==================== regfile_mp
### config.mk
export PLATFORM = sky130hd
export DESIGN_NAME = regfile_mp
export DESIGN_NICKNAME = d
export VERILOG_FILES = /design/src/rtl/regfile_pkg.sv /design/src/rtl/regfile_clr_seq.sv /design/src/rtl/regfile_mp.sv
export SDC_FILE = /design/constraint.sdc
export NUM_CORES = 2
export LEC_CHECK = 0
export CAP_MARGIN = 20
export CORE_MARGIN = 3
export CORE_UTILIZATION = 60
export CTS_CLUSTER_SIZE = 20
export DETAILED_ROUTE_END_ITERATION = 6
export GPL_TIMING_DRIVEN = 0
export PLACE_DENSITY = 0.89
export SKIP_CTS_REPAIR_TIMING = 1
export SYNTH_ARGS = -nofsm -noshare
export SYNTH_HDL_FRONTEND = slang
export SYNTH_SLANG_ARGS = --single-unit
### constraint.sdc
create_clock -name clk -period 4.3 [get_ports clk]
set_input_delay 1.075 -clock clk [delete_from_list [all_inputs] [get_ports clk]]
set_output_delay 1.075 -clock clk [all_outputs]
set_load 0.02 [all_outputs]
### src/rtl/regfile_pkg.sv
// Shared types and helpers for the multi-port register file.
// Imported by the top level and the clear sequencer.
package regfile_pkg;

  typedef enum logic {
    RF_CLEAR,
    RF_RUN
  } rf_state_t;

  function automatic int unsigned rf_aw(int unsigned depth);
    return (depth < 2) ? 1 : $clog2(depth);
  endfunction

  function automatic int unsigned rf_first_addr(bit zero_reg);
    return zero_reg ? 1 : 0;
  endfunction

endpackage

### src/rtl/regfile_clr_seq.sv
// Sequential clear engine: zeroes one entry per cycle,
// then holds ready high until rst or clear_req.
module regfile_clr_seq
  import regfile_pkg::*;
#(
  parameter int DEPTH    = 32,
  parameter bit ZERO_REG = 1'b1,
  localparam int AW      = rf_aw(DEPTH)
) (
  input  logic          clk,
  input  logic          rst,
  input  logic          clear_req,
  output logic          ready,
  output logic          clr_we,
  output logic [AW-1:0] clr_addr
);

  localparam logic [AW-1:0] FIRST =
    AW'(rf_first_addr(ZERO_REG));
  localparam logic [AW-1:0] LAST = AW'(DEPTH - 1);

  rf_state_t     state;
  logic [AW-1:0] clr_ptr;

  always_ff @(posedge clk) begin
    if (rst) begin
      state   <= RF_CLEAR;
      clr_ptr <= FIRST;
      ready   <= 1'b0;
    end else begin
      case (state)
        RF_CLEAR: begin
          clr_ptr <= clr_ptr + 1'b1;
          if (clr_ptr == LAST) begin
            state <= RF_RUN;
            ready <= 1'b1;
          end
        end
        RF_RUN: begin
          if (clear_req) begin
            state   <= RF_CLEAR;
            clr_ptr <= FIRST;
            ready   <= 1'b0;
          end
        end
        default: begin
          state   <= RF_CLEAR;
          clr_ptr <= FIRST;
          ready   <= 1'b0;
        end
      endcase
    end
  end

  assign clr_we   = (state == RF_CLEAR) && !rst;
  assign clr_addr = clr_ptr;

endmodule

### src/rtl/regfile_mp.sv
// Multi-port integer register file with write bypass,
// highest-port-wins writes and a sequential clear.
module regfile_mp
  import regfile_pkg::*;
#(
  parameter int XLEN     = 32,
  parameter int DEPTH    = 32,
  parameter int NUM_RD   = 2,
  parameter int NUM_WR   = 1,
  parameter bit BYPASS   = 1'b1,
  parameter bit ZERO_REG = 1'b1,
  localparam int AW      = rf_aw(DEPTH)
) (
  input  logic                   clk,
  input  logic                   rst,
  input  logic                   clear_req,
  output logic                   ready,
  input  logic [NUM_RD*AW-1:0]   rs_addr,
  output logic [NUM_RD*XLEN-1:0] rs_data,
  input  logic [NUM_WR-1:0]      wr_en,
  input  logic [NUM_WR*AW-1:0]   wr_addr,
  input  logic [NUM_WR*XLEN-1:0] wr_data
);

  localparam logic [AW:0] DEPTH_W = (AW+1)'(DEPTH);

  logic [XLEN-1:0] mem [0:DEPTH-1];

  logic            clr_we;
  logic [AW-1:0]   clr_addr;
  logic [AW-1:0]   wa [NUM_WR];
  logic [XLEN-1:0] wd [NUM_WR];
  logic [NUM_WR-1:0] w_ok;
  logic [NUM_WR-1:0] w_win;

  regfile_clr_seq #(
    .DEPTH    (DEPTH),
    .ZERO_REG (ZERO_REG)
  ) u_clr (
    .clk       (clk),
    .rst       (rst),
    .clear_req (clear_req),
    .ready     (ready),
    .clr_we    (clr_we),
    .clr_addr  (clr_addr)
  );

  // In range and not the hardwired zero entry
  function automatic logic legal_addr(
    input logic [AW-1:0] a
  );
    return ({1'b0, a} < DEPTH_W) &&
           !(ZERO_REG && (a == '0));
  endfunction

  for (genvar p = 0; p < NUM_WR; p++) begin : g_wr
    logic win;

    assign wa[p] = wr_addr[p*AW +: AW];
    assign wd[p] = wr_data[p*XLEN +: XLEN];

    assign w_ok[p] = ready && !clear_req &&
                     wr_en[p] && legal_addr(wa[p]);

    // A higher port to the same address shadows this one
    always_comb begin
      win = w_ok[p];
      for (int q = p + 1; q < NUM_WR; q++) begin
        if (w_ok[q] && (wa[q] == wa[p])) win = 1'b0;
      end
    end

    assign w_win[p] = win;
  end

  always_ff @(posedge clk) begin
    if (clr_we) mem[clr_addr] <= '0;
    for (int p = 0; p < NUM_WR; p++) begin
      if (w_win[p]) mem[wa[p]] <= wd[p];
    end
  end

  for (genvar r = 0; r < NUM_RD; r++) begin : g_rd
    logic [AW-1:0]   ra;
    logic [XLEN-1:0] rd;

    assign ra = rs_addr[r*AW +: AW];

    always_comb begin
      rd = '0;
      if (ready && legal_addr(ra)) begin
        rd = mem[ra];
        if (BYPASS) begin
          for (int p = 0; p < NUM_WR; p++) begin
            if (w_ok[p] && (wa[p] == ra)) rd = wd[p];
          end
        end
      end
    end

    assign rs_data[r*XLEN +: XLEN] = rd;
  end

endmodule
regfile_mp/pins.png
Pins as bars across the die edge, other pins in gray.
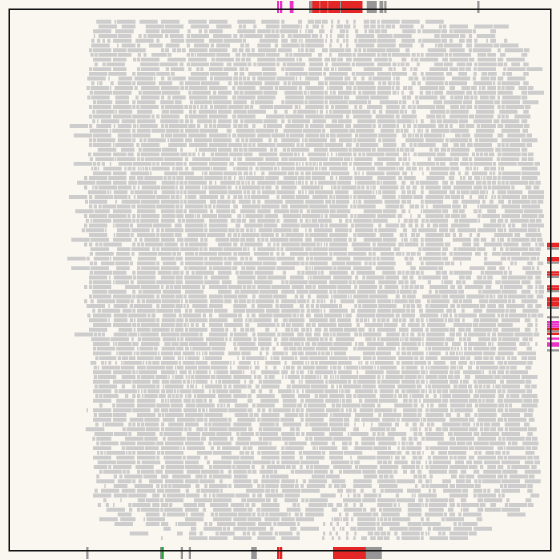
legend:
  green:
    port: clear_req
    pins: 1
    direction: input
    edge: bottom
  red:
    port: rs_data
    pins: 64
    direction: output
    edge: 28 top, 22 bottom, 14 right
  magenta:
    port: rs_addr
    pins: 10
    direction: input
    edge: 6 right, 4 top
die height: 310 microns
port bufs: 105
Die Wd: 310 microns

regfile_mp/met3.png
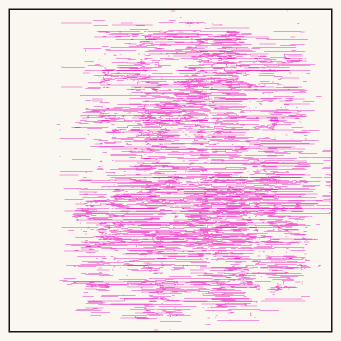
share of all routed wire: 17%
longest straight run: 126 microns
wire length on this layer: 31.9 mm
nets with wire on the layer: 1195
routed vias: 40256
WL final: 190000 microns
met3 GRT Util: 12.7%

==> impl_metrics.yaml <==
# implementation run metrics
power:
  p_sw_share_pct: 24.3
  pwr_density_cell_mw_per_mm2: 336
  power_switching_w: 0.00532
  p_int_w: 0.0166
worst_hold_path:
  worstHoldPathType: "flip-flop to flip-flop"
  whs_path_depth: 2
  hold_path_end: "u_clr.clr_addr[1]"
floorplan:
  n_tap_cell: 1176
  rows: 110
  initial_core_util_pct: 61.1
synthesis:
  simple_gate_share_pct: 12.1
  fa_ha_area_share_pct: 0.113
  flop_cell: "edfxtp_1"
  synthMuxAreaShare_pct: 20.2
  top_logic_kind: "multiplexers"
  yosys.area_share.aoi_pct: 8.56
run_status:
  status: "complete, but fails checks"
  violations: "setup timing"
finish:
  clock_area_share_pct: 4.95
  multi_input_comb_cells: 2402
  layout_top_cells: "1024 x edfxtp_1, 993 x and2_1, 384 x mux4_2"
  drive_gt1_share_pct: 28.1
worst_setup_path:
  worst_r2r_path_depth: 9
  worst_ep_arrival_time_ps: 3540
  path_max_fanout: 10
  worst-setup-path-type: "input pin to output pin"
  worstSetupStartpoint: "rs_addr[4]"
  crit_path_start_kind: "input pin"
sta:
  setup_violations: 64
  drv_slew: 0
  max_freq_mhz: 217
  tns_ps: -11150
  fin_skew_ps: 40.1
  setup_slack_ps: -315
  hold_violations: 0
routing:
  vias_per_cell: 7.47
  post-route-drc-count: 0
  topRoutingLayerUsed: "met5"
global_routing:
  track_usage_pct: 38.0
  gr-total-overflow: 0
place:
  hpwl_microns: 136000
  placed_area_sq_mm: 0.0594
clocking:
  numCtsBuffers: 102
  clk_pin_slew_ps: 60
  clock-sinks: 1031
  htree_levels: 3
cells in the mapped netlist (all sizes together), types with 32 or more instances:
cell    number  area share [%]
o21bai      64            0.87
clkbuf     322             2.2
mux4       384              16
edfxtp    1024              55
o22ai       32            0.36
a22oi      193             2.6
nor2        50            0.34
a21oi      132             1.3
buf        101            0.96
and2       994              11
a311o       64             1.2
a221oi     128             2.0
mux2i      257             4.6
power groups by stage:
stage,registers [W],logic [W],clock network (W)
detailed placement,0.0113,0.00160,0
global route,0.0110,0.00197,0.00919
finish,0.0110,0.00195,0.00894
floorplan,0.0112,0.000938,0
CTS,0.0110,0.00162,0.00882
global placement,0.0113,0.00152,0
cells by family (layout without fill, tap and decap cells):
group,after synthesis,count (layout)
other cells,1,39
buf+inv,427,771
fa+ha+maj,5,5
flops,1031,1031
xor+xnor,10,10
compound gates,621,621
mux,641,641
simple gates,1093,1093
worst max-delay path, stage by stage:
cell	delay (ps)
clkbuf_2	220
buf_6	260
clkinvlp_4	120
buf_4	210
clkbuf_4	300
a221oi_2	420
a22oi_1	160
a21oi_1	260
a311o_1	290
clkbuf_2	210
registers in the layout, indices dropped and copies added (netlist names):
name            cells
mem              1024
u_clr.ready         1
u_clr.state         1
u_clr.clr_addr      5

==================== vu_meter_ctrl
File: src/rtl/vu_meter_ctrl.sv
// Windowed peak detector driving a thermometer LED bar and a peak-hold dot.
// Samples are accepted in ACCUM, the peak becomes a level in CALC, and the display is refreshed in UPD.
module vu_meter_ctrl #(
    parameter int DW       = 8,
    parameter int WIN_LEN  = 256,
    parameter int LEDS     = 8,
    parameter int HOLD_WIN = 4,
    localparam int LW      = $clog2(LEDS + 1)
) (
    input  logic            clk,
    input  logic            rst,
    input  logic            en,
    input  logic            smp_valid,
    input  logic [DW-1:0]   smp_data,
    output logic            smp_ready,
    output logic [LW-1:0]   level,
    output logic [LEDS-1:0] bar,
    output logic [LEDS-1:0] peak_dot,
    output logic            upd
);

    localparam int CW = (WIN_LEN > 1) ? $clog2(WIN_LEN) : 1;
    localparam int HW = (HOLD_WIN > 0) ? $clog2(HOLD_WIN + 1) : 1;
    localparam int PW = DW + LW;

    typedef enum logic [1:0] {
        ACCUM = 2'd0,
        CALC  = 2'd1,
        UPD   = 2'd2
    } state_t;

    state_t        state_q, state_d;
    logic [CW-1:0] cnt_q, cnt_d;
    logic [DW-1:0] win_peak_q, win_peak_d;
    logic [LW-1:0] new_lvl_q, new_lvl_d;
    logic [LW-1:0] level_q, level_d;
    logic [LW-1:0] hold_lvl_q, hold_lvl_d;
    logic [HW-1:0] hold_cnt_q, hold_cnt_d;
    logic          upd_q, upd_d;

    logic          accept;
    logic          last_smp;
    logic [PW-1:0] prod;

    assign smp_ready = en && (state_q == ACCUM);
    assign accept    = smp_valid && smp_ready;
    assign last_smp  = (cnt_q == CW'(WIN_LEN - 1));

    // Full-width product so the shift sees every bit; the result never exceeds LEDS.
    assign prod = PW'(win_peak_q) * PW'(LEDS + 1);

    always_comb begin
        state_d    = state_q;
        cnt_d      = cnt_q;
        win_peak_d = win_peak_q;
        new_lvl_d  = new_lvl_q;
        level_d    = level_q;
        hold_lvl_d = hold_lvl_q;
        hold_cnt_d = hold_cnt_q;
        upd_d      = 1'b0;

        case (state_q)
            ACCUM: begin
                if (accept) begin
                    win_peak_d = (smp_data > win_peak_q) ? smp_data : win_peak_q;
                    if (last_smp) begin
                        cnt_d   = '0;
                        state_d = CALC;
                    end else begin
                        cnt_d = cnt_q + CW'(1);
                    end
                end
            end
            CALC: begin
                new_lvl_d = LW'(prod >> DW);
                state_d   = UPD;
            end
            UPD: begin
                level_d    = new_lvl_q;
                win_peak_d = '0;
                upd_d      = 1'b1;
                // Peak dot: a new high reloads the hold time, otherwise hold, then fall one LED per window.
                if (new_lvl_q >= hold_lvl_q) begin
                    hold_lvl_d = new_lvl_q;
                    hold_cnt_d = HW'(HOLD_WIN);
                end else if (hold_cnt_q != '0) begin
                    hold_cnt_d = hold_cnt_q - HW'(1);
                end else begin
                    hold_lvl_d = hold_lvl_q - LW'(1);
                end
                state_d = ACCUM;
            end
            default: state_d = ACCUM;
        endcase
    end

    always_ff @(posedge clk or negedge rst) begin
        if (!rst) begin
            state_q    <= ACCUM;
            cnt_q      <= '0;
            win_peak_q <= '0;
            new_lvl_q  <= '0;
            level_q    <= '0;
            hold_lvl_q <= '0;
            hold_cnt_q <= '0;
            upd_q      <= 1'b0;
        end else begin
            state_q    <= state_d;
            cnt_q      <= cnt_d;
            win_peak_q <= win_peak_d;
            new_lvl_q  <= new_lvl_d;
            level_q    <= level_d;
            hold_lvl_q <= hold_lvl_d;
            hold_cnt_q <= hold_cnt_d;
            upd_q      <= upd_d;
        end
    end

    // Display decode reads only registered state, so sample inputs never reach the LEDs.
    always_comb begin
        bar      = '0;
        peak_dot = '0;
        for (int i = 0; i < LEDS; i++) begin
            bar[i]      = (i < int'(level_q));
            peak_dot[i] = (int'(hold_lvl_q) == i + 1);
        end
    end

    assign level = level_q;
    assign upd   = upd_q;

endmodule

File: config.mk
export PLATFORM = sky130hd
export DESIGN_NAME = vu_meter_ctrl
export DESIGN_NICKNAME = d
export VERILOG_FILES = /design/src/rtl/vu_meter_ctrl.sv
export SDC_FILE = /design/constraint.sdc
export NUM_CORES = 1
export LEC_CHECK = 0
export ABC_AREA = 1
export CAP_MARGIN = 20
export CORE_ASPECT_RATIO = 1.2
export CORE_MARGIN = 1.5
export CORE_UTILIZATION = 54
export CTS_CLUSTER_SIZE = 16
export DETAILED_ROUTE_END_ITERATION = 16
export PLACE_DENSITY = 0.8
export SYNTH_ARGS = -nofsm -noshare
export SYNTH_HDL_FRONTEND = slang
export SYNTH_SLANG_ARGS = --single-unit
File: constraint.sdc
create_clock -name clk -period 2.5 [get_ports clk]
set_clock_uncertainty 0.2 [all_clocks]
set_input_delay 0.25 -clock clk [delete_from_list [all_inputs] [get_ports clk]]
set_output_delay 0.25 -clock clk [all_outputs]
set_load 0.02 [all_outputs]
vu_meter_ctrl/density.png
The die is cut into 6 by 7 equal tiles; white is low, dark blue is high, 0 to 100% covered.
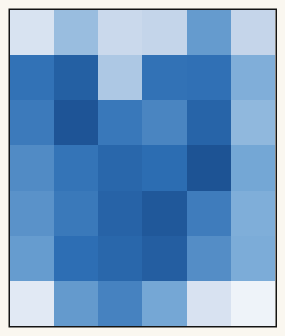
emptiest ninth of the die: lower right
mean over tiles: 58%
tiles over 75% full: 24%
fullest tile: 86%
fp_density: 57.5%
CORE AREA: 0.00400 sq mm
final core occ: 69.3%

vu_meter_ctrl/pins.png
Pins as bars across the die edge, other pins in gray.
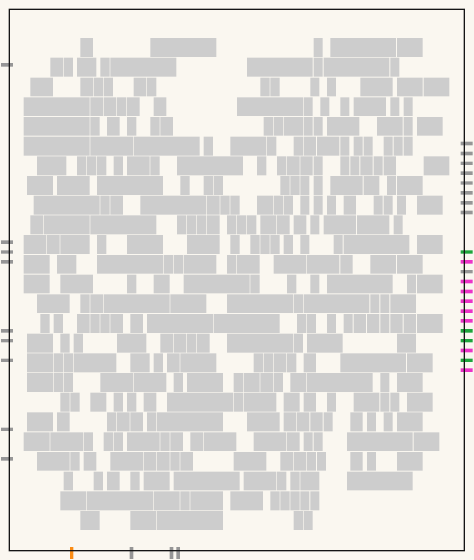
legend:
  orange:
    port: rst
    pins: 1
    direction: input
    edge: bottom
  magenta:
    port: bar
    pins: 8
    direction: output
    edge: right
  green:
    port: level
    pins: 4
    direction: output
    edge: right
die height: 74.5 microns
Die Wd: 62.6 microns
port bufs: 33

vu_meter_ctrl/met3.png
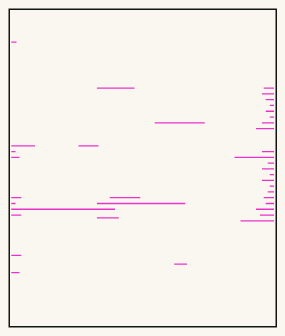
main direction: horizontal
longest straight run: 24.1 microns
wire length on this layer: 155 microns
routed vias: 2020
WL final: 4510 microns

==> impl_metrics.yaml <==
# implementation run metrics
synthesis:
  edf_count: 0
  top_cells_by_count: "84 x nand2_1, 49 x inv_1, 35 x nand3_1"
  top_cell_area_share_pct: 36.9
  postSynthCellCount: 302
  synth.yosys.warnings: 0
  simple_gate_share_pct: 31.0
  fa_ha_area_share_pct: 14.7
  synth_cell_type_count: 26
clocking:
  cts_max_path_buffers: 2
  clock-sinks: 34
  htree_levels: 2
global_routing:
  grt_pass1_wl_microns: 8220
  gr-total-overflow: 0
sta:
  max_freq_mhz: 419
  setup_slack_ps: 112
power:
  p_sw_share_pct: 37.5
  p_clk_w: 0.000398
place:
  place_congestion: 0.884
  hpwl_microns: 3540
routing:
  antenna_left: 0
  drtIter0Drc: 63
run_status:
  status: "finished clean"
floorplan:
  rows: 25
finish:
  syn_to_final_growth_pct: 20.5
worst_setup_path:
  critical_path.top_delay_family: "buffers and inverters"
  path_buffers: 3
[metal layers]
layer / wire length (microns) / up-vias / global-route usage (%)
met5: 0 / - / 0
met4: 70 / 0 / 9.14
met3: 154 / 6 / 3.93
met2: 2260 / 40 / 39.8
met1: 2020 / 929 / 27.0
li1: - / 1045 / -
[worst paths after layout]
kind | end | cells past startpoint
min in group clk | cnt_q[6] | 1
max in group asynchronous | cnt_q[5] | 2
worst max register to register | new_lvl_q[1] | 9
worst min register to register | cnt_q[6] | 1
worst max-delay path | peak_dot[7] | 5
worst min-delay path | win_peak_q[2] | 2
[cell type report]
| type | count | share of cell area, % |
|---|---|---|
| inverter | 49 | 6.62 |
| timing repair buffer | 34 | 12.2 |
| multi-input combinational | 217 | 45.2 |
| sequential | 34 | 30.6 |
| clock buffer | 6 | 2.97 |
| tap | 54 | 2.43 |
[flip-flops by register name (all words and copies together) (netlist names)]
name / flops
cnt_q: 8
state_q: 2
hold_cnt_q: 3
hold_lvl_q: 4
upd: 1
win_peak_q: 8
level: 4
new_lvl_q: 4

==================== conv_relu_pool2
`config.mk`:
```
export PLATFORM = sky130hd
export DESIGN_NAME = conv_relu_pool2
export DESIGN_NICKNAME = d
export VERILOG_FILES = /design/src/rtl/conv_relu_pool2_pkg.sv /design/src/rtl/conv_relu_pool2_relu_hmax_lane.sv /design/src/rtl/conv_relu_pool2.sv
export SDC_FILE = /design/constraint.sdc
export NUM_CORES = 2
export LEC_CHECK = 0
export ABC_AREA = 1
export CORE_AREA = 4 4 598 600
export DETAILED_ROUTE_END_ITERATION = 8
export DIE_AREA = 0 0 602 604
export GPL_TIMING_DRIVEN = 0
export HOLD_SLACK_MARGIN = 0.1
export MAX_ROUTING_LAYER = met4
export PLACE_DENSITY = 0.46
export SYNTH_ARGS = -nofsm -noshare
export SYNTH_HDL_FRONTEND = slang
export SYNTH_SLANG_ARGS = --single-unit
```
`constraint.sdc`:
```
create_clock -name clk -period 2.7 [get_ports clk]
set_clock_uncertainty 0.1 [all_clocks]
set_input_delay 0.27 -clock clk [delete_from_list [all_inputs] [get_ports clk]]
set_output_delay 0.27 -clock clk [all_outputs]
set_load 0.005 [all_outputs]
```
`src/rtl/conv_relu_pool2_pkg.sv`:
```
`default_nettype none
// ============================================================================
// Module   : conv_relu_pool2_pkg
// Brief    : Shared constants, FSM encoding and signed max helper.
// Revision : 1.0
// ============================================================================
package conv_relu_pool2_pkg;

  localparam int LANES = 16;
  localparam int DW    = 32;
  localparam int CNT_W = 5;
  localparam int POS_W = 4;

  localparam logic [0:0] S_TOP = 1'b0;
  localparam logic [0:0] S_BOT = 1'b1;

  function automatic logic signed [DW-1:0] smax(
    input logic signed [DW-1:0] a,
    input logic signed [DW-1:0] b
  );
    return (a > b) ? a : b;
  endfunction

endpackage
`default_nettype wire

```
`src/rtl/conv_relu_pool2_relu_hmax_lane.sv`:
```
`default_nettype none
// ============================================================================
// Module   : relu_hmax_lane
// Brief    : Per-lane ReLU on an even/odd pair followed by horizontal max.
// Revision : 1.0
// ============================================================================
module relu_hmax_lane
  import conv_relu_pool2_pkg::*;
(
  input  logic signed [DW-1:0] d0,
  input  logic signed [DW-1:0] d1,
  output logic signed [DW-1:0] h
);

  logic signed [DW-1:0] w_r0;
  logic signed [DW-1:0] w_r1;

  // Negative values clamp to zero, so the sign bit alone selects the ReLU.
  assign w_r0 = d0[DW-1] ? '0 : d0;
  assign w_r1 = d1[DW-1] ? '0 : d1;
  assign h    = smax(w_r0, w_r1);

endmodule
`default_nettype wire

```
`src/rtl/conv_relu_pool2.sv`:
```
`default_nettype none
// ============================================================================
// Module   : conv_relu_pool2
// Brief    : ReLU + 2x2 max-pool over paired conv beats, valid/ready in/out.
// Revision : 1.0
// ============================================================================
module conv_relu_pool2
  import conv_relu_pool2_pkg::*;
(
  input  logic                 clk,
  input  logic                 rst_b,
  input  logic                 in_valid,
  output logic                 in_ready,
  input  logic [LANES*DW-1:0]  in_data0,
  input  logic [LANES*DW-1:0]  in_data1,
  input  logic [CNT_W-1:0]     cnt_in,
  input  logic [POS_W-1:0]     pos_in,
  output logic                 out_valid,
  input  logic                 out_ready,
  output logic [LANES*DW-1:0]  out_data,
  output logic [CNT_W-2:0]     cnt_out,
  output logic [POS_W-1:0]     pos_out,
  output logic                 row_err
);

  logic [0:0]           r_state;
  logic [0:0]           w_next_state;
  logic signed [DW-1:0] w_h   [LANES];
  logic signed [DW-1:0] r_top [LANES];
  logic [POS_W-1:0]     r_top_pos;
  logic [LANES*DW-1:0]  w_pool;
  logic                 w_accept;
  logic                 w_top_acc;
  logic                 w_bot_acc;
  logic                 w_row_err;

  // Lane 0 sits at the most-significant end of each bus.
  for (genvar i = 0; i < LANES; i++) begin : g_lane
    relu_hmax_lane u_lane (
      .d0 (in_data0[(LANES-1-i)*DW +: DW]),
      .d1 (in_data1[(LANES-1-i)*DW +: DW]),
      .h  (w_h[i])
    );
  end

  assign w_accept  = in_valid & in_ready;
  assign w_top_acc = w_accept & (r_state == S_TOP);
  assign w_bot_acc = w_accept & (r_state == S_BOT);
  assign w_row_err = (w_top_acc & cnt_in[0]) |
                     (w_bot_acc & (~cnt_in[0] | (pos_in != r_top_pos)));

  always_ff @(posedge clk or negedge rst_b) begin
    if (!rst_b) r_state <= S_TOP;
    else        r_state <= w_next_state;
  end

  always_comb begin
    w_next_state = r_state;
    if (w_accept) w_next_state = (r_state == S_TOP) ? S_BOT : S_TOP;
  end

  // A bottom beat may enter while the output drains in the same cycle.
  always_comb begin
    in_ready = 1'b1;
    if (r_state == S_BOT) in_ready = ~out_valid | out_ready;
  end

  always_comb begin
    w_pool = '0;
    for (int i = 0; i < LANES; i++) begin
      w_pool[(LANES-1-i)*DW +: DW] = smax(r_top[i], w_h[i]);
    end
  end

  always_ff @(posedge clk or negedge rst_b) begin
    if (!rst_b) begin
      for (int i = 0; i < LANES; i++) r_top[i] <= '0;
      r_top_pos <= '0;
    end else if (w_top_acc) begin
      for (int i = 0; i < LANES; i++) r_top[i] <= w_h[i];
      r_top_pos <= pos_in;
    end
  end

  always_ff @(posedge clk or negedge rst_b) begin
    if (!rst_b) begin
      out_valid <= 1'b0;
      out_data  <= '0;
      cnt_out   <= '0;
      pos_out   <= '0;
    end else if (w_bot_acc) begin
      out_valid <= 1'b1;
      out_data  <= w_pool;
      cnt_out   <= cnt_in[CNT_W-1:1];
      pos_out   <= pos_in;
    end else if (out_ready) begin
      out_valid <= 1'b0;
    end
  end

  always_ff @(posedge clk or negedge rst_b) begin
    if (!rst_b)         row_err <= 1'b0;
    else if (w_row_err) row_err <= 1'b1;
  end

endmodule
`default_nettype wire
```
conv_relu_pool2/met3.png
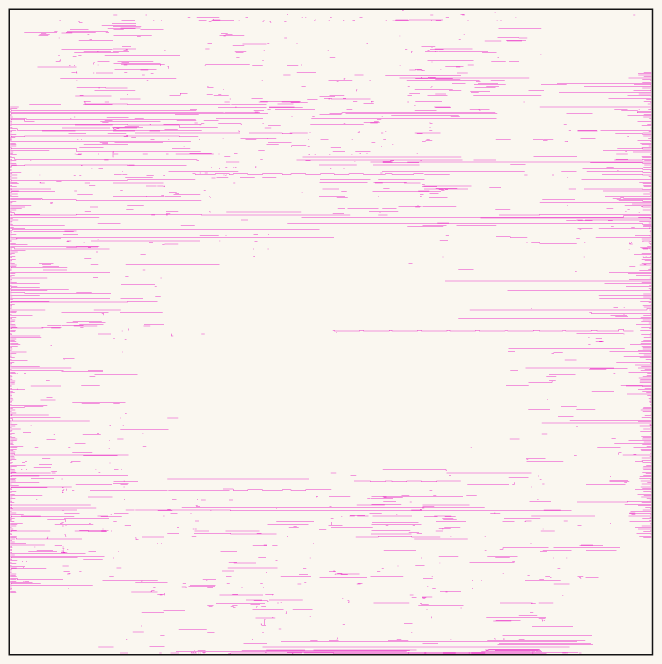
share of all routed wire: 6.9%
main direction: horizontal
nets with wire on the layer: 1369
WL final: 444000 microns
met3 GRT Util: 5.67%
routed vias: 86492

conv_relu_pool2/pins.png
Pins as bars across the die edge, other pins in gray.
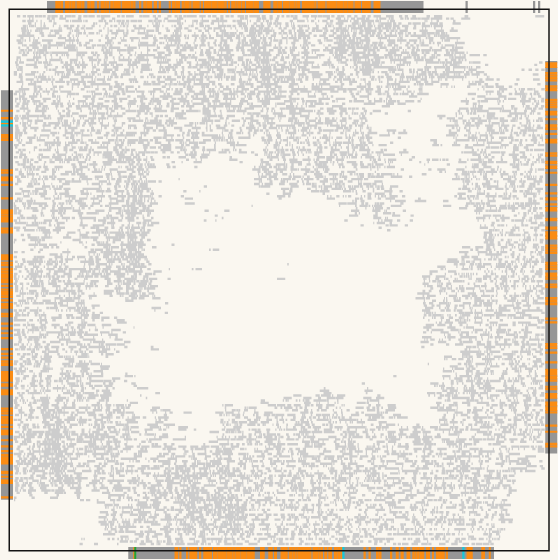
legend:
  green:
    port: out_valid
    pins: 1
    direction: output
    edge: bottom
  orange:
    port: in_data1
    pins: 512
    direction: input
    edge: 175 top, 133 bottom, 104 left, 100 right
  cyan:
    port: pos_out
    pins: 4
    direction: output
    edge: 2 left, 2 bottom
all pins by edge: 459 top, 443 bottom, 336 left, 322 right
Die Wd: 602 microns
die height: 604 microns
port bufs: 1528

==> impl_metrics.yaml <==
# implementation run metrics
run_status:
  status: "complete, but fails checks"
  violations: "hold timing, setup timing"
run:
  cap_violations: 0
clocking:
  cts_max_path_buffers: 4
sta:
  fin_hold_ws_ps: -773
  hold_violations: 246
  setup_slack_ps: -1420
  maxSlewHeadroom_pct: 8.98
  setup_violations: 672
power:
  p_total_w: 0.108
synthesis:
  simple_gate_share_pct: 32.2
  synth_cell_type_count: 50
  top_cells_by_count: "3812 x nand2_1, 1267 x inv_1, 1220 x nand3_1"
routing:
  m1WireLength_microns: 190000
global_routing:
  track_usage_pct: 23.7
worst_setup_path:
  worst_r2r_path_depth: 7
## report_power, final
group / internal (W) / switching, W
Combinational: 0.0259 / 0.0344
Clock: 0.0121 / 0.00826
Sequential: 0.0213 / 0.00561
Total: 0.0593 / 0.0483
## through the flow
stage	worst slack [ps]	utilization [%]	hold slack (ps)	setup TNS, ps	instance area, sq um
3_3_place_gp	-51070	29.1	354	-	103000
6_report	-1420	35.0	-773	-622580	123000
3_5_place_dp	-4280	29.3	154	-2412940	103000
5_1_grt	-1560	35.0	-768	-739880	123000
2_1_floorplan	-1390	-	-126	-566590	81400
4_1_cts	-1240	32.7	-800	-622170	115000
## worst max path at each step
stage                  start             to  slack [ps]
6_report       in_data1[351]  out_data[350]       -1420
5_1_grt        in_data1[351]  out_data[349]       -1560
4_1_cts        in_data0[103]  out_data[122]       -1240
3_5_place_dp   in_data1[415]  out_data[408]       -4280
3_3_place_gp           rst_b     r_top[493]      -51070
2_1_floorplan  in_data1[415]  out_data[389]       -1390
## state kept, by name (all words and copies together), names as in the netlist
register and cells:
cnt_out 4, pos_out 4, row_err 1, out_valid 1, r_top 496, r_state 1, r_top_pos 4, out_data 496

==================== gpio_ctrl
===== src/rtl/gpio_pkg.sv =====
// gpio_pkg: shared definitions for the GPIO controller.
//   - byte offsets of the software-visible registers
//   - enum of decoded register selects
//   - strb_mask(): expands a 4-bit byte-lane strobe to a 32-bit bit mask
//   - decode_sel(): maps a word-aligned byte address to a register select
package gpio_pkg;

  localparam logic [31:0] GPIO_IN      = 32'h00;
  localparam logic [31:0] GPIO_OUT     = 32'h04;
  localparam logic [31:0] GPIO_DIR     = 32'h08;
  localparam logic [31:0] GPIO_SET     = 32'h0C;
  localparam logic [31:0] GPIO_CLR     = 32'h10;
  localparam logic [31:0] GPIO_TGL     = 32'h14;
  localparam logic [31:0] GPIO_RISE_EN = 32'h18;
  localparam logic [31:0] GPIO_FALL_EN = 32'h1C;
  localparam logic [31:0] GPIO_PEND    = 32'h20;

  typedef enum logic [3:0] {
    SEL_NONE,
    SEL_IN,
    SEL_OUT,
    SEL_DIR,
    SEL_SET,
    SEL_CLR,
    SEL_TGL,
    SEL_RISE_EN,
    SEL_FALL_EN,
    SEL_PEND
  } reg_sel_e;

  function automatic logic [31:0] strb_mask(input logic [3:0] strb);
    logic [31:0] mask;
    mask = '0;
    for (int i = 0; i < 4; i++) begin
      mask[i*8 +: 8] = {8{strb[i]}};
    end
    return mask;
  endfunction

  function automatic reg_sel_e decode_sel(input logic [31:0] byte_addr);
    reg_sel_e sel;
    case (byte_addr)
      GPIO_IN:      sel = SEL_IN;
      GPIO_OUT:     sel = SEL_OUT;
      GPIO_DIR:     sel = SEL_DIR;
      GPIO_SET:     sel = SEL_SET;
      GPIO_CLR:     sel = SEL_CLR;
      GPIO_TGL:     sel = SEL_TGL;
      GPIO_RISE_EN: sel = SEL_RISE_EN;
      GPIO_FALL_EN: sel = SEL_FALL_EN;
      GPIO_PEND:    sel = SEL_PEND;
      default:      sel = SEL_NONE;
    endcase
    return sel;
  endfunction

endpackage


===== src/rtl/gpio_sync.sv =====
// gpio_sync: multi-stage input synchroniser with edge detection.
//   clk, rst  : system clock, synchronous active-high reset
//   gpio_i    : raw asynchronous pin levels
//   sync_o    : synchronised levels (last synchroniser stage)
//   rise_o    : sync & ~prev, one cycle per 0->1 transition
//   fall_o    : ~sync & prev, one cycle per 1->0 transition
module gpio_sync #(
  parameter int WIDTH       = 16,
  parameter int SYNC_STAGES = 2
) (
  input  logic             clk,
  input  logic             rst,
  input  logic [WIDTH-1:0] gpio_i,
  output logic [WIDTH-1:0] sync_o,
  output logic [WIDTH-1:0] rise_o,
  output logic [WIDTH-1:0] fall_o
);

  logic [WIDTH-1:0] stage_q [SYNC_STAGES];
  logic [WIDTH-1:0] prev_q;

  always_ff @(posedge clk) begin
    if (rst) begin
      for (int i = 0; i < SYNC_STAGES; i++) begin
        stage_q[i] <= '0;
      end
      prev_q <= '0;
    end else begin
      stage_q[0] <= gpio_i;
      for (int i = 1; i < SYNC_STAGES; i++) begin
        stage_q[i] <= stage_q[i-1];
      end
      prev_q <= stage_q[SYNC_STAGES-1];
    end
  end

  assign sync_o = stage_q[SYNC_STAGES-1];

  for (genvar gi = 0; gi < WIDTH; gi++) begin : g_edge
    assign rise_o[gi] =  sync_o[gi] & ~prev_q[gi];
    assign fall_o[gi] = ~sync_o[gi] &  prev_q[gi];
  end

endmodule


===== src/rtl/gpio_ctrl.sv =====
// gpio_ctrl: memory-mapped GPIO controller for the peripheral bus.
//   clk, rst               : system clock, synchronous active-high reset
//   bus_req/we/addr/wdata/wstrb : single-cycle access strobe and payload
//   bus_rdata, bus_ready   : registered response, one cycle after bus_req
//   gpio_in                : raw asynchronous pin levels
//   gpio_out, gpio_en      : output data and output enables (tristate is external)
//   irq                    : registered OR of the pending register
// Registers: IN, OUT, DIR, SET/CLR/TGL (write-only), RISE_EN, FALL_EN, PEND (W1C).
module gpio_ctrl
  import gpio_pkg::*;
#(
  parameter int WIDTH       = 16,
  parameter int SYNC_STAGES = 2,
  parameter int ADDR_W      = 6
) (
  input  logic              clk,
  input  logic              rst,
  input  logic              bus_req,
  input  logic              bus_we,
  input  logic [ADDR_W-1:0] bus_addr,
  input  logic [31:0]       bus_wdata,
  input  logic [3:0]        bus_wstrb,
  output logic [31:0]       bus_rdata,
  output logic              bus_ready,
  input  logic [WIDTH-1:0]  gpio_in,
  output logic [WIDTH-1:0]  gpio_out,
  output logic [WIDTH-1:0]  gpio_en,
  output logic              irq
);

  // Edge capture stays off until the synchroniser and prev register have
  // been refilled from real pin levels after reset.
  localparam int WARM_CYCLES = SYNC_STAGES + 1;
  localparam int CNT_W       = $clog2(WARM_CYCLES + 1);

  logic [WIDTH-1:0] out_q, out_d;
  logic [WIDTH-1:0] dir_q, dir_d;
  logic [WIDTH-1:0] rise_en_q, rise_en_d;
  logic [WIDTH-1:0] fall_en_q, fall_en_d;
  logic [WIDTH-1:0] pend_q, pend_d;
  logic [31:0]      rdata_q, rdata_d;
  logic             ready_q;
  logic             irq_q;
  logic [CNT_W-1:0] warm_cnt_q;
  logic             warm_done;

  logic [WIDTH-1:0] sync_lvl, rise, fall;
  logic [WIDTH-1:0] w1c, events;
  logic [31:0]      byte_addr;
  logic [31:0]      lane_mask;
  logic [WIDTH-1:0] wmask, wbits;
  logic             wr_en, rd_en;
  reg_sel_e         sel;
  logic             unused_bits;

  gpio_sync #(
    .WIDTH      (WIDTH),
    .SYNC_STAGES(SYNC_STAGES)
  ) u_sync (
    .clk   (clk),
    .rst   (rst),
    .gpio_i(gpio_in),
    .sync_o(sync_lvl),
    .rise_o(rise),
    .fall_o(fall)
  );

  // Address bits [1:0] are ignored: registers are word-wide.
  assign byte_addr = 32'({bus_addr[ADDR_W-1:2], 2'b00});
  assign sel       = decode_sel(byte_addr);
  assign wr_en     = bus_req & bus_we;
  assign rd_en     = bus_req & ~bus_we;

  // Unstrobed lanes behave as wdata = 0 for SET/CLR/TGL/PEND and keep
  // their old value for plain RW registers.
  assign lane_mask = strb_mask(bus_wstrb);
  assign wmask     = lane_mask[WIDTH-1:0];
  assign wbits     = bus_wdata[WIDTH-1:0] & wmask;

  assign unused_bits = ^{bus_addr[1:0], bus_wdata, lane_mask};

  assign warm_done = (warm_cnt_q == CNT_W'(WARM_CYCLES));

  always_comb begin
    out_d     = out_q;
    dir_d     = dir_q;
    rise_en_d = rise_en_q;
    fall_en_d = fall_en_q;
    w1c       = '0;
    if (wr_en) begin
      case (sel)
        SEL_OUT:     out_d     = (out_q & ~wmask) | wbits;
        SEL_DIR:     dir_d     = (dir_q & ~wmask) | wbits;
        SEL_SET:     out_d     = out_q | wbits;
        SEL_CLR:     out_d     = out_q & ~wbits;
        SEL_TGL:     out_d     = out_q ^ wbits;
        SEL_RISE_EN: rise_en_d = (rise_en_q & ~wmask) | wbits;
        SEL_FALL_EN: fall_en_d = (fall_en_q & ~wmask) | wbits;
        SEL_PEND:    w1c       = wbits;
        default:     ;
      endcase
    end
  end

  // A fresh edge is OR-ed in after the clear, so it survives a
  // simultaneous W1C of the same bit.
  assign events = warm_done ? ((rise & rise_en_q) | (fall & fall_en_q)) : '0;
  assign pend_d = (pend_q & ~w1c) | events;

  always_comb begin
    rdata_d = '0;
    if (rd_en) begin
      case (sel)
        SEL_IN:      rdata_d = 32'(sync_lvl);
        SEL_OUT:     rdata_d = 32'(out_q);
        SEL_DIR:     rdata_d = 32'(dir_q);
        SEL_RISE_EN: rdata_d = 32'(rise_en_q);
        SEL_FALL_EN: rdata_d = 32'(fall_en_q);
        SEL_PEND:    rdata_d = 32'(pend_q);
        default:     rdata_d = '0;
      endcase
    end
  end

  always_ff @(posedge clk) begin
    if (rst) begin
      out_q      <= '0;
      dir_q      <= '0;
      rise_en_q  <= '0;
      fall_en_q  <= '0;
      pend_q     <= '0;
      rdata_q    <= '0;
      ready_q    <= 1'b0;
      irq_q      <= 1'b0;
      warm_cnt_q <= '0;
    end else begin
      out_q      <= out_d;
      dir_q      <= dir_d;
      rise_en_q  <= rise_en_d;
      fall_en_q  <= fall_en_d;
      pend_q     <= pend_d;
      rdata_q    <= rdata_d;
      ready_q    <= bus_req;
      irq_q      <= |pend_q;
      if (!warm_done) begin
        warm_cnt_q <= warm_cnt_q + 1'b1;
      end
    end
  end

  assign gpio_out  = out_q;
  assign gpio_en   = dir_q;
  assign irq       = irq_q;
  assign bus_ready = ready_q;
  assign bus_rdata = rdata_q;

endmodule

===== config.mk =====
export PLATFORM = sky130hd
export DESIGN_NAME = gpio_ctrl
export DESIGN_NICKNAME = d
export VERILOG_FILES = /design/src/rtl/gpio_pkg.sv /design/src/rtl/gpio_sync.sv /design/src/rtl/gpio_ctrl.sv
export SDC_FILE = /design/constraint.sdc
export NUM_CORES = 1
export LEC_CHECK = 0
export CORE_MARGIN = 4
export CORE_UTILIZATION = 50
export DETAILED_ROUTE_END_ITERATION = 10
export MAX_ROUTING_LAYER = met4
export PLACE_DENSITY_LB_ADDON = 0.2
export RECOVER_POWER = 25
export SYNTH_ARGS = -nofsm -noshare
export SYNTH_HDL_FRONTEND = slang
export SYNTH_SLANG_ARGS = --single-unit

===== constraint.sdc =====
create_clock -name clk -period 3.12 [get_ports clk]
set_input_delay 0.624 -clock clk [delete_from_list [all_inputs] [get_ports clk]]
set_output_delay 0.624 -clock clk [all_outputs]
set_load 0.01 [all_outputs]

==> impl_metrics.yaml <==
# implementation run metrics
run_status:
  status: "complete, but fails checks"
  violations: "capacitance limit, slew limit"
power:
  vdd_ir_drop_max_mv: 0.373
  leakage_nw: 2.87
worst_setup_path:
  crit_required_ps: 3340
  worst-setup-path-type: "input pin to flip-flop"
  reg2reg_to: "pend_q[9]"
  worst_setup_path_end_kind: "flip-flop"
  cp_num_cells: 5
  path_max_fanout: 13
  crit_end: "gpio_out[14]"
  worst_r2r_path_depth: 3
  path_buffers: 1
synthesis:
  top_logic_kind: "simple AND/OR/NAND/NOR gates"
  flop_cell: "dfxtp_1"
  synth.yosys.warnings: 0
  ys_top_cells_by_area: "dfxtp_1 45%, nand2_1 5.9%, nor2b_1 5.0%"
  simple_gate_share_pct: 23.7
  fa_ha_area_share_pct: 3.23
  syn_area_per_cell_sq_um: 8.76
  ys_area_sq_mm: 0.00659
  synth.most_common_cell: "dfxtp_1"
  top_cell_area_share_pct: 45.0
  ys_seq_share_pct: 45.0
  synth_area_sq_mm: 0.00659
  yosys-stat-cells: 752
  postSynthCellCount: 752
  ys_sh_xor_pct: 0.133
clocking:
  post_cts_resized: 0
  cts-root-buf: "clkbuf_16"
  numCtsBuffers: 17
  clk_pin_slew_ps: 60
  clock-sinks: 148
sta:
  tns_ps: 0
  setup_violations: 0
  drv_slew: 36
  hold_violations: 0
  maxSlewHeadroom_pct: -18.2
  rsz0062_at_grt: "false"
  fin_hold_ws_ps: 435
  tightest_slew_ps: 1770
place:
  place_ws_ps: 220
  hpwl_microns: 14000
  place_congestion: 0.954
worst_hold_path:
  worstHoldPathType: "flip-flop to flip-flop"
routing:
  vias_per_cell: 5.82
  vias: 5981
  post-route-drc-count: 0
floorplan:
  n_tap_cell: 172
  initial_core_util_pct: 51.6
  ios: 128
global_routing:
  track_usage_pct: 27.1
  gr-total-overflow: 0
finish:
  regArea_sq_mm: 0.00296
  comb_share_pct: 40.1
  sh_seq_area_pct: 36.2
  clock_area_share_pct: 6.67
  syn_to_final_growth_pct: 24.2
  inverters: 6
  buf_share_pct: 14.1
  signal_buffers: 125
  layout.nets: 922
run:
  cap_violations: 1
  tool_warnings: 46
placed cells by master, fill, tap and decap left out, types with 33 or more instances in the layout:
master,instances
nand3_1,37
a22oi_1,38
nor2_1,35
a21oi_1,53
o21ai_0,39
dfxtp_1,148
nand2_1,103
buf_4,33
nor2b_1,53
clkdlybuf4s50_1,90
worst min-delay path by stage:
| stage | to | slack (ps) | from |
|---|---|---|---|
| after floorplan | u_sync.stage_q[0][16] | 410 | u_sync.stage_q[0][0] |
| after global placement | u_sync.stage_q[0][18] | 420 | u_sync.stage_q[0][2] |
| after detailed placement | u_sync.stage_q[0][26] | 420 | u_sync.stage_q[0][10] |
| after CTS | u_sync.stage_q[0][26] | 440 | u_sync.stage_q[0][10] |
| after global routing | u_sync.stage_q[0][29] | 450 | u_sync.stage_q[0][13] |
| final | u_sync.stage_q[0][26] | 440 | u_sync.stage_q[0][10] |
layer usage:
metal  track usage, %  part of all wire, %
met1             38.6                   46
met2             39.0                   44
met3             4.52                  8.6
met4             8.89                  1.6
met5                -                    0
power breakdown:
part           internal [W]  total (W)  leakage (nW)  switching, W
Sequential          0.00193    0.00196          1.20     0.0000321
Combinational      0.000151   0.000352          1.42      0.000201
Clock               0.00104    0.00187         0.249      0.000828
gpio_ctrl/clock_map.png
Bar = 20 microns.
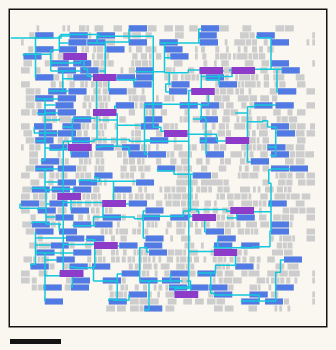
legend:
  cyan:
    item: clock wires
    length: 1710 microns
  blue:
    item: flip-flops
    count: 148
  purple:
    item: cells driving clock nets
    count: 17
flops lie: widely spread
clk_skew: 4.10 ps
Clk Latency, worst-skew pair: 420 ps

gpio_ctrl/pins.png
Pins as bars across the die edge, other pins in gray.
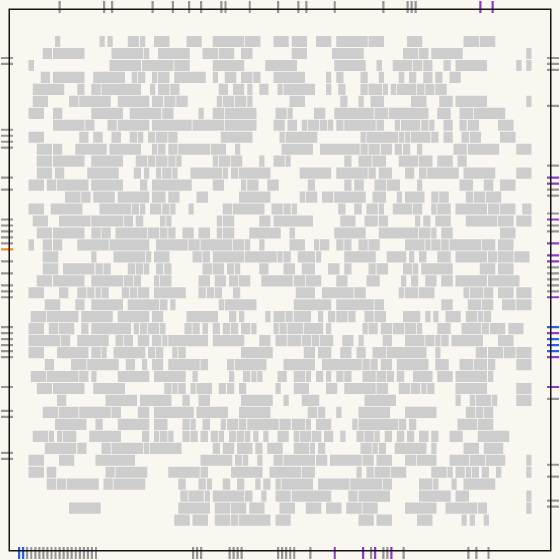
legend:
  orange:
    port: rst
    pins: 1
    direction: input
    edge: left
  blue:
    port: bus_addr
    pins: 6
    direction: input
    edge: 4 right, 2 bottom
  purple:
    port: gpio_out
    pins: 16
    direction: output
    edge: 10 right, 4 bottom, 2 top
all pins by edge: 44 bottom, 34 right, 30 left, 20 top
port bufs: 91
Die Wd: 123 microns
die height: 123 microns

gpio_ctrl/final_placement.png
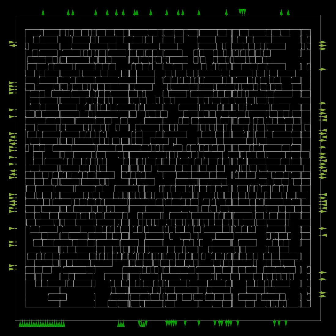
Post-Layout Cell Count: 1028
Seq cells: 148
# rows: 41
final core occ: 64.0%


==================== memory_stage
--- src/rtl/memory_stage.sv ---
// memory_stage: load/store pipeline stage between execute and writeback.
// Optional MISALIGN_TRAP_EN: misaligned accesses raise dataM.exc instead of being aligned down.
package memory_stage_pkg;

   typedef struct packed {
      logic [3:0] op;
      logic       memread;
      logic       memwrite;
      logic       regwrite;
   } ctl_t;

   typedef struct packed {
      logic [63:0] pc;
      logic [31:0] instruction;
      logic [63:0] result;
      logic [63:0] memdata;
      ctl_t        ctl;
      logic [4:0]  dst;
   } execute_data_t;

   typedef struct packed {
      logic [63:0] pc;
      logic [31:0] instruction;
      logic [63:0] result;
      logic        regwrite;
      logic [4:0]  dst;
`ifdef MISALIGN_TRAP_EN
      logic        exc;
`endif
   } memory_data_t;

   typedef enum logic [1:0] {
      IDLE = 2'd0,
      BUS  = 2'd1,
      HOLD = 2'd2
   } state_t;

endpackage

// Handshakes: a transfer happens on a rising edge where valid && ready; the producer
// holds valid and its payload stable until then, and ready never depends on the payload.
module memory_stage
   import memory_stage_pkg::*;
(
   input  logic          clk,
   input  logic          resetn,
   input  execute_data_t dataE,
   input  logic          in_valid,
   output logic          in_ready,
   output logic          dreq_valid,
   output logic [63:0]   dreq_addr,
   output logic          dreq_write,
   output logic [2:0]    dreq_size,
   output logic [7:0]    dreq_strobe,
   output logic [63:0]   dreq_data,
   input  logic          dresp_data_ok,
   input  logic [63:0]   dresp_data,
   output memory_data_t  dataM,
   output logic          out_valid,
   input  logic          out_ready,
   output state_t        dbg_state
);

   state_t      state;
   state_t      state_nxt;
   logic        in_fire;
   logic        bus_done;
   logic        is_mem;
   logic        trap_e;
   logic        go_direct;
   logic        go_bus;
   logic [2:0]  funct3;
   logic [1:0]  size_e;
   logic [2:0]  align_mask;
   logic [7:0]  size_mask;
   logic [63:0] addr_e;

   logic [63:0] req_addr;
   logic        req_write;
   logic [2:0]  req_size;
   logic [7:0]  req_strobe;
   logic [63:0] req_data;
   logic [2:0]  req_funct3;
   logic [63:0] req_pc;
   logic [31:0] req_instr;
   logic        req_regwrite;
   logic [4:0]  req_dst;

   logic [63:0] ld_shift;
   logic [63:0] ld_ext;
   logic        unused_bits;

   assign unused_bits = ^dataE.ctl.op;

   // ---------------- decode of the incoming instruction ----------------
   assign funct3 = dataE.instruction[14:12];
   assign size_e = funct3[1:0];
   assign is_mem = dataE.ctl.memread || dataE.ctl.memwrite;

   always_comb begin
      align_mask = 3'b000;
      size_mask  = 8'h01;
      case (size_e)
         2'd0: begin align_mask = 3'b000; size_mask = 8'h01; end
         2'd1: begin align_mask = 3'b001; size_mask = 8'h03; end
         2'd2: begin align_mask = 3'b011; size_mask = 8'h0F; end
         default: begin align_mask = 3'b111; size_mask = 8'hFF; end
      endcase
   end

   // Without the trap the low address bits are simply cleared to the access size.
   assign addr_e = {dataE.result[63:3], dataE.result[2:0] & ~align_mask};

`ifdef MISALIGN_TRAP_EN
   assign trap_e = is_mem && (|(dataE.result[2:0] & align_mask));
`else
   assign trap_e = 1'b0;
`endif

   assign in_fire   = in_valid && in_ready;
   assign go_direct = in_fire && (!is_mem || trap_e);
   assign go_bus    = in_fire && is_mem && !trap_e;

   // ---------------- FSM ----------------
   always_ff @(posedge clk or negedge resetn) begin
      if (!resetn) state <= IDLE;
      else         state <= state_nxt;
   end

   always_comb begin
      state_nxt  = state;
      in_ready   = 1'b0;
      dreq_valid = 1'b0;
      bus_done   = 1'b0;
      case (state)
         IDLE: begin
            in_ready = resetn && (!out_valid || out_ready);
            if (in_valid && in_ready && is_mem && !trap_e) state_nxt = BUS;
         end
         BUS: begin
            dreq_valid = 1'b1;
            if (dresp_data_ok) begin
               bus_done  = 1'b1;
               state_nxt = out_ready ? IDLE : HOLD;
            end
         end
         HOLD: begin
            if (out_ready) state_nxt = IDLE;
         end
         default: state_nxt = IDLE;
      endcase
   end

   assign dbg_state = state;

   // ---------------- request latch; held for the whole BUS phase ----------------
   always_ff @(posedge clk or negedge resetn) begin
      if (!resetn) begin
         req_addr     <= '0;
         req_write    <= 1'b0;
         req_size     <= '0;
         req_strobe   <= '0;
         req_data     <= '0;
         req_funct3   <= '0;
         req_pc       <= '0;
         req_instr    <= '0;
         req_regwrite <= 1'b0;
         req_dst      <= '0;
      end else if (go_bus) begin
         req_addr     <= addr_e;
         req_write    <= dataE.ctl.memwrite;
         req_size     <= {1'b0, size_e};
         req_strobe   <= dataE.ctl.memwrite ? (size_mask << addr_e[2:0]) : 8'h00;
         req_data     <= dataE.ctl.memwrite ? (dataE.memdata << {addr_e[2:0], 3'b000}) : 64'h0;
         req_funct3   <= funct3;
         req_pc       <= dataE.pc;
         req_instr    <= dataE.instruction;
         req_regwrite <= dataE.ctl.regwrite && !dataE.ctl.memwrite;
         req_dst      <= dataE.dst;
      end
   end

   assign dreq_addr   = req_addr;
   assign dreq_write  = req_write;
   assign dreq_size   = req_size;
   assign dreq_strobe = req_strobe;
   assign dreq_data   = req_data;

   // ---------------- load return alignment and extension ----------------
   assign ld_shift = dresp_data >> {req_addr[2:0], 3'b000};

   always_comb begin
      ld_ext = ld_shift;
      case (req_funct3)
         3'b000:  ld_ext = {{56{ld_shift[7]}},  ld_shift[7:0]};
         3'b001:  ld_ext = {{48{ld_shift[15]}}, ld_shift[15:0]};
         3'b010:  ld_ext = {{32{ld_shift[31]}}, ld_shift[31:0]};
         3'b100:  ld_ext = {56'h0, ld_shift[7:0]};
         3'b101:  ld_ext = {48'h0, ld_shift[15:0]};
         3'b110:  ld_ext = {32'h0, ld_shift[31:0]};
         default: ld_ext = ld_shift;
      endcase
   end

   // ---------------- writeback register ----------------
   always_ff @(posedge clk or negedge resetn) begin
      if (!resetn) begin
         dataM     <= '0;
         out_valid <= 1'b0;
      end else begin
         if (out_ready) out_valid <= 1'b0;
         if (go_direct) begin
            dataM.pc          <= dataE.pc;
            dataM.instruction <= dataE.instruction;
            dataM.result      <= dataE.result;
            dataM.regwrite    <= dataE.ctl.regwrite && !trap_e;
            dataM.dst         <= dataE.dst;
`ifdef MISALIGN_TRAP_EN
            dataM.exc         <= trap_e;
`endif
            out_valid         <= 1'b1;
         end else if (bus_done) begin
            dataM.pc          <= req_pc;
            dataM.instruction <= req_instr;
            dataM.result      <= req_write ? req_addr : ld_ext;
            dataM.regwrite    <= req_regwrite;
            dataM.dst         <= req_dst;
`ifdef MISALIGN_TRAP_EN
            dataM.exc         <= 1'b0;
`endif
            out_valid         <= 1'b1;
         end
      end
   end

endmodule

--- config.mk ---
export PLATFORM = sky130hd
export DESIGN_NAME = memory_stage
export DESIGN_NICKNAME = d
export VERILOG_FILES = /design/src/rtl/memory_stage.sv
export SDC_FILE = /design/constraint.sdc
export NUM_CORES = 1
export LEC_CHECK = 0
export ABC_AREA = 1
export CAP_MARGIN = 5
export CORE_MARGIN = 3
export CORE_UTILIZATION = 30
export DETAILED_ROUTE_END_ITERATION = 6
export PLACE_DENSITY_LB_ADDON = 0.25
export SYNTH_ARGS = -nofsm -noshare
export SYNTH_HDL_FRONTEND = slang
export SYNTH_SLANG_ARGS = --single-unit
--- constraint.sdc ---
create_clock -name clk -period 2.3 [get_ports clk]
set_input_delay 0.46 -clock clk [delete_from_list [all_inputs] [get_ports clk]]
set_output_delay 0.46 -clock clk [all_outputs]
set_load 0.1 [all_outputs]
==> impl_metrics.yaml <==
# implementation run metrics
finish:
  drive_gt1_share_pct: 16.2
  layout.nets: 3790
  layout_top_cells: "1023 x nand2_1, 415 x buf_4, 402 x dfrtp_1"
  mostFrequentLayoutCell: "nand2_1"
  final_cells: 4470
sta:
  drv_slew: 0
  tns_ps: 0
clocking:
  post_cts_buffers: 1
  cts-root-buf: "clkbuf_16"
  cts_tree: "yes"
  cts-hold-fix-buffers: 1
synthesis:
  synth_flops: 408
  synth_area_sq_mm: 0.0210
  yosys-stat-cells: 2861
  top_area_cell: "dfrtp_1"
  synth.yosys.warnings: 0
worst_setup_path:
  reg2reg_to: "dataM[21]"
  worstSetupStartpoint: "dbg_state[1]"
  worst_ep_arrival_time_ps: 1740
  crit_required_ps: 1840
floorplan:
  chipArea_sq_mm: 0.0732
  ios: 616
run_status:
  status: "finished clean"
power:
  vdd_ir_drop_max_mv: 0.887
  leakage_nw: 14.9
  power_switching_w: 0.0273
place:
  placed_cells_incl_taps: 4364
routing:
  routed_wl_microns: 84500
global_routing:
  grt_max_degree: 155
## final cells by class
| cell class | count | area (sq um) | share of cell area [%] |
|---|---|---|---|
| flip-flops and latches | 408 | 10200 | 34.0 |
| multi-input cells | 1961 | 8820 | 29.3 |
| repair buffers | 760 | 7010 | 23.3 |
| clock buffers | 70 | 1400 | 4.63 |
| well taps | 931 | 1160 | 3.87 |
| inverters | 306 | 1160 | 3.87 |
| clock inverters | 18 | 282 | 0.935 |
| diodes | 16 | 40.0 | 0.133 |
## cell families (layout without fill, tap and decap cells)
logic type             count (synthesis)  count (layout)
AND-OR/OR-AND                        568             568
buffers and inverters                492            1154
AND/OR/NAND/NOR                     1392            1392
flip-flops                           408             408
other                                  1              17
## state kept, by name (all words and copies together) (netlist names), 2 cells and up
| name | count |
|---|---|
| dataM | 166 |
| dbg_state | 2 |
| dreq_addr | 64 |
| dreq_data | 64 |
| dreq_strobe | 8 |
| req_dst | 5 |
| req_funct3 | 2 |
| req_instr | 30 |
| req_pc | 64 |
## per-layer routing
metal	track usage [%]	part of all wire [%]
met1	27.9	41
met2	37.4	48
met3	5.51	7.1
met4	9.43	3.8
met5	0	0.082
memory_stage/density.png
The die is cut into 27 by 27 equal tiles; white is low, dark blue is high, 0 to 100% covered.
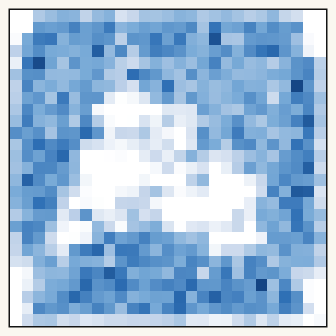
emptiest ninth of the die: center
nearly empty tiles: 12%
mean over tiles: 40%
fullest tile: 92%
fp_density: 30.5%
CORE AREA: 0.0689 sq mm

memory_stage/pins.png
Pins as bars across the die edge, other pins in gray.
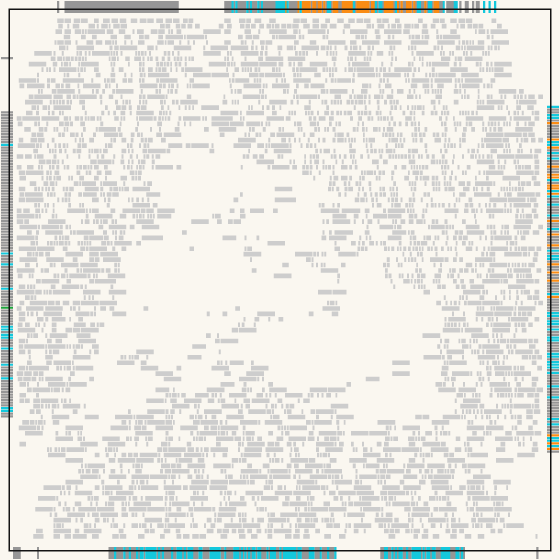
legend:
  orange:
    port: dresp_data
    pins: 64
    direction: input
    edge: 45 top, 19 right
  green:
    port: out_valid
    pins: 1
    direction: output
    edge: left
  cyan:
    port: dataM
    pins: 166
    direction: output
    edge: 86 bottom, 37 right, 30 top, 13 left
Die Wd: 271 microns
port bufs: 610
die height: 271 microns


==================== keccak_round_ctrl
==> config.mk <==
export PLATFORM = sky130hd
export DESIGN_NAME = keccak_round_ctrl
export DESIGN_NICKNAME = d
export VERILOG_FILES = /design/src/rtl/keccak_round_ctrl.sv
export SDC_FILE = /design/constraint.sdc
export NUM_CORES = 1
export LEC_CHECK = 0
export CORE_MARGIN = 2
export CORE_UTILIZATION = 42
export DETAILED_ROUTE_END_ITERATION = 12
export PLACE_DENSITY = 0.74
export SYNTH_ARGS = -nofsm -noshare
export SYNTH_HDL_FRONTEND = slang
export SYNTH_SLANG_ARGS = --single-unit
==> constraint.sdc <==
create_clock -name clk -period 1.5 [get_ports clk]
set_input_delay 0.3 -clock clk [delete_from_list [all_inputs] [get_ports clk]]
set_output_delay 0.3 -clock clk [all_outputs]
set_load 0.02 [all_outputs]
==> src/rtl/keccak_round_ctrl.sv <==
`default_nettype none
// ============================================================================
// Module   : keccak_round_ctrl
// Purpose  : Control sequencer for the iterative Keccak-f[1600] core. It
//            handles load, one-hot round stepping and the result handshake.
// Revision : 1.0
// ============================================================================
module keccak_round_ctrl #(
    parameter int ROUNDS = 24
) (
    input  logic        clk,
    input  logic        reset,
    input  logic        start,
    output logic        ready,
    input  logic        stall,
    input  logic        abort,
    output logic        load,
    output logic        round_en,
    output logic [23:0] i,
    output logic [4:0]  round_idx,
    output logic        out_valid,
    input  logic        out_ready
);

    localparam logic [1:0] c_idle  = 2'd0;
    localparam logic [1:0] c_load  = 2'd1;
    localparam logic [1:0] c_round = 2'd2;
    localparam logic [1:0] c_done  = 2'd3;

    // Out-of-range ROUNDS values are clamped so the last-round tap stays inside the 24-bit vector.
    localparam int c_last = (ROUNDS < 1) ? 0 : ((ROUNDS > 24) ? 23 : ROUNDS - 1);

    logic [1:0]  r_state;
    logic [23:0] r_i;
    logic [4:0]  w_idx;

    always_ff @(posedge clk or negedge reset) begin
        if (!reset) begin
            r_state <= c_idle;
            r_i     <= '0;
        end else if (abort) begin
            r_state <= c_idle;
            r_i     <= '0;
        end else begin
            case (r_state)
                c_idle: begin
                    if (start) begin
                        r_state <= c_load;
                    end
                end
                c_load: begin
                    r_state <= c_round;
                    r_i     <= 24'h000001;
                end
                c_round: begin
                    if (!stall) begin
                        if (r_i[c_last]) begin
                            r_i     <= '0;
                            r_state <= c_done;
                        end else begin
                            r_i <= r_i << 1;
                        end
                    end
                end
                c_done: begin
                    if (out_ready) begin
                        r_state <= c_idle;
                    end
                end
                default: begin
                    r_state <= c_idle;
                    r_i     <= '0;
                end
            endcase
        end
    end

    // With at most one bit set, OR-ing the indices of set bits yields the binary index.
    always_comb begin
        w_idx = '0;
        for (int k = 0; k < 24; k++) begin
            if (r_i[k]) begin
                w_idx = w_idx | 5'(k);
            end
        end
    end

    assign ready     = (r_state == c_idle);
    assign load      = (r_state == c_load);
    assign round_en  = (r_state == c_round) & ~stall;
    assign out_valid = (r_state == c_done);
    assign i         = r_i;
    assign round_idx = w_idx;

endmodule
`default_nettype wire

==> impl_metrics.yaml <==
# implementation run metrics
worst_hold_path:
  worstHoldPathType: "input pin to async pin"
synthesis:
  yosys-stat-cells: 139
  ys_sh_xor_pct: 0
  synthMuxAreaShare_pct: 17.3
  top_cells_by_count: "26 x dfrtp_1, 25 x inv_1, 24 x mux2i_1, 24 x nand2_1"
  postSynthCellCount: 139
  synth_flops: 26
  edf_count: 0
  top_logic_kind: "simple AND/OR/NAND/NOR gates"
  fa_ha_area_share_pct: 4.50
  ys_top_cells_by_area: "dfrtp_1 47%, mux2i_1 17%, inv_1 6.8%"
  synth.yosys.warnings: 0
  ys_area_sq_mm: 0.00139
  ys_seq_share_pct: 46.8
routing:
  drtPass1Iterations: 4
  vias_per_cell: 5.13
  post-route-drc-count: 0
  drtIter0Drc: 99
sta:
  fin_skew_ps: 1.27
  setup_violations: 35
  maxSlewHeadroom_pct: 75.9
  max_freq_mhz: 559
  setup_slack_ps: -289
  hold_violations: 0
clocking:
  clock-sinks: 26
  post_cts_buffers: 11
  cts_tree: "yes"
  cts-hold-fix-buffers: 0
  cts_max_path_buffers: 2
  htree_levels: 1
worst_setup_path:
  r2r-start: "r_state[0]"
  worstPathCellList: "nor4_2 -> nand3_1 -> buf_2"
  crit_end: "round_idx[1]"
  worst_ep_arrival_time_ps: 1490
  cp_num_cells: 3
  worstSetupStartpoint: "i[11]"
finish:
  drive_gt1_share_pct: 47.3
  final_cell_area_sq_mm: 0.00230
run_status:
  violations: "setup timing"
  status: "complete, but fails checks"
power:
  leakage_nw: 1.11
  vdd_ir_drop_max_mv: 0.540
  power_switching_w: 0.000735
  p_int_w: 0.00139
  p_total_w: 0.00212
global_routing:
  grt_pass1_vias: 1374
  grt_pass1_wl_microns: 6560
  grt_max_degree: 27
place:
  place_ws_ps: -293
  place_congestion: 0.866
floorplan:
  chipArea_sq_mm: 0.00379
  ios: 39
  die_w_microns: 61.5
[area by class of cell]
cell class / count / area, sq um
sequential: 26 / 657
clock buffer: 3 / 22.5
tap: 44 / 55.1
multi-input combinational: 84 / 742
timing repair buffer: 82 / 726
fill: 239 / 807
inverter: 25 / 93.8
[placed cells by master, fill, tap and decap left out, drive strengths merged, types with 2 or more instances in the layout]
cell type	count
buf	63
nand2b	3
nor4	6
dfrtp	26
ha	5
nor3	7
clkdlybuf4s15	4
clkbuf	11
dlygate4sd2	2
inv	25
clkdlybuf4s50	5
mux2i	24
nand2	24
nand3	3
nand4	2
nor2b	4
[metal layers]
layer | global-route usage, % | share of wire (%)
met1 | 31.0 | 40
met2 | 40.5 | 51
met3 | 5.04 | 5.1
met4 | 6.69 | 3.1
met5 | 0 | 0
[state kept, by name, summed over array words and instances (netlist names)]
register	cells
i	24
r_state	2
[power groups by stage]
stage          combinational (W)  sequential (W)  clock (W)
2_1_floorplan           0.000543        0.000804          0
3_5_place_dp            0.000790        0.000786          0
6_report                 0.00105        0.000776   0.000303
3_3_place_gp            0.000771        0.000784          0
5_1_grt                  0.00111        0.000782   0.000319
4_1_cts                  0.00107        0.000774   0.000303
keccak_round_ctrl/density.png
The die is cut into 6 by 6 equal tiles; white is low, dark blue is high, 0 to 100% covered.
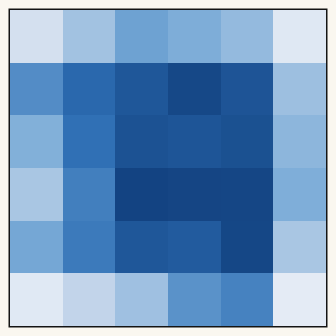
mean over tiles: 59%
fullest tile: 92%
tiles over 75% full: 36%
densest ninth of the die: center
final core occ: 74.0%
CORE AREA: 0.00310 sq mm
fp_density: 44.8%

keccak_round_ctrl/final_placement.png
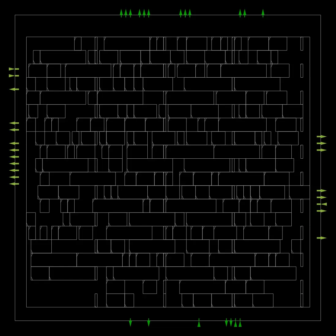
Seq cells: 26
# rows: 20
flop share of the area: 28.6%
tapcell count: 44


==================== hazard_forwarding_unit
`config.mk`:
```
export PLATFORM = sky130hd
export DESIGN_NAME = hazard_forwarding_unit
export DESIGN_NICKNAME = d
export VERILOG_FILES = /design/src/rtl/hazard_forwarding_unit.sv
export SDC_FILE = /design/constraint.sdc
export NUM_CORES = 1
export LEC_CHECK = 0
export CAP_MARGIN = 40
export CORE_UTILIZATION = 40
export DETAILED_ROUTE_END_ITERATION = 7
export HOLD_SLACK_MARGIN = 0.05
export PLACE_DENSITY_LB_ADDON = 0.05
export SYNTH_ARGS = -nofsm -noshare
export SYNTH_HDL_FRONTEND = slang
export SYNTH_SLANG_ARGS = --single-unit
```
`constraint.sdc`:
```
create_clock -name clk -period 2.9 [get_ports clk]
set_input_delay 0.29 -clock clk [delete_from_list [all_inputs] [get_ports clk]]
set_output_delay 0.29 -clock clk [all_outputs]
set_load 0.01 [all_outputs]
```
`src/rtl/hazard_forwarding_unit.sv`:
```
// Load-use hazard detection and ID-stage operand forwarding for the five-stage pipeline.
// Keeps a shadow copy of dest/load/write info for EX, MEM and WB to drive the operand mux selects.
module hazard_forwarding_unit #(
  parameter int unsigned STALL_CNT_W = 16
) (
  input  logic                   clk,
  input  logic                   clr,
  input  logic [3:0]             ID_Rn,
  input  logic [3:0]             ID_Rm,
  input  logic [3:0]             ID_Rd_src,
  input  logic                   ID_use_Rn,
  input  logic                   ID_use_Rm,
  input  logic                   ID_use_Rd,
  input  logic [3:0]             ID_dest,
  input  logic                   ID_RF_enable,
  input  logic                   ID_load_instr,
  output logic [1:0]             fwd_Rn,
  output logic [1:0]             fwd_Rm,
  output logic [1:0]             fwd_Rd,
  output logic                   stall,
  output logic                   nop_insert,
  output logic [STALL_CNT_W-1:0] stall_count
);

  typedef struct packed {
    logic       valid;
    logic [3:0] dest;
    logic       load;
    logic       wr;
  } slot_t;

  localparam logic [1:0] SEL_RF  = 2'b00;
  localparam logic [1:0] SEL_EX  = 2'b01;
  localparam logic [1:0] SEL_MEM = 2'b10;
  localparam logic [1:0] SEL_WB  = 2'b11;

  slot_t ex_slot;
  slot_t mem_slot;
  slot_t wb_slot;
  logic  load_use;

  // R15 is excluded here so the PC always comes from the fetch path.
  function automatic logic slot_match(slot_t s, logic [3:0] src);
    return s.valid && s.wr && (s.dest == src) && (src != 4'd15);
  endfunction

  function automatic logic [1:0] fwd_sel(logic [3:0] src, logic use_src,
                                         slot_t ex, slot_t mem, slot_t wb);
    logic [1:0] sel;
    sel = SEL_RF;
    if (use_src) begin
      if (slot_match(ex, src))       sel = SEL_EX;
      else if (slot_match(mem, src)) sel = SEL_MEM;
      else if (slot_match(wb, src))  sel = SEL_WB;
    end
    return sel;
  endfunction

  always_comb begin
    load_use = ex_slot.load &&
               ((ID_use_Rn && slot_match(ex_slot, ID_Rn)) ||
                (ID_use_Rm && slot_match(ex_slot, ID_Rm)) ||
                (ID_use_Rd && slot_match(ex_slot, ID_Rd_src)));
  end

  always_comb begin
    fwd_Rn     = SEL_RF;
    fwd_Rm     = SEL_RF;
    fwd_Rd     = SEL_RF;
    stall      = load_use;
    nop_insert = load_use;
    if (!load_use) begin
      fwd_Rn = fwd_sel(ID_Rn,     ID_use_Rn, ex_slot, mem_slot, wb_slot);
      fwd_Rm = fwd_sel(ID_Rm,     ID_use_Rm, ex_slot, mem_slot, wb_slot);
      fwd_Rd = fwd_sel(ID_Rd_src, ID_use_Rd, ex_slot, mem_slot, wb_slot);
    end
  end

  always_ff @(posedge clk) begin
    if (clr) begin
      ex_slot     <= '0;
      mem_slot    <= '0;
      wb_slot     <= '0;
      stall_count <= '0;
    end else begin
      wb_slot  <= mem_slot;
      mem_slot <= ex_slot;
      if (stall) begin
        ex_slot <= '0;
      end else begin
        ex_slot.valid <= 1'b1;
        ex_slot.dest  <= ID_dest;
        ex_slot.load  <= ID_load_instr;
        ex_slot.wr    <= ID_RF_enable;
      end
      if (stall && (stall_count != '1))
        stall_count <= stall_count + {{(STALL_CNT_W-1){1'b0}}, 1'b1};
    end
  end

endmodule

```
hazard_forwarding_unit/density.png
The die is cut into 7 by 7 equal tiles; white is low, dark blue is high, 0 to 100% covered.
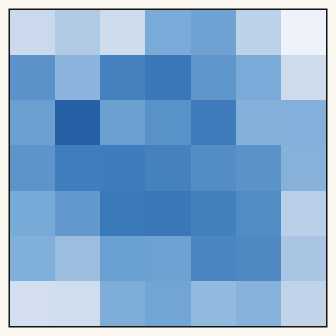
fullest tile: 80%
tiles over 75% full: 2.0%
mean over tiles: 50%
emptiest ninth of the die: upper right
final core occ: 58.5%
CORE AREA: 0.00485 sq mm
fp_density: 42.9%

hazard_forwarding_unit/final_placement.png
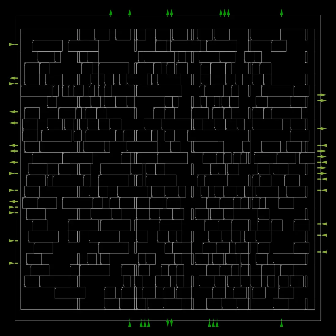
tapcell count: 67
# rows: 25
flop share of the area: 24.7%

==> impl_metrics.yaml <==
# implementation run metrics
run_status:
  status: "finished clean"
worst_setup_path:
  worst_setup_path_end_kind: "output pin"
  r2r-start: "ex_slot[5]"
  crit_slowest_cell: "clkdlybuf4s50_1"
  reg2reg_to: "stall_count[12]"
  worst_ep_arrival_time_ps: 2470
  worstPathCellList: "clkdlybuf4s50_1 -> xnor2_1 -> nand3_1 -> nor4_4 -> a222oi_1 -> buf_4 -> nor2_4 -> clkdlybuf4s50_1"
  rrSetupSlack_ps: 540
sta:
  tns_ps: 0
  tightest_slew_ps: 531
  fin_hold_ws_ps: 456
  rsz0062_at_grt: "false"
  drv_slew: 0
  max_freq_mhz: 363
worst_hold_path:
  min-delay-start: "ex_slot[0]"
  whs_path_depth: 1
routing:
  wl_met3_microns: 242
  vias_per_cell: 5.20
  topRoutingLayerUsed: "met4"
  m1WireLength_microns: 2520
power:
  p_total_w: 0.00106
  p_int_w: 0.000818
  power_leader: "registers"
  clkPwrFrac_pct: 39.6
  p_clk_w: 0.000420
place:
  place_ws_ps: 57.0
  placed_cells_incl_taps: 354
  io_buffers: 46
  place_congestion: 0.833
synthesis:
  ys_top_cells_by_area: "dfxtp_1 34%, xor2_1 7.6%, nand3_1 6.3%"
  ys_seq_share_pct: 33.7
  synth_cell_type_count: 38
  syn_area_per_cell_sq_um: 8.89
  edf_count: 0
  yosys-stat-cells: 234
  ys_area_sq_mm: 0.00208
  postSynthCellCount: 234
finish:
  drive_gt1_share_pct: 16.2
  nFillCells: 473
  layout_top_cells: "42 x clkdlybuf4s50_1, 35 x dfxtp_1, 26 x nand3_1"
  mostFrequentLayoutCell: "clkdlybuf4s50_1"
  largest_reg_flops: 16
  syn_to_final_growth_pct: 36.4
floorplan:
  chipArea_sq_mm: 0.00549
  die_w_microns: 74.1
clocking:
  numCtsBuffers: 5
  cts-hold-fix-buffers: 0
  clk_latency_ps: 290
global_routing:
  gr-usage-met1_pct: 25.4
  grtUsageMet3_pct: 5.28
## cells by family (layout without fill, tap and decap cells)
| group | Yosys count | after routing | share of synthesized area [%] |
|---|---|---|---|
| XOR/XNOR | 28 | 28 | 11.8 |
| AND-OR/OR-AND | 35 | 35 | 10.0 |
| multiplexers | 7 | 7 | 3.73 |
| AND/OR/NAND/NOR | 113 | 114 | 35.9 |
| adder cells (fa/ha/maj) | 1 | 1 | 0.601 |
| flip-flops | 35 | 35 | 33.7 |
| buffers and inverters | 15 | 77 | 4.27 |
## cells in the mapped netlist, types with 6 or more instances
library cell,instances
a21oi_1,16
dfxtp_1,35
mux2_1,6
nand2_1,10
nand3_1,26
nor2_1,11
nor2b_1,18
nor3b_2,8
nor4_1,6
o21ai_0,7
o31ai_1,9
or4_1,8
xnor2_1,10
xor2_1,18
## cell type report
type | instances | area, sq um | share of cell area [%]
Timing Repair Buffer | 69 | 643 | 22.7
Inverter | 1 | 3.75 | 0.132
Multi-Input combinational cell | 185 | 1300 | 45.9
Tap cell | 67 | 83.8 | 2.95
Clock buffer | 6 | 72.6 | 2.56
Clock inverter | 1 | 30.0 | 1.06
Sequential cell | 35 | 701 | 24.7

==================== stats_sequencer_flat
$ cat config.mk
export PLATFORM = sky130hd
export DESIGN_NAME = stats_sequencer_flat
export DESIGN_NICKNAME = d
export VERILOG_FILES = /design/src/rtl/stats_pkg.sv /design/src/rtl/stats_sequencer_if.sv /design/src/rtl/sat_counter.sv /design/src/rtl/stats_sequencer.sv /design/src/flat_wrapper.sv
export SDC_FILE = /design/constraint.sdc
export NUM_CORES = 1
export LEC_CHECK = 0
export ABC_CLOCK_PERIOD_IN_PS = 31300
export CORE_MARGIN = 3
export CORE_UTILIZATION = 40
export CTS_CLUSTER_DIAMETER = 80
export DETAILED_ROUTE_END_ITERATION = 10
export PLACE_DENSITY = 0.71
export SKIP_LAST_GASP = 1
export SYNTH_ARGS = -nofsm -noshare
export SYNTH_HDL_FRONTEND = slang
export SYNTH_SLANG_ARGS = --single-unit
$ cat constraint.sdc
create_clock -name clk -period 31.3 [get_ports clk]
set_clock_uncertainty 0.15 [all_clocks]
set_input_delay 7.825 -clock clk [delete_from_list [all_inputs] [get_ports clk]]
set_output_delay 7.825 -clock clk [all_outputs]
set_load 0.01 [all_outputs]
$ cat src/rtl/stats_pkg.sv
// Shared command codes, counter indices and FSM state encoding for the
// stats sequencer slice.
package stats_pkg;

    localparam int unsigned CMD_W   = 4;
    localparam int unsigned NUM_CNT = 7;
    localparam int unsigned HOLD_W  = 4;

    localparam logic [CMD_W-1:0] CMD_DREAD  = 4'd0;
    localparam logic [CMD_W-1:0] CMD_DWRITE = 4'd1;
    localparam logic [CMD_W-1:0] CMD_IFETCH = 4'd2;
    localparam logic [CMD_W-1:0] CMD_CLEAR  = 4'd8;
    localparam logic [CMD_W-1:0] CMD_PRINT  = 4'd9;

    // Slot of each statistic in the live-counter and snapshot arrays
    localparam int unsigned IDX_INS_READS   = 0;
    localparam int unsigned IDX_INS_HIT     = 1;
    localparam int unsigned IDX_INS_MISS    = 2;
    localparam int unsigned IDX_DATA_READS  = 3;
    localparam int unsigned IDX_DATA_WRITES = 4;
    localparam int unsigned IDX_DATA_HIT    = 5;
    localparam int unsigned IDX_DATA_MISS   = 6;

    typedef enum logic [1:0] {
        ST_IDLE  = 2'd0,
        ST_SNAP  = 2'd1,
        ST_PRINT = 2'd2,
        ST_GAP   = 2'd3
    } state_t;

endpackage

$ cat src/rtl/stats_sequencer_if.sv
// Command handshake from the trace driver plus the print trigger and
// snapshot bus towards the statistics display block.
interface stats_sequencer_if
    import stats_pkg::*;
#(
    parameter int unsigned CNT_W = 32
);
    logic             cmd_valid;
    logic [CMD_W-1:0] cmd;
    logic             hit;
    logic             cmd_ready;
    logic             print;
    logic [CNT_W-1:0] ins_reads;
    logic [CNT_W-1:0] ins_hit;
    logic [CNT_W-1:0] ins_miss;
    logic [CNT_W-1:0] data_reads;
    logic [CNT_W-1:0] data_writes;
    logic [CNT_W-1:0] data_hit;
    logic [CNT_W-1:0] data_miss;

    modport master (
        output cmd_valid, cmd, hit,
        input  cmd_ready, print,
        input  ins_reads, ins_hit, ins_miss,
        input  data_reads, data_writes, data_hit, data_miss
    );

    modport slave (
        input  cmd_valid, cmd, hit,
        output cmd_ready, print,
        output ins_reads, ins_hit, ins_miss,
        output data_reads, data_writes, data_hit, data_miss
    );
endinterface

$ cat src/rtl/sat_counter.sv
// Up-counter that sticks at all-ones; synchronous clear has priority
// over increment.
module sat_counter #(
    parameter int unsigned CNT_W = 32
) (
    input  logic             clk,
    input  logic             rst,
    input  logic             clr,
    input  logic             inc,
    output logic [CNT_W-1:0] value
);
    logic [CNT_W-1:0] r_value;

    always_ff @(posedge clk or posedge rst) begin
        if (rst) begin
            r_value <= '0;
        end else if (clr) begin
            r_value <= '0;
        end else if (inc && (r_value != '1)) begin
            r_value <= r_value + CNT_W'(1);
        end
    end

    assign value = r_value;
endmodule

$ cat src/rtl/stats_sequencer.sv
// Cache-trace statistics: seven saturating live counters, a snapshot bank,
// and an IDLE/SNAP/PRINT/GAP sequencer that pulses print for the display.
module stats_sequencer
    import stats_pkg::*;
#(
    parameter int unsigned CNT_W      = 32,
    parameter int unsigned PRINT_HOLD = 2
) (
    input  logic               clk,
    input  logic               rst,
    stats_sequencer_if.slave   bus
);
    state_t              r_state;
    state_t              w_next_state;
    logic [HOLD_W-1:0]   r_hold;
    logic [HOLD_W-1:0]   w_hold_next;
    logic                r_cmd_ready;
    logic                r_print;
    logic                w_accept;
    logic                w_clr;
    logic                w_snap_load;
    logic [NUM_CNT-1:0]  w_inc;
    logic [CNT_W-1:0]    w_live [NUM_CNT];
    logic [CNT_W-1:0]    r_snap [NUM_CNT];

    // cmd_ready is only ever high in IDLE, so an accept implies IDLE
    assign w_accept    = bus.cmd_valid && r_cmd_ready;
    assign w_snap_load = (r_state == ST_SNAP);

    always_comb begin
        w_inc = '0;
        w_clr = 1'b0;
        if (w_accept) begin
            case (bus.cmd)
                CMD_DREAD: begin
                    w_inc[IDX_DATA_READS] = 1'b1;
                    w_inc[IDX_DATA_HIT]   = bus.hit;
                    w_inc[IDX_DATA_MISS]  = !bus.hit;
                end
                CMD_DWRITE: begin
                    w_inc[IDX_DATA_WRITES] = 1'b1;
                    w_inc[IDX_DATA_HIT]    = bus.hit;
                    w_inc[IDX_DATA_MISS]   = !bus.hit;
                end
                CMD_IFETCH: begin
                    w_inc[IDX_INS_READS] = 1'b1;
                    w_inc[IDX_INS_HIT]   = bus.hit;
                    w_inc[IDX_INS_MISS]  = !bus.hit;
                end
                CMD_CLEAR: w_clr = 1'b1;
                default: ;
            endcase
        end
    end

    for (genvar g = 0; g < NUM_CNT; g++) begin : g_cnt
        sat_counter #(.CNT_W(CNT_W)) u_cnt (
            .clk   (clk),
            .rst   (rst),
            .clr   (w_clr),
            .inc   (w_inc[g]),
            .value (w_live[g])
        );
    end

    always_comb begin
        w_next_state = r_state;
        w_hold_next  = '0;
        case (r_state)
            ST_IDLE: begin
                if (w_accept && (bus.cmd == CMD_PRINT)) begin
                    w_next_state = ST_SNAP;
                end
            end
            ST_SNAP: begin
                w_next_state = ST_PRINT;
            end
            ST_PRINT: begin
                if (r_hold == HOLD_W'(PRINT_HOLD - 1)) begin
                    w_next_state = ST_GAP;
                end else begin
                    w_hold_next = r_hold + HOLD_W'(1);
                end
            end
            ST_GAP: begin
                w_next_state = ST_IDLE;
            end
            default: begin
                w_next_state = ST_IDLE;
            end
        endcase
    end

    // Outputs are registered from the next state so they line up with r_state
    always_ff @(posedge clk or posedge rst) begin
        if (rst) begin
            r_state     <= ST_IDLE;
            r_hold      <= '0;
            r_cmd_ready <= 1'b1;
            r_print     <= 1'b0;
        end else begin
            r_state     <= w_next_state;
            r_hold      <= w_hold_next;
            r_cmd_ready <= (w_next_state == ST_IDLE);
            r_print     <= (w_next_state == ST_PRINT);
        end
    end

    always_ff @(posedge clk or posedge rst) begin
        if (rst) begin
            for (int unsigned i = 0; i < NUM_CNT; i++) begin
                r_snap[i] <= '0;
            end
        end else if (w_snap_load) begin
            for (int unsigned i = 0; i < NUM_CNT; i++) begin
                r_snap[i] <= w_live[i];
            end
        end
    end

    assign bus.cmd_ready   = r_cmd_ready;
    assign bus.print       = r_print;
    assign bus.ins_reads   = r_snap[IDX_INS_READS];
    assign bus.ins_hit     = r_snap[IDX_INS_HIT];
    assign bus.ins_miss    = r_snap[IDX_INS_MISS];
    assign bus.data_reads  = r_snap[IDX_DATA_READS];
    assign bus.data_writes = r_snap[IDX_DATA_WRITES];
    assign bus.data_hit    = r_snap[IDX_DATA_HIT];
    assign bus.data_miss   = r_snap[IDX_DATA_MISS];
endmodule
$ cat src/flat_wrapper.sv
// flat-port wrapper written by rule: the top's interface ports become plain ports
module stats_sequencer_flat import stats_pkg::*;
#(
    parameter int unsigned CNT_W      = 32,
    parameter int unsigned PRINT_HOLD = 2
)
  (clk, rst, bus_cmd_valid, bus_cmd, bus_hit, bus_cmd_ready, bus_print, bus_ins_reads, bus_ins_hit, bus_ins_miss, bus_data_reads, bus_data_writes, bus_data_hit, bus_data_miss);
  stats_sequencer_if #(.CNT_W(CNT_W)) bus_i ();
  input  logic clk;
  input  logic rst;
  input wire logic [$bits(bus_i.cmd_valid)-1:0] bus_cmd_valid;
  input wire logic [$bits(bus_i.cmd)-1:0] bus_cmd;
  input wire logic [$bits(bus_i.hit)-1:0] bus_hit;
  output wire logic [$bits(bus_i.cmd_ready)-1:0] bus_cmd_ready;
  output wire logic [$bits(bus_i.print)-1:0] bus_print;
  output wire logic [$bits(bus_i.ins_reads)-1:0] bus_ins_reads;
  output wire logic [$bits(bus_i.ins_hit)-1:0] bus_ins_hit;
  output wire logic [$bits(bus_i.ins_miss)-1:0] bus_ins_miss;
  output wire logic [$bits(bus_i.data_reads)-1:0] bus_data_reads;
  output wire logic [$bits(bus_i.data_writes)-1:0] bus_data_writes;
  output wire logic [$bits(bus_i.data_hit)-1:0] bus_data_hit;
  output wire logic [$bits(bus_i.data_miss)-1:0] bus_data_miss;
  assign bus_i.cmd_valid = bus_cmd_valid;
  assign bus_i.cmd = bus_cmd;
  assign bus_i.hit = bus_hit;
  assign bus_cmd_ready = bus_i.cmd_ready;
  assign bus_print = bus_i.print;
  assign bus_ins_reads = bus_i.ins_reads;
  assign bus_ins_hit = bus_i.ins_hit;
  assign bus_ins_miss = bus_i.ins_miss;
  assign bus_data_reads = bus_i.data_reads;
  assign bus_data_writes = bus_i.data_writes;
  assign bus_data_hit = bus_i.data_hit;
  assign bus_data_miss = bus_i.data_miss;
  stats_sequencer #(.CNT_W(CNT_W), .PRINT_HOLD(PRINT_HOLD)) u_core (.clk(clk), .rst(rst), .bus(bus_i));
endmodule
stats_sequencer_flat/density.png
The die is cut into 24 by 24 equal tiles; white is low, dark blue is high, 0 to 100% covered.
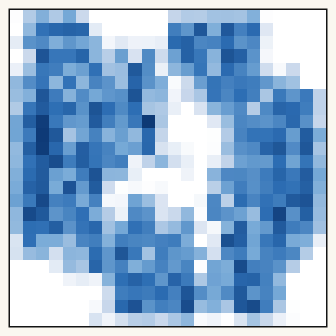
fullest tile: 97%
tiles over 75% full: 16%
nearly empty tiles: 18%
mean over tiles: 44%
final core occ: 49.1%
CORE AREA: 0.0541 sq mm
fp_density: 40.7%

stats_sequencer_flat/clock_map.png
Bar = 50 microns.
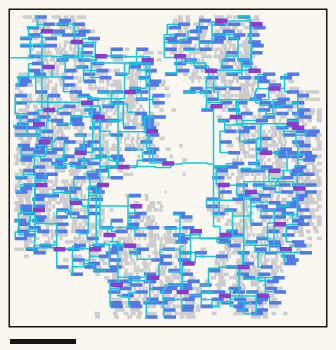
legend:
  blue:
    item: flip-flops
    count: 456
  cyan:
    item: clock wires
    length: 6150 microns
  purple:
    item: cells driving clock nets
    count: 50
flops lie: widely spread
routed clock nets: 51
Clk Latency, worst-skew pair: 590 ps
P_clk: 0.000582 W
clock network fraction of design power: 38.2%

==> impl_metrics.yaml <==
# implementation run metrics
clocking:
  numCtsBuffers: 50
  cts_tree: "yes"
  post_cts_resized: 0
finish:
  layout_top_cells: "455 x dfrtp_1, 233 x clkdlybuf4s50_1, 228 x mux2_2"
  drive_gt1_share_pct: 15.9
  logic_area_sq_mm: 0.0100
  final_cells: 2931
  final_cell_area_sq_mm: 0.0266
synthesis:
  edf_count: 0
  ys_top_cells_by_area: "dfrtp_1 52%, mux2_2 12%, nand3_1 2.8%"
  synth_nets: 2035
power:
  seqPwrFrac_pct: 45.3
  comb_power_w: 0.000251
  p_total_w: 0.00152
floorplan:
  chipHeight_microns: 241
  chipArea_sq_mm: 0.0579
  ios: 234
place:
  placed_cells_incl_taps: 2842
  placed_area_sq_mm: 0.0250
  place_ws_ps: 20130
sta:
  period_used_pct: 33.7
  drv_slew: 0
  setup_slack_ps: 20740
worst_setup_path:
  path_buffers: 2
worst_hold_path:
  worstHoldPathType: "flip-flop to flip-flop"
routing:
  routed_wl_microns: 58600
run_status:
  status: "finished clean"
[final cells by class]
type,instances,share of cell area [%]
Timing Repair Buffer,255,9.48
Multi-Input combinational cell,1395,37.7
Clock inverter,18,0.635
Clock buffer,71,5.42
Tap cell,696,3.27
Sequential cell,456,42.9
Inverter,40,0.593
[metal layers]
metal / global-route usage, % / part of all wire, %
met5: 0 / 0
met4: 6.21 / 2.0
met3: 4.72 / 7.8
met1: 26.7 / 43
met2: 31.9 / 47
[logic make-up after synthesis]
family | count (synthesis) | synth area share, %
AND-OR/OR-AND | 307 | 9.40
XOR/XNOR | 23 | 0.915
adder cells (fa/ha/maj) | 12 | 0.682
buffers and inverters | 164 | 2.93
flip-flops | 456 | 51.8
multiplexers | 290 | 14.5
AND/OR/NAND/NOR | 763 | 19.8
[state kept, by name, indices dropped and copies added (netlist names)]
signal                    cells
u_core.bus.cmd_ready          1
u_core.bus.data_hit          32
u_core.bus.data_miss         32
u_core.bus.data_reads        32
u_core.bus.data_writes       32
u_core.bus.ins_hit           32
u_core.bus.ins_miss          32
u_core.bus.ins_reads         32
u_core.bus.print              1
u_core.g_cnt.u_cnt.value    224
u_core.r_hold                 4
u_core.r_state                2

==================== assembly_test_monitor
`config.mk`:
```
export PLATFORM = sky130hd
export DESIGN_NAME = assembly_test_monitor
export DESIGN_NICKNAME = d
export VERILOG_FILES = /design/src/rtl/assembly_test_monitor_pkg.sv /design/src/rtl/assembly_test_monitor_watchdog.sv /design/src/rtl/assembly_test_monitor.sv
export SDC_FILE = /design/constraint.sdc
export NUM_CORES = 1
export LEC_CHECK = 0
export CORE_UTILIZATION = 56
export DETAILED_ROUTE_END_ITERATION = 16
export PLACE_DENSITY = 0.92
export SYNTH_ARGS = -nofsm -noshare
export SYNTH_HDL_FRONTEND = slang
export SYNTH_HIERARCHICAL = 1
export SYNTH_SLANG_ARGS = --single-unit
```
`constraint.sdc`:
```
create_clock -name clk -period 5.8 [get_ports clk]
set_input_delay 1.74 -clock clk [delete_from_list [all_inputs] [get_ports clk]]
set_output_delay 1.74 -clock clk [all_outputs]
set_load 0.005 [all_outputs]
```
`src/rtl/assembly_test_monitor_pkg.sv`:
```
// Shared definitions for the assembly self-test monitor.
// Holds the verdict error codes, the monitor state encoding and the
// default sentinel instruction (ebreak) that marks the end of a test program.
package assembly_test_monitor_pkg;

    localparam logic [2:0] ERR_NONE       = 3'd0;
    localparam logic [2:0] ERR_MISMATCH   = 3'd1;
    localparam logic [2:0] ERR_TAKEOVER   = 3'd2;
    localparam logic [2:0] ERR_INCOMPLETE = 3'd3;
    localparam logic [2:0] ERR_TIMEOUT    = 3'd4;
    localparam logic [2:0] ERR_STALL      = 3'd5;

    typedef enum logic [1:0] {
        IDLE = 2'd0,
        RUN  = 2'd1,
        PASS = 2'd2,
        FAIL = 2'd3
    } mon_state_t;

    localparam logic [31:0] DEFAULT_END_INSTR = 32'h0010_0073;

endpackage

```
`src/rtl/assembly_test_monitor_watchdog.sv`:
```
// Stall watchdog for the assembly test monitor.
// Counts consecutive enabled cycles, saturating at STALL_LIMIT, and is
// cleared whenever the CPU retires. 'expired' is combinational and flags
// the cycle that brings the count up to STALL_LIMIT, so the parent can
// register the verdict at the edge ending that cycle.
// Ports:
//   clk     - rising-edge clock
//   reset   - synchronous active-low reset
//   clear   - zero the counter (takes precedence over enable)
//   enable  - count this cycle
//   expired - this enabled cycle is the STALL_LIMIT-th in a row
// STALL_LIMIT == 0 disables the watchdog entirely.
module assembly_test_watchdog #(
    parameter int STALL_LIMIT = 16
) (
    input  logic clk,
    input  logic reset,
    input  logic clear,
    input  logic enable,
    output logic expired
);

    localparam int CW = (STALL_LIMIT < 2) ? 1 : $clog2(STALL_LIMIT + 1);

    logic [CW-1:0] count;

    always_ff @(posedge clk) begin
        if (!reset) begin
            count <= '0;
        end else if (clear) begin
            count <= '0;
        end else if (enable && (count != CW'(STALL_LIMIT))) begin
            count <= count + CW'(1);
        end
    end

    // The current cycle is included in the tally, hence the LIMIT-1 compare.
    generate
        if (STALL_LIMIT == 0) begin : g_disabled
            assign expired = 1'b0;
        end else begin : g_enabled
            assign expired = enable && !clear && (count >= CW'(STALL_LIMIT - 1));
        end
    endgenerate

endmodule

```
`src/rtl/assembly_test_monitor.sv`:
```
// In-SoC checker for assembly self-tests.
// Snoops the register-file write port and the retire strobe, keeps shadow
// copies of the test-number, result, benchmark and check registers, and
// issues a sticky verdict.
// Ports:
//   clk, reset              - rising-edge clock, synchronous active-low reset
//   rf_we/rf_waddr/rf_wdata - register-file write port
//   retire/instr/pc         - retiring instruction and its PC
//   done/pass/fail          - verdict flags (sticky)
//   err_code                - 0 none, 1 mismatch, 2 takeover, 3 incomplete,
//                             4 timeout, 5 stall
//   fail_test/fail_pc       - test number and PC at the failure
//   test_count              - distinct sub-tests entered
//   retired_count           - instructions retired
module assembly_test_monitor
    import assembly_test_monitor_pkg::*;
#(
    parameter int          XLEN        = 32,
    parameter int          TEST_REG    = 1,
    parameter int          RESULT_REG  = 29,
    parameter int          MY_REG   = 30,
    parameter int          CHECK_REG   = 31,
    parameter int          MAX_RETIRED = 1024,
    parameter int          STALL_LIMIT = 16,
    parameter logic [31:0] END_INSTR   = DEFAULT_END_INSTR
) (
    input  logic            clk,
    input  logic            reset,
    input  logic            rf_we,
    input  logic [4:0]      rf_waddr,
    input  logic [XLEN-1:0] rf_wdata,
    input  logic            retire,
    input  logic [31:0]     instr,
    input  logic [XLEN-1:0] pc,
    output logic            done,
    output logic            pass,
    output logic            fail,
    output logic [2:0]      err_code,
    output logic [XLEN-1:0] fail_test,
    output logic [XLEN-1:0] fail_pc,
    output logic [15:0]     test_count,
    output logic [XLEN-1:0] retired_count
);

    localparam logic [4:0] TEST_IDX   = 5'(TEST_REG);
    localparam logic [4:0] RESULT_IDX = 5'(RESULT_REG);
    localparam logic [4:0] MY_IDX  = 5'(MY_REG);
    localparam logic [4:0] CHECK_IDX  = 5'(CHECK_REG);

    mon_state_t state_q, state_d;
    logic [2:0] err_d;

    logic [XLEN-1:0] test_q, result_q, my_q, check_q;
    logic [XLEN-1:0] test_n, result_n, my_n, check_n;
    logic [XLEN-1:0] last_pc;
    logic [XLEN-1:0] retired_inc;
    logic hit_test, hit_result, hit_my, hit_check;
    logic is_end, takeover, mismatch, incomplete, timeout;
    logic stall_expired;

    // An index of 0 aliases x0, whose writes are discarded, so that shadow
    // never leaves zero.
    assign hit_test   = rf_we && (rf_waddr == TEST_IDX)   && (TEST_IDX   != 5'd0);
    assign hit_result = rf_we && (rf_waddr == RESULT_IDX) && (RESULT_IDX != 5'd0);
    assign hit_my  = rf_we && (rf_waddr == MY_IDX)  && (MY_IDX  != 5'd0);
    assign hit_check  = rf_we && (rf_waddr == CHECK_IDX)  && (CHECK_IDX  != 5'd0);

    // Same-cycle writes are merged so a retiring instruction that writes the
    // check register is judged against its own result.
    assign test_n   = hit_test   ? rf_wdata : test_q;
    assign result_n = hit_result ? rf_wdata : result_q;
    assign my_n  = hit_my  ? rf_wdata : my_q;
    assign check_n  = hit_check  ? rf_wdata : check_q;

    assign retired_inc = retired_count + XLEN'(1);
    assign is_end      = (instr == END_INSTR);
    assign takeover    = (check_n != '0) && (check_n != test_n);
    assign mismatch    = (check_n != '0) && (check_n == test_n) && (result_n !== my_n);
    assign incomplete  = is_end && (test_n != '0) && (check_n != test_n);
    assign timeout     = !is_end && (retired_inc >= XLEN'(MAX_RETIRED));

    assembly_test_watchdog #(
        .STALL_LIMIT (STALL_LIMIT)
    ) u_watchdog (
        .clk     (clk),
        .reset   (reset),
        .clear   (retire || (state_q != RUN)),
        .enable  ((state_q == RUN) && !retire),
        .expired (stall_expired)
    );

    always_ff @(posedge clk) begin
        if (!reset) begin
            state_q <= IDLE;
        end else begin
            state_q <= state_d;
        end
    end

    // Checks only run on retire cycles; the watchdog only fires on idle ones,
    // so STALL never competes with the retire-time errors.
    always_comb begin
        state_d = state_q;
        err_d   = ERR_NONE;
        case (state_q)
            IDLE: state_d = RUN;
            RUN: begin
                if (retire) begin
                    if (takeover)        err_d = ERR_TAKEOVER;
                    else if (mismatch)   err_d = ERR_MISMATCH;
                    else if (incomplete) err_d = ERR_INCOMPLETE;
                    else if (timeout)    err_d = ERR_TIMEOUT;
                    if (err_d != ERR_NONE) state_d = FAIL;
                    else if (is_end)       state_d = PASS;
                end else if (stall_expired) begin
                    err_d   = ERR_STALL;
                    state_d = FAIL;
                end
            end
            default: state_d = state_q;
        endcase
    end

    // Shadows, counters and failure capture move only while running, which
    // freezes everything once a verdict is reached.
    always_ff @(posedge clk) begin
        if (!reset) begin
            test_q        <= '0;
            result_q      <= '0;
            my_q       <= '0;
            check_q       <= '0;
            last_pc       <= '0;
            err_code      <= ERR_NONE;
            fail_test     <= '0;
            fail_pc       <= '0;
            test_count    <= '0;
            retired_count <= '0;
        end else if (state_q == RUN) begin
            test_q   <= test_n;
            result_q <= result_n;
            my_q  <= my_n;
            check_q  <= check_n;
            if (retire) begin
                retired_count <= retired_inc;
                last_pc       <= pc;
                if (hit_test && (test_n != test_q) && (test_count != 16'hFFFF)) begin
                    test_count <= test_count + 16'd1;
                end
            end
            if (state_d == FAIL) begin
                err_code  <= err_d;
                fail_test <= test_n;
                fail_pc   <= retire ? pc : last_pc;
            end
        end
    end

    assign done = (state_q == PASS) || (state_q == FAIL);
    assign pass = (state_q == PASS);
    assign fail = (state_q == FAIL);

endmodule

```
==> impl_metrics.yaml <==
# implementation run metrics
clocking:
  numCtsBuffers: 29
  cts_max_path_buffers: 3
  clock-sinks: 282
  post_cts_buffers: 0
  cts-root-buf: "clkbuf_16"
  cts_tree: "yes"
  htree_levels: 1
  clk_pin_slew_ps: 60
routing:
  vias: 17448
  antenna_left: 0
  vias_per_cell: 6.57
  wl_per_cell_microns: 21.6
sta:
  period_used_pct: 90.1
  rsz0062_at_grt: "false"
  tns_ps: 0
synthesis:
  top_area_cell: "dfxtp_1"
  top_cell_area_share_pct: 35.4
  syn_area_per_cell_sq_um: 7.52
  edf_count: 0
  postSynthCellCount: 2123
  flop_cell: "dfxtp_1"
  synth_flops: 282
  synth_nets: 2233
  synth_area_sq_mm: 0.0160
global_routing:
  grt_pass1_wl_microns: 89100
  track_usage_pct: 38.5
  gr-total-overflow: 0
  top_usage_layer: "met2"
  gr-usage-met1_pct: 48.3
place:
  placed_area_sq_mm: 0.0185
  placed_cells_incl_taps: 2602
  io_buffers: 222
worst_setup_path:
  crit_end: "fail_test[27]"
  crit_path_start_kind: "input pin"
  path_max_fanout: 67
  worst-setup-path-type: "input pin to flip-flop"
finish:
  mostFrequentLayoutCell: "nand2_1"
  regArea_sq_mm: 0.00565
  n_antenna_cell: 1
  layout_top_cells: "422 x nand2_1, 282 x dfxtp_1, 265 x a21oi_1"
  clock_buffers: 44
  final_cells: 2655
  clock_area_share_pct: 4.82
power:
  p_sw_share_pct: 26.0
  leakage_nw: 6.43
worst_hold_path:
  worstHoldPathType: "flip-flop to flip-flop"
  hold_path_end: "last_pc[14]"
run_status:
  status: "finished clean"
run:
  tool_warnings: 30
==> power groups by stage <==
stage	clock [W]	combinational (W)	sequential, W
after floorplan	0	0.000305	0.00206
after global placement	0	0.000559	0.00206
after detailed placement	0	0.000577	0.00206
after CTS	0.00187	0.000582	0.00202
after global routing	0.00197	0.000632	0.00203
final	0.00187	0.000596	0.00202
==> metrics by stage <==
stage               setup slack [ps]  utilization, %  power (W)
global placement                 250            66.1    0.00262
detailed placement               152            66.1    0.00264
finish                           572            69.5    0.00449
global route                     351            69.5    0.00462
CTS                              703            69.5    0.00448
floorplan                       1130               -    0.00236
==> kinds of logic after synthesis <==
family / count (synthesis) / synth area share [%]
and+or+nand+nor: 938 / 29.1
AOI/OAI and AO/OA: 532 / 21.7
DFF: 282 / 35.4
buffers and inverters: 231 / 5.77
xor gates and xnor gates: 95 / 5.21
muxes: 40 / 2.51
adders and majority gates: 5 / 0.392
==> worst max-delay path: stages <==
cell,delay (ps)
clkdlybuf4s50_1,530
nand4_1,160
buf_4,170
or2_2,470
buf_4,350
nand4_1,130
nand4_1,130
nand4_1,200
nor4_1,480
and2_1,310
o2111ai_4,130
buf_4,400
a21oi_1,310
a211oi_2,80
assembly_test_monitor/final_placement.png
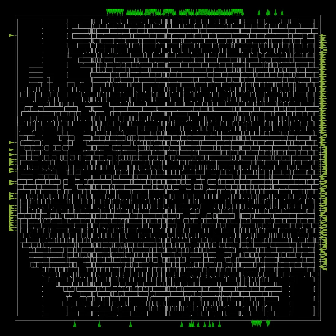
Fillers: 2116
tapcell count: 378
final core occ: 69.5%
CORE AREA: 0.0279 sq mm
Seq cells: 282

assembly_test_monitor/met3.png
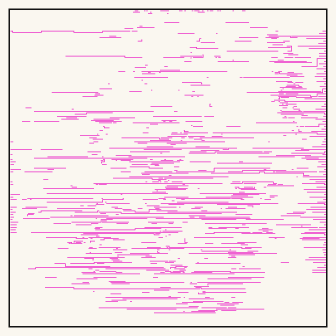
share of all routed wire: 12%
main direction: horizontal
longest straight run: 79.4 microns
wire length on this layer: 6680 microns
nets with wire on the layer: 425
met3 GRT Util: 8.33%
WL final: 57300 microns


==================== i2s_receiver
===== src/rtl/i2s_receiver.sv =====
// -----------------------------------------------------------------------------
// i2s_receiver
//
// Deserialises the SGTL5000 I2S ADC stream (codec DOUT) into parallel
// left/right sample pairs. SCLK, LRCLK and SDIN are oversampled in the Clk
// domain, so there is only one clock in this block.
//
// Ports
//   Clk           system clock (50 MHz)
//   Reset_n       synchronous active-low reset
//   enable        low: receiver held idle, outputs frozen, lock dropped
//   SCLK          codec bit clock (asynchronous, oversampled)
//   LRCLK         codec word select, 0 = left, 1 = right (asynchronous)
//   SDIN          codec serial data, MSB first (asynchronous)
//   left_data     last complete left sample
//   right_data    last complete right sample
//   sample_valid  one-Clk pulse when left_data/right_data update as a pair
//   frame_err     one-Clk pulse when a word closes with < DATA_WIDTH bits
//   locked        high once a full left word has been framed
//
// Timing: the closing SCLK pin rise reaches sample_valid after
// SYNC_STAGES (synchroniser) + 1 (edge strobe) + 1 (output register) Clk.
// -----------------------------------------------------------------------------
module i2s_receiver #(
  parameter int DATA_WIDTH  = 16,
  parameter int SYNC_STAGES = 2   // must be >= 2
) (
  input  logic                  Clk,
  input  logic                  Reset_n,
  input  logic                  enable,
  input  logic                  SCLK,
  input  logic                  LRCLK,
  input  logic                  SDIN,
  output logic [DATA_WIDTH-1:0] left_data,
  output logic [DATA_WIDTH-1:0] right_data,
  output logic                  sample_valid,
  output logic                  frame_err,
  output logic                  locked
);

  localparam int CW = $clog2(DATA_WIDTH + 1);

  typedef enum logic {
    IDLE,
    SHIFT
  } state_e;

  // ---------------------------------------------------------------------------
  // Input conditioning: synchronisers, SCLK rise strobe, aligned ws/bit samples
  // ---------------------------------------------------------------------------
  logic [SYNC_STAGES-1:0] sclk_sync_q, lrclk_sync_q, sdin_sync_q;
  logic                   sclk_prev_q;
  logic                   rise_q;   // registered srise strobe
  logic                   ws_q;     // synced LRCLK captured with the strobe
  logic                   bit_q;    // synced SDIN captured with the strobe

  // NOTE: clocked state is always written with <= so every flop samples the
  // pre-edge values of the others; = here would collapse the synchroniser.
  always_ff @(posedge Clk) begin
    if (!Reset_n) begin
      sclk_sync_q  <= '0;
      lrclk_sync_q <= '0;
      sdin_sync_q  <= '0;
      sclk_prev_q  <= 1'b0;
      rise_q       <= 1'b0;
      ws_q         <= 1'b0;
      bit_q        <= 1'b0;
    end else begin
      sclk_sync_q  <= {sclk_sync_q[SYNC_STAGES-2:0], SCLK};
      lrclk_sync_q <= {lrclk_sync_q[SYNC_STAGES-2:0], LRCLK};
      sdin_sync_q  <= {sdin_sync_q[SYNC_STAGES-2:0], SDIN};
      sclk_prev_q  <= sclk_sync_q[SYNC_STAGES-1];
      rise_q       <= sclk_sync_q[SYNC_STAGES-1] & ~sclk_prev_q;
      ws_q         <= lrclk_sync_q[SYNC_STAGES-1];
      bit_q        <= sdin_sync_q[SYNC_STAGES-1];
    end
  end

  // ---------------------------------------------------------------------------
  // Framing FSM
  // ---------------------------------------------------------------------------
  state_e                state_q, state_d;
  logic [CW-1:0]         count_q, count_d;
  logic [DATA_WIDTH-1:0] shift_q, shift_d;
  logic                  ws_prev_q, ws_prev_d;     // ws at previous strobe; also the current channel
  logic [DATA_WIDTH-1:0] left_hold_q, left_hold_d;
  logic                  held_q, held_d;           // a left word is waiting for its right partner
  logic [DATA_WIDTH-1:0] left_q, left_d;
  logic [DATA_WIDTH-1:0] right_q, right_d;
  logic                  valid_q, valid_d;
  logic                  err_q, err_d;
  logic                  locked_q, locked_d;

  // Word contents after this strobe's bit is appended (saturating at
  // DATA_WIDTH, so a long slot keeps only its MSBs).
  logic [DATA_WIDTH-1:0] shift_app;
  logic [CW-1:0]         count_app;

  always_ff @(posedge Clk) begin
    if (!Reset_n) begin
      state_q     <= IDLE;
      count_q     <= '0;
      shift_q     <= '0;
      ws_prev_q   <= 1'b0;
      left_hold_q <= '0;
      held_q      <= 1'b0;
      left_q      <= '0;
      right_q     <= '0;
      valid_q     <= 1'b0;
      err_q       <= 1'b0;
      locked_q    <= 1'b0;
    end else begin
      state_q     <= state_d;
      count_q     <= count_d;
      shift_q     <= shift_d;
      ws_prev_q   <= ws_prev_d;
      left_hold_q <= left_hold_d;
      held_q      <= held_d;
      left_q      <= left_d;
      right_q     <= right_d;
      valid_q     <= valid_d;
      err_q       <= err_d;
      locked_q    <= locked_d;
    end
  end

  always_comb begin
    // NOTE: every signal written below gets a default first, so no path can
    // leave one unassigned and infer a latch.
    state_d     = state_q;
    count_d     = count_q;
    shift_d     = shift_q;
    ws_prev_d   = ws_prev_q;
    left_hold_d = left_hold_q;
    held_d      = held_q;
    left_d      = left_q;
    right_d     = right_q;
    valid_d     = 1'b0;
    err_d       = 1'b0;
    locked_d    = locked_q;
    shift_app   = shift_q;
    count_app   = count_q;

    if (count_q < CW'(DATA_WIDTH)) begin
      shift_app = {shift_q[DATA_WIDTH-2:0], bit_q};
      count_app = count_q + CW'(1);
    end

    if (!enable) begin
      // Keep tracking ws so a fresh left-word start is recognised cleanly
      // after re-enable; everything else idles.
      state_d  = IDLE;
      locked_d = 1'b0;
      held_d   = 1'b0;
      if (rise_q) ws_prev_d = ws_q;
    end else if (rise_q) begin
      ws_prev_d = ws_q;
      unique case (state_q)
        IDLE: begin
          // ws 1 -> 0: this strobe carries the outgoing right LSB, the next
          // one is the MSB of a left word.
          if (!ws_q && ws_prev_q) begin
            state_d = SHIFT;
            count_d = '0;
            shift_d = '0;
          end
        end
        SHIFT: begin
          if (ws_q != ws_prev_q) begin
            // This bit is the LSB of the outgoing word (one-bit delay).
            if (count_app == CW'(DATA_WIDTH)) begin
              if (!ws_prev_q) begin
                left_hold_d = shift_app;
                held_d      = 1'b1;
                locked_d    = 1'b1;
              end else if (held_q) begin
                left_d  = left_hold_q;
                right_d = shift_app;
                valid_d = 1'b1;
                held_d  = 1'b0;
              end
            end else begin
              err_d  = 1'b1;
              held_d = 1'b0;
            end
            count_d = '0;
            shift_d = '0;
          end else begin
            count_d = count_app;
            shift_d = shift_app;
          end
        end
        default: state_d = IDLE;
      endcase
    end
  end

  assign left_data    = left_q;
  assign right_data   = right_q;
  assign sample_valid = valid_q;
  assign frame_err    = err_q;
  assign locked       = locked_q;

endmodule


===== config.mk =====
export PLATFORM = sky130hd
export DESIGN_NAME = i2s_receiver
export DESIGN_NICKNAME = d
export VERILOG_FILES = /design/src/rtl/i2s_receiver.sv
export SDC_FILE = /design/constraint.sdc
export NUM_CORES = 1
export LEC_CHECK = 0
export CAP_MARGIN = 20
export CORE_UTILIZATION = 35
export CTS_BUF_LIST = sky130_fd_sc_hd__clkbuf_4 sky130_fd_sc_hd__clkbuf_8
export DETAILED_ROUTE_END_ITERATION = 10
export DONT_BUFFER_PORTS = 1
export SYNTH_ARGS = -nofsm -noshare
export SYNTH_HDL_FRONTEND = slang
export SYNTH_SLANG_ARGS = --single-unit

===== constraint.sdc =====
create_clock -name Clk -period 2.8 [get_ports Clk]
set_input_delay 0.42 -clock Clk [delete_from_list [all_inputs] [get_ports Clk]]
set_output_delay 0.42 -clock Clk [all_outputs]
set_load 0.01 [all_outputs]

i2s_receiver/final_placement.png
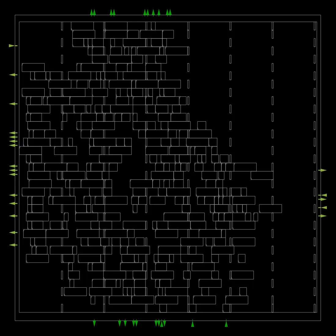
tapcell count: 129
final core occ: 39.6%
flop share of the area: 46.3%
Post-Layout Cell Count: 460

==> impl_metrics.yaml <==
# implementation run metrics
finish:
  layout.nets: 335
  clock_area_share_pct: 5.28
  syn_to_final_growth_pct: 8.90
  n_antenna_cell: 0
  flops: 85
  inverters: 3
run:
  cap_violations: 0
synthesis:
  ys_top_cells_by_area: "dfxtp_1 50%, mux2i_1 15%, nand2_1 7.6%"
  edf_count: 0
  top_area_cell: "dfxtp_1"
  synth_flops: 85
  synthArstFlopShare_pct: 0
  postSynthCellCount: 331
  top_cell_area_share_pct: 50.4
  syn_area_per_cell_sq_um: 10.2
  synthMuxAreaShare_pct: 19.9
worst_setup_path:
  worst_r2r_path_depth: 6
  path_buffers: 1
  reg2reg_to: "right_data[10]"
  r2r-start: "count_q[1]"
  critical_path.top_delay_family: "simple AND/OR/NAND/NOR gates"
  crit_path_start_kind: "flip-flop"
routing:
  drtIter0Drc: 90
  drtPass1Iterations: 4
power:
  p_sw_share_pct: 22.0
  clkPwrFrac_pct: 40.2
  comb_power_w: 0.0000120
  leakage_nw: 1.21
sta:
  tightest_slew_ps: 671
  max_freq_mhz: 482
  tns_ps: 0
  period_used_pct: 74.0
  drv_slew: 0
floorplan:
  rows: 35
  initial_core_util_pct: 36.3
  core-area_sq_mm: 0.00928
  ios: 41
global_routing:
  top_usage_layer: "met2"
clocking:
  numCtsBuffers: 9
  clk_pin_slew_ps: 90
  cts_max_path_buffers: 2
run_status:
  status: "finished clean"
worst_hold_path:
  worstHoldPathType: "input pin to flip-flop"
i2s_receiver/pins.png
Pins as bars across the die edge, other pins in gray.
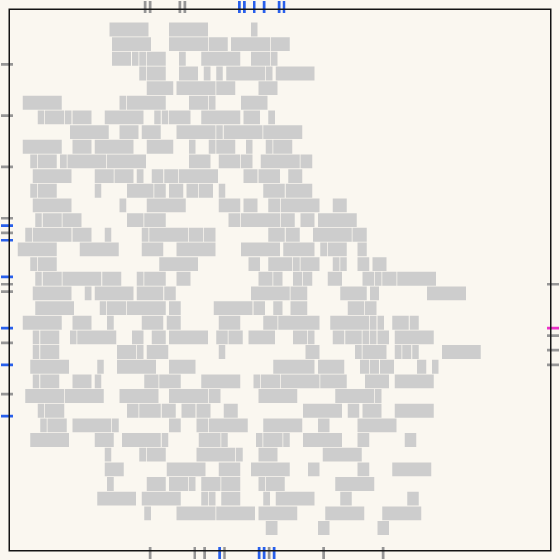
legend:
  blue:
    port: right_data
    pins: 16
    direction: output
    edge: 6 left, 6 top, 4 bottom
  magenta:
    port: Reset_n
    pins: 1
    direction: input
    edge: right
all pins by edge: 15 left, 11 bottom, 10 top, 5 right
Die Wd: 100 microns
port bufs: 0

-- synth_stat cells, drive strengths merged (2+ instances only) --
library cell,count
nor3,2
clkbuf,16
nor2,8
inv,3
nor4,2
o21ai,2
dfxtp,85
nor2b,21
a22oi,17
a21boi,2
nand2,68
a21oi,5
nand4,2
ha,3
nand3,2
mux2i,49
and2,9
buf,5
mux2,16
-- cell usage in the layout, fill, tap and decap left out, types with 2 or more instances in the layout --
| cell type | instances |
|---|---|
| o21ai_0 | 2 |
| a21boi_0 | 2 |
| inv_1 | 3 |
| nor2_1 | 8 |
| ha_1 | 3 |
| nor4_4 | 2 |
| a21oi_1 | 5 |
| clkbuf_8 | 11 |
| nor3_1 | 2 |
| mux2i_1 | 49 |
| nand4_1 | 2 |
| nand2_1 | 68 |
| nand3_1 | 2 |
| mux2_2 | 16 |
| dfxtp_1 | 85 |
| clkinv_4 | 3 |
| and2_1 | 9 |
| nor2b_1 | 21 |
| buf_4 | 4 |
| a22oi_1 | 17 |
-- through the flow --
stage	hold slack [ps]	instance area (sq um)	total power, W
global placement	377	3480	0.00126
detailed placement	375	3480	0.00126
floorplan	367	3370	0.00127
finish	194	3670	0.00205
global route	176	3670	0.00213
CTS	173	3670	0.00208

==================== bin_to_bcd_seq_flat
--- src/rtl/bcd_pkg.sv ---
`default_nettype none
// ============================================================================
//  Package     : bcd_pkg
//  Description : Shared types and constants for the sequential binary-to-BCD
//                (double-dabble) converter.
//  Revision    : 1.0 - initial release
// ============================================================================
package bcd_pkg;

  // Converter control states
  typedef enum logic [1:0] {
    IDLE  = 2'd0,
    SHIFT = 2'd1,
    DONE  = 2'd2
  } state_e;

  localparam int BCD_DIGIT_W = 4;
  localparam int ADJ_THRESH  = 5;
  localparam int ADJ_ADD     = 3;

  // Number of decimal digits needed to show the largest IN_W-bit value
  function automatic int min_digits(input int in_w);
    longint unsigned v;
    int              d;
    if (in_w >= 64) v = '1;
    else            v = (64'd1 << in_w) - 64'd1;
    d = 1;
    for (int i = 0; i < 20; i++) begin
      if (v >= 64'd10) begin
        v = v / 64'd10;
        d = d + 1;
      end
    end
    return d;
  endfunction

endpackage
`default_nettype wire

--- src/rtl/bin_to_bcd_seq_if.sv ---
`default_nettype none
// ============================================================================
//  Interface   : bin_to_bcd_seq_if
//  Description : Start/busy/done handshake and result bus of the binary-to-BCD
//                converter. master = requester, slave = converter.
//  Revision    : 1.0 - initial release
// ============================================================================
interface bin_to_bcd_seq_if
  import bcd_pkg::*;
#(
  parameter int IN_W   = 16,
  parameter int DIGITS = 5
) ();

  logic                          load;
  logic [IN_W-1:0]               bin_in;
  logic                          busy;
  logic                          done;
  logic [BCD_DIGIT_W*DIGITS-1:0] bcd_out;
  logic [DIGITS-1:0]             blank;

  modport master (
    output load, bin_in,
    input  busy, done, bcd_out, blank
  );

  modport slave (
    input  load, bin_in,
    output busy, done, bcd_out, blank
  );

endinterface
`default_nettype wire

--- src/rtl/bcd_digit_adj.sv ---
`default_nettype none
// ============================================================================
//  Module      : bcd_digit_adj
//  Description : Combinational double-dabble digit correction: adds 3 to a
//                BCD digit that is 5 or more, so the following left shift
//                carries correctly into the next decimal digit.
//  Revision    : 1.0 - initial release
// ============================================================================
module bcd_digit_adj
  import bcd_pkg::*;
(
  input  wire logic [BCD_DIGIT_W-1:0] i_digit,
  output logic      [BCD_DIGIT_W-1:0] o_digit
);

  // No carry out: a digit <= 9 plus 3 never exceeds 4 bits
  assign o_digit = (i_digit >= BCD_DIGIT_W'(ADJ_THRESH))
                 ? i_digit + BCD_DIGIT_W'(ADJ_ADD)
                 : i_digit;

endmodule
`default_nettype wire

--- src/rtl/bin_to_bcd_seq.sv ---
`default_nettype none
// ============================================================================
//  Module      : bin_to_bcd_seq
//  Description : Sequential shift-add-3 binary-to-BCD converter, one bit per
//                clock. A load accepted in IDLE runs IN_W SHIFT cycles, then
//                one DONE cycle that pulses done and presents the result.
//                Optional build macro LEADING_ZERO_BLANK_EN enables the
//                registered leading-zero blank mask; otherwise blank is 0.
//  Revision    : 1.0 - initial release
// ============================================================================
module bin_to_bcd_seq
  import bcd_pkg::*;
#(
  parameter int IN_W   = 16,
  parameter int DIGITS = 5
) (
  input wire logic         clk,
  input wire logic         rst_n,
  bin_to_bcd_seq_if.slave  bus
);

  localparam int SCR_W = BCD_DIGIT_W * DIGITS;
  localparam int CNT_W = $clog2(IN_W + 1);

  // Too few digits would silently lose the top digit's shifted-out bit
  generate
    if (DIGITS < min_digits(IN_W)) begin : g_digits_check
      $error("bin_to_bcd_seq: DIGITS too small for IN_W");
    end
  endgenerate

  state_e            state_q,   state_d;
  logic [IN_W-1:0]   shift_q,   shift_d;
  logic [SCR_W-1:0]  scratch_q, scratch_d;
  logic [CNT_W-1:0]  cnt_q,     cnt_d;
  logic [SCR_W-1:0]  bcd_q,     bcd_d;
  logic              busy_q,    busy_d;
  logic              done_q,    done_d;

  logic [SCR_W-1:0]  w_adj;
  logic [SCR_W-1:0]  w_scratch_nxt;
  logic [IN_W-1:0]   w_shift_nxt;
  logic              w_unused_msb;

  // Per-digit add-3 correction on the current scratch
  generate
    for (genvar g = 0; g < DIGITS; g++) begin : g_adj
      bcd_digit_adj u_adj (
        .i_digit (scratch_q[g*BCD_DIGIT_W +: BCD_DIGIT_W]),
        .o_digit (w_adj[g*BCD_DIGIT_W +: BCD_DIGIT_W])
      );
    end
  endgenerate

  // Shift {scratch, shift register} left by one; top digit's MSB is dropped
  assign {w_unused_msb, w_scratch_nxt, w_shift_nxt} = {w_adj, shift_q, 1'b0};

`ifdef LEADING_ZERO_BLANK_EN
  logic [DIGITS-1:0] blank_q, blank_d;
  logic [DIGITS-1:0] w_blank_nxt;

  // Blank digit i when it and every higher digit are zero; digit 0 always shows
  always_comb begin : blank_calc
    logic zero_above;
    w_blank_nxt = '0;
    zero_above  = 1'b1;
    for (int i = DIGITS - 1; i >= 1; i--) begin
      zero_above     = zero_above & (w_scratch_nxt[i*BCD_DIGIT_W +: BCD_DIGIT_W] == '0);
      w_blank_nxt[i] = zero_above;
    end
  end
`endif

  // Next-state, datapath and output-register logic
  always_comb begin
    state_d   = state_q;
    shift_d   = shift_q;
    scratch_d = scratch_q;
    cnt_d     = cnt_q;
    bcd_d     = bcd_q;
    done_d    = 1'b0;
`ifdef LEADING_ZERO_BLANK_EN
    blank_d   = blank_q;
`endif
    case (state_q)
      IDLE: begin
        if (bus.load) begin
          shift_d   = bus.bin_in;
          scratch_d = '0;
          cnt_d     = CNT_W'(IN_W);
          state_d   = SHIFT;
        end
      end
      SHIFT: begin
        shift_d   = w_shift_nxt;
        scratch_d = w_scratch_nxt;
        cnt_d     = cnt_q - CNT_W'(1);
        if (cnt_q == CNT_W'(1)) begin
          state_d = DONE;
          bcd_d   = w_scratch_nxt;
          done_d  = 1'b1;
`ifdef LEADING_ZERO_BLANK_EN
          blank_d = w_blank_nxt;
`endif
        end
      end
      DONE:    state_d = IDLE;
      default: state_d = IDLE;
    endcase
    busy_d = (state_d != IDLE);
  end

  // State and output registers with asynchronous clear
  always_ff @(posedge clk or negedge rst_n) begin
    if (!rst_n) begin
      state_q   <= IDLE;
      shift_q   <= '0;
      scratch_q <= '0;
      cnt_q     <= '0;
      bcd_q     <= '0;
      busy_q    <= 1'b0;
      done_q    <= 1'b0;
`ifdef LEADING_ZERO_BLANK_EN
      blank_q   <= '0;
`endif
    end else begin
      state_q   <= state_d;
      shift_q   <= shift_d;
      scratch_q <= scratch_d;
      cnt_q     <= cnt_d;
      bcd_q     <= bcd_d;
      busy_q    <= busy_d;
      done_q    <= done_d;
`ifdef LEADING_ZERO_BLANK_EN
      blank_q   <= blank_d;
`endif
    end
  end

  assign bus.busy    = busy_q;
  assign bus.done    = done_q;
  assign bus.bcd_out = bcd_q;
`ifdef LEADING_ZERO_BLANK_EN
  assign bus.blank   = blank_q;
`else
  assign bus.blank   = '0;
`endif

endmodule
`default_nettype wire
--- src/flat_wrapper.sv ---
// flat-port wrapper written by rule: the top's interface ports become plain ports
module bin_to_bcd_seq_flat import bcd_pkg::*;
#(
  parameter int IN_W   = 16,
  parameter int DIGITS = 5
)
  (clk, rst_n, bus_load, bus_bin_in, bus_busy, bus_done, bus_bcd_out, bus_blank);
  bin_to_bcd_seq_if #(.IN_W(IN_W), .DIGITS(DIGITS)) bus_i ();
  input wire logic clk;
  input wire logic rst_n;
  input wire logic [$bits(bus_i.load)-1:0] bus_load;
  input wire logic [$bits(bus_i.bin_in)-1:0] bus_bin_in;
  output wire logic [$bits(bus_i.busy)-1:0] bus_busy;
  output wire logic [$bits(bus_i.done)-1:0] bus_done;
  output wire logic [$bits(bus_i.bcd_out)-1:0] bus_bcd_out;
  output wire logic [$bits(bus_i.blank)-1:0] bus_blank;
  assign bus_i.load = bus_load;
  assign bus_i.bin_in = bus_bin_in;
  assign bus_busy = bus_i.busy;
  assign bus_done = bus_i.done;
  assign bus_bcd_out = bus_i.bcd_out;
  assign bus_blank = bus_i.blank;
  bin_to_bcd_seq #(.IN_W(IN_W), .DIGITS(DIGITS)) u_core (.clk(clk), .rst_n(rst_n), .bus(bus_i));
endmodule
--- config.mk ---
export PLATFORM = sky130hd
export DESIGN_NAME = bin_to_bcd_seq_flat
export DESIGN_NICKNAME = d
export VERILOG_FILES = /design/src/rtl/bcd_pkg.sv /design/src/rtl/bin_to_bcd_seq_if.sv /design/src/rtl/bcd_digit_adj.sv /design/src/rtl/bin_to_bcd_seq.sv /design/src/flat_wrapper.sv
export SDC_FILE = /design/constraint.sdc
export NUM_CORES = 1
export LEC_CHECK = 0
export CORE_MARGIN = 2
export CORE_UTILIZATION = 54
export DETAILED_ROUTE_END_ITERATION = 12
export PLACE_DENSITY = 0.85
export SLEW_MARGIN = 20
export SYNTH_ARGS = -nofsm -noshare
export SYNTH_HDL_FRONTEND = slang
export SYNTH_SLANG_ARGS = --single-unit
--- constraint.sdc ---
create_clock -name clk -period 2.1 [get_ports clk]
set_clock_uncertainty 0.15 [all_clocks]
set_input_delay 0.315 -clock clk [delete_from_list [all_inputs] [get_ports clk]]
set_output_delay 0.315 -clock clk [all_outputs]
set_load 0.1 [all_outputs]
bin_to_bcd_seq_flat/final_placement.png
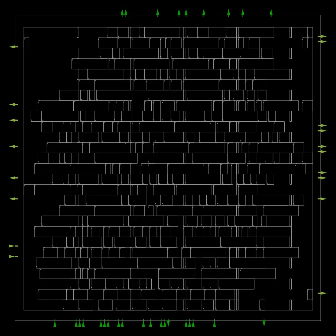
tapcell count: 72
Fillers: 401
final core occ: 67.2%
Post-Layout Cell Count: 422

bin_to_bcd_seq_flat/met3.png
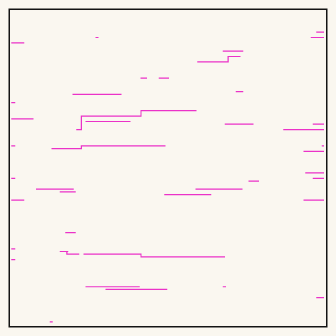
wire length on this layer: 277 microns
longest straight run: 20.9 microns
share of all routed wire: 4.3%
main direction: horizontal
nets with wire on the layer: 31
routed vias: 2341
met3 GRT Util: 6.02%
WL final: 6440 microns

==> impl_metrics.yaml <==
# implementation run metrics
synthesis:
  synth.most_common_cell: "dfrtp_1"
  top_area_cell: "dfrtp_1"
  synthArstFlopShare_pct: 100
  top_cells_by_count: "65 x dfrtp_1, 46 x o21ai_0, 41 x nand2_1"
  ys_top_cells_by_area: "dfrtp_1 53%, o21ai_0 7.5%, nand2_1 5.0%"
  ys_seq_share_pct: 53.1
  synth_cell_type_count: 33
  ys_sh_xor_pct: 1.43
clocking:
  post_cts_resized: 0
  post_cts_buffers: 0
  clk_pin_slew_ps: 70
floorplan:
  ios: 46
  die_w_microns: 79.3
  rows: 27
place:
  place_congestion: 0.830
sta:
  hold_violations: 0
  period_minus_slack_ps: 1920
  drv_slew: 0
  setup_slack_ps: 181
  tns_ps: 0
  fin_hold_ws_ps: 335
run_status:
  status: "finished clean"
finish:
  layout.nets: 376
  multi_input_comb_cells: 201
  clock_buffers: 14
  sh_seq_area_pct: 44.0
  buf_share_pct: 12.2
  inverters: 15
  syn_to_final_growth_pct: 20.7
  final_cell_area_sq_mm: 0.00370
  drive_gt1_share_pct: 20.0
  flops: 65
  mostFrequentLayoutCell: "dfrtp_1"
run:
  cap_violations: 0
  tool_warnings: 32
worst_hold_path:
  worstHoldPathType: "flip-flop to flip-flop"
routing:
  vias_per_cell: 5.55
worst_setup_path:
  crit_required_ps: 2210
bin_to_bcd_seq_flat/clock_map.png
Bar = 20 microns.
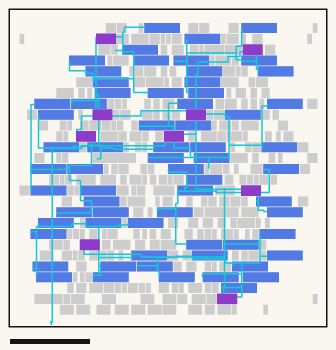
legend:
  blue:
    item: flip-flops
    count: 65
  purple:
    item: cells driving clock nets
    count: 9
  cyan:
    item: clock wires
    length: 820 microns
routed clock nets: 10
flops lie: widely spread
Clk Latency, worst-skew pair: 350 ps

## critical path, stage by stage, from the launching register on
cell	delay [ps]
dfrtp_1	400
inv_1	150
ha_1	250
nand2b_1	90
a21oi_1	260
mux2_2	380
o21ai_0	150
## final timing paths
kind | slack, ps | startpoint | cells past startpoint | to
min in group asynchronous | 360 | rst_n | 3 | u_core.shift_q[8]
hold reg to reg | 340 | u_core.bus.bcd_out[16] | 2 | u_core.bus.bcd_out[16]
setup reg to reg | 180 | u_core.scratch_q[4] | 6 | u_core.bus.bcd_out[6]
hold / removal | 340 | u_core.bus.bcd_out[16] | 2 | u_core.bus.bcd_out[16]
max in group asynchronous | 1170 | rst_n | 3 | u_core.bus.bcd_out[9]
setup / recovery | 180 | u_core.scratch_q[4] | 6 | u_core.bus.bcd_out[6]
## routing by layer
metal  share of wire, %  GRT usage [%]  up-vias
met5                  0              0        -
met4                1.5           10.0        0
met3                4.3           6.02        9
met2                 49           36.9       62
met1                 45           31.7     1139
li1                   -              -     1131
## repair_timing
item	4_1_cts	5_1_grt
hold endpoints to repair	65	0
hold buffers	1	0
setup endpoints to repair	0	0

==================== line_unslider
line_unslider/final_placement.png
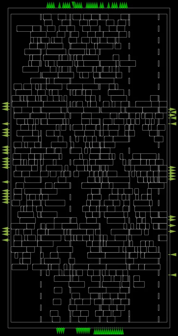
line_unslider/met3.png
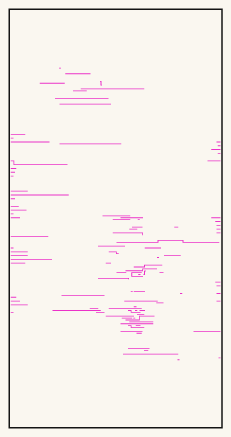
line_unslider/pins.png
Pins as bars across the die edge, other pins in gray.
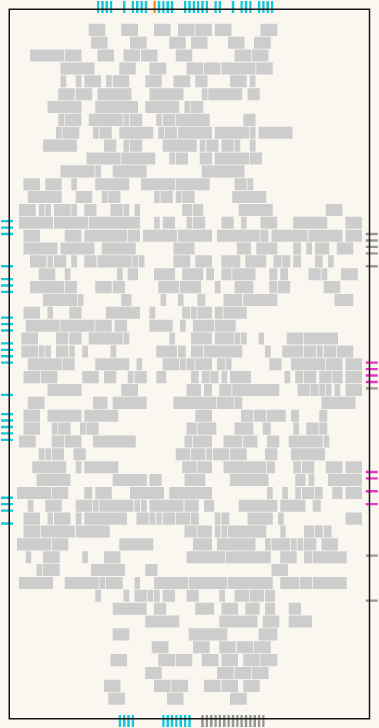
### src/rtl/line_unslider.sv
// Column un-slider: undoes the per-column rotate of the slide stage and
// rebuilds a NUM_COLS x COL_W block from serially received slid columns.
//
// state     | meaning
// ----------+------------------------------------------------------------
// S_COLLECT | accepting slid columns, col_idx_q selects the slot to fill
// S_OUTPUT  | block complete, held on out_block until out_ready
module line_unslider #(
  parameter int NUM_COLS   = 8,
  parameter int COL_W      = 8,
  parameter int SHIFT_STEP = 2
) (
  input  logic                      clk,
  input  logic                      rst,
  input  logic                      flush,
  input  logic                      in_valid,
  output logic                      in_ready,
  input  logic [2*COL_W-1:0]        in_column,
  output logic                      out_valid,
  input  logic                      out_ready,
  output logic [NUM_COLS*COL_W-1:0] out_block,
  output logic                      out_error,
  output logic [NUM_COLS-1:0]       out_err_mask
);

  localparam int SW    = 2 * COL_W;
  localparam int IDX_W = (NUM_COLS > 1) ? $clog2(NUM_COLS) : 1;
  localparam logic [IDX_W-1:0] LAST_IDX = IDX_W'(NUM_COLS - 1);

  typedef enum logic {S_COLLECT, S_OUTPUT} state_t;

  state_t                      state_q, state_d;
  logic [IDX_W-1:0]            col_idx_q, col_idx_d;
  logic [NUM_COLS*COL_W-1:0]   block_q, block_d;
  logic [NUM_COLS-1:0]         mask_q, mask_d;
  int                          rot_amt;
  logic [SW-1:0]               col_rot;

  // A shift by SW yields zero, so rot_amt == 0 passes the column through.
  always_comb begin
    rot_amt = (SHIFT_STEP * int'(col_idx_q)) % SW;
    col_rot = (in_column >> rot_amt) | (in_column << (SW - rot_amt));
  end

  always_ff @(posedge clk) begin
    if (rst) begin
      state_q   <= S_COLLECT;
      col_idx_q <= '0;
      block_q   <= '0;
      mask_q    <= '0;
    end else begin
      state_q   <= state_d;
      col_idx_q <= col_idx_d;
      block_q   <= block_d;
      mask_q    <= mask_d;
    end
  end

  always_comb begin
    state_d   = state_q;
    col_idx_d = col_idx_q;
    block_d   = block_q;
    mask_d    = mask_q;
    if (flush) begin
      // Abort discards any beat presented in the same cycle.
      state_d   = S_COLLECT;
      col_idx_d = '0;
    end else begin
      case (state_q)
        S_COLLECT: begin
          if (in_valid) begin
            block_d[col_idx_q*COL_W +: COL_W] = col_rot[COL_W-1:0];
            mask_d[col_idx_q]                 = |col_rot[SW-1:COL_W];
            if (col_idx_q == LAST_IDX) begin
              col_idx_d = '0;
              state_d   = S_OUTPUT;
            end else begin
              col_idx_d = col_idx_q + IDX_W'(1);
            end
          end
        end
        S_OUTPUT: begin
          if (out_ready) state_d = S_COLLECT;
        end
        default: state_d = S_COLLECT;
      endcase
    end
  end

  always_comb begin
    in_ready     = (state_q == S_COLLECT);
    out_valid    = (state_q == S_OUTPUT);
    out_block    = block_q;
    out_err_mask = mask_q;
    out_error    = |mask_q;
  end

endmodule

### config.mk
export PLATFORM = sky130hd
export DESIGN_NAME = line_unslider
export DESIGN_NICKNAME = d
export VERILOG_FILES = /design/src/rtl/line_unslider.sv
export SDC_FILE = /design/constraint.sdc
export NUM_CORES = 1
export LEC_CHECK = 0
export CORE_ASPECT_RATIO = 2
export CORE_UTILIZATION = 35
export DETAILED_ROUTE_END_ITERATION = 12
export GPL_TIMING_DRIVEN = 0
export HOLD_SLACK_MARGIN = 0.05
export PLACE_DENSITY = 0.62
export SETUP_SLACK_MARGIN = 0.2
export SYNTH_ARGS = -nofsm -noshare
export SYNTH_HDL_FRONTEND = slang
export SYNTH_SLANG_ARGS = --single-unit
### constraint.sdc
create_clock -name clk -period 3.5 [get_ports clk]
set_clock_uncertainty 0.15 [all_clocks]
set_input_delay 0.7 -clock clk [delete_from_list [all_inputs] [get_ports clk]]
set_output_delay 0.7 -clock clk [all_outputs]
set_load 0.02 [all_outputs]
==> impl_metrics.yaml <==
# implementation run metrics
global_routing:
  track_usage_pct: 22.7
clocking:
  cts-hold-fix-buffers: 0
  post_cts_buffers: 0
  clock-sinks: 76
  clk_latency_ps: 340
  clk_pin_slew_ps: 60
  numCtsBuffers: 9
  cts-root-buf: "clkbuf_16"
  cts_tree: "yes"
worst_setup_path:
  reg2reg_to: "out_err_mask[7]"
  crit_end: "out_err_mask[7]"
  worst_r2r_path_depth: 12
  worst-setup-path-type: "flip-flop to flip-flop"
  worst_ep_arrival_time_ps: 3220
synthesis:
  ys_area_sq_mm: 0.00382
  yosys-stat-cells: 395
  top_cells_by_count: "89 x nor2_1, 76 x dfxtp_1, 50 x a22oi_1"
  fa_ha_area_share_pct: 2.29
  ys_top_cells_by_area: "dfxtp_1 40%, a22oi_1 9.8%, nor2_1 8.7%"
  synth.yosys.warnings: 0
  synth_flops: 76
  top_area_cell: "dfxtp_1"
  postSynthCellCount: 395
  edf_count: 0
finish:
  nFillCells: 968
  syn_to_final_growth_pct: 38.5
  n_antenna_cell: 0
  final_core_util_pct: 50.2
  layout.nets: 529
  drive_gt1_share_pct: 15.6
  mostFrequentLayoutCell: "clkdlybuf4s50_1"
sta:
  tightest_slew_ps: 588
  setup_slack_ps: 329
  maxSlewHeadroom_pct: 60.6
  period_minus_slack_ps: 3170
  setup_violations: 0
  fin_hold_ws_ps: 341
  hold_violations: 0
floorplan:
  rows: 53
  die_w_microns: 75.9
  ios: 96
  chipArea_sq_mm: 0.0114
worst_hold_path:
  hold_path_end: "out_block[3]"
  worstHoldPathType: "flip-flop to flip-flop"
  min-delay-start: "out_block[3]"
routing:
  antenna_left: 0
  drtIter0Drc: 274
  wl_per_cell_microns: 19.1
  drtPass1Iterations: 5
  routed_wl_microns: 12300
place:
  placed_cells_incl_taps: 626
  placed_area_sq_mm: 0.00493
  place_ws_ps: 82.7
  hpwl_microns: 9150
  place_congestion: 0.899
run_status:
  status: "finished clean"
power:
  p_comb_share_pct: 12.1
  seqPwrFrac_pct: 42.1
  clkPwrFrac_pct: 45.8
  leakage_nw: 1.96
## Picture notes: line_unslider/final_placement.png
flop share of the area: 28.8%
CORE AREA: 0.0105 sq mm
Seq cells: 76
Post-Layout Cell Count: 643

## Picture notes: line_unslider/met3.png
share of all routed wire: 4.9%
nets with wire on the layer: 76
wire length on this layer: 599 microns
main direction: horizontal
longest straight run: 22.5 microns
routed vias: 3615
met3 GRT Util: 5.32%

## Picture notes: line_unslider/pins.png
legend:
  magenta:
    port: out_err_mask
    pins: 8
    direction: output
    edge: right
  cyan:
    port: out_block
    pins: 64
    direction: output
    edge: 29 top, 24 left, 11 bottom
  orange:
    port: rst
    pins: 1
    direction: input
    edge: top
all pins by edge: 30 top, 26 bottom, 24 left, 16 right
port bufs: 94
die height: 150 microns

[final cells by class]
type                       count  area share (%)
clock inverter                 7            1.51
buffer                        25            3.71
timing repair buffer          95            17.9
sequential                    76            28.8
inverter                       7           0.497
clock buffer                   9            4.26
tap                          137            3.24
multi-input combinational    287            40.1
[per-layer routing]
metal,up-vias,wire length (microns),track usage (%)
li1,1683,-,-
met1,1756,4420,23.2
met2,137,6860,41.7
met3,39,599,5.32
met4,0,370,9.72
met5,-,0,0
[power by group through the flow]
stage | sequential (W) | clock [W] | combinational [W]
2_1_floorplan | 0.000903 | 0 | 0.000138
3_3_place_gp | 0.000896 | 0 | 0.000241
3_5_place_dp | 0.000897 | 0 | 0.000243
4_1_cts | 0.000877 | 0.000969 | 0.000245
5_1_grt | 0.000877 | 0.00100 | 0.000268
6_report | 0.000877 | 0.000955 | 0.000253
[worst max-delay path, stage by stage, from the launching register on]
cell and delay [ps]:
dfxtp_2 370, buf_6 150, buf_6 180, clkbuf_8 190, inv_1 80, ha_1 300, buf_2 210, mux2_2 370
a21oi_1 260, nand4_1 150, a222oi_1 300, buf_4 230, a211oi_1 70

==================== ir_line_tracker
ir_line_tracker/pins.png
Pins as bars across the die edge, other pins in gray.
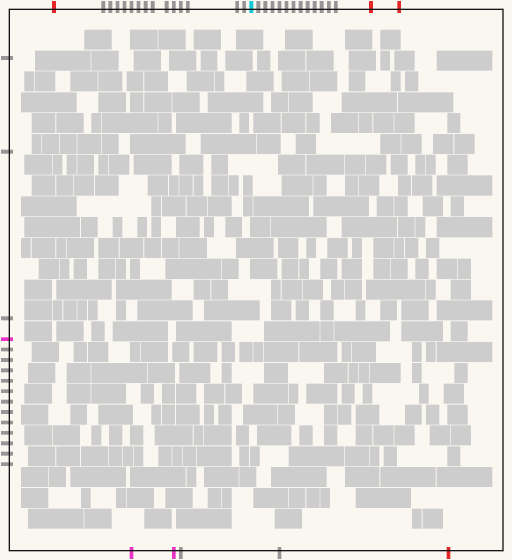
[config.mk]
export PLATFORM = sky130hd
export DESIGN_NAME = ir_line_tracker
export DESIGN_NICKNAME = d
export VERILOG_FILES = /design/src/rtl/ir_line_tracker.sv
export SDC_FILE = /design/constraint.sdc
export NUM_CORES = 1
export LEC_CHECK = 0
export CORE_ASPECT_RATIO = 1.1
export CORE_UTILIZATION = 54
export CTS_CLUSTER_DIAMETER = 100
export DETAILED_ROUTE_END_ITERATION = 8
export GPL_ROUTABILITY_DRIVEN = 0
export GPL_TIMING_DRIVEN = 0
export PLACE_DENSITY_LB_ADDON = 0.15
export SETUP_SLACK_MARGIN = 0.02
export SKIP_LAST_GASP = 1
export SYNTH_ARGS = -nofsm -noshare
export SYNTH_HDL_FRONTEND = slang
export SYNTH_SLANG_ARGS = --single-unit
[constraint.sdc]
create_clock -name clk_50 -period 5.5 [get_ports clk_50]
set_input_delay 1.1 -clock clk_50 [delete_from_list [all_inputs] [get_ports clk_50]]
set_output_delay 1.1 -clock clk_50 [all_outputs]
set_load 0.01 [all_outputs]
[src/rtl/ir_line_tracker.sv]
// rtl/ir_line_tracker.sv - three-channel IR line follower: hysteresis, debounce, steering FSM
// Optional feature: define IR_NODE_COUNT_EN to build the 4-bit wrapping junction counter on node_cnt;
// without it node_cnt is tied to zero.
module ir_line_tracker #(
  parameter logic [11:0] TH_HI      = 12'h900,
  parameter logic [11:0] TH_LO      = 12'h700,
  parameter int          DEBOUNCE   = 3,
  parameter int          LOST_LIMIT = 50000
) (
  input  logic        clk_50,
  input  logic        rst,
  input  logic        ir_valid,
  input  logic [11:0] ir1,
  input  logic [11:0] ir2,
  input  logic [11:0] ir3,
  output logic        line_l,
  output logic        line_c,
  output logic        line_r,
  output logic [2:0]  cmd,
  output logic        node_det,
  output logic        lost,
  output logic [3:0]  node_cnt
);

  // Motion command encoding seen by the drive stage.
  localparam logic [2:0] CMD_STOP   = 3'd0;
  localparam logic [2:0] CMD_FWD    = 3'd1;
  localparam logic [2:0] CMD_LEFT   = 3'd2;
  localparam logic [2:0] CMD_RIGHT  = 3'd3;
  localparam logic [2:0] CMD_SPIN_L = 3'd4;
  localparam logic [2:0] CMD_SPIN_R = 3'd5;

  // Debounce counter is at least two bits wide and grows with DEBOUNCE.
  localparam int            CW       = (DEBOUNCE < 4) ? 2 : $clog2(DEBOUNCE + 1);
  localparam logic [CW-1:0] CNT_LAST = CW'(DEBOUNCE - 1);

  // Last timer value spent in SEARCH before giving up on the line.
  localparam logic [15:0] LOST_LAST = 16'(LOST_LIMIT - 1);

  typedef enum logic [1:0] {
    S_IDLE,
    S_FOLLOW,
    S_SEARCH,
    S_LOST
  } state_t;

  // Channel index 2 = left (ir1), 1 = centre (ir2), 0 = right (ir3), so {l,c,r} reads naturally.
  logic [2:0][11:0]   sample;
  logic [2:0]         raw_q;
  logic [2:0]         raw_d;
  logic [2:0]         deb_q;
  logic [2:0]         deb_d;
  logic [2:0][CW-1:0] cnt_q;
  logic [2:0][CW-1:0] cnt_d;
  logic [2:0]         lcr;

  state_t      state_q;
  logic [2:0]  cmd_q;
  logic [15:0] timer_q;
  logic        side_left_q;
  logic        node_q;
  logic        lost_q;
  logic [2:0]  prev_lcr_q;
  logic        node_hit;

  assign sample = {ir1, ir2, ir3};
  assign lcr    = deb_q;

  // Steering command for a non-empty line pattern.
  function automatic logic [2:0] follow_cmd(input logic [2:0] pat);
    case (pat)
      3'b110, 3'b100: follow_cmd = CMD_LEFT;
      3'b011, 3'b001: follow_cmd = CMD_RIGHT;
      default:        follow_cmd = CMD_FWD;
    endcase
  endfunction

  // Remember which side the line was last seen on; centred patterns keep the old side.
  function automatic logic follow_side(input logic [2:0] pat, input logic cur_left);
    case (pat)
      3'b110, 3'b100: follow_side = 1'b1;
      3'b011, 3'b001: follow_side = 1'b0;
      default:        follow_side = cur_left;
    endcase
  endfunction

  // Hysteresis: strictly above TH_HI sets, strictly below TH_LO clears, anything else holds.
  always_comb begin
    raw_d = raw_q;
    if (ir_valid) begin
      for (int i = 0; i < 3; i++) begin
        if (sample[i] > TH_HI) begin
          raw_d[i] = 1'b1;
        end else if (sample[i] < TH_LO) begin
          raw_d[i] = 1'b0;
        end
      end
    end
  end

  // Debounce: DEBOUNCE consecutive disagreeing strobes flip the bit; one agreeing strobe restarts the count.
  always_comb begin
    deb_d = deb_q;
    cnt_d = cnt_q;
    if (ir_valid) begin
      for (int i = 0; i < 3; i++) begin
        if (raw_d[i] != deb_q[i]) begin
          if (cnt_q[i] == CNT_LAST) begin
            deb_d[i] = raw_d[i];
            cnt_d[i] = '0;
          end else begin
            cnt_d[i] = cnt_q[i] + CW'(1);
          end
        end else begin
          cnt_d[i] = '0;
        end
      end
    end
  end

  // Front-end registers: hysteresis state, debounced flags and their counters.
  always_ff @(posedge clk_50) begin
    if (rst) begin
      raw_q <= '0;
      deb_q <= '0;
      cnt_q <= '0;
    end else begin
      raw_q <= raw_d;
      deb_q <= deb_d;
      cnt_q <= cnt_d;
    end
  end

  // A junction is the debounced pattern arriving at 111 while actively following.
  assign node_hit = (state_q == S_FOLLOW) && (lcr == 3'b111) && (prev_lcr_q != 3'b111);

  // Steering FSM with registered cmd/node_det/lost; it reacts to the already-debounced pattern.
  always_ff @(posedge clk_50) begin
    if (rst) begin
      state_q     <= S_IDLE;
      cmd_q       <= CMD_STOP;
      timer_q     <= '0;
      side_left_q <= 1'b0;
      node_q      <= 1'b0;
      lost_q      <= 1'b0;
      prev_lcr_q  <= '0;
    end else begin
      node_q     <= node_hit;
      prev_lcr_q <= lcr;
      case (state_q)
        S_IDLE: begin
          if (ir_valid) begin
            state_q <= S_FOLLOW;
          end
        end
        S_FOLLOW: begin
          if (lcr == 3'b000) begin
            state_q     <= S_SEARCH;
            cmd_q       <= side_left_q ? CMD_SPIN_L : CMD_SPIN_R;
            side_left_q <= 1'b0;
            timer_q     <= '0;
          end else begin
            cmd_q       <= follow_cmd(lcr);
            side_left_q <= follow_side(lcr, side_left_q);
          end
        end
        S_SEARCH: begin
          if (lcr != 3'b000) begin
            state_q     <= S_FOLLOW;
            cmd_q       <= follow_cmd(lcr);
            side_left_q <= follow_side(lcr, side_left_q);
            timer_q     <= '0;
          end else if (timer_q == LOST_LAST) begin
            state_q <= S_LOST;
            cmd_q   <= CMD_STOP;
            lost_q  <= 1'b1;
          end else if (timer_q != 16'hFFFF) begin
            timer_q <= timer_q + 16'd1;
          end
        end
        S_LOST: begin
          if (lcr != 3'b000) begin
            state_q     <= S_FOLLOW;
            cmd_q       <= follow_cmd(lcr);
            side_left_q <= follow_side(lcr, side_left_q);
            lost_q      <= 1'b0;
            timer_q     <= '0;
          end
        end
        default: begin
          state_q <= S_IDLE;
          cmd_q   <= CMD_STOP;
        end
      endcase
    end
  end

`ifdef IR_NODE_COUNT_EN
  logic [3:0] node_cnt_q;

  // Junction counter advances together with the node_det pulse and wraps past 15.
  always_ff @(posedge clk_50) begin
    if (rst) begin
      node_cnt_q <= '0;
    end else if (node_hit) begin
      node_cnt_q <= node_cnt_q + 4'd1;
    end
  end

  assign node_cnt = node_cnt_q;
`else
  assign node_cnt = 4'd0;
`endif

  assign line_l   = deb_q[2];
  assign line_c   = deb_q[1];
  assign line_r   = deb_q[0];
  assign cmd      = cmd_q;
  assign node_det = node_q;
  assign lost     = lost_q;

endmodule

==> impl_metrics.yaml <==
# implementation run metrics
place:
  placed_cells_incl_taps: 377
synthesis:
  top_area_cell: "dfxtp_1"
  syn_area_per_cell_sq_um: 8.32
  ys_top_cells_by_area: "dfxtp_1 34%, or4_1 5.2%, ha_1 4.9%"
  top_cell_area_share_pct: 33.9
  postSynthCellCount: 277
  flop_cell: "dfxtp_1"
  top_logic_kind: "simple AND/OR/NAND/NOR gates"
  synth.most_common_cell: "dfxtp_1"
  top_cells_by_count: "39 x dfxtp_1, 25 x nor2_1, 22 x nand2_1"
  synth_area_sq_mm: 0.00230
  edf_count: 0
  synth_flops: 39
worst_setup_path:
  path_buffers: 2
  rrSetupSlack_ps: 3020
  path_max_fanout: 10
  crit_path_start_kind: "input pin"
  worst_ep_arrival_time_ps: 2980
  worstPathCellList: "clkdlybuf4s50_1 -> clkbuf_1 -> nand2b_1 -> or4b_2 -> o221ai_1"
routing:
  routed_wl_microns: 5340
  m1WireLength_microns: 2270
  drtIter0Drc: 112
  topRoutingLayerUsed: "met4"
finish:
  final_cells: 385
  buf_share_pct: 19.5
  signal_buffers: 64
  layout.nets: 380
  largest_reg_flops: 16
  drive_gt1_share_pct: 8.41
  regMostFlops: "timer_q"
  clock_area_share_pct: 2.88
  regArea_sq_um: 781
  nFillCells: 347
  layout_top_cells: "45 x clkdlybuf4s50_1, 39 x dfxtp_1, 25 x nor2_1"
  comb_share_pct: 47.7
sta:
  tightest_slew_ps: 644
  hold_violations: 0
  tns_ps: 0
  max_freq_mhz: 362
  setup_violations: 0
global_routing:
  grt_max_degree: 13
  antenna_found_initial: 0
  gr-total-overflow: 0
  track_usage_pct: 25.2
  grtUsageMet3_pct: 6.05
power:
  leakage_nw: 1.01
  pwr_density_cell_mw_per_mm2: 213
floorplan:
  ios: 51
  initial_core_util_pct: 57.3
clocking:
  post_cts_resized: 0
  clk_latency_ps: 290
  post_cts_buffers: 0
  cts_max_path_buffers: 2
  clock-sinks: 39
run:
  cap_violations: 0
run_status:
  status: "finished clean"
About ir_line_tracker/pins.png:
legend:
  cyan:
    port: rst
    pins: 1
    direction: input
    edge: top
  red:
    port: node_cnt
    pins: 4
    direction: output
    edge: 3 top, 1 bottom
  magenta:
    port: cmd
    pins: 3
    direction: output
    edge: 2 bottom, 1 left
all pins by edge: 30 top, 16 left, 5 bottom
die height: 70.5 microns
port bufs: 45
Die Wd: 64.3 microns

-- final timing paths --
| check | start | to | cells past startpoint |
|---|---|---|---|
| setup / recovery | ir_valid | cnt_q[3] | 5 |
| hold / removal | prev_lcr_q[1] | node_det | 1 |
| setup reg to reg | state_q[0] | timer_q[1] | 7 |
| hold reg to reg | prev_lcr_q[1] | node_det | 1 |
-- worst register-to-register path: cells and delay by family, from the launching register on --
kind	cells	cell delay (ps)
AOI/OAI and AO/OA	3	580
and+or+nand+nor	1	540
buffers and inverters	2	540
DFF	1	430
adders and majority gates	1	320
-- through the flow --
| step | util, % | hold slack (ps) | area (sq um) |
|---|---|---|---|
| 3_3_place_gp | 70.4 | 402 | 2830 |
| 3_5_place_dp | 70.4 | 407 | 2830 |
| 5_1_grt | 72.5 | 436 | 2920 |
| 4_1_cts | 72.5 | 418 | 2920 |
| 2_1_floorplan | - | 390 | 2320 |
| 6_report | 72.5 | 417 | 2920 |
-- power breakdown --
part	leakage [nW]	switching, W	internal, W
clock network	0.0477	0.000101	0.0000868
logic	0.644	0.0000677	0.0000642
registers	0.316	0.00000829	0.000292

==================== a_seq_gen
[src/rtl/a_seq_pkg.sv]
// a_seq_pkg: shared definitions for the A-pattern sequence generator.
//   LEN_W_DEFAULT - default width of the phase-length field
//   state_t       - sequencer state encoding (IDLE=0, PH1..PH4=1..4)
//   pattern_level - level of the A line for a given state
package a_seq_pkg;

    localparam int unsigned LEN_W_DEFAULT = 4;

    typedef enum logic [2:0] {
        IDLE = 3'd0,
        PH1  = 3'd1,
        PH2  = 3'd2,
        PH3  = 3'd3,
        PH4  = 3'd4
    } state_t;

    // PH1 and PH3 drive A high, every other state drives it low.
    function automatic logic pattern_level(input state_t s);
        return (s == PH1) || (s == PH3);
    endfunction

endpackage

[src/rtl/phase_cnt.sv]
// phase_cnt: loadable down-counter that times one phase of the sequence.
//   clk      - rising-edge clock
//   rst      - asynchronous active-high reset, clears the count
//   load     - load load_val this edge (takes priority over counting)
//   load_val - value loaded into the counter
//   zero     - high while the count is zero (last cycle of a phase)
// The count stops at zero instead of wrapping, so the all-ones length
// gives exactly 2^LEN_W cycles per phase.
module phase_cnt #(
    parameter int unsigned LEN_W = 4
) (
    input  logic             clk,
    input  logic             rst,
    input  logic             load,
    input  logic [LEN_W-1:0] load_val,
    output logic             zero
);

    logic [LEN_W-1:0] count;

    always_ff @(posedge clk or posedge rst) begin
        if (rst) begin
            count <= '0;
        end else if (load) begin
            count <= load_val;
        end else if (count != '0) begin
            count <= count - 1'b1;
        end
    end

    assign zero = (count == '0);

endmodule

[src/rtl/a_seq_gen.sv]
// a_seq_gen: generates the four-phase pattern 1,0,1,0 on A, each phase
// lasting Len+1 cycles, and checks the detector's acknowledges.
//   Clock - rising-edge clock
//   Reset - asynchronous active-high reset
//   Go    - start request, accepted in IDLE or on the last PH4 cycle
//   Len   - per-phase hold count, latched when Go is accepted
//   K2    - Stop-to-Clear acknowledge, expected during PH3
//   K1    - Clear-to-Idle acknowledge, expected during PH4
//   A     - registered pattern line
//   Busy  - high whenever the sequencer is not in IDLE
//   Done  - one-cycle pulse when a sequence completes
//   Err   - sticky acknowledge error, cleared by the next accepted Go
module a_seq_gen
    import a_seq_pkg::*;
#(
    parameter int unsigned LEN_W = LEN_W_DEFAULT
) (
    input  logic             Clock,
    input  logic             Reset,
    input  logic             Go,
    input  logic [LEN_W-1:0] Len,
    input  logic             K2,
    input  logic             K1,
    output logic             A,
    output logic             Busy,
    output logic             Done,
    output logic             Err
);

    state_t           state;
    state_t           state_n;
    logic [LEN_W-1:0] len_q;
    logic [LEN_W-1:0] len_n;
    logic [LEN_W-1:0] load_val;
    logic             load;
    logic             cnt_zero;
    logic             done_n;
    logic             err_set;
    logic             err_clr;
    logic             a_n;
    logic             k2_seen;
    logic             k1_seen;

    phase_cnt #(
        .LEN_W (LEN_W)
    ) u_phase_cnt (
        .clk      (Clock),
        .rst      (Reset),
        .load     (load),
        .load_val (load_val),
        .zero     (cnt_zero)
    );

    always_ff @(posedge Clock or posedge Reset) begin
        if (Reset) begin
            state <= IDLE;
        end else begin
            state <= state_n;
        end
    end

    always_comb begin
        state_n  = state;
        load     = 1'b0;
        load_val = len_q;
        len_n    = len_q;
        done_n   = 1'b0;
        err_set  = 1'b0;
        err_clr  = 1'b0;

        case (state)
            IDLE: begin
                if (Go) begin
                    state_n  = PH1;
                    load     = 1'b1;
                    load_val = Len;
                    len_n    = Len;
                    err_clr  = 1'b1;
                end
            end
            PH1: begin
                if (cnt_zero) begin
                    state_n = PH2;
                    load    = 1'b1;
                end
            end
            PH2: begin
                if (cnt_zero) begin
                    state_n = PH3;
                    load    = 1'b1;
                end
            end
            PH3: begin
                if (cnt_zero) begin
                    state_n = PH4;
                    load    = 1'b1;
                    if (!(k2_seen || K2)) begin
                        err_set = 1'b1;
                    end
                end
            end
            PH4: begin
                if (cnt_zero) begin
                    done_n = 1'b1;
                    if (!(k1_seen || K1)) begin
                        err_set = 1'b1;
                    end
                    // A held Go restarts straight from PH4 so back-to-back
                    // sequences have no idle gap; Done still pulses once.
                    if (Go) begin
                        state_n  = PH1;
                        load     = 1'b1;
                        load_val = Len;
                        len_n    = Len;
                        err_clr  = 1'b1;
                    end else begin
                        state_n = IDLE;
                    end
                end
            end
            default: begin
                state_n = IDLE;
            end
        endcase

        // An acknowledge outside its own phase is a protocol error.
        if (K2 && (state != PH3)) begin
            err_set = 1'b1;
        end
        if (K1 && (state != PH4)) begin
            err_set = 1'b1;
        end

        a_n = pattern_level(state_n);
    end

    always_ff @(posedge Clock or posedge Reset) begin
        if (Reset) begin
            len_q   <= '0;
            A       <= 1'b0;
            Done    <= 1'b0;
            Err     <= 1'b0;
            k2_seen <= 1'b0;
            k1_seen <= 1'b0;
        end else begin
            len_q   <= len_n;
            A       <= a_n;
            Done    <= done_n;
            // An error raised by the finishing sequence survives a restart
            // on the same edge so it is not silently lost.
            Err     <= (err_clr ? 1'b0 : Err) | err_set;
            k2_seen <= (state == PH3) && (k2_seen || K2);
            k1_seen <= (state == PH4) && (k1_seen || K1);
        end
    end

    assign Busy = (state != IDLE);

endmodule

[config.mk]
export PLATFORM = sky130hd
export DESIGN_NAME = a_seq_gen
export DESIGN_NICKNAME = d
export VERILOG_FILES = /design/src/rtl/a_seq_pkg.sv /design/src/rtl/phase_cnt.sv /design/src/rtl/a_seq_gen.sv
export SDC_FILE = /design/constraint.sdc
export NUM_CORES = 1
export LEC_CHECK = 0
export CAP_MARGIN = 30
export CORE_MARGIN = 2
export CORE_UTILIZATION = 45
export DETAILED_ROUTE_END_ITERATION = 7
export GPL_TIMING_DRIVEN = 1
export PLACE_DENSITY_LB_ADDON = 0.3
export RECOVER_POWER = 25
export SYNTH_ARGS = -nofsm -noshare
export SYNTH_HDL_FRONTEND = slang
export SYNTH_HIERARCHICAL = 1
export SYNTH_SLANG_ARGS = --single-unit
export TNS_END_PERCENT = 5
[constraint.sdc]
create_clock -name Clock -period 4.3 [get_ports Clock]
set_input_delay 0.645 -clock Clock [delete_from_list [all_inputs] [get_ports Clock]]
set_output_delay 0.645 -clock Clock [all_outputs]
set_load 0.01 [all_outputs]
==> impl_metrics.yaml <==
# implementation run metrics
worst_setup_path:
  critPathMaxStageDelay_ps: 620
  worst-setup-path-type: "flip-flop to flip-flop"
  reg2reg_to: "u_phase_cnt/count[3]"
  worst_ep_arrival_time_ps: 2640
  crit_required_ps: 4470
  r2r-start: "u_phase_cnt/count[0]"
  worstSetupStartpoint: "u_phase_cnt/count[0]"
floorplan:
  initial_core_util_pct: 47.7
  n_tap_cell: 25
  ios: 13
  chipHeight_microns: 46.8
routing:
  wl_met2_microns: 661
  wl_per_cell_microns: 12.5
  post-route-drc-count: 0
  drtIter0Drc: 10
  topRoutingLayerUsed: "met4"
  drtPass1Iterations: 3
global_routing:
  grt_pass1_wl_microns: 2390
  gr-total-overflow: 0
  track_usage_pct: 16.2
  top_usage_layer: "met2"
  grt_use_met2_pct: 25.8
  antenna_found_initial: 0
synthesis:
  ys_area_sq_um: 823
  synth_cell_type_count: 33
  syn_area_per_cell_sq_um: 10.8
  yosys-stat-cells: 76
  ys_seq_share_pct: 48.6
  top_cell_area_share_pct: 48.6
  synth_nets: 86
  synth_flops: 16
  top_cells_by_count: "16 x dfrtp_1, 6 x inv_1, 6 x mux2_2, 6 x nor2_1, 5 x nand2_1"
  synth_area_sq_um: 823
  postSynthCellCount: 76
  synth.most_common_cell: "dfrtp_1"
sta:
  period_minus_slack_ps: 2460
  hold_violations: 0
  max_freq_mhz: 406
  rsz0062_at_grt: "false"
  period_used_pct: 57.3
  fin_skew_ps: 5.23
  maxSlewHeadroom_pct: 49.6
finish:
  syn_to_final_growth_pct: 19.1
  logic_area_sq_um: 384
  nFillCells: 162
  comb_share_pct: 39.2
  clock_area_share_pct: 2.30
  layout_top_cells: "16 x dfrtp_1, 11 x clkdlybuf4s50_1, 6 x mux2_2, 6 x inv_1, 6 x nor2_1"
  sh_seq_area_pct: 40.8
run_status:
  status: "finished clean"
power:
  power_leader: "combinational cells"
  leakage_nw: 0.413
  pwr_density_cell_mw_per_mm2: 653
  powerSeq_w: 0.000265
  comb_power_w: 0.000299
clocking:
  clk_pin_slew_ps: 90
  clk_latency_ps: 280
  cts_tree: "yes"
  cts_max_path_buffers: 2
place:
  placed_cells_incl_taps: 110
run:
  tool_warnings: 26
## cells by family (layout without fill, tap and decap cells)
logic type | count (synthesis) | in the layout | share of synthesized area (%)
AND-OR/OR-AND | 13 | 13 | 11.7
XOR/XNOR | 2 | 2 | 2.13
adder cells (fa/ha/maj) | 1 | 1 | 1.52
buffers and inverters | 9 | 21 | 4.71
flip-flops | 16 | 16 | 48.6
multiplexers | 8 | 8 | 10.6
AND/OR/NAND/NOR | 27 | 27 | 20.7
## critical path, delay by kind of cell, from the launching register on
kind,cells,cell delay (ps)
compound gates,2,960
fa+ha+maj,1,220
buf+inv,1,90
flops,1,390
mux,1,120
simple gates,2,570
## state kept, by name, summed over array words and instances, names as in the netlist
name,flops
A,1
Done,1
Err,1
k1_seen,1
k2_seen,1
len_q,4
state,3
u_phase_cnt/count,4
## through the flow
stage	total power, W	util [%]	area [sq um]	worst slack, ps	hold slack [ps]
floorplan	0.000499	-	823	2270	411
global placement	0.000559	55.5	958	1910	472
detailed placement	0.000569	55.5	958	1870	486
CTS	0.000648	56.8	981	1860	506
finish	0.000641	56.8	981	1840	496
global route	0.000700	56.8	981	1620	521
a_seq_gen/final_placement.png
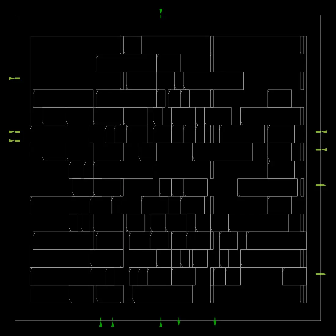
# rows: 15
final core occ: 56.8%
Seq cells: 16


==================== render_pixel_top
render_pixel_top/met3.png
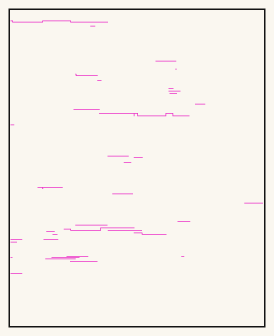
render_pixel_top/pins.png
Pins as bars across the die edge, other pins in gray.
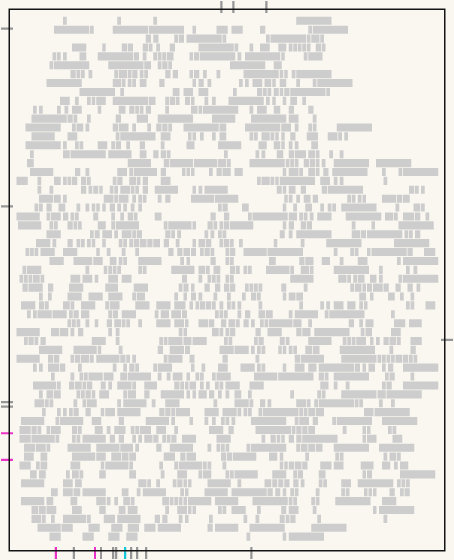
$ cat src/rtl/render_pixel_top.sv
// Pixel renderer: VGA timing, gradient background, and a square moved by debounced buttons.
// The timing fields are parameters so that a scaled-down raster can be built; the defaults
// give standard 640x480@60 Hz from a 100 MHz clock.
module render_pixel_top #(
    parameter int unsigned DEBOUNCE_CYCLES = 1000000,
    parameter int unsigned STEP            = 4,
    parameter int unsigned SQ_SIZE         = 32,
    parameter int unsigned H_VISIBLE       = 640,
    parameter int unsigned H_FRONT         = 16,
    parameter int unsigned H_SYNC          = 96,
    parameter int unsigned H_BACK          = 48,
    parameter int unsigned V_VISIBLE       = 480,
    parameter int unsigned V_FRONT         = 10,
    parameter int unsigned V_SYNC          = 2,
    parameter int unsigned V_BACK          = 33
) (
    input  logic       clk,
    input  logic       RSTN,
    input  logic [3:0] BTN_Y,
    output logic       BTN_X4,
    output logic       vga_hs,
    output logic       vga_vs,
    output logic [3:0] vga_red,
    output logic [3:0] vga_green,
    output logic [3:0] vga_blue
);

    localparam int unsigned H_TOTAL = H_VISIBLE + H_FRONT + H_SYNC + H_BACK;
    localparam int unsigned V_TOTAL = V_VISIBLE + V_FRONT + V_SYNC + V_BACK;

    localparam logic [9:0] H_LAST    = 10'(H_TOTAL - 1);
    localparam logic [9:0] V_LAST    = 10'(V_TOTAL - 1);
    localparam logic [9:0] H_VIS_END = 10'(H_VISIBLE);
    localparam logic [9:0] V_VIS_END = 10'(V_VISIBLE);
    localparam logic [9:0] HS_FIRST  = 10'(H_VISIBLE + H_FRONT);
    localparam logic [9:0] HS_LAST   = 10'(H_VISIBLE + H_FRONT + H_SYNC - 1);
    localparam logic [9:0] VS_FIRST  = 10'(V_VISIBLE + V_FRONT);
    localparam logic [9:0] VS_LAST   = 10'(V_VISIBLE + V_FRONT + V_SYNC - 1);

    localparam logic [9:0]         SQ_X_INIT = 10'((H_VISIBLE - SQ_SIZE) / 2);
    localparam logic [9:0]         SQ_Y_INIT = 10'((V_VISIBLE - SQ_SIZE) / 2);
    localparam logic [10:0]        SQ_SPAN   = 11'(SQ_SIZE - 1);
    localparam logic signed [11:0] X_MAX     = 12'(H_VISIBLE - SQ_SIZE);
    localparam logic signed [11:0] Y_MAX     = 12'(V_VISIBLE - SQ_SIZE);
    localparam logic signed [11:0] STEP_S    = 12'(STEP);

    localparam int unsigned        CNT_W    = (DEBOUNCE_CYCLES > 1) ? $clog2(DEBOUNCE_CYCLES) : 1;
    localparam logic [CNT_W-1:0]   CNT_LAST = CNT_W'(DEBOUNCE_CYCLES - 1);

    logic [1:0]       div;
    logic             pe;
    logic [9:0]       h;
    logic [9:0]       v;
    logic             frame_end;
    logic [9:0]       sq_x;
    logic [9:0]       sq_y;
    logic [3:0]       btn_meta;
    logic [3:0]       btn_sync;
    logic [3:0]       btn_db;
    logic [CNT_W-1:0] db_cnt [4];
    logic             up_held;
    logic             down_held;
    logic             left_held;
    logic             right_held;
    logic signed [11:0] x_next;
    logic signed [11:0] y_next;
    logic             in_visible;
    logic             in_square;
    logic [3:0]       red_next;
    logic [3:0]       green_next;
    logic [3:0]       blue_next;

    assign BTN_X4 = 1'b0;

    // Pixel enable strobe and end-of-frame marker derived from the divider and counters.
    always_comb begin
        pe        = (div == 2'd3);
        frame_end = pe && (h == H_LAST) && (v == V_LAST);
    end

    // Clock divider plus horizontal/vertical raster counters.
    always_ff @(posedge clk) begin
        if (RSTN) begin
            div <= '0;
            h   <= '0;
            v   <= '0;
        end else begin
            div <= div + 2'd1;
            if (pe) begin
                if (h == H_LAST) begin
                    h <= '0;
                    v <= (v == V_LAST) ? '0 : v + 10'd1;
                end else begin
                    h <= h + 10'd1;
                end
            end
        end
    end

    // Two-flop synchronizer and per-button stability counter; buttons are active-low.
    always_ff @(posedge clk) begin
        if (RSTN) begin
            btn_meta <= '1;
            btn_sync <= '1;
            btn_db   <= '1;
            for (int unsigned i = 0; i < 4; i++) db_cnt[i] <= '0;
        end else begin
            btn_meta <= BTN_Y;
            btn_sync <= btn_meta;
            for (int unsigned i = 0; i < 4; i++) begin
                if (btn_sync[i] != btn_db[i]) begin
                    if (db_cnt[i] == CNT_LAST) begin
                        btn_db[i] <= btn_sync[i];
                        db_cnt[i] <= '0;
                    end else begin
                        db_cnt[i] <= db_cnt[i] + 1'b1;
                    end
                end else begin
                    db_cnt[i] <= '0;
                end
            end
        end
    end

    // Next square position: opposing directions cancel, result saturates at the screen edges.
    always_comb begin
        up_held    = ~btn_db[0];
        down_held  = ~btn_db[1];
        left_held  = ~btn_db[2];
        right_held = ~btn_db[3];
        x_next = $signed({2'b00, sq_x});
        y_next = $signed({2'b00, sq_y});
        if (left_held && !right_held)      x_next = x_next - STEP_S;
        else if (right_held && !left_held) x_next = x_next + STEP_S;
        if (up_held && !down_held)         y_next = y_next - STEP_S;
        else if (down_held && !up_held)    y_next = y_next + STEP_S;
        if (x_next < 12'sd0)      x_next = '0;
        else if (x_next > X_MAX)  x_next = X_MAX;
        if (y_next < 12'sd0)      y_next = '0;
        else if (y_next > Y_MAX)  y_next = Y_MAX;
    end

    // Square position updates once per frame on the last pixel of the raster.
    always_ff @(posedge clk) begin
        if (RSTN) begin
            sq_x <= SQ_X_INIT;
            sq_y <= SQ_Y_INIT;
        end else if (frame_end) begin
            sq_x <= 10'(x_next);
            sq_y <= 10'(y_next);
        end
    end

    // Colour of the pixel currently addressed by (h,v): blank, square, or gradient.
    always_comb begin
        in_visible = (h < H_VIS_END) && (v < V_VIS_END);
        in_square  = ({1'b0, h} >= {1'b0, sq_x}) && ({1'b0, h} <= {1'b0, sq_x} + SQ_SPAN) &&
                     ({1'b0, v} >= {1'b0, sq_y}) && ({1'b0, v} <= {1'b0, sq_y} + SQ_SPAN);
        red_next   = '0;
        green_next = '0;
        blue_next  = '0;
        if (in_visible) begin
            if (in_square) begin
                red_next   = '1;
                green_next = '1;
                blue_next  = '1;
            end else begin
                red_next   = h[9:6];
                green_next = v[8:5];
                blue_next  = h[5:2] ^ v[5:2];
            end
        end
    end

    // Registered video outputs, one pixel behind the counters.
    always_ff @(posedge clk) begin
        if (RSTN) begin
            vga_hs    <= 1'b1;
            vga_vs    <= 1'b1;
            vga_red   <= '0;
            vga_green <= '0;
            vga_blue  <= '0;
        end else if (pe) begin
            vga_hs    <= !((h >= HS_FIRST) && (h <= HS_LAST));
            vga_vs    <= !((v >= VS_FIRST) && (v <= VS_LAST));
            vga_red   <= red_next;
            vga_green <= green_next;
            vga_blue  <= blue_next;
        end
    end

endmodule

$ cat config.mk
export PLATFORM = sky130hd
export DESIGN_NAME = render_pixel_top
export DESIGN_NICKNAME = d
export VERILOG_FILES = /design/src/rtl/render_pixel_top.sv
export SDC_FILE = /design/constraint.sdc
export NUM_CORES = 1
export LEC_CHECK = 0
export ABC_AREA = 1
export CAP_MARGIN = 30
export CORE_ASPECT_RATIO = 1.25
export CORE_MARGIN = 1.5
export CORE_UTILIZATION = 43
export CTS_BUF_LIST = sky130_fd_sc_hd__clkbuf_2
export DETAILED_ROUTE_END_ITERATION = 8
export PLACE_DENSITY = 0.57
export SLEW_MARGIN = 20
export SYNTH_ARGS = -nofsm -noshare
export SYNTH_HDL_FRONTEND = slang
export SYNTH_SLANG_ARGS = --single-unit
export TNS_END_PERCENT = 5
$ cat constraint.sdc
create_clock -name clk -period 4.3 [get_ports clk]
set_input_delay 0.86 -clock clk [delete_from_list [all_inputs] [get_ports clk]]
set_output_delay 0.86 -clock clk [all_outputs]
set_load 0.005 [all_outputs]
==> impl_metrics.yaml <==
# implementation run metrics
synthesis:
  simple_gate_share_pct: 32.4
  ys_sh_xor_pct: 4.84
  ys_area_sq_mm: 0.00904
  syn_area_per_cell_sq_um: 7.78
  synth_area_sq_mm: 0.00904
sta:
  period_used_pct: 64.4
clocking:
  htree_levels: 4
run_status:
  status: "finished clean"
finish:
  final_core_util_pct: 48.7
  layout.nets: 1317
global_routing:
  grt_pass1_wl_microns: 32500
  grt_max_degree: 43
worst_setup_path:
  worst_setup_path_end_kind: "flip-flop"
  worstPathCellList: "inv_1 -> ha_1 -> a21oi_4 -> nand2_1 -> xor2_1 -> ha_1 -> a21o_2 -> nand3_1 -> nand2_1 -> nor2_1 -> nand2_1 -> nand2_1 -> nand2_2 -> nand2_1 -> nand2_1 -> a21oi_1"
  critPathMaxStageDelay_ps: 470
  crit_slowest_cell: "dfxtp_1"
place:
  placed_cells_incl_taps: 1517
About render_pixel_top/met3.png:
nets with wire on the layer: 24
longest straight run: 20.0 microns
routed vias: 7404
met3 GRT Util: 3.05%
WL final: 18900 microns

About render_pixel_top/pins.png:
legend:
  magenta:
    port: vga_green
    pins: 4
    direction: output
    edge: 2 bottom, 2 left
  cyan:
    port: vga_vs
    pins: 1
    direction: output
    edge: bottom
all pins by edge: 11 bottom, 6 left, 3 top, 1 right
Die Wd: 133 microns
port bufs: 19
die height: 165 microns

[cell type report]
class	instances	area, sq um	area share, %
Clock buffer	18	90.1	0.893
Tap cell	274	343	3.40
Antenna cell	1	2.50	0.0248
Multi-Input combinational cell	924	4980	49.3
Inverter	151	567	5.62
Sequential cell	144	3680	36.5
Clock inverter	14	205	2.03
Timing Repair Buffer	24	226	2.24
[power breakdown]
group          leakage, nW  internal, W  switching [W]
Combinational         2.88    0.0000357      0.0000742
Clock                0.168     0.000397       0.000539
Sequential            1.34      0.00149      0.0000330
Total                 4.39      0.00192       0.000646
[final timing paths]
path | start | to | slack, ps | cells past startpoint
max | sq_y[2] | vga_blue[0] | 1530 | 16
min | btn_meta[2] | btn_sync[2] | 430 | 1
max reg2reg | sq_y[2] | vga_blue[0] | 1530 | 16
min reg2reg | btn_meta[2] | btn_sync[2] | 430 | 1
[per-layer routing]
layer,up-vias,global-route usage (%),wire length [microns]
met5,-,0,0
met4,0,5.79,190
met3,12,3.05,398
met2,63,33.6,9380
met1,3370,21.9,8920
li1,3959,-,-

==================== adder_arbiter
adder_arbiter/clock_map.png
Bar = 20 microns.
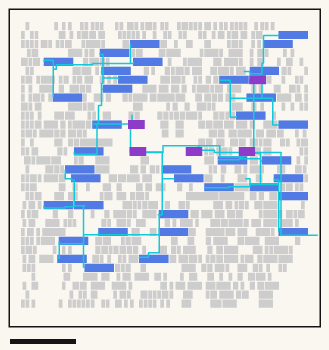
adder_arbiter/pins.png
Pins as bars across the die edge, other pins in gray.
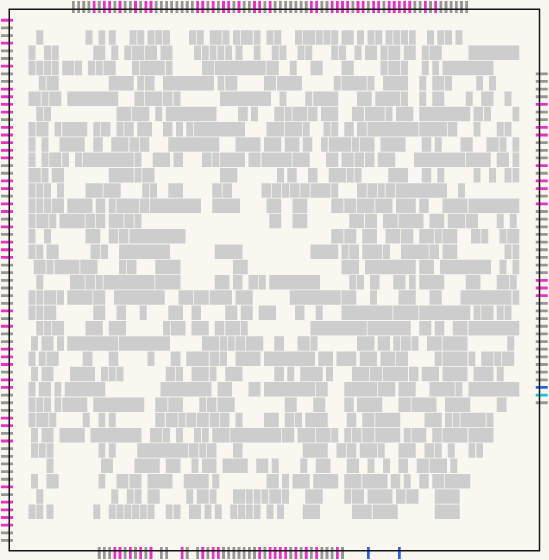
adder_arbiter/final_placement.png
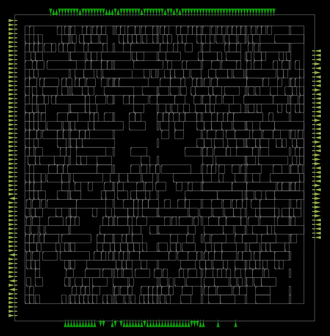
File: src/rtl/adder_arb_pkg.sv
// Shared types and helpers for the adder arbiter: FSM state encoding,
// default requester count and round-robin pointer advance.
package adder_arb_pkg;

  typedef enum logic {IDLE, HOLD} arb_state_t;

  localparam int DEFAULT_NUM_REQ = 3;

  function automatic int rr_next(input int ptr, input int n);
    return (ptr + 1 >= n) ? 0 : ptr + 1;
  endfunction

endpackage

File: src/rtl/adder.sv
// Shared DATA_W-bit adder; the carry out is discarded so sums wrap modulo 2^DATA_W.
module adder #(
  parameter int DATA_W = 32
) (
  input  logic [DATA_W-1:0] a,
  input  logic [DATA_W-1:0] b,
  output logic [DATA_W-1:0] sum
);

  assign sum = a + b;

endmodule

File: src/rtl/rr_picker.sv
// Combinational round-robin picker: grants the first set request at or after
// ptr, wrapping from NUM_REQ-1 back to 0.
module rr_picker #(
  parameter int NUM_REQ = 3,
  parameter int ID_W    = $clog2(NUM_REQ)
) (
  input  logic [NUM_REQ-1:0] req,
  input  logic [ID_W-1:0]    ptr,
  output logic [NUM_REQ-1:0] gnt,
  output logic [ID_W-1:0]    idx,
  output logic               any
);

  int best_d;
  int d;

  // Smallest wrap distance from ptr wins; keeps every index a loop constant.
  always_comb begin
    best_d = NUM_REQ;
    d      = 0;
    idx    = '0;
    any    = 1'b0;
    for (int j = 0; j < NUM_REQ; j++) begin
      d = (j + NUM_REQ - int'(ptr)) % NUM_REQ;
      if (req[j] && d < best_d) begin
        best_d = d;
        idx    = ID_W'(j);
        any    = 1'b1;
      end
    end
  end

  always_comb begin
    gnt = '0;
    for (int j = 0; j < NUM_REQ; j++) begin
      gnt[j] = any && (idx == ID_W'(j));
    end
  end

endmodule

File: src/rtl/adder_arbiter.sv
// Round-robin arbiter sharing one adder among NUM_REQ requesters, with a
// single registered result stage. Define ADDER_ARB_STATS_EN for grant/stall counters.
module adder_arbiter
  import adder_arb_pkg::*;
#(
  parameter int NUM_REQ = DEFAULT_NUM_REQ,
  parameter int DATA_W  = 32,
  parameter int ID_W    = $clog2(NUM_REQ)
) (
  input  logic                      clk,
  input  logic                      rst_n,
  input  logic [NUM_REQ-1:0]        req_valid,
  output logic [NUM_REQ-1:0]        req_ready,
  input  logic [NUM_REQ*DATA_W-1:0] req_a,
  input  logic [NUM_REQ*DATA_W-1:0] req_b,
  output logic                      rsp_valid,
  input  logic                      rsp_ready,
  output logic [DATA_W-1:0]         rsp_result,
  output logic [ID_W-1:0]           rsp_id
`ifdef ADDER_ARB_STATS_EN
  ,
  output logic [31:0]               stat_grants,
  output logic [31:0]               stat_stalls
`endif
);

  arb_state_t          state;
  logic [ID_W-1:0]     rr_ptr;
  logic                vld_p1;
  logic [DATA_W-1:0]   result_p1;
  logic [ID_W-1:0]     id_p1;

  logic                drain;
  logic                can_accept;
  logic [NUM_REQ-1:0]  pick_req;
  logic [NUM_REQ-1:0]  pick_gnt;
  logic [ID_W-1:0]     grant_idx;
  logic                pick_any;
  logic                accept;
  logic [DATA_W-1:0]   a_p0;
  logic [DATA_W-1:0]   b_p0;
  logic [DATA_W-1:0]   sum_p0;

  // Stage p0: arbitration and operand selection
  assign drain      = vld_p1 & rsp_ready;
  assign can_accept = (state == IDLE) | drain;
  assign pick_req   = req_valid & {NUM_REQ{can_accept & rst_n}};

  rr_picker #(
    .NUM_REQ (NUM_REQ),
    .ID_W    (ID_W)
  ) u_picker (
    .req (pick_req),
    .ptr (rr_ptr),
    .gnt (pick_gnt),
    .idx (grant_idx),
    .any (pick_any)
  );

  assign req_ready = pick_gnt;
  assign accept    = pick_any;

  always_comb begin
    a_p0 = '0;
    b_p0 = '0;
    for (int j = 0; j < NUM_REQ; j++) begin
      if (grant_idx == ID_W'(j)) begin
        a_p0 = req_a[j*DATA_W +: DATA_W];
        b_p0 = req_b[j*DATA_W +: DATA_W];
      end
    end
  end

  adder #(
    .DATA_W (DATA_W)
  ) u_adder (
    .a   (a_p0),
    .b   (b_p0),
    .sum (sum_p0)
  );

  // Stage p1: result register and FSM
  always_ff @(posedge clk or negedge rst_n) begin
    if (!rst_n) begin
      state     <= IDLE;
      rr_ptr    <= '0;
      vld_p1    <= 1'b0;
      result_p1 <= '0;
      id_p1     <= '0;
    end else begin
      case (state)
        IDLE: begin
          if (accept) begin
            result_p1 <= sum_p0;
            id_p1     <= grant_idx;
            vld_p1    <= 1'b1;
            rr_ptr    <= ID_W'(rr_next(int'(grant_idx), NUM_REQ));
            state     <= HOLD;
          end
        end
        HOLD: begin
          if (accept) begin
            result_p1 <= sum_p0;
            id_p1     <= grant_idx;
            vld_p1    <= 1'b1;
            rr_ptr    <= ID_W'(rr_next(int'(grant_idx), NUM_REQ));
          end else if (drain) begin
            vld_p1 <= 1'b0;
            state  <= IDLE;
          end
        end
        default: begin
          vld_p1 <= 1'b0;
          state  <= IDLE;
        end
      endcase
    end
  end

  assign rsp_valid  = vld_p1;
  assign rsp_result = result_p1;
  assign rsp_id     = id_p1;

`ifdef ADDER_ARB_STATS_EN
  function automatic logic [31:0] sat_inc(input logic [31:0] v);
    return (v == 32'hFFFF_FFFF) ? v : v + 32'd1;
  endfunction

  always_ff @(posedge clk or negedge rst_n) begin
    if (!rst_n) begin
      stat_grants <= '0;
      stat_stalls <= '0;
    end else begin
      if (accept) begin
        stat_grants <= sat_inc(stat_grants);
      end
      if ((|req_valid) && !accept) begin
        stat_stalls <= sat_inc(stat_stalls);
      end
    end
  end
`endif

endmodule

File: config.mk
export PLATFORM = sky130hd
export DESIGN_NAME = adder_arbiter
export DESIGN_NICKNAME = d
export VERILOG_FILES = /design/src/rtl/adder_arb_pkg.sv /design/src/rtl/adder.sv /design/src/rtl/rr_picker.sv /design/src/rtl/adder_arbiter.sv
export SDC_FILE = /design/constraint.sdc
export NUM_CORES = 1
export LEC_CHECK = 0
export CORE_AREA = 3 3 91 93
export DETAILED_ROUTE_END_ITERATION = 6
export DIE_AREA = 0 0 94 96
export DONT_BUFFER_PORTS = 1
export GPL_ROUTABILITY_DRIVEN = 0
export PLACE_DENSITY = 0.82
export SLEW_MARGIN = 40
export SYNTH_ARGS = -nofsm -noshare
export SYNTH_HDL_FRONTEND = slang
export SYNTH_SLANG_ARGS = --single-unit
File: constraint.sdc
create_clock -name clk -period 10.45 [get_ports clk]
set_input_delay 2.09 -clock clk [delete_from_list [all_inputs] [get_ports clk]]
set_output_delay 2.09 -clock clk [all_outputs]
set_load 0.005 [all_outputs]
==> impl_metrics.yaml <==
# implementation run metrics
global_routing:
  track_usage_pct: 28.8
  gr-usage-met1_pct: 35.0
  grt_max_degree: 68
  grt_use_met2_pct: 51.3
routing:
  wl_met3_microns: 1100
  m1WireLength_microns: 5280
  drtIter0Drc: 228
  post-route-drc-count: 0
  antenna_left: 0
  wl_met2_microns: 6890
run_status:
  status: "finished clean"
synthesis:
  simple_gate_share_pct: 28.4
  ys_top_cells_by_area: "dfrtp_1 19%, ha_1 14%, nand2_1 13%"
  top_cells_by_count: "164 x nand2_1, 103 x nor2_1, 67 x a31oi_1"
  edf_count: 0
  synthArstFlopShare_pct: 100
  fa_ha_area_share_pct: 14.0
  synth_area_sq_mm: 0.00489
  yosys-stat-cells: 713
  synth.most_common_cell: "nand2_1"
  yosys.area_share.aoi_pct: 28.3
  synth.yosys.warnings: 0
  synth_cell_type_count: 70
  ys_area_sq_mm: 0.00489
  flop_cell: "dfrtp_1"
  top_area_cell: "dfrtp_1"
  synthMuxAreaShare_pct: 0.435
sta:
  rsz0062_at_grt: "false"
  tns_ps: 0
  drv_slew: 0
  setup_violations: 0
  setup_slack_ps: 1700
finish:
  layout.nets: 937
  n_antenna_cell: 0
  logic_area_sq_mm: 0.00370
  clock_area_share_pct: 1.84
  regArea_sq_um: 926
  signal_buffers: 4
  syn_to_final_growth_pct: 1.56
place:
  place_ws_ps: 1430
  placed_area_sq_mm: 0.00488
worst_setup_path:
  reg2reg_to: "rsp_result[22]"
  worst_ep_arrival_time_ps: 8930
  r2r-start: "rsp_id[0]"
  cp_common_cell: "ha_1"
  crit_slowest_cell: "and2_4"
  crit_required_ps: 10630
floorplan:
  ios: 236
  initial_core_util_pct: 64.3
  rows: 32
  chipArea_sq_mm: 0.00902
run:
  tool_warnings: 34
  cap_violations: 0
clocking:
  cts_max_path_buffers: 2
  cts_tree: "yes"
  post_cts_buffers: 0
  cts-hold-fix-buffers: 0
  post_cts_resized: 0
worst_hold_path:
  whs_path_depth: 2
power:
  pwr_density_cell_mw_per_mm2: 438
  p_total_w: 0.00218
## Picture notes: adder_arbiter/clock_map.png
legend:
  purple:
    item: cells driving clock nets
    count: 5
  blue:
    item: flip-flops
    count: 37
  cyan:
    item: clock wires
    length: 529 microns
routed clock nets: 6
clock network fraction of design power: 4.8%
P_clk: 0.000104 W
Clk Latency, worst-skew pair: 300 ps
clk_skew: 13.9 ps

## Picture notes: adder_arbiter/pins.png
legend:
  blue:
    port: req_valid
    pins: 3
    direction: input
    edge: 2 bottom, 1 right
  cyan:
    port: clk
    pins: 1
    direction: input
    edge: right
  magenta:
    port: req_b
    pins: 96
    direction: input
    edge: 35 left, 33 top, 18 bottom, 10 right
all pins by edge: 77 top, 69 left, 46 bottom, 44 right
die height: 96 microns
Die Wd: 94 microns

## Picture notes: adder_arbiter/final_placement.png
flop share of the area: 18.6%
tapcell count: 102
Seq cells: 37
Fillers: 708

placed cells by master, fill, tap and decap left out, types with 4 or more instances in the layout:
cell	synthesis	final
a211oi_1	4	4
a21o_1	12	12
a21oi_1	39	39
a31oi_1	67	67
and2_1	6	6
and3_1	7	7
buf_4	2	4
clkbuf_8	0	5
dfrtp_1	37	37
ha_1	53	53
inv_1	22	22
nand2_1	164	163
nand3_1	6	6
nand4_1	5	5
nor2_1	103	103
nor2b_1	8	8
nor3_1	11	11
o21a_1	6	6
o21ai_0	19	19
o21ai_1	11	11
o21bai_1	4	4
o221ai_1	4	4
o31ai_1	5	5
xnor2_1	12	12
xor2_1	13	13
power breakdown:
| group | switching [W] | total, W | leakage (nW) | internal (W) |
|---|---|---|---|---|
| clock | 0.0000570 | 0.000104 | 0.0481 | 0.0000474 |
| combinational | 0.00107 | 0.00178 | 1.78 | 0.000711 |
| sequential | 0.0000703 | 0.000294 | 0.431 | 0.000224 |
cells by family after synthesis:
family | Yosys count
flops | 37
simple gates | 328
xor+xnor | 25
mux | 2
compound gates | 204
fa+ha+maj | 54
buf+inv | 63
state kept, by name (all words and copies together) (netlist names):
name / count
rr_ptr: 1
rsp_result: 32
state: 1
rsp_valid: 1
rsp_id: 2

==================== mul32_seq_ctrl
### config.mk
export PLATFORM = sky130hd
export DESIGN_NAME = mul32_seq_ctrl
export DESIGN_NICKNAME = d
export VERILOG_FILES = /design/src/rtl/mul32_seq_ctrl.sv
export SDC_FILE = /design/constraint.sdc
export NUM_CORES = 1
export LEC_CHECK = 0
export CORE_UTILIZATION = 35
export DETAILED_ROUTE_END_ITERATION = 12
export PLACE_DENSITY = 0.63
export REMOVE_ABC_BUFFERS = 1
export SYNTH_ARGS = -nofsm -noshare
export SYNTH_HDL_FRONTEND = slang
export SYNTH_SLANG_ARGS = --single-unit
### constraint.sdc
create_clock -name clk -period 11.87 [get_ports clk]
set_input_delay 1.187 -clock clk [delete_from_list [all_inputs] [get_ports clk]]
set_output_delay 1.187 -clock clk [all_outputs]
set_load 0.01 [all_outputs]
### src/rtl/mul32_seq_ctrl.sv
// rtl/mul32_seq_ctrl.sv - 32x32 unsigned multiply sequenced over one shared 16x16 multiplier
module mul32_seq_ctrl #(
  parameter int MUL_LAT = 1
) (
  input  logic        clk,
  input  logic        rst_n,
  input  logic        in_valid,
  output logic        in_ready,
  input  logic [31:0] in_a,
  input  logic [31:0] in_b,
  output logic [15:0] mul_a,
  output logic [15:0] mul_b,
  output logic        mul_vld,
  input  logic [31:0] mul_p,
  output logic        out_valid,
  input  logic        out_ready,
  output logic [63:0] out_p,
  output logic        busy
);

  typedef enum logic [1:0] {S_IDLE, S_ISSUE, S_DRAIN, S_DONE} state_t;

  state_t      state_q;
  logic [31:0] a_q, b_q;
  logic [15:0] mul_a_q, mul_b_q;
  logic        mul_vld_q;
  logic [1:0]  tag_q;
  logic [63:0] acc_q;
  logic [63:0] out_p_q;
  logic [2:0]  ret_cnt_q;
  logic        in_ready_q, out_valid_q, busy_q;
  logic        ret_vld;
  logic [1:0]  ret_tag;
  logic [63:0] ret_term;
  logic        accept;

  // Pass k picks {A half, B half}: bit0 selects aH, bit1 selects bH.
  function automatic logic [31:0] pass_ops(input logic [1:0] k, input logic [31:0] a,
                                           input logic [31:0] b);
    logic [15:0] opa, opb;
    opa = k[0] ? a[31:16] : a[15:0];
    opb = k[1] ? b[31:16] : b[15:0];
    return {opa, opb};
  endfunction

  assign accept = (state_q == S_IDLE) && in_valid;

  // Control FSM: captures operands, issues four passes, waits for returns, holds the result.
  always_ff @(posedge clk or negedge rst_n) begin
    if (!rst_n) begin
      state_q     <= S_IDLE;
      a_q         <= '0;
      b_q         <= '0;
      mul_a_q     <= '0;
      mul_b_q     <= '0;
      mul_vld_q   <= 1'b0;
      tag_q       <= '0;
      out_p_q     <= '0;
      in_ready_q  <= 1'b1;
      out_valid_q <= 1'b0;
      busy_q      <= 1'b0;
    end else begin
      case (state_q)
        S_IDLE: begin
          if (in_valid) begin
            a_q                <= in_a;
            b_q                <= in_b;
            {mul_a_q, mul_b_q} <= pass_ops(2'd0, in_a, in_b);
            mul_vld_q          <= 1'b1;
            tag_q              <= 2'd0;
            in_ready_q         <= 1'b0;
            busy_q             <= 1'b1;
            state_q            <= S_ISSUE;
          end
        end
        S_ISSUE: begin
          if (tag_q == 2'd3) begin
            // Park the multiplier inputs at zero so an idle multiplier does not toggle.
            mul_a_q   <= '0;
            mul_b_q   <= '0;
            mul_vld_q <= 1'b0;
            state_q   <= S_DRAIN;
          end else begin
            tag_q              <= tag_q + 2'd1;
            {mul_a_q, mul_b_q} <= pass_ops(tag_q + 2'd1, a_q, b_q);
          end
        end
        S_DRAIN: begin
          // Also absorbs the final accumulate cycle, so it lasts at least one cycle.
          if (ret_cnt_q == 3'd4) begin
            out_p_q     <= acc_q;
            out_valid_q <= 1'b1;
            state_q     <= S_DONE;
          end
        end
        S_DONE: begin
          if (out_ready) begin
            out_valid_q <= 1'b0;
            in_ready_q  <= 1'b1;
            busy_q      <= 1'b0;
            state_q     <= S_IDLE;
          end
        end
        default: state_q <= S_IDLE;
      endcase
    end
  end

  generate
    if (MUL_LAT == 0) begin : g_tag_comb
      assign ret_vld = mul_vld_q;
      assign ret_tag = tag_q;
    end else begin : g_tag_pipe
      logic [MUL_LAT-1:0] vld_pipe_q;
      logic [1:0]         tag_pipe_q [MUL_LAT];

      // Valid + pass tag follow each issue through the multiplier's latency.
      always_ff @(posedge clk or negedge rst_n) begin
        if (!rst_n) begin
          vld_pipe_q <= '0;
          for (int i = 0; i < MUL_LAT; i++) tag_pipe_q[i] <= '0;
        end else begin
          vld_pipe_q[0] <= mul_vld_q;
          tag_pipe_q[0] <= tag_q;
          for (int i = 1; i < MUL_LAT; i++) begin
            vld_pipe_q[i] <= vld_pipe_q[i-1];
            tag_pipe_q[i] <= tag_pipe_q[i-1];
          end
        end
      end

      assign ret_vld = vld_pipe_q[MUL_LAT-1];
      assign ret_tag = tag_pipe_q[MUL_LAT-1];
    end
  endgenerate

  // Weight the returning partial product by its pass position.
  always_comb begin
    ret_term = '0;
    case (ret_tag)
      2'd0:    ret_term = {32'd0, mul_p};
      2'd1,
      2'd2:    ret_term = {16'd0, mul_p, 16'd0};
      default: ret_term = {mul_p, 32'd0};
    endcase
  end

  // Accumulate tagged returns; cleared on each accepted operand pair.
  always_ff @(posedge clk or negedge rst_n) begin
    if (!rst_n) begin
      acc_q     <= '0;
      ret_cnt_q <= '0;
    end else if (accept) begin
      acc_q     <= '0;
      ret_cnt_q <= '0;
    end else if (ret_vld) begin
      acc_q     <= acc_q + ret_term;
      ret_cnt_q <= ret_cnt_q + 3'd1;
    end
  end

  assign in_ready  = in_ready_q;
  assign out_valid = out_valid_q;
  assign out_p     = out_p_q;
  assign mul_a     = mul_a_q;
  assign mul_b     = mul_b_q;
  assign mul_vld   = mul_vld_q;
  assign busy      = busy_q;

endmodule

mul32_seq_ctrl/pins.png
Pins as bars across the die edge, other pins in gray.
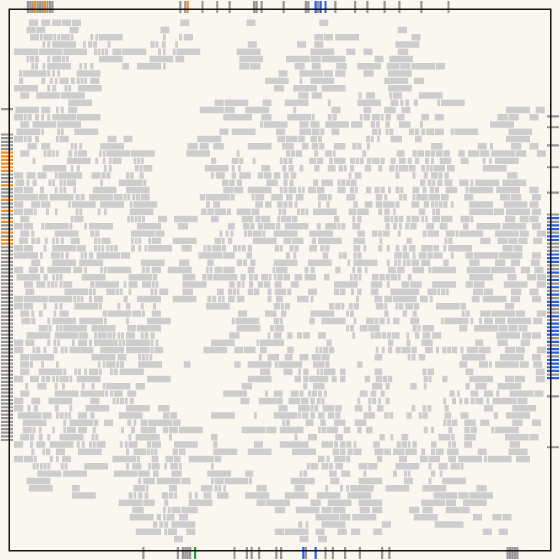
legend:
  green:
    port: out_valid
    pins: 1
    direction: output
    edge: bottom
  orange:
    port: mul_b
    pins: 16
    direction: output
    edge: 13 left, 3 top
  blue:
    port: mul_p
    pins: 32
    direction: input
    edge: 27 right, 3 top, 2 bottom
port bufs: 199
Die Wd: 202 microns
die height: 202 microns

mul32_seq_ctrl/final_placement.png
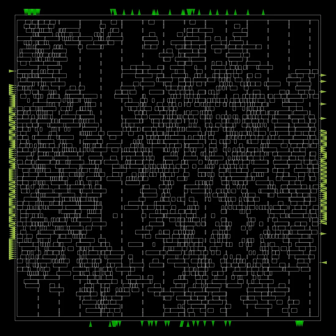
Fillers: 3787
CORE AREA: 0.0390 sq mm
Post-Layout Cell Count: 2252

==> impl_metrics.yaml <==
# implementation run metrics
place:
  placed_cells_incl_taps: 2200
  place_ws_ps: 6830
finish:
  logic_area_sq_mm: 0.00764
  regArea_sq_mm: 0.00596
  clock_area_share_pct: 5.52
  layout_top_cells: "288 x nand2_1, 236 x dfrtp_1, 198 x clkdlybuf4s50_1"
  mostFrequentLayoutCell: "nand2_1"
power:
  vdd_ir_drop_max_mv: 0.140
  comb_power_w: 0.00321
  p_comb_share_pct: 57.7
  pwr_density_cell_mw_per_mm2: 320
  p_total_w: 0.00556
worst_setup_path:
  reg2reg_to: "acc_q[54]"
  worst-setup-path-type: "flip-flop to flip-flop"
  path_max_fanout: 45
  worst_r2r_path_depth: 19
routing:
  routed_wl_microns: 41300
  vias: 11792
synthesis:
  synth_flops: 238
  synth_cell_type_count: 66
  ys_seq_share_pct: 42.6
  ys_area_sq_mm: 0.0140
  synthArstFlopShare_pct: 100
run_status:
  status: "finished clean"
sta:
  fin_hold_ws_ps: 437
  drv_slew: 0
  setup_slack_ps: 7190
  hold_violations: 0
global_routing:
  grt_pass1_vias: 11593
  grtUsageMet3_pct: 4.82
floorplan:
  initial_core_util_pct: 35.9
clocking:
  cts-hold-fix-buffers: 0
  clk_pin_slew_ps: 60
mul32_seq_ctrl/clock_map.png
Bar = 50 microns.
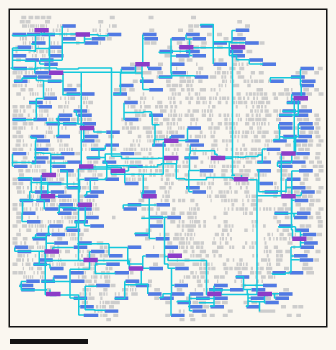
legend:
  blue:
    item: flip-flops
    count: 238
  cyan:
    item: clock wires
    length: 3510 microns
  purple:
    item: cells driving clock nets
    count: 28
flops lie: widely spread
routed clock nets: 29
clock network fraction of design power: 16.0%
clk_skew: 10.5 ps
Clk Latency, worst-skew pair: 580 ps

## kinds of logic after synthesis
group                    count (synthesis)  share of synthesized area, %
flip-flops                             238                          42.6
AND-OR/OR-AND                          358                          15.5
multiplexers                           143                          10.8
adder cells (fa/ha/maj)                 74                          6.67
XOR/XNOR                                52                          3.25
AND/OR/NAND/NOR                        585                          18.1
buffers and inverters                  113                          3.09
## worst max-delay path, cell delays in order (launching register included)
cell	delay [ps]
dfrtp_1	400
ha_1	180
buf_4	260
nor2b_2	140
buf_4	320
and2_1	190
ha_1	160
inv_1	50
fa_1	370
nor2b_1	210
o31a_1	230
o31ai_2	100
nand2_1	130
a31oi_1	200
nand4b_1	290
a21oi_1	240
nor3_2	90
o31ai_1	490
a21oi_1	240
a211oi_1	280
## flip-flops by register name, indices dropped and copies added (netlist names)
| signal | count |
|---|---|
| a_q | 32 |
| acc_q | 64 |
| b_q | 32 |
| busy | 1 |
| g_tag_pipe.tag_pipe_q | 2 |
| g_tag_pipe.vld_pipe_q | 1 |
| in_ready | 1 |
| mul_a | 16 |
| mul_b | 16 |
| mul_vld | 1 |
| out_p | 64 |
| out_valid | 1 |
| ret_cnt_q | 3 |
| state_q | 2 |
| tag_q | 2 |

==================== petri_engine
### src/rtl/petri_engine.sv
// Parametrised Petri-net token-game engine: enable/fire-count evaluation, arbitration,
// single-cycle marking update with saturation, run/step/halt control and marking load/readout.
module petri_engine #(
  parameter int NP = 5,
  parameter int NT = 3,
  parameter int TW = 8,
  parameter int WW = 4,
  parameter logic [NT*NP*WW-1:0] PRE  = '0,
  parameter logic [NT*NP*WW-1:0] POST = '0,
  parameter logic [NT*NP-1:0]    INH  = '0,
  parameter logic [NP*TW-1:0]    INIT = '0,
  parameter bit BULK      = 1'b1,
  parameter bit ARB_RR    = 1'b0,
  parameter int LED_PLACE = 1,
  localparam int PIW = (NP > 1) ? $clog2(NP) : 1,
  localparam int TIW = (NT > 1) ? $clog2(NT) : 1
) (
  input  logic           sys_clk,
  input  logic           sys_rst,
  input  logic           run,
  input  logic           step,
  input  logic           load_en,
  input  logic [PIW-1:0] load_idx,
  input  logic [TW-1:0]  load_val,
  input  logic [PIW-1:0] rd_idx,
  output logic [TW-1:0]  rd_val,
  output logic           fired,
  output logic [TIW-1:0] fired_idx,
  output logic [TW-1:0]  fire_cnt,
  output logic           busy,
  output logic           deadlock,
  output logic           overflow,
  output logic [31:0]    step_count,
  output logic [5:0]     led
);

  // state | meaning
  // IDLE  | halted; load and single step accepted
  // RUN   | one firing per cycle while run is high
  // DEAD  | nothing enabled during RUN; waits for run to drop
  typedef enum logic [1:0] {S_IDLE, S_RUN, S_DEAD} state_t;

  localparam int AW = TW + WW + TW;
  localparam int CW = (TW > WW) ? TW : WW;
  localparam logic [TW-1:0] MAXT = '1;

  state_t         state, state_nxt;
  logic [TW-1:0]  m      [NP];
  logic [TW-1:0]  m_fire [NP];
  logic [TW-1:0]  m_nxt  [NP];
  logic [AW-1:0]  sum    [NP];
  logic [TW-1:0]  k_t    [NT];
  logic [NT-1:0]  en;
  logic [NT-1:0]  has_in;
  logic [TIW-1:0] ptr;
  logic [TIW-1:0] win;
  logic [TW-1:0]  k_win;
  logic           found;
  logic           any_en;
  logic           ovf_hit;
  logic           do_fire;
  logic           do_load;
  logic           set_dead;

  function automatic logic [WW-1:0] pre_w(int t, int p);
    return PRE[(t*NP+p)*WW +: WW];
  endfunction

  function automatic logic [WW-1:0] post_w(int t, int p);
    return POST[(t*NP+p)*WW +: WW];
  endfunction

  function automatic logic [5:0] led_of(logic [TW-1:0] v);
    logic [5:0] r;
    r = '0;
    for (int i = 0; i < 6; i++)
      if (i < TW) r[i] = v[i];
    return ~r;
  endfunction

  // Enable and bulk fire count per transition, straight from the current marking
  always_comb begin
    for (int t = 0; t < NT; t++) begin
      en[t]     = 1'b1;
      has_in[t] = 1'b0;
      k_t[t]    = MAXT;
      for (int p = 0; p < NP; p++) begin
        if (pre_w(t, p) != '0) begin
          has_in[t] = 1'b1;
          if (CW'(m[p]) < CW'(pre_w(t, p))) en[t] = 1'b0;
          if (TW'(CW'(m[p]) / CW'(pre_w(t, p))) < k_t[t])
            k_t[t] = TW'(CW'(m[p]) / CW'(pre_w(t, p)));
        end
        if (INH[t*NP+p] && (m[p] != '0)) en[t] = 1'b0;
      end
      if (!has_in[t] || !BULK) k_t[t] = TW'(1);
    end
  end

  always_comb begin
    win   = '0;
    found = 1'b0;
    if (ARB_RR) begin
      for (int i = 0; i < NT; i++)
        if (!found && en[(int'(ptr) + i) % NT]) begin
          win   = TIW'((int'(ptr) + i) % NT);
          found = 1'b1;
        end
    end else begin
      for (int i = NT - 1; i >= 0; i--)
        if (en[i]) win = TIW'(i);
    end
  end

  assign any_en = |en;
  assign k_win  = k_t[win];

  // Subtraction cannot underflow because k never exceeds floor(m/w) on any input arc
  always_comb begin
    ovf_hit = 1'b0;
    for (int p = 0; p < NP; p++) begin
      sum[p] = AW'(m[p]) - AW'(k_win) * AW'(pre_w(int'(win), p))
             + AW'(k_win) * AW'(post_w(int'(win), p));
      if (sum[p] > AW'(MAXT)) begin
        m_fire[p] = MAXT;
        ovf_hit   = 1'b1;
      end else begin
        m_fire[p] = sum[p][TW-1:0];
      end
      m_nxt[p] = m[p];
      if (do_fire)
        m_nxt[p] = m_fire[p];
      else if (do_load && (int'(load_idx) == p))
        m_nxt[p] = load_val;
    end
  end

  always_ff @(posedge sys_clk) begin
    if (sys_rst) state <= S_IDLE;
    else         state <= state_nxt;
  end

  always_comb begin
    state_nxt = state;
    case (state)
      S_IDLE:  if (run) state_nxt = S_RUN;
      S_RUN:   if (!run) state_nxt = S_IDLE;
               else if (!any_en) state_nxt = S_DEAD;
      S_DEAD:  if (!run) state_nxt = S_IDLE;
      default: state_nxt = S_IDLE;
    endcase
  end

  // load_en outranks step; an out-of-range load is dropped entirely
  always_comb begin
    do_fire  = 1'b0;
    do_load  = 1'b0;
    set_dead = 1'b0;
    case (state)
      S_IDLE:
        if (!run) begin
          if (load_en) begin
            do_load = (int'(load_idx) < NP);
          end else if (step) begin
            do_fire  = any_en;
            set_dead = !any_en;
          end
        end
      S_RUN:
        if (run) begin
          do_fire  = any_en;
          set_dead = !any_en;
        end
      default: ;
    endcase
  end

  assign busy = (state == S_RUN);

  always_ff @(posedge sys_clk) begin
    if (sys_rst) begin
      for (int p = 0; p < NP; p++) m[p] <= INIT[p*TW +: TW];
      ptr        <= '0;
      fired      <= 1'b0;
      fired_idx  <= '0;
      fire_cnt   <= '0;
      deadlock   <= 1'b0;
      overflow   <= 1'b0;
      step_count <= '0;
      rd_val     <= '0;
      led        <= led_of(INIT[LED_PLACE*TW +: TW]);
    end else begin
      for (int p = 0; p < NP; p++) m[p] <= m_nxt[p];
      fired <= do_fire;
      if (do_fire) begin
        fired_idx  <= win;
        fire_cnt   <= k_win;
        step_count <= step_count + 32'd1;
        if (ARB_RR) ptr <= (win == TIW'(NT - 1)) ? '0 : win + 1'b1;
      end
      if (do_fire && ovf_hit) overflow <= 1'b1;
      if (set_dead)     deadlock <= 1'b1;
      else if (do_load) deadlock <= 1'b0;
      rd_val <= (int'(rd_idx) < NP) ? m_nxt[rd_idx] : '0;
      led    <= led_of(m_nxt[LED_PLACE]);
    end
  end

endmodule

### config.mk
export PLATFORM = sky130hd
export DESIGN_NAME = petri_engine
export DESIGN_NICKNAME = d
export VERILOG_FILES = /design/src/rtl/petri_engine.sv
export SDC_FILE = /design/constraint.sdc
export NUM_CORES = 1
export LEC_CHECK = 0
export ABC_CLOCK_PERIOD_IN_PS = 1500
export CORE_MARGIN = 8
export CORE_UTILIZATION = 45
export DETAILED_ROUTE_END_ITERATION = 12
export GPL_TIMING_DRIVEN = 0
export PLACE_DENSITY = 0.72
export SLEW_MARGIN = 30
export SYNTH_ARGS = -nofsm -noshare
export SYNTH_HDL_FRONTEND = slang
export SYNTH_SLANG_ARGS = --single-unit
### constraint.sdc
create_clock -name sys_clk -period 1.5 [get_ports sys_clk]
set_input_delay 0.3 -clock sys_clk [delete_from_list [all_inputs] [get_ports sys_clk]]
set_output_delay 0.3 -clock sys_clk [all_outputs]
set_load 0.03 [all_outputs]
petri_engine/met3.png
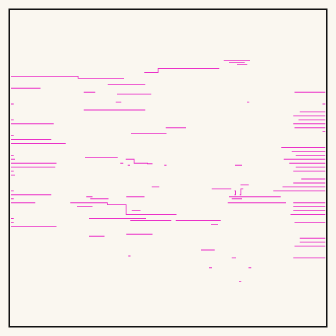
wire length on this layer: 787 microns
share of all routed wire: 7.0%
main direction: horizontal
nets with wire on the layer: 77
WL final: 11200 microns
routed vias: 3562
met3 GRT Util: 6.38%

==> impl_metrics.yaml <==
# implementation run metrics
run_status:
  status: "complete, but fails checks"
  violations: "setup timing"
worst_setup_path:
  r2r-start: "state[0]"
  crit_required_ps: 1780
  worstSetupStartpoint: "state[0]"
  rrSetupSlack_ps: -260
  crit_path_start_kind: "flip-flop"
synthesis:
  ys_seq_share_pct: 45.9
  synthArstFlopShare_pct: 0
  yosys-stat-cells: 437
  synth.yosys.warnings: 0
  ys_top_cells_by_area: "dfxtp_1 46%, nor2_1 6.2%, mux2i_1 5.9%"
  top_cells_by_count: "89 x dfxtp_1, 64 x nor2_1, 45 x nand2_1"
  synth_cell_type_count: 50
  flop_cell: "dfxtp_1"
  top_cell_area_share_pct: 45.9
  synth_area_sq_mm: 0.00388
power:
  powerSeq_w: 0.00239
  seqPwrFrac_pct: 57.1
  power_switching_w: 0.00109
  pwr_density_cell_mw_per_mm2: 755
  vdd_ir_drop_max_mv: 0.469
sta:
  setup_violations: 36
  fin_hold_ws_ps: 459
  period_minus_slack_ps: 1760
  tns_ps: -5830
  setup_slack_ps: -265
  max_freq_mhz: 567
  drv_slew: 0
routing:
  drtIter0Drc: 210
  drtPass1Iterations: 4
  post-route-drc-count: 0
  wl_met3_microns: 786
worst_hold_path:
  whs_path_depth: 2
  worstHoldPathType: "flip-flop to flip-flop"
floorplan:
  core-area_sq_mm: 0.00855
  ios: 79
run:
  cap_violations: 0
clocking:
  clock-sinks: 89
  cts-hold-fix-buffers: 0
  clk_pin_slew_ps: 80
  cts-root-buf: "clkbuf_8"
  numCtsBuffers: 9
global_routing:
  antenna_found_initial: 0
  gr-total-overflow: 0
  grt_max_degree: 14
  grt_pass1_vias: 3562
place:
  place_congestion: 0.832
  hpwl_microns: 7470
  placed_area_sq_mm: 0.00490
finish:
  drive_gt1_share_pct: 28.2
  mostFrequentLayoutCell: "dfxtp_1"
  syn_to_final_growth_pct: 42.5
  layout.nets: 567
petri_engine/clock_map.png
Bar = 20 microns.
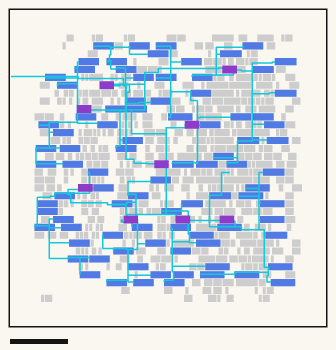
legend:
  cyan:
    item: clock wires
    length: 1100 microns
  blue:
    item: flip-flops
    count: 89
  purple:
    item: cells driving clock nets
    count: 9
flops lie: widely spread
routed clock nets: 10
P_clk: 0.00137 W
clock network fraction of design power: 32.7%
Clk Latency, worst-skew pair: 370 ps
clk_skew: 17.4 ps

## state kept, by name, summed over array words and instances, names as in the netlist
register	flops
fire_cnt	1
state	1
rd_val	8
step_count	32
m	40
fired	1
led	6
## final cells by class
cell class              instances  area, sq um
plain buffers                  28          205
clock buffers                  11          131
clock inverters                 2         10.0
fillers                       706         3010
inverters                      13         50.0
multi-input cells             315         2300
flip-flops and latches         89         1850
well taps                     108          135
repair buffers                 91          860
## through the flow
stage / std cells / total power, W
after floorplan: 447 / 0.00269
after global routing: 657 / 0.00435
after detailed placement: 621 / 0.00285
after global placement: 621 / 0.00285
after CTS: 652 / 0.00419
final: 657 / 0.00418
## kinds of logic after synthesis
group	count (synthesis)	share of synthesized area, %
and+or+nand+nor	188	24.5
DFF	89	45.9
AOI/OAI and AO/OA	63	11.2
buffers and inverters	43	5.54
xor gates and xnor gates	29	6.54
muxes	23	5.93
adders and majority gates	1	0.322
other	1	0.0965
## critical path, stage by stage, from the launching register on
cell       delay [ps]
dfxtp_4           370
nor4b_4           250
buf_4             170
o2111ai_4         160
buf_6             180
buf_6             120
or3_4             330
a21oi_2           110

==================== segm_capture_flat
## src/rtl/segm_capture_if.sv

```systemverilog
// Bundle between the multiplexed 7-segment display tap and the frame capture block.
// No latency (wires only). No backpressure: the display bus is free-running.
// value_valid and digit_err are single-cycle pulses that nothing acknowledges.
interface segm_capture_if;
    logic [6:0]  segm;
    logic [3:0]  dig_sel;
    logic [15:0] value;
    logic        value_valid;
    logic        digit_err;
    logic [1:0]  err_digit;

    modport master (
        output segm,
        output dig_sel,
        input  value,
        input  value_valid,
        input  digit_err,
        input  err_digit
    );

    modport slave (
        input  segm,
        input  dig_sel,
        output value,
        output value_valid,
        output digit_err,
        output err_digit
    );
endinterface

```

## src/rtl/segm_capture.sv

```systemverilog
// Decodes a multiplexed active-low 7-segment display into a 16-bit frame.
// Latency is 2 sync + STABLE_CYCLES + 1 cycles from the input change. No backpressure: results are pulses.
// Frames are assembled one digit at a time; an undecodable digit aborts the frame in progress.
module segm_capture #(
    parameter int unsigned STABLE_CYCLES = 4
) (
    input  logic           clk,
    input  logic           reset,
    segm_capture_if.slave  bus
);
    typedef enum logic {
        IDLE    = 1'b0,
        COLLECT = 1'b1
    } state_t;

    localparam logic [7:0] ACCEPT_CNT = 8'(STABLE_CYCLES - 1);

    logic [6:0]  segm_s1;
    logic [6:0]  segm_s2;
    logic [3:0]  sel_s1;
    logic [3:0]  sel_s2;
    logic [10:0] smp;
    logic [10:0] smp_q;
    logic [7:0]  stab_cnt;

    logic        accept;
    logic [6:0]  acc_segm;
    logic [3:0]  acc_sel;
    logic        sel_ok;
    logic [1:0]  sel_idx;
    logic        seg_ok;
    logic [3:0]  nib;
    logic        is_blank;
    logic        cap_vld;
    logic        err_vld;
    logic [3:0]  sel_bit;
    logic        frame_done;
    logic [15:0] frame_word;

    state_t      state_q;
    state_t      state_d;
    logic        do_capture;
    logic        do_complete;
    logic        do_abort;

    logic [3:0]  mask;
    logic [15:0] shadow;
    logic [15:0] value_q;
    logic        value_vld_q;
    logic        digit_err_q;
    logic [1:0]  err_digit_q;

    // Idle level of the bus (all ones) means blank segments and no digit selected.
    always_ff @(posedge clk) begin
        if (reset) begin
            segm_s1 <= '1;
            segm_s2 <= '1;
            sel_s1  <= '1;
            sel_s2  <= '1;
        end else begin
            segm_s1 <= bus.segm;
            segm_s2 <= segm_s1;
            sel_s1  <= bus.dig_sel;
            sel_s2  <= sel_s1;
        end
    end

    assign smp = {segm_s2, sel_s2};

    always_ff @(posedge clk) begin
        if (reset) begin
            smp_q    <= '1;
            stab_cnt <= '0;
        end else begin
            smp_q <= smp;
            if (smp == smp_q) begin
                if (stab_cnt != 8'hFF) begin
                    stab_cnt <= stab_cnt + 8'd1;
                end
            end else begin
                stab_cnt <= '0;
            end
        end
    end

    // The counter passes through ACCEPT_CNT exactly once per stable episode.
    assign accept   = (stab_cnt == ACCEPT_CNT);
    assign acc_segm = smp_q[10:4];
    assign acc_sel  = smp_q[3:0];
    assign is_blank = (acc_segm == 7'h7F);

    always_comb begin
        sel_ok  = 1'b1;
        sel_idx = 2'd0;
        case (acc_sel)
            4'b1110: sel_idx = 2'd0;
            4'b1101: sel_idx = 2'd1;
            4'b1011: sel_idx = 2'd2;
            4'b0111: sel_idx = 2'd3;
            default: sel_ok  = 1'b0;
        endcase
    end

    always_comb begin
        seg_ok = 1'b1;
        nib    = 4'h0;
        case (acc_segm)
            7'h40: nib = 4'h0;
            7'h79: nib = 4'h1;
            7'h24: nib = 4'h2;
            7'h30: nib = 4'h3;
            7'h19: nib = 4'h4;
            7'h12: nib = 4'h5;
            7'h02: nib = 4'h6;
            7'h78: nib = 4'h7;
            7'h00: nib = 4'h8;
            7'h10: nib = 4'h9;
            7'h08: nib = 4'hA;
            7'h03: nib = 4'hB;
            7'h46: nib = 4'hC;
            7'h21: nib = 4'hD;
            7'h06: nib = 4'hE;
            7'h0E: nib = 4'hF;
            default: seg_ok = 1'b0;
        endcase
    end

    assign cap_vld    = accept && sel_ok && !is_blank && seg_ok;
    assign err_vld    = accept && sel_ok && !is_blank && !seg_ok;
    assign sel_bit    = 4'b0001 << sel_idx;
    assign frame_done = ((mask | sel_bit) == 4'b1111);

    always_comb begin
        frame_word = shadow;
        frame_word[{sel_idx, 2'b00} +: 4] = nib;
    end

    always_ff @(posedge clk) begin
        if (reset) begin
            state_q <= IDLE;
        end else begin
            state_q <= state_d;
        end
    end

    always_comb begin
        state_d = state_q;
        case (state_q)
            IDLE: begin
                if (cap_vld) begin
                    state_d = COLLECT;
                end
            end
            COLLECT: begin
                if (err_vld || (cap_vld && frame_done)) begin
                    state_d = IDLE;
                end
            end
            default: state_d = IDLE;
        endcase
    end

    always_comb begin
        do_capture  = 1'b0;
        do_complete = 1'b0;
        do_abort    = 1'b0;
        case (state_q)
            IDLE: begin
                do_capture = cap_vld;
                do_abort   = err_vld;
            end
            COLLECT: begin
                do_capture  = cap_vld && !frame_done;
                do_complete = cap_vld && frame_done;
                do_abort    = err_vld;
            end
            default: ;
        endcase
    end

    always_ff @(posedge clk) begin
        if (reset) begin
            mask        <= '0;
            shadow      <= '0;
            value_q     <= '0;
            value_vld_q <= 1'b0;
            digit_err_q <= 1'b0;
            err_digit_q <= '0;
        end else begin
            value_vld_q <= do_complete;
            digit_err_q <= do_abort;
            if (do_capture) begin
                shadow <= frame_word;
                mask   <= mask | sel_bit;
            end
            if (do_complete) begin
                shadow  <= frame_word;
                value_q <= frame_word;
                mask    <= '0;
            end
            // Partial nibbles stay in shadow but are dead once their mask bits clear.
            if (do_abort) begin
                mask        <= '0;
                err_digit_q <= sel_idx;
            end
        end
    end

    assign bus.value       = value_q;
    assign bus.value_valid = value_vld_q;
    assign bus.digit_err   = digit_err_q;
    assign bus.err_digit   = err_digit_q;
endmodule

```

## src/flat_wrapper.sv

```systemverilog
// flat-port wrapper written by rule: the top's interface ports become plain ports
module segm_capture_flat 
#(
    parameter int unsigned STABLE_CYCLES = 4
)
  (clk, reset, bus_segm, bus_dig_sel, bus_value, bus_value_valid, bus_digit_err, bus_err_digit);
  segm_capture_if bus_i ();
  input  logic clk;
  input  logic reset;
  input wire logic [$bits(bus_i.segm)-1:0] bus_segm;
  input wire logic [$bits(bus_i.dig_sel)-1:0] bus_dig_sel;
  output wire logic [$bits(bus_i.value)-1:0] bus_value;
  output wire logic [$bits(bus_i.value_valid)-1:0] bus_value_valid;
  output wire logic [$bits(bus_i.digit_err)-1:0] bus_digit_err;
  output wire logic [$bits(bus_i.err_digit)-1:0] bus_err_digit;
  assign bus_i.segm = bus_segm;
  assign bus_i.dig_sel = bus_dig_sel;
  assign bus_value = bus_i.value;
  assign bus_value_valid = bus_i.value_valid;
  assign bus_digit_err = bus_i.digit_err;
  assign bus_err_digit = bus_i.err_digit;
  segm_capture #(.STABLE_CYCLES(STABLE_CYCLES)) u_core (.clk(clk), .reset(reset), .bus(bus_i));
endmodule
```

## config.mk

```make
export PLATFORM = sky130hd
export DESIGN_NAME = segm_capture_flat
export DESIGN_NICKNAME = d
export VERILOG_FILES = /design/src/rtl/segm_capture_if.sv /design/src/rtl/segm_capture.sv /design/src/flat_wrapper.sv
export SDC_FILE = /design/constraint.sdc
export NUM_CORES = 1
export LEC_CHECK = 0
export CAP_MARGIN = 10
export CORE_ASPECT_RATIO = 2
export CORE_MARGIN = 5
export CORE_UTILIZATION = 61
export CTS_BUF_LIST = sky130_fd_sc_hd__clkbuf_16
export DETAILED_ROUTE_END_ITERATION = 10
export HOLD_SLACK_MARGIN = 0.05
export PLACE_DENSITY = 0.84
export SETUP_SLACK_MARGIN = 0.05
export SKIP_CTS_REPAIR_TIMING = 1
export SYNTH_ARGS = -nofsm -noshare
export SYNTH_HDL_FRONTEND = slang
export SYNTH_SLANG_ARGS = --single-unit
```

## constraint.sdc

```tcl
create_clock -name clk -period 7.35 [get_ports clk]
set_input_delay 1.1025 -clock clk [delete_from_list [all_inputs] [get_ports clk]]
set_output_delay 1.1025 -clock clk [all_outputs]
set_load 0.05 [all_outputs]
```

segm_capture_flat/pins.png
Pins as bars across the die edge, other pins in gray.
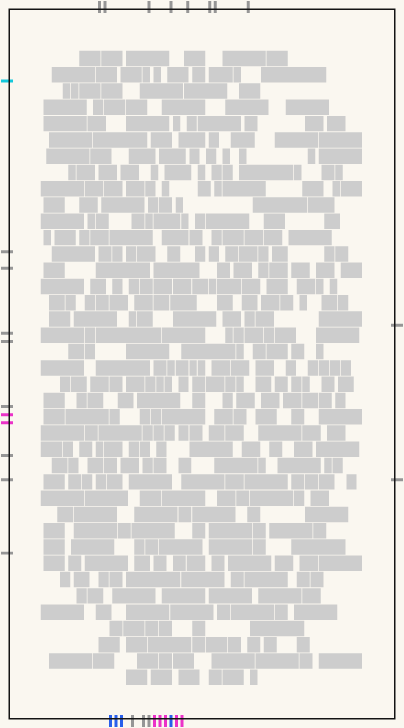
legend:
  cyan:
    port: clk
    pins: 1
    direction: input
    edge: left
  blue:
    port: bus_dig_sel
    pins: 4
    direction: input
    edge: bottom
  magenta:
    port: bus_segm
    pins: 7
    direction: input
    edge: 5 bottom, 2 left
all pins by edge: 12 bottom, 11 left, 8 top, 2 right
port bufs: 32
Die Wd: 64.1 microns
die height: 118 microns

==> impl_metrics.yaml <==
# implementation run metrics
routing:
  topRoutingLayerUsed: "met4"
  vias_per_cell: 6.02
  antenna_left: 0
finish:
  layout_top_cells: "82 x dfxtp_1, 33 x or2_2, 31 x clkdlybuf4s50_1"
  multi_input_comb_cells: 264
  drive_gt1_share_pct: 13.3
  buf_share_pct: 7.88
  regArea_sq_mm: 0.00164
  signal_buffers: 34
power:
  p_sw_share_pct: 20.6
  pwr_density_cell_mw_per_mm2: 230
  vdd_ir_drop_max_mv: 0.240
global_routing:
  grt_pass1_vias: 2792
  grt_pass1_wl_microns: 13000
  grtUsageMet3_pct: 4.46
worst_setup_path:
  r2r-start: "u_core.smp_q[4]"
  path_max_fanout: 23
  crit_path_start_kind: "flip-flop"
synthesis:
  ys_sh_xor_pct: 4.17
  simple_gate_share_pct: 25.8
  synth_flops: 82
  synth.yosys.warnings: 0
  yosys.area_share.aoi_pct: 14.1
  synthArstFlopShare_pct: 0
sta:
  tightest_slew_ps: 769
  tns_ps: 0
  period_used_pct: 41.1
run_status:
  status: "finished clean"
place:
  place_ws_ps: 4360
segm_capture_flat/final_placement.png
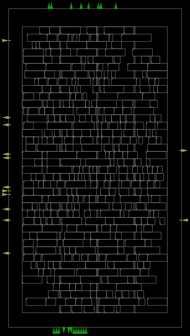
Fillers: 428
Seq cells: 82
Post-Layout Cell Count: 466
flop share of the area: 39.2%
CORE AREA: 0.00571 sq mm

[Yosys cell counts (all sizes together) (3+ instances only)]
master / n / area [sq um]
o2bb2ai: 12 / 105
dfxtp: 82 / 1640
nor2: 25 / 93.8
nand3b: 14 / 105
a22o: 6 / 52.6
ha: 8 / 100
nand2: 4 / 15.0
o21ai: 29 / 149
clkbuf: 16 / 60.1
nand3: 11 / 55.1
or2: 33 / 206
mux2i: 10 / 100
and3: 3 / 18.8
and2: 3 / 18.8
xor2: 16 / 140
nor4b: 5 / 43.8
nor2b: 7 / 43.8
nand4b: 3 / 26.3
nor3: 12 / 60.1
nor4bb: 4 / 40.0
nand2b: 8 / 50.1
nor4: 5 / 31.3
buf: 7 / 40.0
or3: 4 / 25.0
inv: 9 / 33.8
nor3b: 4 / 30.0
a31oi: 3 / 18.8
a21oi: 11 / 55.1
[kinds of logic after synthesis]
group | count (synthesis)
xor gates and xnor gates | 17
DFF | 82
muxes | 12
and+or+nand+nor | 152
buffers and inverters | 32
adders and majority gates | 8
AOI/OAI and AO/OA | 75

==================== tlk2711_frame_gen
tlk2711_frame_gen/met3.png
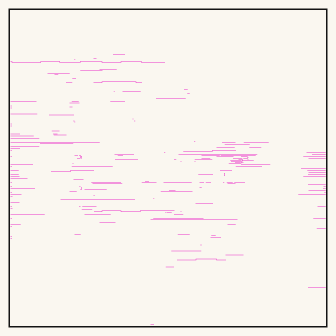
tlk2711_frame_gen/final_placement.png
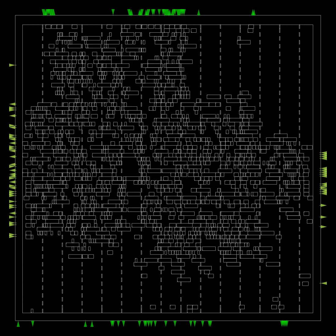
tlk2711_frame_gen/pins.png
Pins as bars across the die edge, other pins in gray.
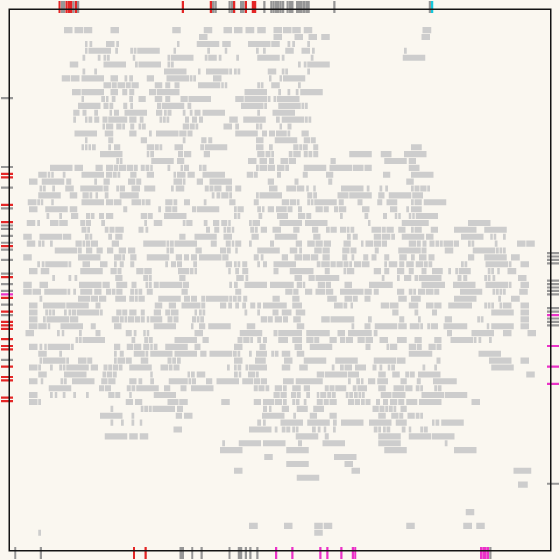
===== src/rtl/tlk2711_pkg.sv =====
// Shared constants and types for the TLK2711 far-end frame generator.
// K-codes, header field widths and the frame generator state encoding.
package tlk2711_pkg;

  localparam logic [15:0] K_SOF  = 16'hFBFB;  // K27.7 K27.7
  localparam logic [15:0] K_EOF  = 16'hFDFD;  // K29.7 K29.7
  localparam logic [15:0] K_IDLE = 16'hBCC5;  // K28.5 D5.6

  localparam int HDR_NUM_W   = 16;
  localparam int HDR_LEN_W   = 16;
  localparam int FRAME_CNT_W = 32;

  typedef enum logic [3:0] {
    ST_IDLE,
    ST_SYNC,
    ST_SOF,
    ST_HDR_NUM,
    ST_HDR_LEN,
    ST_PAYLOAD,
    ST_CKSUM,
    ST_EOF,
    ST_IFG,
    ST_DONE
  } fgen_state_e;

endpackage


===== src/rtl/tlk2711_prbs15.sv =====
// PRBS15 (x^15 + x^14 + 1) word generator, 16 bits per clock.
// o_word holds the next 16 bits, first generated bit in bit 15.
module tlk2711_prbs15 #(
  parameter logic [14:0] SEED = 15'h7FFF
) (
  input  logic        clk,
  input  logic        rst_n,
  input  logic        i_load,
  input  logic        i_adv,
  output logic [15:0] o_word
);

  logic [14:0] r_lfsr;
  logic [30:0] w_step;

  // Returns {state after 16 shifts, the 16 bits produced on the way}.
  function automatic logic [30:0] step16(input logic [14:0] s_in);
    logic [14:0] s;
    logic [15:0] w;
    logic        b;
    s = s_in;
    w = '0;
    for (int i = 0; i < 16; i++) begin
      b = s[14] ^ s[13];
      s = {s[13:0], b};
      w = {w[14:0], b};
    end
    return {s, w};
  endfunction

  always_comb begin
    w_step = step16(r_lfsr);
  end

  assign o_word = w_step[15:0];

  always_ff @(posedge clk or negedge rst_n) begin
    if (!rst_n) begin
      r_lfsr <= SEED;
    end else if (i_load) begin
      r_lfsr <= SEED;
    end else if (i_adv) begin
      r_lfsr <= w_step[30:16];
    end
  end

endmodule


===== src/rtl/tlk2711_frame_gen.sv =====
// Far-end TLK2711 frame transmitter: sync preamble then SOF/header/payload/cksum/EOF frames.
// Optional first-payload-word error injection is built only with TLK2711_FGEN_ERR_INJ_EN.
module tlk2711_frame_gen
  import tlk2711_pkg::*;
#(
  parameter int          SYNC_WORDS = 64,
  parameter logic [15:0] IDLE_WORD  = K_IDLE
) (
  input  logic                   clk,
  input  logic                   rst_n,
  input  logic                   i_start,
  input  logic                   i_stop,
  input  logic [FRAME_CNT_W-1:0] i_frame_num,
  input  logic [HDR_LEN_W-1:0]   i_payload_words,
  input  logic [7:0]             i_ifg_words,
  input  logic                   i_pattern_sel,
  input  logic                   i_err_inject,
  output logic                   o_busy,
  output logic                   o_done,
  output logic [FRAME_CNT_W-1:0] o_frame_cnt,
  output logic [15:0]            o_2711_txd,
  output logic                   o_2711_tkmsb,
  output logic                   o_2711_tklsb,
  output logic                   o_2711_enable,
  output logic                   o_2711_loopen,
  output logic                   o_2711_lckrefn,
  output fgen_state_e            o_dbg_state
);

  localparam logic [15:0] SYNC_LAST = 16'(SYNC_WORDS - 1);

  fgen_state_e            r_state, w_next;
  logic [15:0]            r_cnt;
  logic [FRAME_CNT_W-1:0] r_frame_num, r_frame_cnt;
  logic [HDR_LEN_W-1:0]   r_payload_words;
  logic [7:0]             r_ifg_words;
  logic                   r_pattern_sel, r_stop_pend;
  logic [15:0]            r_cksum;
  logic [15:0]            r_txd;
  logic                   r_tkmsb, r_tklsb, r_enable, r_lckrefn, r_busy, r_done;

  logic                   w_start, w_stop;
  logic [15:0]            w_prbs_word, w_pay_clean, w_pay_sent;
  logic [15:0]            w_txd;
  logic                   w_tkmsb, w_tklsb;

  assign w_start = (r_state == ST_IDLE) && i_start;
  assign w_stop  = r_stop_pend || i_stop;

  tlk2711_prbs15 #(.SEED(15'h7FFF)) u_prbs (
    .clk    (clk),
    .rst_n  (rst_n),
    .i_load (w_start),
    .i_adv  ((r_state == ST_PAYLOAD) && r_pattern_sel),
    .o_word (w_prbs_word)
  );

  // The checksum always covers the clean word; only the line copy is corrupted.
  assign w_pay_clean = r_pattern_sel ? w_prbs_word : r_cnt;

`ifdef TLK2711_FGEN_ERR_INJ_EN
  logic r_err_armed;
  logic w_inj;

  assign w_inj      = r_err_armed && (r_state == ST_PAYLOAD) && (r_cnt == 16'd0);
  assign w_pay_sent = w_pay_clean ^ {15'd0, w_inj};

  always_ff @(posedge clk or negedge rst_n) begin
    if (!rst_n) begin
      r_err_armed <= 1'b0;
    end else if (w_inj) begin
      r_err_armed <= 1'b0;
    end else if (i_err_inject) begin
      r_err_armed <= 1'b1;
    end
  end
`else
  logic w_unused_err_inject;

  assign w_unused_err_inject = i_err_inject;
  assign w_pay_sent          = w_pay_clean;
`endif

  always_comb begin
    w_next = r_state;
    case (r_state)
      ST_IDLE:    if (i_start) w_next = ST_SYNC;
      ST_SYNC: begin
        if (r_cnt == SYNC_LAST) begin
          w_next = ((r_frame_num == '0) || w_stop) ? ST_DONE : ST_SOF;
        end
      end
      ST_SOF:     w_next = ST_HDR_NUM;
      ST_HDR_NUM: w_next = ST_HDR_LEN;
      ST_HDR_LEN: w_next = (r_payload_words == '0) ? ST_CKSUM : ST_PAYLOAD;
      ST_PAYLOAD: if (r_cnt == r_payload_words - 16'd1) w_next = ST_CKSUM;
      ST_CKSUM:   w_next = ST_EOF;
      ST_EOF: begin
        if ((r_frame_cnt + 32'd1 == r_frame_num) || w_stop) w_next = ST_DONE;
        else if (r_ifg_words == 8'd0)                     w_next = ST_SOF;
        else                                              w_next = ST_IFG;
      end
      ST_IFG:     if (r_cnt == {8'd0, r_ifg_words} - 16'd1) w_next = ST_SOF;
      ST_DONE:    w_next = ST_IDLE;
      default:    w_next = ST_IDLE;
    endcase
  end

  always_comb begin
    w_txd   = IDLE_WORD;
    w_tkmsb = 1'b1;
    w_tklsb = 1'b0;
    case (r_state)
      ST_SOF:     begin w_txd = K_SOF; w_tkmsb = 1'b1; w_tklsb = 1'b1; end
      ST_HDR_NUM: begin w_txd = r_frame_cnt[HDR_NUM_W-1:0]; w_tkmsb = 1'b0; end
      ST_HDR_LEN: begin w_txd = r_payload_words; w_tkmsb = 1'b0; end
      ST_PAYLOAD: begin w_txd = w_pay_sent; w_tkmsb = 1'b0; end
      ST_CKSUM:   begin w_txd = r_cksum; w_tkmsb = 1'b0; end
      ST_EOF:     begin w_txd = K_EOF; w_tkmsb = 1'b1; w_tklsb = 1'b1; end
      default:    ;
    endcase
  end

  always_ff @(posedge clk or negedge rst_n) begin
    if (!rst_n) begin
      r_state         <= ST_IDLE;
      r_cnt           <= '0;
      r_frame_num     <= '0;
      r_frame_cnt     <= '0;
      r_payload_words <= '0;
      r_ifg_words     <= '0;
      r_pattern_sel   <= 1'b0;
      r_stop_pend     <= 1'b0;
      r_cksum         <= '0;
      r_txd           <= '0;
      r_tkmsb         <= 1'b0;
      r_tklsb         <= 1'b0;
      r_enable        <= 1'b0;
      r_lckrefn       <= 1'b0;
      r_busy          <= 1'b0;
      r_done          <= 1'b0;
    end else begin
      r_state   <= w_next;
      r_cnt     <= (w_next != r_state) ? 16'd0 : r_cnt + 16'd1;
      r_txd     <= w_txd;
      r_tkmsb   <= w_tkmsb;
      r_tklsb   <= w_tklsb;
      r_enable  <= 1'b1;
      r_lckrefn <= 1'b1;
      r_done    <= (r_state == ST_DONE);

      if (w_start) begin
        r_frame_num     <= i_frame_num;
        r_payload_words <= i_payload_words;
        r_ifg_words     <= i_ifg_words;
        r_pattern_sel   <= i_pattern_sel;
        r_frame_cnt     <= '0;
        r_busy          <= 1'b1;
        r_stop_pend     <= i_stop;
      end else if ((r_state != ST_IDLE) && i_stop) begin
        r_stop_pend <= 1'b1;
      end

      if (r_state == ST_DONE) begin
        r_busy      <= 1'b0;
        r_stop_pend <= 1'b0;
      end

      if (r_state == ST_SOF)          r_cksum <= '0;
      else if (r_state == ST_PAYLOAD) r_cksum <= r_cksum + w_pay_clean;

      if (r_state == ST_EOF) r_frame_cnt <= r_frame_cnt + 32'd1;
    end
  end

  assign o_busy         = r_busy;
  assign o_done         = r_done;
  assign o_frame_cnt    = r_frame_cnt;
  assign o_2711_txd     = r_txd;
  assign o_2711_tkmsb   = r_tkmsb;
  assign o_2711_tklsb   = r_tklsb;
  assign o_2711_enable  = r_enable;
  assign o_2711_loopen  = 1'b0;
  assign o_2711_lckrefn = r_lckrefn;
  assign o_dbg_state    = r_state;

endmodule

===== config.mk =====
export PLATFORM = sky130hd
export DESIGN_NAME = tlk2711_frame_gen
export DESIGN_NICKNAME = d
export VERILOG_FILES = /design/src/rtl/tlk2711_pkg.sv /design/src/rtl/tlk2711_prbs15.sv /design/src/rtl/tlk2711_frame_gen.sv
export SDC_FILE = /design/constraint.sdc
export NUM_CORES = 1
export LEC_CHECK = 0
export CORE_MARGIN = 5
export CORE_UTILIZATION = 25
export DETAILED_ROUTE_END_ITERATION = 10
export PLACE_DENSITY = 0.5
export SYNTH_ARGS = -nofsm -noshare
export SYNTH_HDL_FRONTEND = slang
export SYNTH_HIERARCHICAL = 1
export SYNTH_SLANG_ARGS = --single-unit
export TNS_END_PERCENT = 20

===== constraint.sdc =====
create_clock -name clk -period 3.7 [get_ports clk]
set_input_delay 0.74 -clock clk [delete_from_list [all_inputs] [get_ports clk]]
set_output_delay 0.74 -clock clk [all_outputs]
set_load 0.05 [all_outputs]

==> impl_metrics.yaml <==
# implementation run metrics
run_status:
  status: "finished clean"
routing:
  wl_met2_microns: 16100
  antenna_left: 0
  wl_per_cell_microns: 18.6
  drtIter0Drc: 808
  topRoutingLayerUsed: "met4"
  vias_per_cell: 4.95
  post-route-drc-count: 0
synthesis:
  ys_sh_xor_pct: 10.6
  synthMuxAreaShare_pct: 1.91
  yosys.area_share.aoi_pct: 14.4
sta:
  fin_skew_ps: 17.3
worst_setup_path:
  cp_num_cells: 11
  r2r-start: "u_prbs/r_lfsr[0]"
  path_buffers: 0
  critPathMaxStageDelay_ps: 560
  reg2reg_to: "r_cksum[15]"
clocking:
  clock-sinks: 162
  numCtsBuffers: 17
  post_cts_resized: 0
finish:
  drive_gt1_share_pct: 11.1
  layout_top_cells: "255 x nand2_1, 147 x dfrtp_1, 117 x clkdlybuf4s50_1"
global_routing:
  grt_pass1_wl_microns: 54200
floorplan:
  initial_core_util_pct: 25.3
place:
  placed_area_sq_mm: 0.0122
power:
  vdd_ir_drop_max_mv: 0.290
## Picture notes: tlk2711_frame_gen/met3.png
longest straight run: 60.0 microns
main direction: horizontal
share of all routed wire: 5.0%
wire length on this layer: 1720 microns
nets with wire on the layer: 133
routed vias: 9220
met3 GRT Util: 3.17%
WL final: 34600 microns

## Picture notes: tlk2711_frame_gen/final_placement.png
# rows: 74
tapcell count: 532
Seq cells: 162
Post-Layout Cell Count: 1861
CORE AREA: 0.0408 sq mm

## Picture notes: tlk2711_frame_gen/pins.png
legend:
  red:
    port: i_frame_num
    pins: 32
    direction: input
    edge: 19 left, 11 top, 2 bottom
  cyan:
    port: o_2711_lckrefn
    pins: 1
    direction: output
    edge: top
  magenta:
    port: o_2711_txd
    pins: 16
    direction: output
    edge: 11 bottom, 4 right, 1 left
all pins by edge: 40 top, 36 left, 26 bottom, 19 right
port bufs: 118
Die Wd: 213 microns
die height: 213 microns

layout make-up:
class / count / area share (%)
well taps: 532 / 5.19
repair buffers: 167 / 12.2
diodes: 1 / 0.0195
clock inverters: 11 / 1.00
flip-flops and latches: 162 / 31.7
clock buffers: 21 / 3.74
multi-input cells: 948 / 45.6
inverters: 19 / 0.556
cell usage after synthesis (all sizes together) (11+ instances only):
library cell / instances
o31ai: 21
nor4: 43
nor2b: 22
nand2: 255
dfrtp: 147
nor3: 33
dfstp: 15
xor2: 57
inv: 19
clkbuf: 57
buf: 21
xnor2: 65
a211o: 15
nand4: 22
ha: 19
nand3: 48
a21oi: 28
o21ai: 79
mux2: 14
a222oi: 11
nor2: 78
a31oi: 11
worst register-to-register path: cells and delay by family, from the launching register on:
family / cells / cell delay [ps]
AND-OR/OR-AND: 5 / 1300
XOR/XNOR: 2 / 550
adder cells (fa/ha/maj): 1 / 300
flip-flops: 1 / 560
multiplexers: 1 / 320
AND/OR/NAND/NOR: 2 / 390
report_power, final:
group          internal (W)  switching (W)  total (W)  leakage (nW)
clock network       0.00107       0.000799    0.00187         0.295
registers           0.00206       0.000450    0.00251          2.03
logic              0.000877        0.00113    0.00201          2.93

==================== serial_adder
`src/rtl/serial_adder.sv`:
```
// Bit-serial WIDTH-bit adder: one full-adder cell, LSB first, WIDTH cycles per add.
// Optional signed-overflow output enabled by defining SERIAL_ADDER_OVF_EN.
module serial_adder #(
    parameter int unsigned WIDTH = 8
) (
    input  logic             clk,
    input  logic             rst_n,
    input  logic             start,
    input  logic [WIDTH-1:0] a,
    input  logic [WIDTH-1:0] b,
    output logic             busy,
    output logic             done,
    output logic [WIDTH-1:0] sum,
`ifdef SERIAL_ADDER_OVF_EN
    output logic             ovf,
`endif
    output logic             cout
);

    localparam int unsigned CNT_W = $clog2(WIDTH);

    typedef enum logic [1:0] {
        S_IDLE  = 2'd0,
        S_SHIFT = 2'd1,
        S_DONE  = 2'd2
    } state_t;

    state_t             r_state;
    state_t             w_state_next;
    logic               w_load;
    logic               w_shift;
    logic               w_last;

    logic [WIDTH-1:0]   r_a;
    logic [WIDTH-1:0]   r_b;
    logic [WIDTH-2:0]   r_res;
    logic               r_carry;
    logic [CNT_W-1:0]   r_cnt;
    logic               r_busy;
    logic               r_done;
    logic [WIDTH-1:0]   r_sum;
    logic               r_cout;

    // Full-adder cell built from two half adders plus an OR on the carries
    logic w_ha0_s;
    logic w_ha0_c;
    logic w_ha1_s;
    logic w_ha1_c;
    logic w_cell_s;
    logic w_cell_c;
    logic [WIDTH-1:0] w_res_next;

    assign w_ha0_s    = r_a[0] ^ r_b[0];
    assign w_ha0_c    = r_a[0] & r_b[0];
    assign w_ha1_s    = w_ha0_s ^ r_carry;
    assign w_ha1_c    = w_ha0_s & r_carry;
    assign w_cell_s   = w_ha1_s;
    assign w_cell_c   = w_ha0_c | w_ha1_c;
    assign w_res_next = {w_cell_s, r_res};

    // Next-state and datapath control
    always_comb begin
        w_state_next = r_state;
        w_load       = 1'b0;
        w_shift      = 1'b0;
        w_last       = 1'b0;
        case (r_state)
            S_IDLE: begin
                if (start) begin
                    w_load       = 1'b1;
                    w_state_next = S_SHIFT;
                end
            end
            S_SHIFT: begin
                w_shift = 1'b1;
                if (r_cnt == CNT_W'(WIDTH - 1)) begin
                    w_last       = 1'b1;
                    w_state_next = S_DONE;
                end
            end
            S_DONE:  w_state_next = S_IDLE;
            default: w_state_next = S_IDLE;
        endcase
    end

`ifdef SERIAL_ADDER_OVF_EN
    logic r_ovf;

    // Signed overflow: carry into the MSB differs from the carry out of it
    always_ff @(posedge clk) begin
        if (!rst_n) begin
            r_ovf <= 1'b0;
        end else if (w_last) begin
            r_ovf <= r_carry ^ w_cell_c;
        end
    end

    assign ovf = r_ovf;
`endif

    always_ff @(posedge clk) begin
        if (!rst_n) begin
            r_state <= S_IDLE;
            r_busy  <= 1'b0;
            r_done  <= 1'b0;
            r_a     <= '0;
            r_b     <= '0;
            r_res   <= '0;
            r_carry <= 1'b0;
            r_cnt   <= '0;
            r_sum   <= '0;
            r_cout  <= 1'b0;
        end else begin
            r_state <= w_state_next;
            r_busy  <= (w_state_next == S_SHIFT);
            r_done  <= (w_state_next == S_DONE);
            if (w_load) begin
                r_a     <= a;
                r_b     <= b;
                r_res   <= '0;
                r_carry <= 1'b0;
                r_cnt   <= '0;
            end
            if (w_shift) begin
                r_a     <= r_a >> 1;
                r_b     <= r_b >> 1;
                r_res   <= w_res_next[WIDTH-1:1];
                r_carry <= w_cell_c;
                r_cnt   <= r_cnt + CNT_W'(1);
            end
            if (w_last) begin
                r_sum  <= w_res_next;
                r_cout <= w_cell_c;
            end
        end
    end

    assign busy = r_busy;
    assign done = r_done;
    assign sum  = r_sum;
    assign cout = r_cout;

endmodule

```
`config.mk`:
```
export PLATFORM = sky130hd
export DESIGN_NAME = serial_adder
export DESIGN_NICKNAME = d
export VERILOG_FILES = /design/src/rtl/serial_adder.sv
export SDC_FILE = /design/constraint.sdc
export NUM_CORES = 1
export LEC_CHECK = 0
export CAP_MARGIN = 30
export CORE_ASPECT_RATIO = 1.4
export CORE_MARGIN = 3
export CORE_UTILIZATION = 54
export CTS_CLUSTER_SIZE = 12
export DETAILED_ROUTE_END_ITERATION = 10
export PLACE_DENSITY = 0.87
export SLEW_MARGIN = 20
export SYNTH_ARGS = -nofsm -noshare
export SYNTH_HDL_FRONTEND = slang
export SYNTH_SLANG_ARGS = --single-unit
```
`constraint.sdc`:
```
create_clock -name clk -period 1.9 [get_ports clk]
set_input_delay 0.38 -clock clk [delete_from_list [all_inputs] [get_ports clk]]
set_output_delay 0.38 -clock clk [all_outputs]
set_load 0.02 [all_outputs]
```
==> impl_metrics.yaml <==
# implementation run metrics
run_status:
  status: "finished clean"
finish:
  buf_share_pct: 17.6
  regArea_sq_um: 801
  final_cell_area_sq_mm: 0.00195
sta:
  rsz0062_at_grt: "false"
  tns_ps: 0
  setup_slack_ps: 225
worst_setup_path:
  crit_path_start_kind: "flip-flop"
  path_max_fanout: 2
  worstPathCellList: "clkdlybuf4s50_1"
  crit_end: "sum[3]"
  worstSetupStartpoint: "sum[3]"
  worst_ep_arrival_time_ps: 1290
routing:
  wl_met2_microns: 1730
  wl_met3_microns: 170
power:
  pwr_density_cell_mw_per_mm2: 764
  p_total_w: 0.00149
place:
  placed_cells_incl_taps: 222
clocking:
  post_cts_resized: 0
[sequential cells by signal (all words and copies together), names as in the netlist]
name / flops
r_cnt: 3
busy: 1
r_a: 8
r_res: 7
cout: 1
done: 1
r_state: 2
r_b: 8
sum: 8
r_carry: 1
[synthesized netlist by cell type, drive strengths merged]
library cell  instances  area (sq um)
nor2                  4          17.5
o22ai                11          68.8
o21ai                23           115
nand2                15          56.3
mux2i                15           150
clkbuf                6          22.5
inv                   5          18.8
buf                   8          46.3
dfxtp                40           801
o32ai                 1          8.76
fa                    1          20.0
o211ai               15           113
nand3                 9          45.0
nand3b                1          7.51
nand2b                3          18.8
ha                    2          25.0
o31ai                 1          7.51
nor3                  2          10.0
or3                   1          11.3
or3b                  1          8.76
[cell families (layout without fill, tap and decap cells)]
logic type	Yosys count	count (layout)	share of synthesized area, %
AOI/OAI and AO/OA	51	51	19.9
adders and majority gates	3	3	2.87
buffers and inverters	19	49	5.57
DFF	40	40	51.0
muxes	15	15	9.55
and+or+nand+nor	36	36	11.1
[power breakdown]
part           internal (W)  switching (W)
combinational     0.0000835      0.0000812
sequential         0.000869      0.0000179
clock              0.000183       0.000254
serial_adder/clock_map.png
Bar = 20 microns.
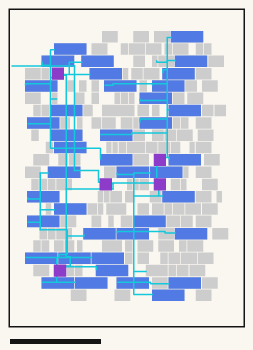
legend:
  cyan:
    item: clock wires
    length: 419 microns
  blue:
    item: flip-flops
    count: 40
  purple:
    item: cells driving clock nets
    count: 5
routed clock nets: 6
flops lie: widely spread
clk_skew: 6.94 ps
Clk Latency, worst-skew pair: 340 ps

serial_adder/met3.png
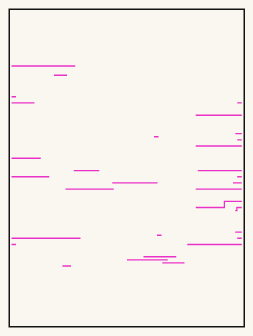
share of all routed wire: 5.0%
nets with wire on the layer: 26
WL final: 3430 microns
routed vias: 1290
met3 GRT Util: 4.95%


==================== sad_disparity
`config.mk`:
```
export PLATFORM = sky130hd
export DESIGN_NAME = sad_disparity
export DESIGN_NICKNAME = d
export VERILOG_FILES = /design/src/rtl/stereo_pkg.sv /design/src/rtl/wta_min_tree.sv /design/src/rtl/sad_disparity.sv
export SDC_FILE = /design/constraint.sdc
export NUM_CORES = 2
export LEC_CHECK = 0
export CORE_ASPECT_RATIO = 0.7
export CORE_MARGIN = 2
export CORE_UTILIZATION = 35
export DETAILED_ROUTE_END_ITERATION = 6
export GPL_ROUTABILITY_DRIVEN = 0
export HOLD_SLACK_MARGIN = 0.08
export SYNTH_ARGS = -nofsm -noshare
export SYNTH_HDL_FRONTEND = slang
export SYNTH_SLANG_ARGS = --single-unit
```
`constraint.sdc`:
```
create_clock -name clk -period 6.83 [get_ports clk]
set_input_delay 1.0245 -clock clk [delete_from_list [all_inputs] [get_ports clk]]
set_output_delay 1.0245 -clock clk [all_outputs]
set_load 0.01 [all_outputs]
```
`src/rtl/stereo_pkg.sv`:
```
// Shared constants and types for the stereo SAD disparity stage.
// Optional macro SAD_UNIQUE_EN adds the uniqueness bookkeeping field to meta_t.
package stereo_pkg;

   localparam int unsigned PIX_W    = 8;
   localparam int unsigned COORD_W  = 13;
   localparam int unsigned MAX_DISP = 16;
   localparam int unsigned WIN      = 5;
   localparam int unsigned UNIQ_THR = 8;

   localparam int unsigned COST_W   = PIX_W + $clog2(WIN);
   localparam int unsigned DISP_W   = $clog2(MAX_DISP);
   localparam int unsigned HIST_MAX = MAX_DISP + WIN - 1;
   localparam int unsigned HIST_W   = $clog2(HIST_MAX + 1);
   localparam int unsigned LAT      = 3 + DISP_W;

   typedef logic [PIX_W-1:0]   pix_t;
   typedef logic [COORD_W-1:0] coord_t;
   typedef logic [COST_W-1:0]  cost_t;
   typedef logic [DISP_W-1:0]  disp_t;
   typedef logic [HIST_W-1:0]  hist_t;

   localparam cost_t COST_MAX = '1;

   typedef struct packed {
      logic   valid;
`ifdef SAD_UNIQUE_EN
      logic   multi;  // at least two disparities legal
`endif
      coord_t row;
      coord_t col;
   } meta_t;

   function automatic pix_t abs_diff(input pix_t a, input pix_t b);
      return (a > b) ? (a - b) : (b - a);
   endfunction

endpackage

```
`src/rtl/wta_min_tree.sv`:
```
// Pipelined winner-take-all min tree, one register per level, lower index wins ties.
// With SAD_UNIQUE_EN the tree also tracks the second-lowest cost.
module wta_min_tree
   import stereo_pkg::*;
#(
   parameter int unsigned MaxDisp = MAX_DISP
) (
   input  logic                           clk,
   input  logic                           rst,
   input  logic [MaxDisp-1:0][COST_W-1:0] cost_i,
   output cost_t                          min_o,
   output logic [$clog2(MaxDisp)-1:0]     idx_o
`ifdef SAD_UNIQUE_EN
   ,
   output cost_t                          min2_o
`endif
);

   localparam int unsigned Levels = $clog2(MaxDisp);
   localparam int unsigned Nodes  = MaxDisp - 1;

   typedef logic [Levels-1:0] idx_t;

   // Levels are packed back to back: level l starts at MaxDisp - (MaxDisp >> l).
   cost_t min_q  [Nodes];
   idx_t  idx_q  [Nodes];
`ifdef SAD_UNIQUE_EN
   cost_t min2_q [Nodes];
`endif

   for (genvar l = 0; l < Levels; l++) begin : g_lvl
      localparam int unsigned Off = MaxDisp - (MaxDisp >> l);
      for (genvar n = 0; n < (MaxDisp >> (l + 1)); n++) begin : g_node
         cost_t a_min, b_min;
         idx_t  a_idx, b_idx;
`ifdef SAD_UNIQUE_EN
         cost_t a_min2, b_min2;
`endif
         if (l == 0) begin : g_leaf
            assign a_min  = cost_i[2*n];
            assign b_min  = cost_i[2*n+1];
            assign a_idx  = idx_t'(2 * n);
            assign b_idx  = idx_t'(2 * n + 1);
`ifdef SAD_UNIQUE_EN
            assign a_min2 = COST_MAX;
            assign b_min2 = COST_MAX;
`endif
         end else begin : g_inner
            localparam int unsigned Src = MaxDisp - (MaxDisp >> (l - 1)) + 2 * n;
            assign a_min  = min_q[Src];
            assign b_min  = min_q[Src+1];
            assign a_idx  = idx_q[Src];
            assign b_idx  = idx_q[Src+1];
`ifdef SAD_UNIQUE_EN
            assign a_min2 = min2_q[Src];
            assign b_min2 = min2_q[Src+1];
`endif
         end

         always_ff @(posedge clk) begin
            if (rst) begin
               min_q[Off+n]  <= '0;
               idx_q[Off+n]  <= '0;
`ifdef SAD_UNIQUE_EN
               min2_q[Off+n] <= '0;
`endif
            end else if (a_min <= b_min) begin
               min_q[Off+n]  <= a_min;
               idx_q[Off+n]  <= a_idx;
`ifdef SAD_UNIQUE_EN
               min2_q[Off+n] <= (b_min < a_min2) ? b_min : a_min2;
`endif
            end else begin
               min_q[Off+n]  <= b_min;
               idx_q[Off+n]  <= b_idx;
`ifdef SAD_UNIQUE_EN
               min2_q[Off+n] <= (a_min < b_min2) ? a_min : b_min2;
`endif
            end
         end
      end
   end

   assign min_o  = min_q[Nodes-1];
   assign idx_o  = idx_q[Nodes-1];
`ifdef SAD_UNIQUE_EN
   assign min2_o = min2_q[Nodes-1];
`endif

endmodule

```
`src/rtl/sad_disparity.sv`:
```
// 1xWIN SAD stereo matcher with winner-take-all disparity selection.
// Optional macro SAD_UNIQUE_EN adds the disp_ok uniqueness output.
module sad_disparity
   import stereo_pkg::*;
(
   input  logic   clk,
   input  logic   rst,
   input  logic   in_valid,
   input  pix_t   pix_l,
   input  pix_t   pix_r,
   input  coord_t row,
   input  coord_t col,
   output logic   out_valid,
   output disp_t  disp,
   output cost_t  cost_min,
   output coord_t rowout,
   output coord_t colout
`ifdef SAD_UNIQUE_EN
   ,
   output logic   disp_ok
`endif
);

   pix_t  l_q [WIN];
   pix_t  r_q [HIST_MAX];
   hist_t hist_q, hist_d;
   meta_t meta_q [LAT];
   meta_t meta_d;

   pix_t                  diff_q [MAX_DISP][WIN];
   logic  [MAX_DISP-1:0]  legal_q;
   cost_t [MAX_DISP-1:0]  sum_d, sum_q;

   cost_t tree_min;
   disp_t tree_idx;
`ifdef SAD_UNIQUE_EN
   cost_t tree_min2;
`endif

   // hist counts pixels of the current row including this one, so col==0 restarts at 1.
   always_comb begin
      hist_d = hist_q;
      if (col == '0) begin
         hist_d = hist_t'(1);
      end else if (hist_q < hist_t'(HIST_MAX)) begin
         hist_d = hist_q + hist_t'(1);
      end
   end

   always_comb begin
      meta_d       = '0;
      meta_d.valid = in_valid;
      meta_d.row   = row;
      meta_d.col   = col - coord_t'((WIN - 1) / 2);
`ifdef SAD_UNIQUE_EN
      meta_d.multi = (hist_d >= hist_t'(WIN + 1));
`endif
   end

   always_ff @(posedge clk) begin
      if (rst) begin
         for (int k = 0; k < int'(WIN); k++) l_q[k] <= '0;
         for (int k = 0; k < int'(HIST_MAX); k++) r_q[k] <= '0;
         hist_q <= '0;
      end else if (in_valid) begin
         l_q[0] <= pix_l;
         r_q[0] <= pix_r;
         for (int k = 1; k < int'(WIN); k++) l_q[k] <= l_q[k-1];
         for (int k = 1; k < int'(HIST_MAX); k++) r_q[k] <= r_q[k-1];
         hist_q <= hist_d;
      end
   end

   always_ff @(posedge clk) begin
      if (rst) begin
         for (int i = 0; i < int'(LAT); i++) meta_q[i] <= '0;
      end else begin
         meta_q[0] <= meta_d;
         for (int i = 1; i < int'(LAT); i++) meta_q[i] <= meta_q[i-1];
      end
   end

   always_comb begin
      sum_d = '0;
      for (int d = 0; d < int'(MAX_DISP); d++) begin
         for (int k = 0; k < int'(WIN); k++) begin
            sum_d[d] = sum_d[d] + cost_t'(diff_q[d][k]);
         end
         if (!legal_q[d]) sum_d[d] = COST_MAX;
      end
   end

   always_ff @(posedge clk) begin
      if (rst) begin
         for (int d = 0; d < int'(MAX_DISP); d++) begin
            for (int k = 0; k < int'(WIN); k++) diff_q[d][k] <= '0;
         end
         legal_q <= '0;
         sum_q   <= '0;
      end else begin
         for (int d = 0; d < int'(MAX_DISP); d++) begin
            for (int k = 0; k < int'(WIN); k++) diff_q[d][k] <= abs_diff(l_q[k], r_q[k+d]);
            legal_q[d] <= (int'(hist_q) >= d + int'(WIN));
         end
         sum_q <= sum_d;
      end
   end

   wta_min_tree #(
      .MaxDisp (MAX_DISP)
   ) u_tree (
      .clk    (clk),
      .rst    (rst),
      .cost_i (sum_q),
      .min_o  (tree_min),
      .idx_o  (tree_idx)
`ifdef SAD_UNIQUE_EN
      ,
      .min2_o (tree_min2)
`endif
   );

   always_ff @(posedge clk) begin
      if (rst) begin
         out_valid <= 1'b0;
         disp      <= '0;
         cost_min  <= '0;
         rowout    <= '0;
         colout    <= '0;
`ifdef SAD_UNIQUE_EN
         disp_ok   <= 1'b0;
`endif
      end else begin
         out_valid <= meta_q[LAT-1].valid;
         if (meta_q[LAT-1].valid) begin
            disp     <= tree_idx;
            cost_min <= tree_min;
            rowout   <= meta_q[LAT-1].row;
            colout   <= meta_q[LAT-1].col;
`ifdef SAD_UNIQUE_EN
            disp_ok  <= meta_q[LAT-1].multi && ((tree_min2 - tree_min) > cost_t'(UNIQ_THR));
`endif
         end
      end
   end

endmodule

```
sad_disparity/clock_map.png
Bar = 200 microns.
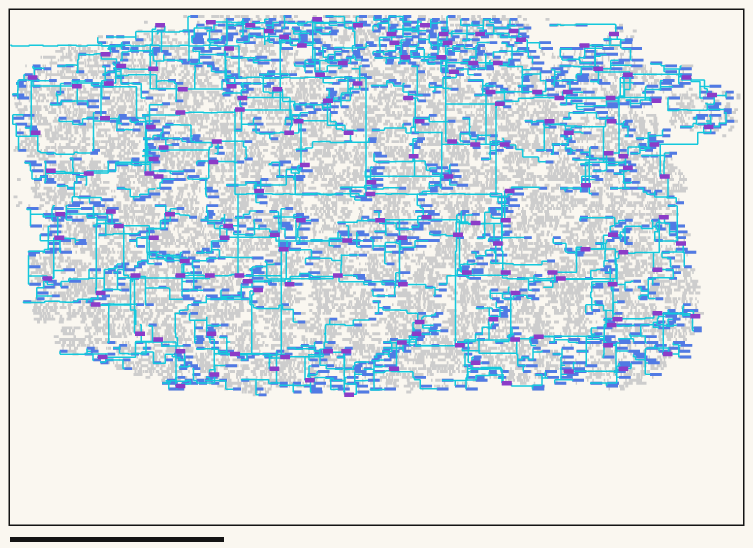
legend:
  cyan:
    item: clock wires
    length: 22.6 mm
  blue:
    item: flip-flops
    count: 1470
  purple:
    item: cells driving clock nets
    count: 163
flops lie: widely spread
routed clock nets: 164
clock network fraction of design power: 23.0%
P_clk: 0.00948 W
Clk Latency, worst-skew pair: 880 ps

sad_disparity/density.png
The die is cut into 34 by 24 equal tiles; white is low, dark blue is high, 0 to 100% covered.
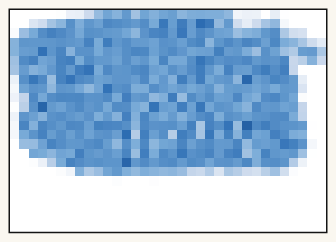
fullest tile: 80%
tiles over 75% full: 0.70%
nearly empty tiles: 32%
mean over tiles: 36%
final core occ: 38.5%
fp_density: 35.3%
CORE AREA: 0.322 sq mm

==> impl_metrics.yaml <==
# implementation run metrics
run_status:
  status: "complete, but fails checks"
  violations: "DRC"
floorplan:
  die_w_microns: 685
global_routing:
  grt_pass1_wl_microns: 582000
sta:
  hold_violations: 0
synthesis:
  top_cell_area_share_pct: 18.8
clocking:
  cts-hold-fix-buffers: 0
power:
  leakage_nw: 57.9
  power_leader: "combinational cells"
  pwr_density_cell_mw_per_mm2: 333
routing:
  vias_per_cell: 5.45
  routed_wl_microns: 408000
  post-route-drc-count: 1
  drtPass1Iterations: 7
finish:
  n_antenna_cell: 39
  regArea_sq_mm: 0.0335
worst_setup_path:
  worst-setup-path-type: "flip-flop to flip-flop"
  crit_required_ps: 7560
## cell families after synthesis
| family | Yosys count | share of synthesized area, % |
|---|---|---|
| AND/OR/NAND/NOR | 2522 | 11.2 |
| AND-OR/OR-AND | 2509 | 14.6 |
| buffers and inverters | 2141 | 7.92 |
| adder cells (fa/ha/maj) | 2074 | 26.3 |
| flip-flops | 1470 | 29.4 |
| multiplexers | 712 | 6.54 |
| XOR/XNOR | 517 | 3.99 |
| other | 1 | 0.00330 |
## flip-flops by register name (all words and copies together) (netlist names)
| signal | cells |
|---|---|
| diff_q | 640 |
| meta_q | 189 |
| sum_q | 176 |
| u_tree.min_q | 165 |
| r_q | 160 |
| l_q | 40 |
| u_tree.idx_q | 37 |
| legal_q | 16 |
| colout | 13 |
| rowout | 13 |
| cost_min | 11 |
| hist_q | 5 |
| disp | 4 |
| out_valid | 1 |
## routing by layer
layer | vias to the layer above | wire length, microns | track usage, %
met2 | 5215 | 145000 | 29.6
met5 | - | 115 | 0
met1 | 42725 | 193000 | 36.7
met3 | 776 | 56500 | 9.55
met4 | 18 | 13700 | 7.17
li1 | 40471 | - | -

==================== debounce_scan_ctrl
debounce_scan_ctrl/clock_map.png
Bar = 20 microns.
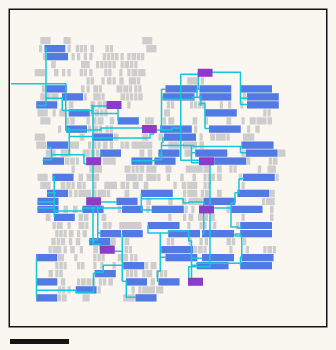
debounce_scan_ctrl/density.png
The die is cut into 11 by 11 equal tiles; white is low, dark blue is high, 0 to 100% covered.
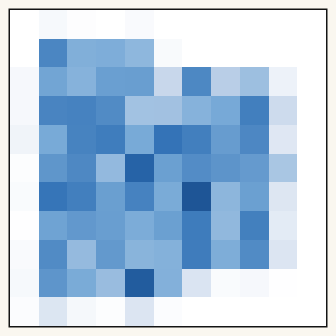
$ cat src/rtl/debounce_scan_ctrl.sv
// Purpose: round-robin scanned shift-register debouncer with press-event queue and valid/ready delivery.
// Latency: level change 2 cycles after the qualifying sample edge; Evt_Valid one cycle after that when idle.
// Backpressure: Evt_Ready low holds the presented event; later presses wait in a per-channel pending bit,
//               a repeated press on a pending channel merges and pulses Overrun_OUT.
//
// Ports:
//   Clk, Rst      clock and synchronous active-high reset
//   Btn_IN        raw (pre-synchronised) button levels, one bit per channel
//   Level_OUT     debounced level per channel
//   Tick_OUT      one-cycle sample strobe (every DIV cycles)
//   Evt_Valid/Evt_Ch/Evt_Ready  press event handshake, Evt_Ch = channel index
//   Overrun_OUT   one-cycle pulse when a press is merged into an already pending one
module debounce_scan_ctrl #(
  parameter int N_CH = 4,
  parameter int DIV  = 50000,
  parameter int HIST = 8,
  localparam int CW  = (N_CH > 2) ? $clog2(N_CH) : 1
) (
  input  logic            Clk,
  input  logic            Rst,
  input  logic [N_CH-1:0] Btn_IN,
  output logic [N_CH-1:0] Level_OUT,
  output logic            Tick_OUT,
  output logic            Evt_Valid,
  output logic [CW-1:0]   Evt_Ch,
  input  logic            Evt_Ready,
  output logic            Overrun_OUT
);

  localparam int DW = $clog2(DIV);

  typedef enum logic {S_IDLE, S_EVAL} scan_state_t;
  typedef enum logic {E_EMPTY, E_PRESENT} evt_state_t;

  // (a + b) mod N_CH for small b
  function automatic logic [CW-1:0] wrap_add(input logic [CW-1:0] a, input int b);
    int s;
    s = int'(a) + b;
    if (s >= N_CH) s = s - N_CH;
    return CW'(s);
  endfunction

  // ---------------- prescaler ----------------
  logic [DW-1:0] div_cnt;
  logic          tick;

  assign tick     = (div_cnt == DW'(DIV - 1));
  assign Tick_OUT = tick;

  always_ff @(posedge Clk) begin
    if (Rst)       div_cnt <= '0;
    else if (tick) div_cnt <= '0;
    else           div_cnt <= div_cnt + 1'b1;
  end

  // ---------------- scan FSM ----------------
  scan_state_t     scan_q, scan_d;
  logic            do_sample, do_eval;
  logic [CW-1:0]   ch_ptr;
  logic [HIST-1:0] hist [N_CH];
  logic [N_CH-1:0] level_q;
  logic [HIST-1:0] cur_hist;
  logic            press, release_c;

  always_ff @(posedge Clk) begin
    if (Rst) scan_q <= S_IDLE;
    else     scan_q <= scan_d;
  end

  always_comb begin
    scan_d = scan_q;
    case (scan_q)
      S_IDLE:  if (tick) scan_d = S_EVAL;
      S_EVAL:  scan_d = S_IDLE;
      default: scan_d = S_IDLE;
    endcase
  end

  always_comb begin
    do_sample = (scan_q == S_IDLE) && tick;
    do_eval   = (scan_q == S_EVAL);
  end

  // EVAL looks at the history that already includes the sample just shifted in
  assign cur_hist  = hist[ch_ptr];
  assign press     = do_eval && (&cur_hist) && !level_q[ch_ptr];
  assign release_c = do_eval && !(|cur_hist) && level_q[ch_ptr];

  always_ff @(posedge Clk) begin
    if (Rst) begin
      for (int i = 0; i < N_CH; i++) hist[i] <= '0;
    end else if (do_sample) begin
      hist[ch_ptr] <= {hist[ch_ptr][HIST-2:0], Btn_IN[ch_ptr]};
    end
  end

  // mixed histories leave the level untouched (hysteresis)
  always_ff @(posedge Clk) begin
    if (Rst)            level_q <= '0;
    else if (press)     level_q[ch_ptr] <= 1'b1;
    else if (release_c) level_q[ch_ptr] <= 1'b0;
  end

  always_ff @(posedge Clk) begin
    if (Rst)          ch_ptr <= '0;
    else if (do_eval) ch_ptr <= wrap_add(ch_ptr, 1);
  end

  assign Level_OUT = level_q;

  // ---------------- event FSM + arbiter ----------------
  evt_state_t      evt_q, evt_d;
  logic [N_CH-1:0] pending, pend_clr, pending_d;
  logic [CW-1:0]   rr_ptr, arb_sel;
  logic            arb_found, arb_load, overrun_d;

  always_ff @(posedge Clk) begin
    if (Rst) evt_q <= E_EMPTY;
    else     evt_q <= evt_d;
  end

  always_comb begin
    evt_d = evt_q;
    case (evt_q)
      E_EMPTY:   if (|pending) evt_d = E_PRESENT;
      E_PRESENT: if (Evt_Ready) evt_d = E_EMPTY;
      default:   evt_d = E_EMPTY;
    endcase
  end

  always_comb begin
    Evt_Valid = (evt_q == E_PRESENT);
    arb_load  = (evt_q == E_EMPTY) && (|pending);
  end

  // first set pending bit at or above rr_ptr, wrapping
  always_comb begin
    arb_sel   = '0;
    arb_found = 1'b0;
    for (int i = 0; i < N_CH; i++) begin
      if (!arb_found && pending[wrap_add(rr_ptr, i)]) begin
        arb_sel   = wrap_add(rr_ptr, i);
        arb_found = 1'b1;
      end
    end
  end

  // a new press beats the arbiter's clear of the same bit; only a bit still
  // set after the clear counts as an overrun
  always_comb begin
    pend_clr = pending;
    if (arb_load) pend_clr[arb_sel] = 1'b0;
    pending_d = pend_clr;
    if (press) pending_d[ch_ptr] = 1'b1;
    overrun_d = press && pend_clr[ch_ptr];
  end

  always_ff @(posedge Clk) begin
    if (Rst) begin
      pending     <= '0;
      Overrun_OUT <= 1'b0;
      Evt_Ch      <= '0;
      rr_ptr      <= '0;
    end else begin
      pending     <= pending_d;
      Overrun_OUT <= overrun_d;
      if (arb_load) begin
        Evt_Ch <= arb_sel;
        rr_ptr <= wrap_add(arb_sel, 1);
      end
    end
  end

endmodule

$ cat config.mk
export PLATFORM = sky130hd
export DESIGN_NAME = debounce_scan_ctrl
export DESIGN_NICKNAME = d
export VERILOG_FILES = /design/src/rtl/debounce_scan_ctrl.sv
export SDC_FILE = /design/constraint.sdc
export NUM_CORES = 1
export LEC_CHECK = 0
export ABC_AREA = 1
export CAP_MARGIN = 20
export CORE_MARGIN = 8
export CORE_UTILIZATION = 40
export DETAILED_ROUTE_END_ITERATION = 8
export GPL_TIMING_DRIVEN = 0
export SLEW_MARGIN = 20
export SYNTH_ARGS = -nofsm -noshare
export SYNTH_HDL_FRONTEND = slang
export SYNTH_SLANG_ARGS = --single-unit
$ cat constraint.sdc
create_clock -name Clk -period 2.63 [get_ports Clk]
set_input_delay 0.526 -clock Clk [delete_from_list [all_inputs] [get_ports Clk]]
set_output_delay 0.526 -clock Clk [all_outputs]
set_load 0.05 [all_outputs]
==> impl_metrics.yaml <==
# implementation run metrics
clocking:
  clk_pin_slew_ps: 70
  post_cts_buffers: 0
  cts_tree: "yes"
  cts-hold-fix-buffers: 0
worst_hold_path:
  whs_path_depth: 2
  hold_path_end: "div_cnt[15]"
finish:
  logic_area_sq_mm: 0.00141
  final_cells: 539
  signal_buffers: 23
  drive_gt1_share_pct: 10.6
  clock_buffers: 14
  final_cell_area_sq_mm: 0.00377
routing:
  wl_met3_microns: 286
  wl_met2_microns: 3380
  routed_wl_microns: 7350
  topRoutingLayerUsed: "met4"
sta:
  setup_slack_ps: 155
  max_freq_mhz: 404
power:
  vdd_ir_drop_max_mv: 0.295
  power_switching_w: 0.000428
place:
  place_congestion: 0.841
  hpwl_microns: 5340
  placed_cells_incl_taps: 523
  place_ws_ps: 62.1
synthesis:
  top_cells_by_count: "110 x nand2_1, 47 x nor2_1, 38 x inv_1"
  postSynthCellCount: 403
  synth_area_sq_mm: 0.00331
global_routing:
  track_usage_pct: 13.7
run_status:
  status: "finished clean"
floorplan:
  rows: 33
Notes on debounce_scan_ctrl/clock_map.png above:
legend:
  purple:
    item: cells driving clock nets
    count: 9
  cyan:
    item: clock wires
    length: 848 microns
  blue:
    item: flip-flops
    count: 67
routed clock nets: 10
clock network fraction of design power: 39.1%
clk_skew: 10.4 ps

Notes on debounce_scan_ctrl/density.png above:
tiles over 75% full: 2.5%
densest ninth of the die: center
nearly empty tiles: 28%
fullest tile: 85%
mean over tiles: 32%
fp_density: 40.6%
CORE AREA: 0.00813 sq mm

==> power by group through the flow <==
| stage | combinational, W | sequential, W | clock (W) |
|---|---|---|---|
| after floorplan | 0.0000437 | 0.00114 | 0 |
| after global placement | 0.0000700 | 0.00114 | 0 |
| after detailed placement | 0.0000722 | 0.00114 | 0 |
| after CTS | 0.0000723 | 0.00112 | 0.000783 |
| after global routing | 0.0000793 | 0.00112 | 0.000827 |
| final | 0.0000711 | 0.00112 | 0.000765 |
==> cell usage in the layout (no fill, tap or decap), types with 2 or more instances in the layout <==
cell type and instances:
o21ai_1 2, buf_2 2, ha_1 5, o21ai_0 12
nor3_1 13, clkbuf_8 11, nand2_1 108, nand3_2 2
nand4_1 6, nand2_2 3, nor2_2 2, clkdlybuf4s50_1 14
clkbuf_1 4, buf_4 3, a32oi_1 2, nand3_1 25
nor3_2 3, edfxtp_1 32, buf_6 2, dfxtp_1 35
nand3b_1 2, a21oi_1 28, inv_2 6, inv_1 38
inv_4 3, a32o_1 3, nor2_1 47, o211ai_1 2
==> logic make-up after synthesis <==
kind of cell / count (synthesis)
adders and majority gates: 5
AOI/OAI and AO/OA: 57
and+or+nand+nor: 218
DFF: 67
buffers and inverters: 55
xor gates and xnor gates: 1


==> layout pictures side by side <==
Cell outlines without signal wires.
Plate I
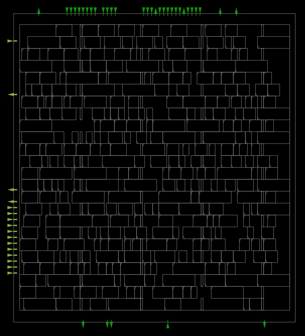
Plate II
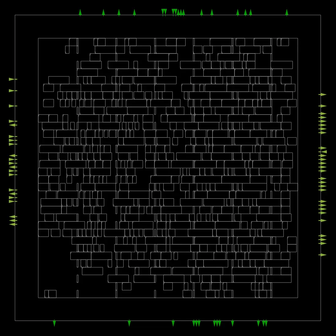
Plate III
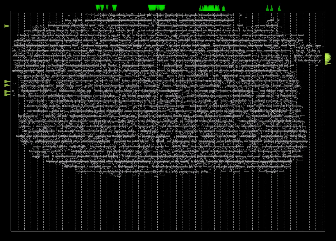
Plate IV
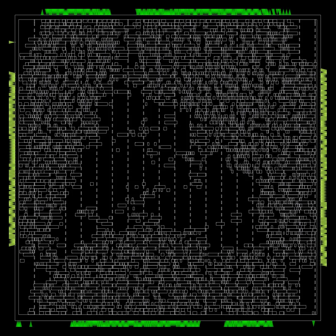
Plate V
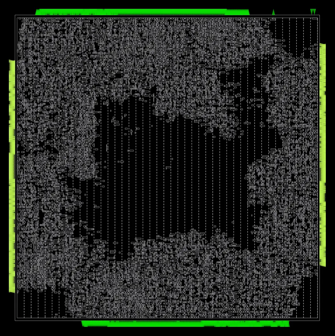
Plate VI
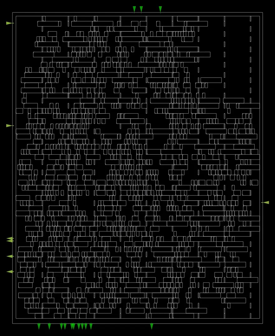
Plate I comes from ir_line_tracker.
Plate III comes from sad_disparity.
Plate V comes from conv_relu_pool2.
Plate II comes from petri_engine.
Plate VI comes from render_pixel_top.
Plate IV comes from memory_stage.


==> screenshots <==
The metal 3 layer.
shot_01.png
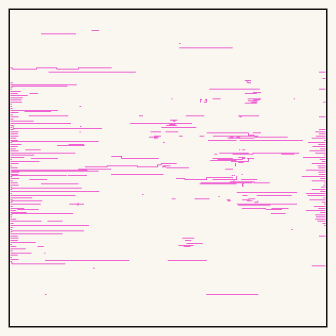
shot_02.png
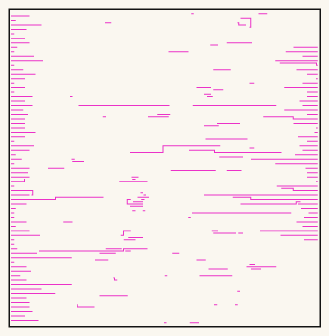
shot_03.png
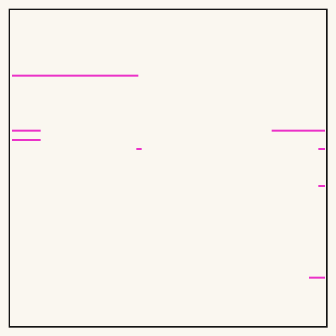
shot_04.png
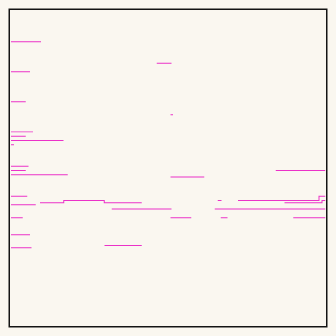
shot_05.png
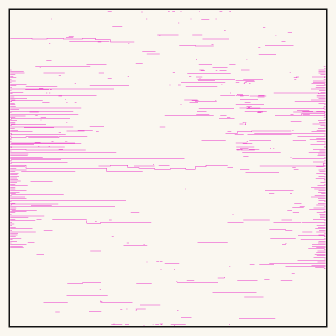
shot_06.png
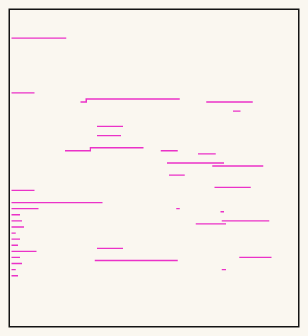
ir_line_tracker: shot_06.png
i2s_receiver: shot_04.png
adder_arbiter: shot_02.png
mul32_seq_ctrl: shot_01.png
a_seq_gen: shot_03.png
memory_stage: shot_05.png

Key to shot_05.png:
longest straight run: 149 microns
main direction: horizontal
share of all routed wire: 7.1%

Power is estimated from default activity; no workload was simulated.
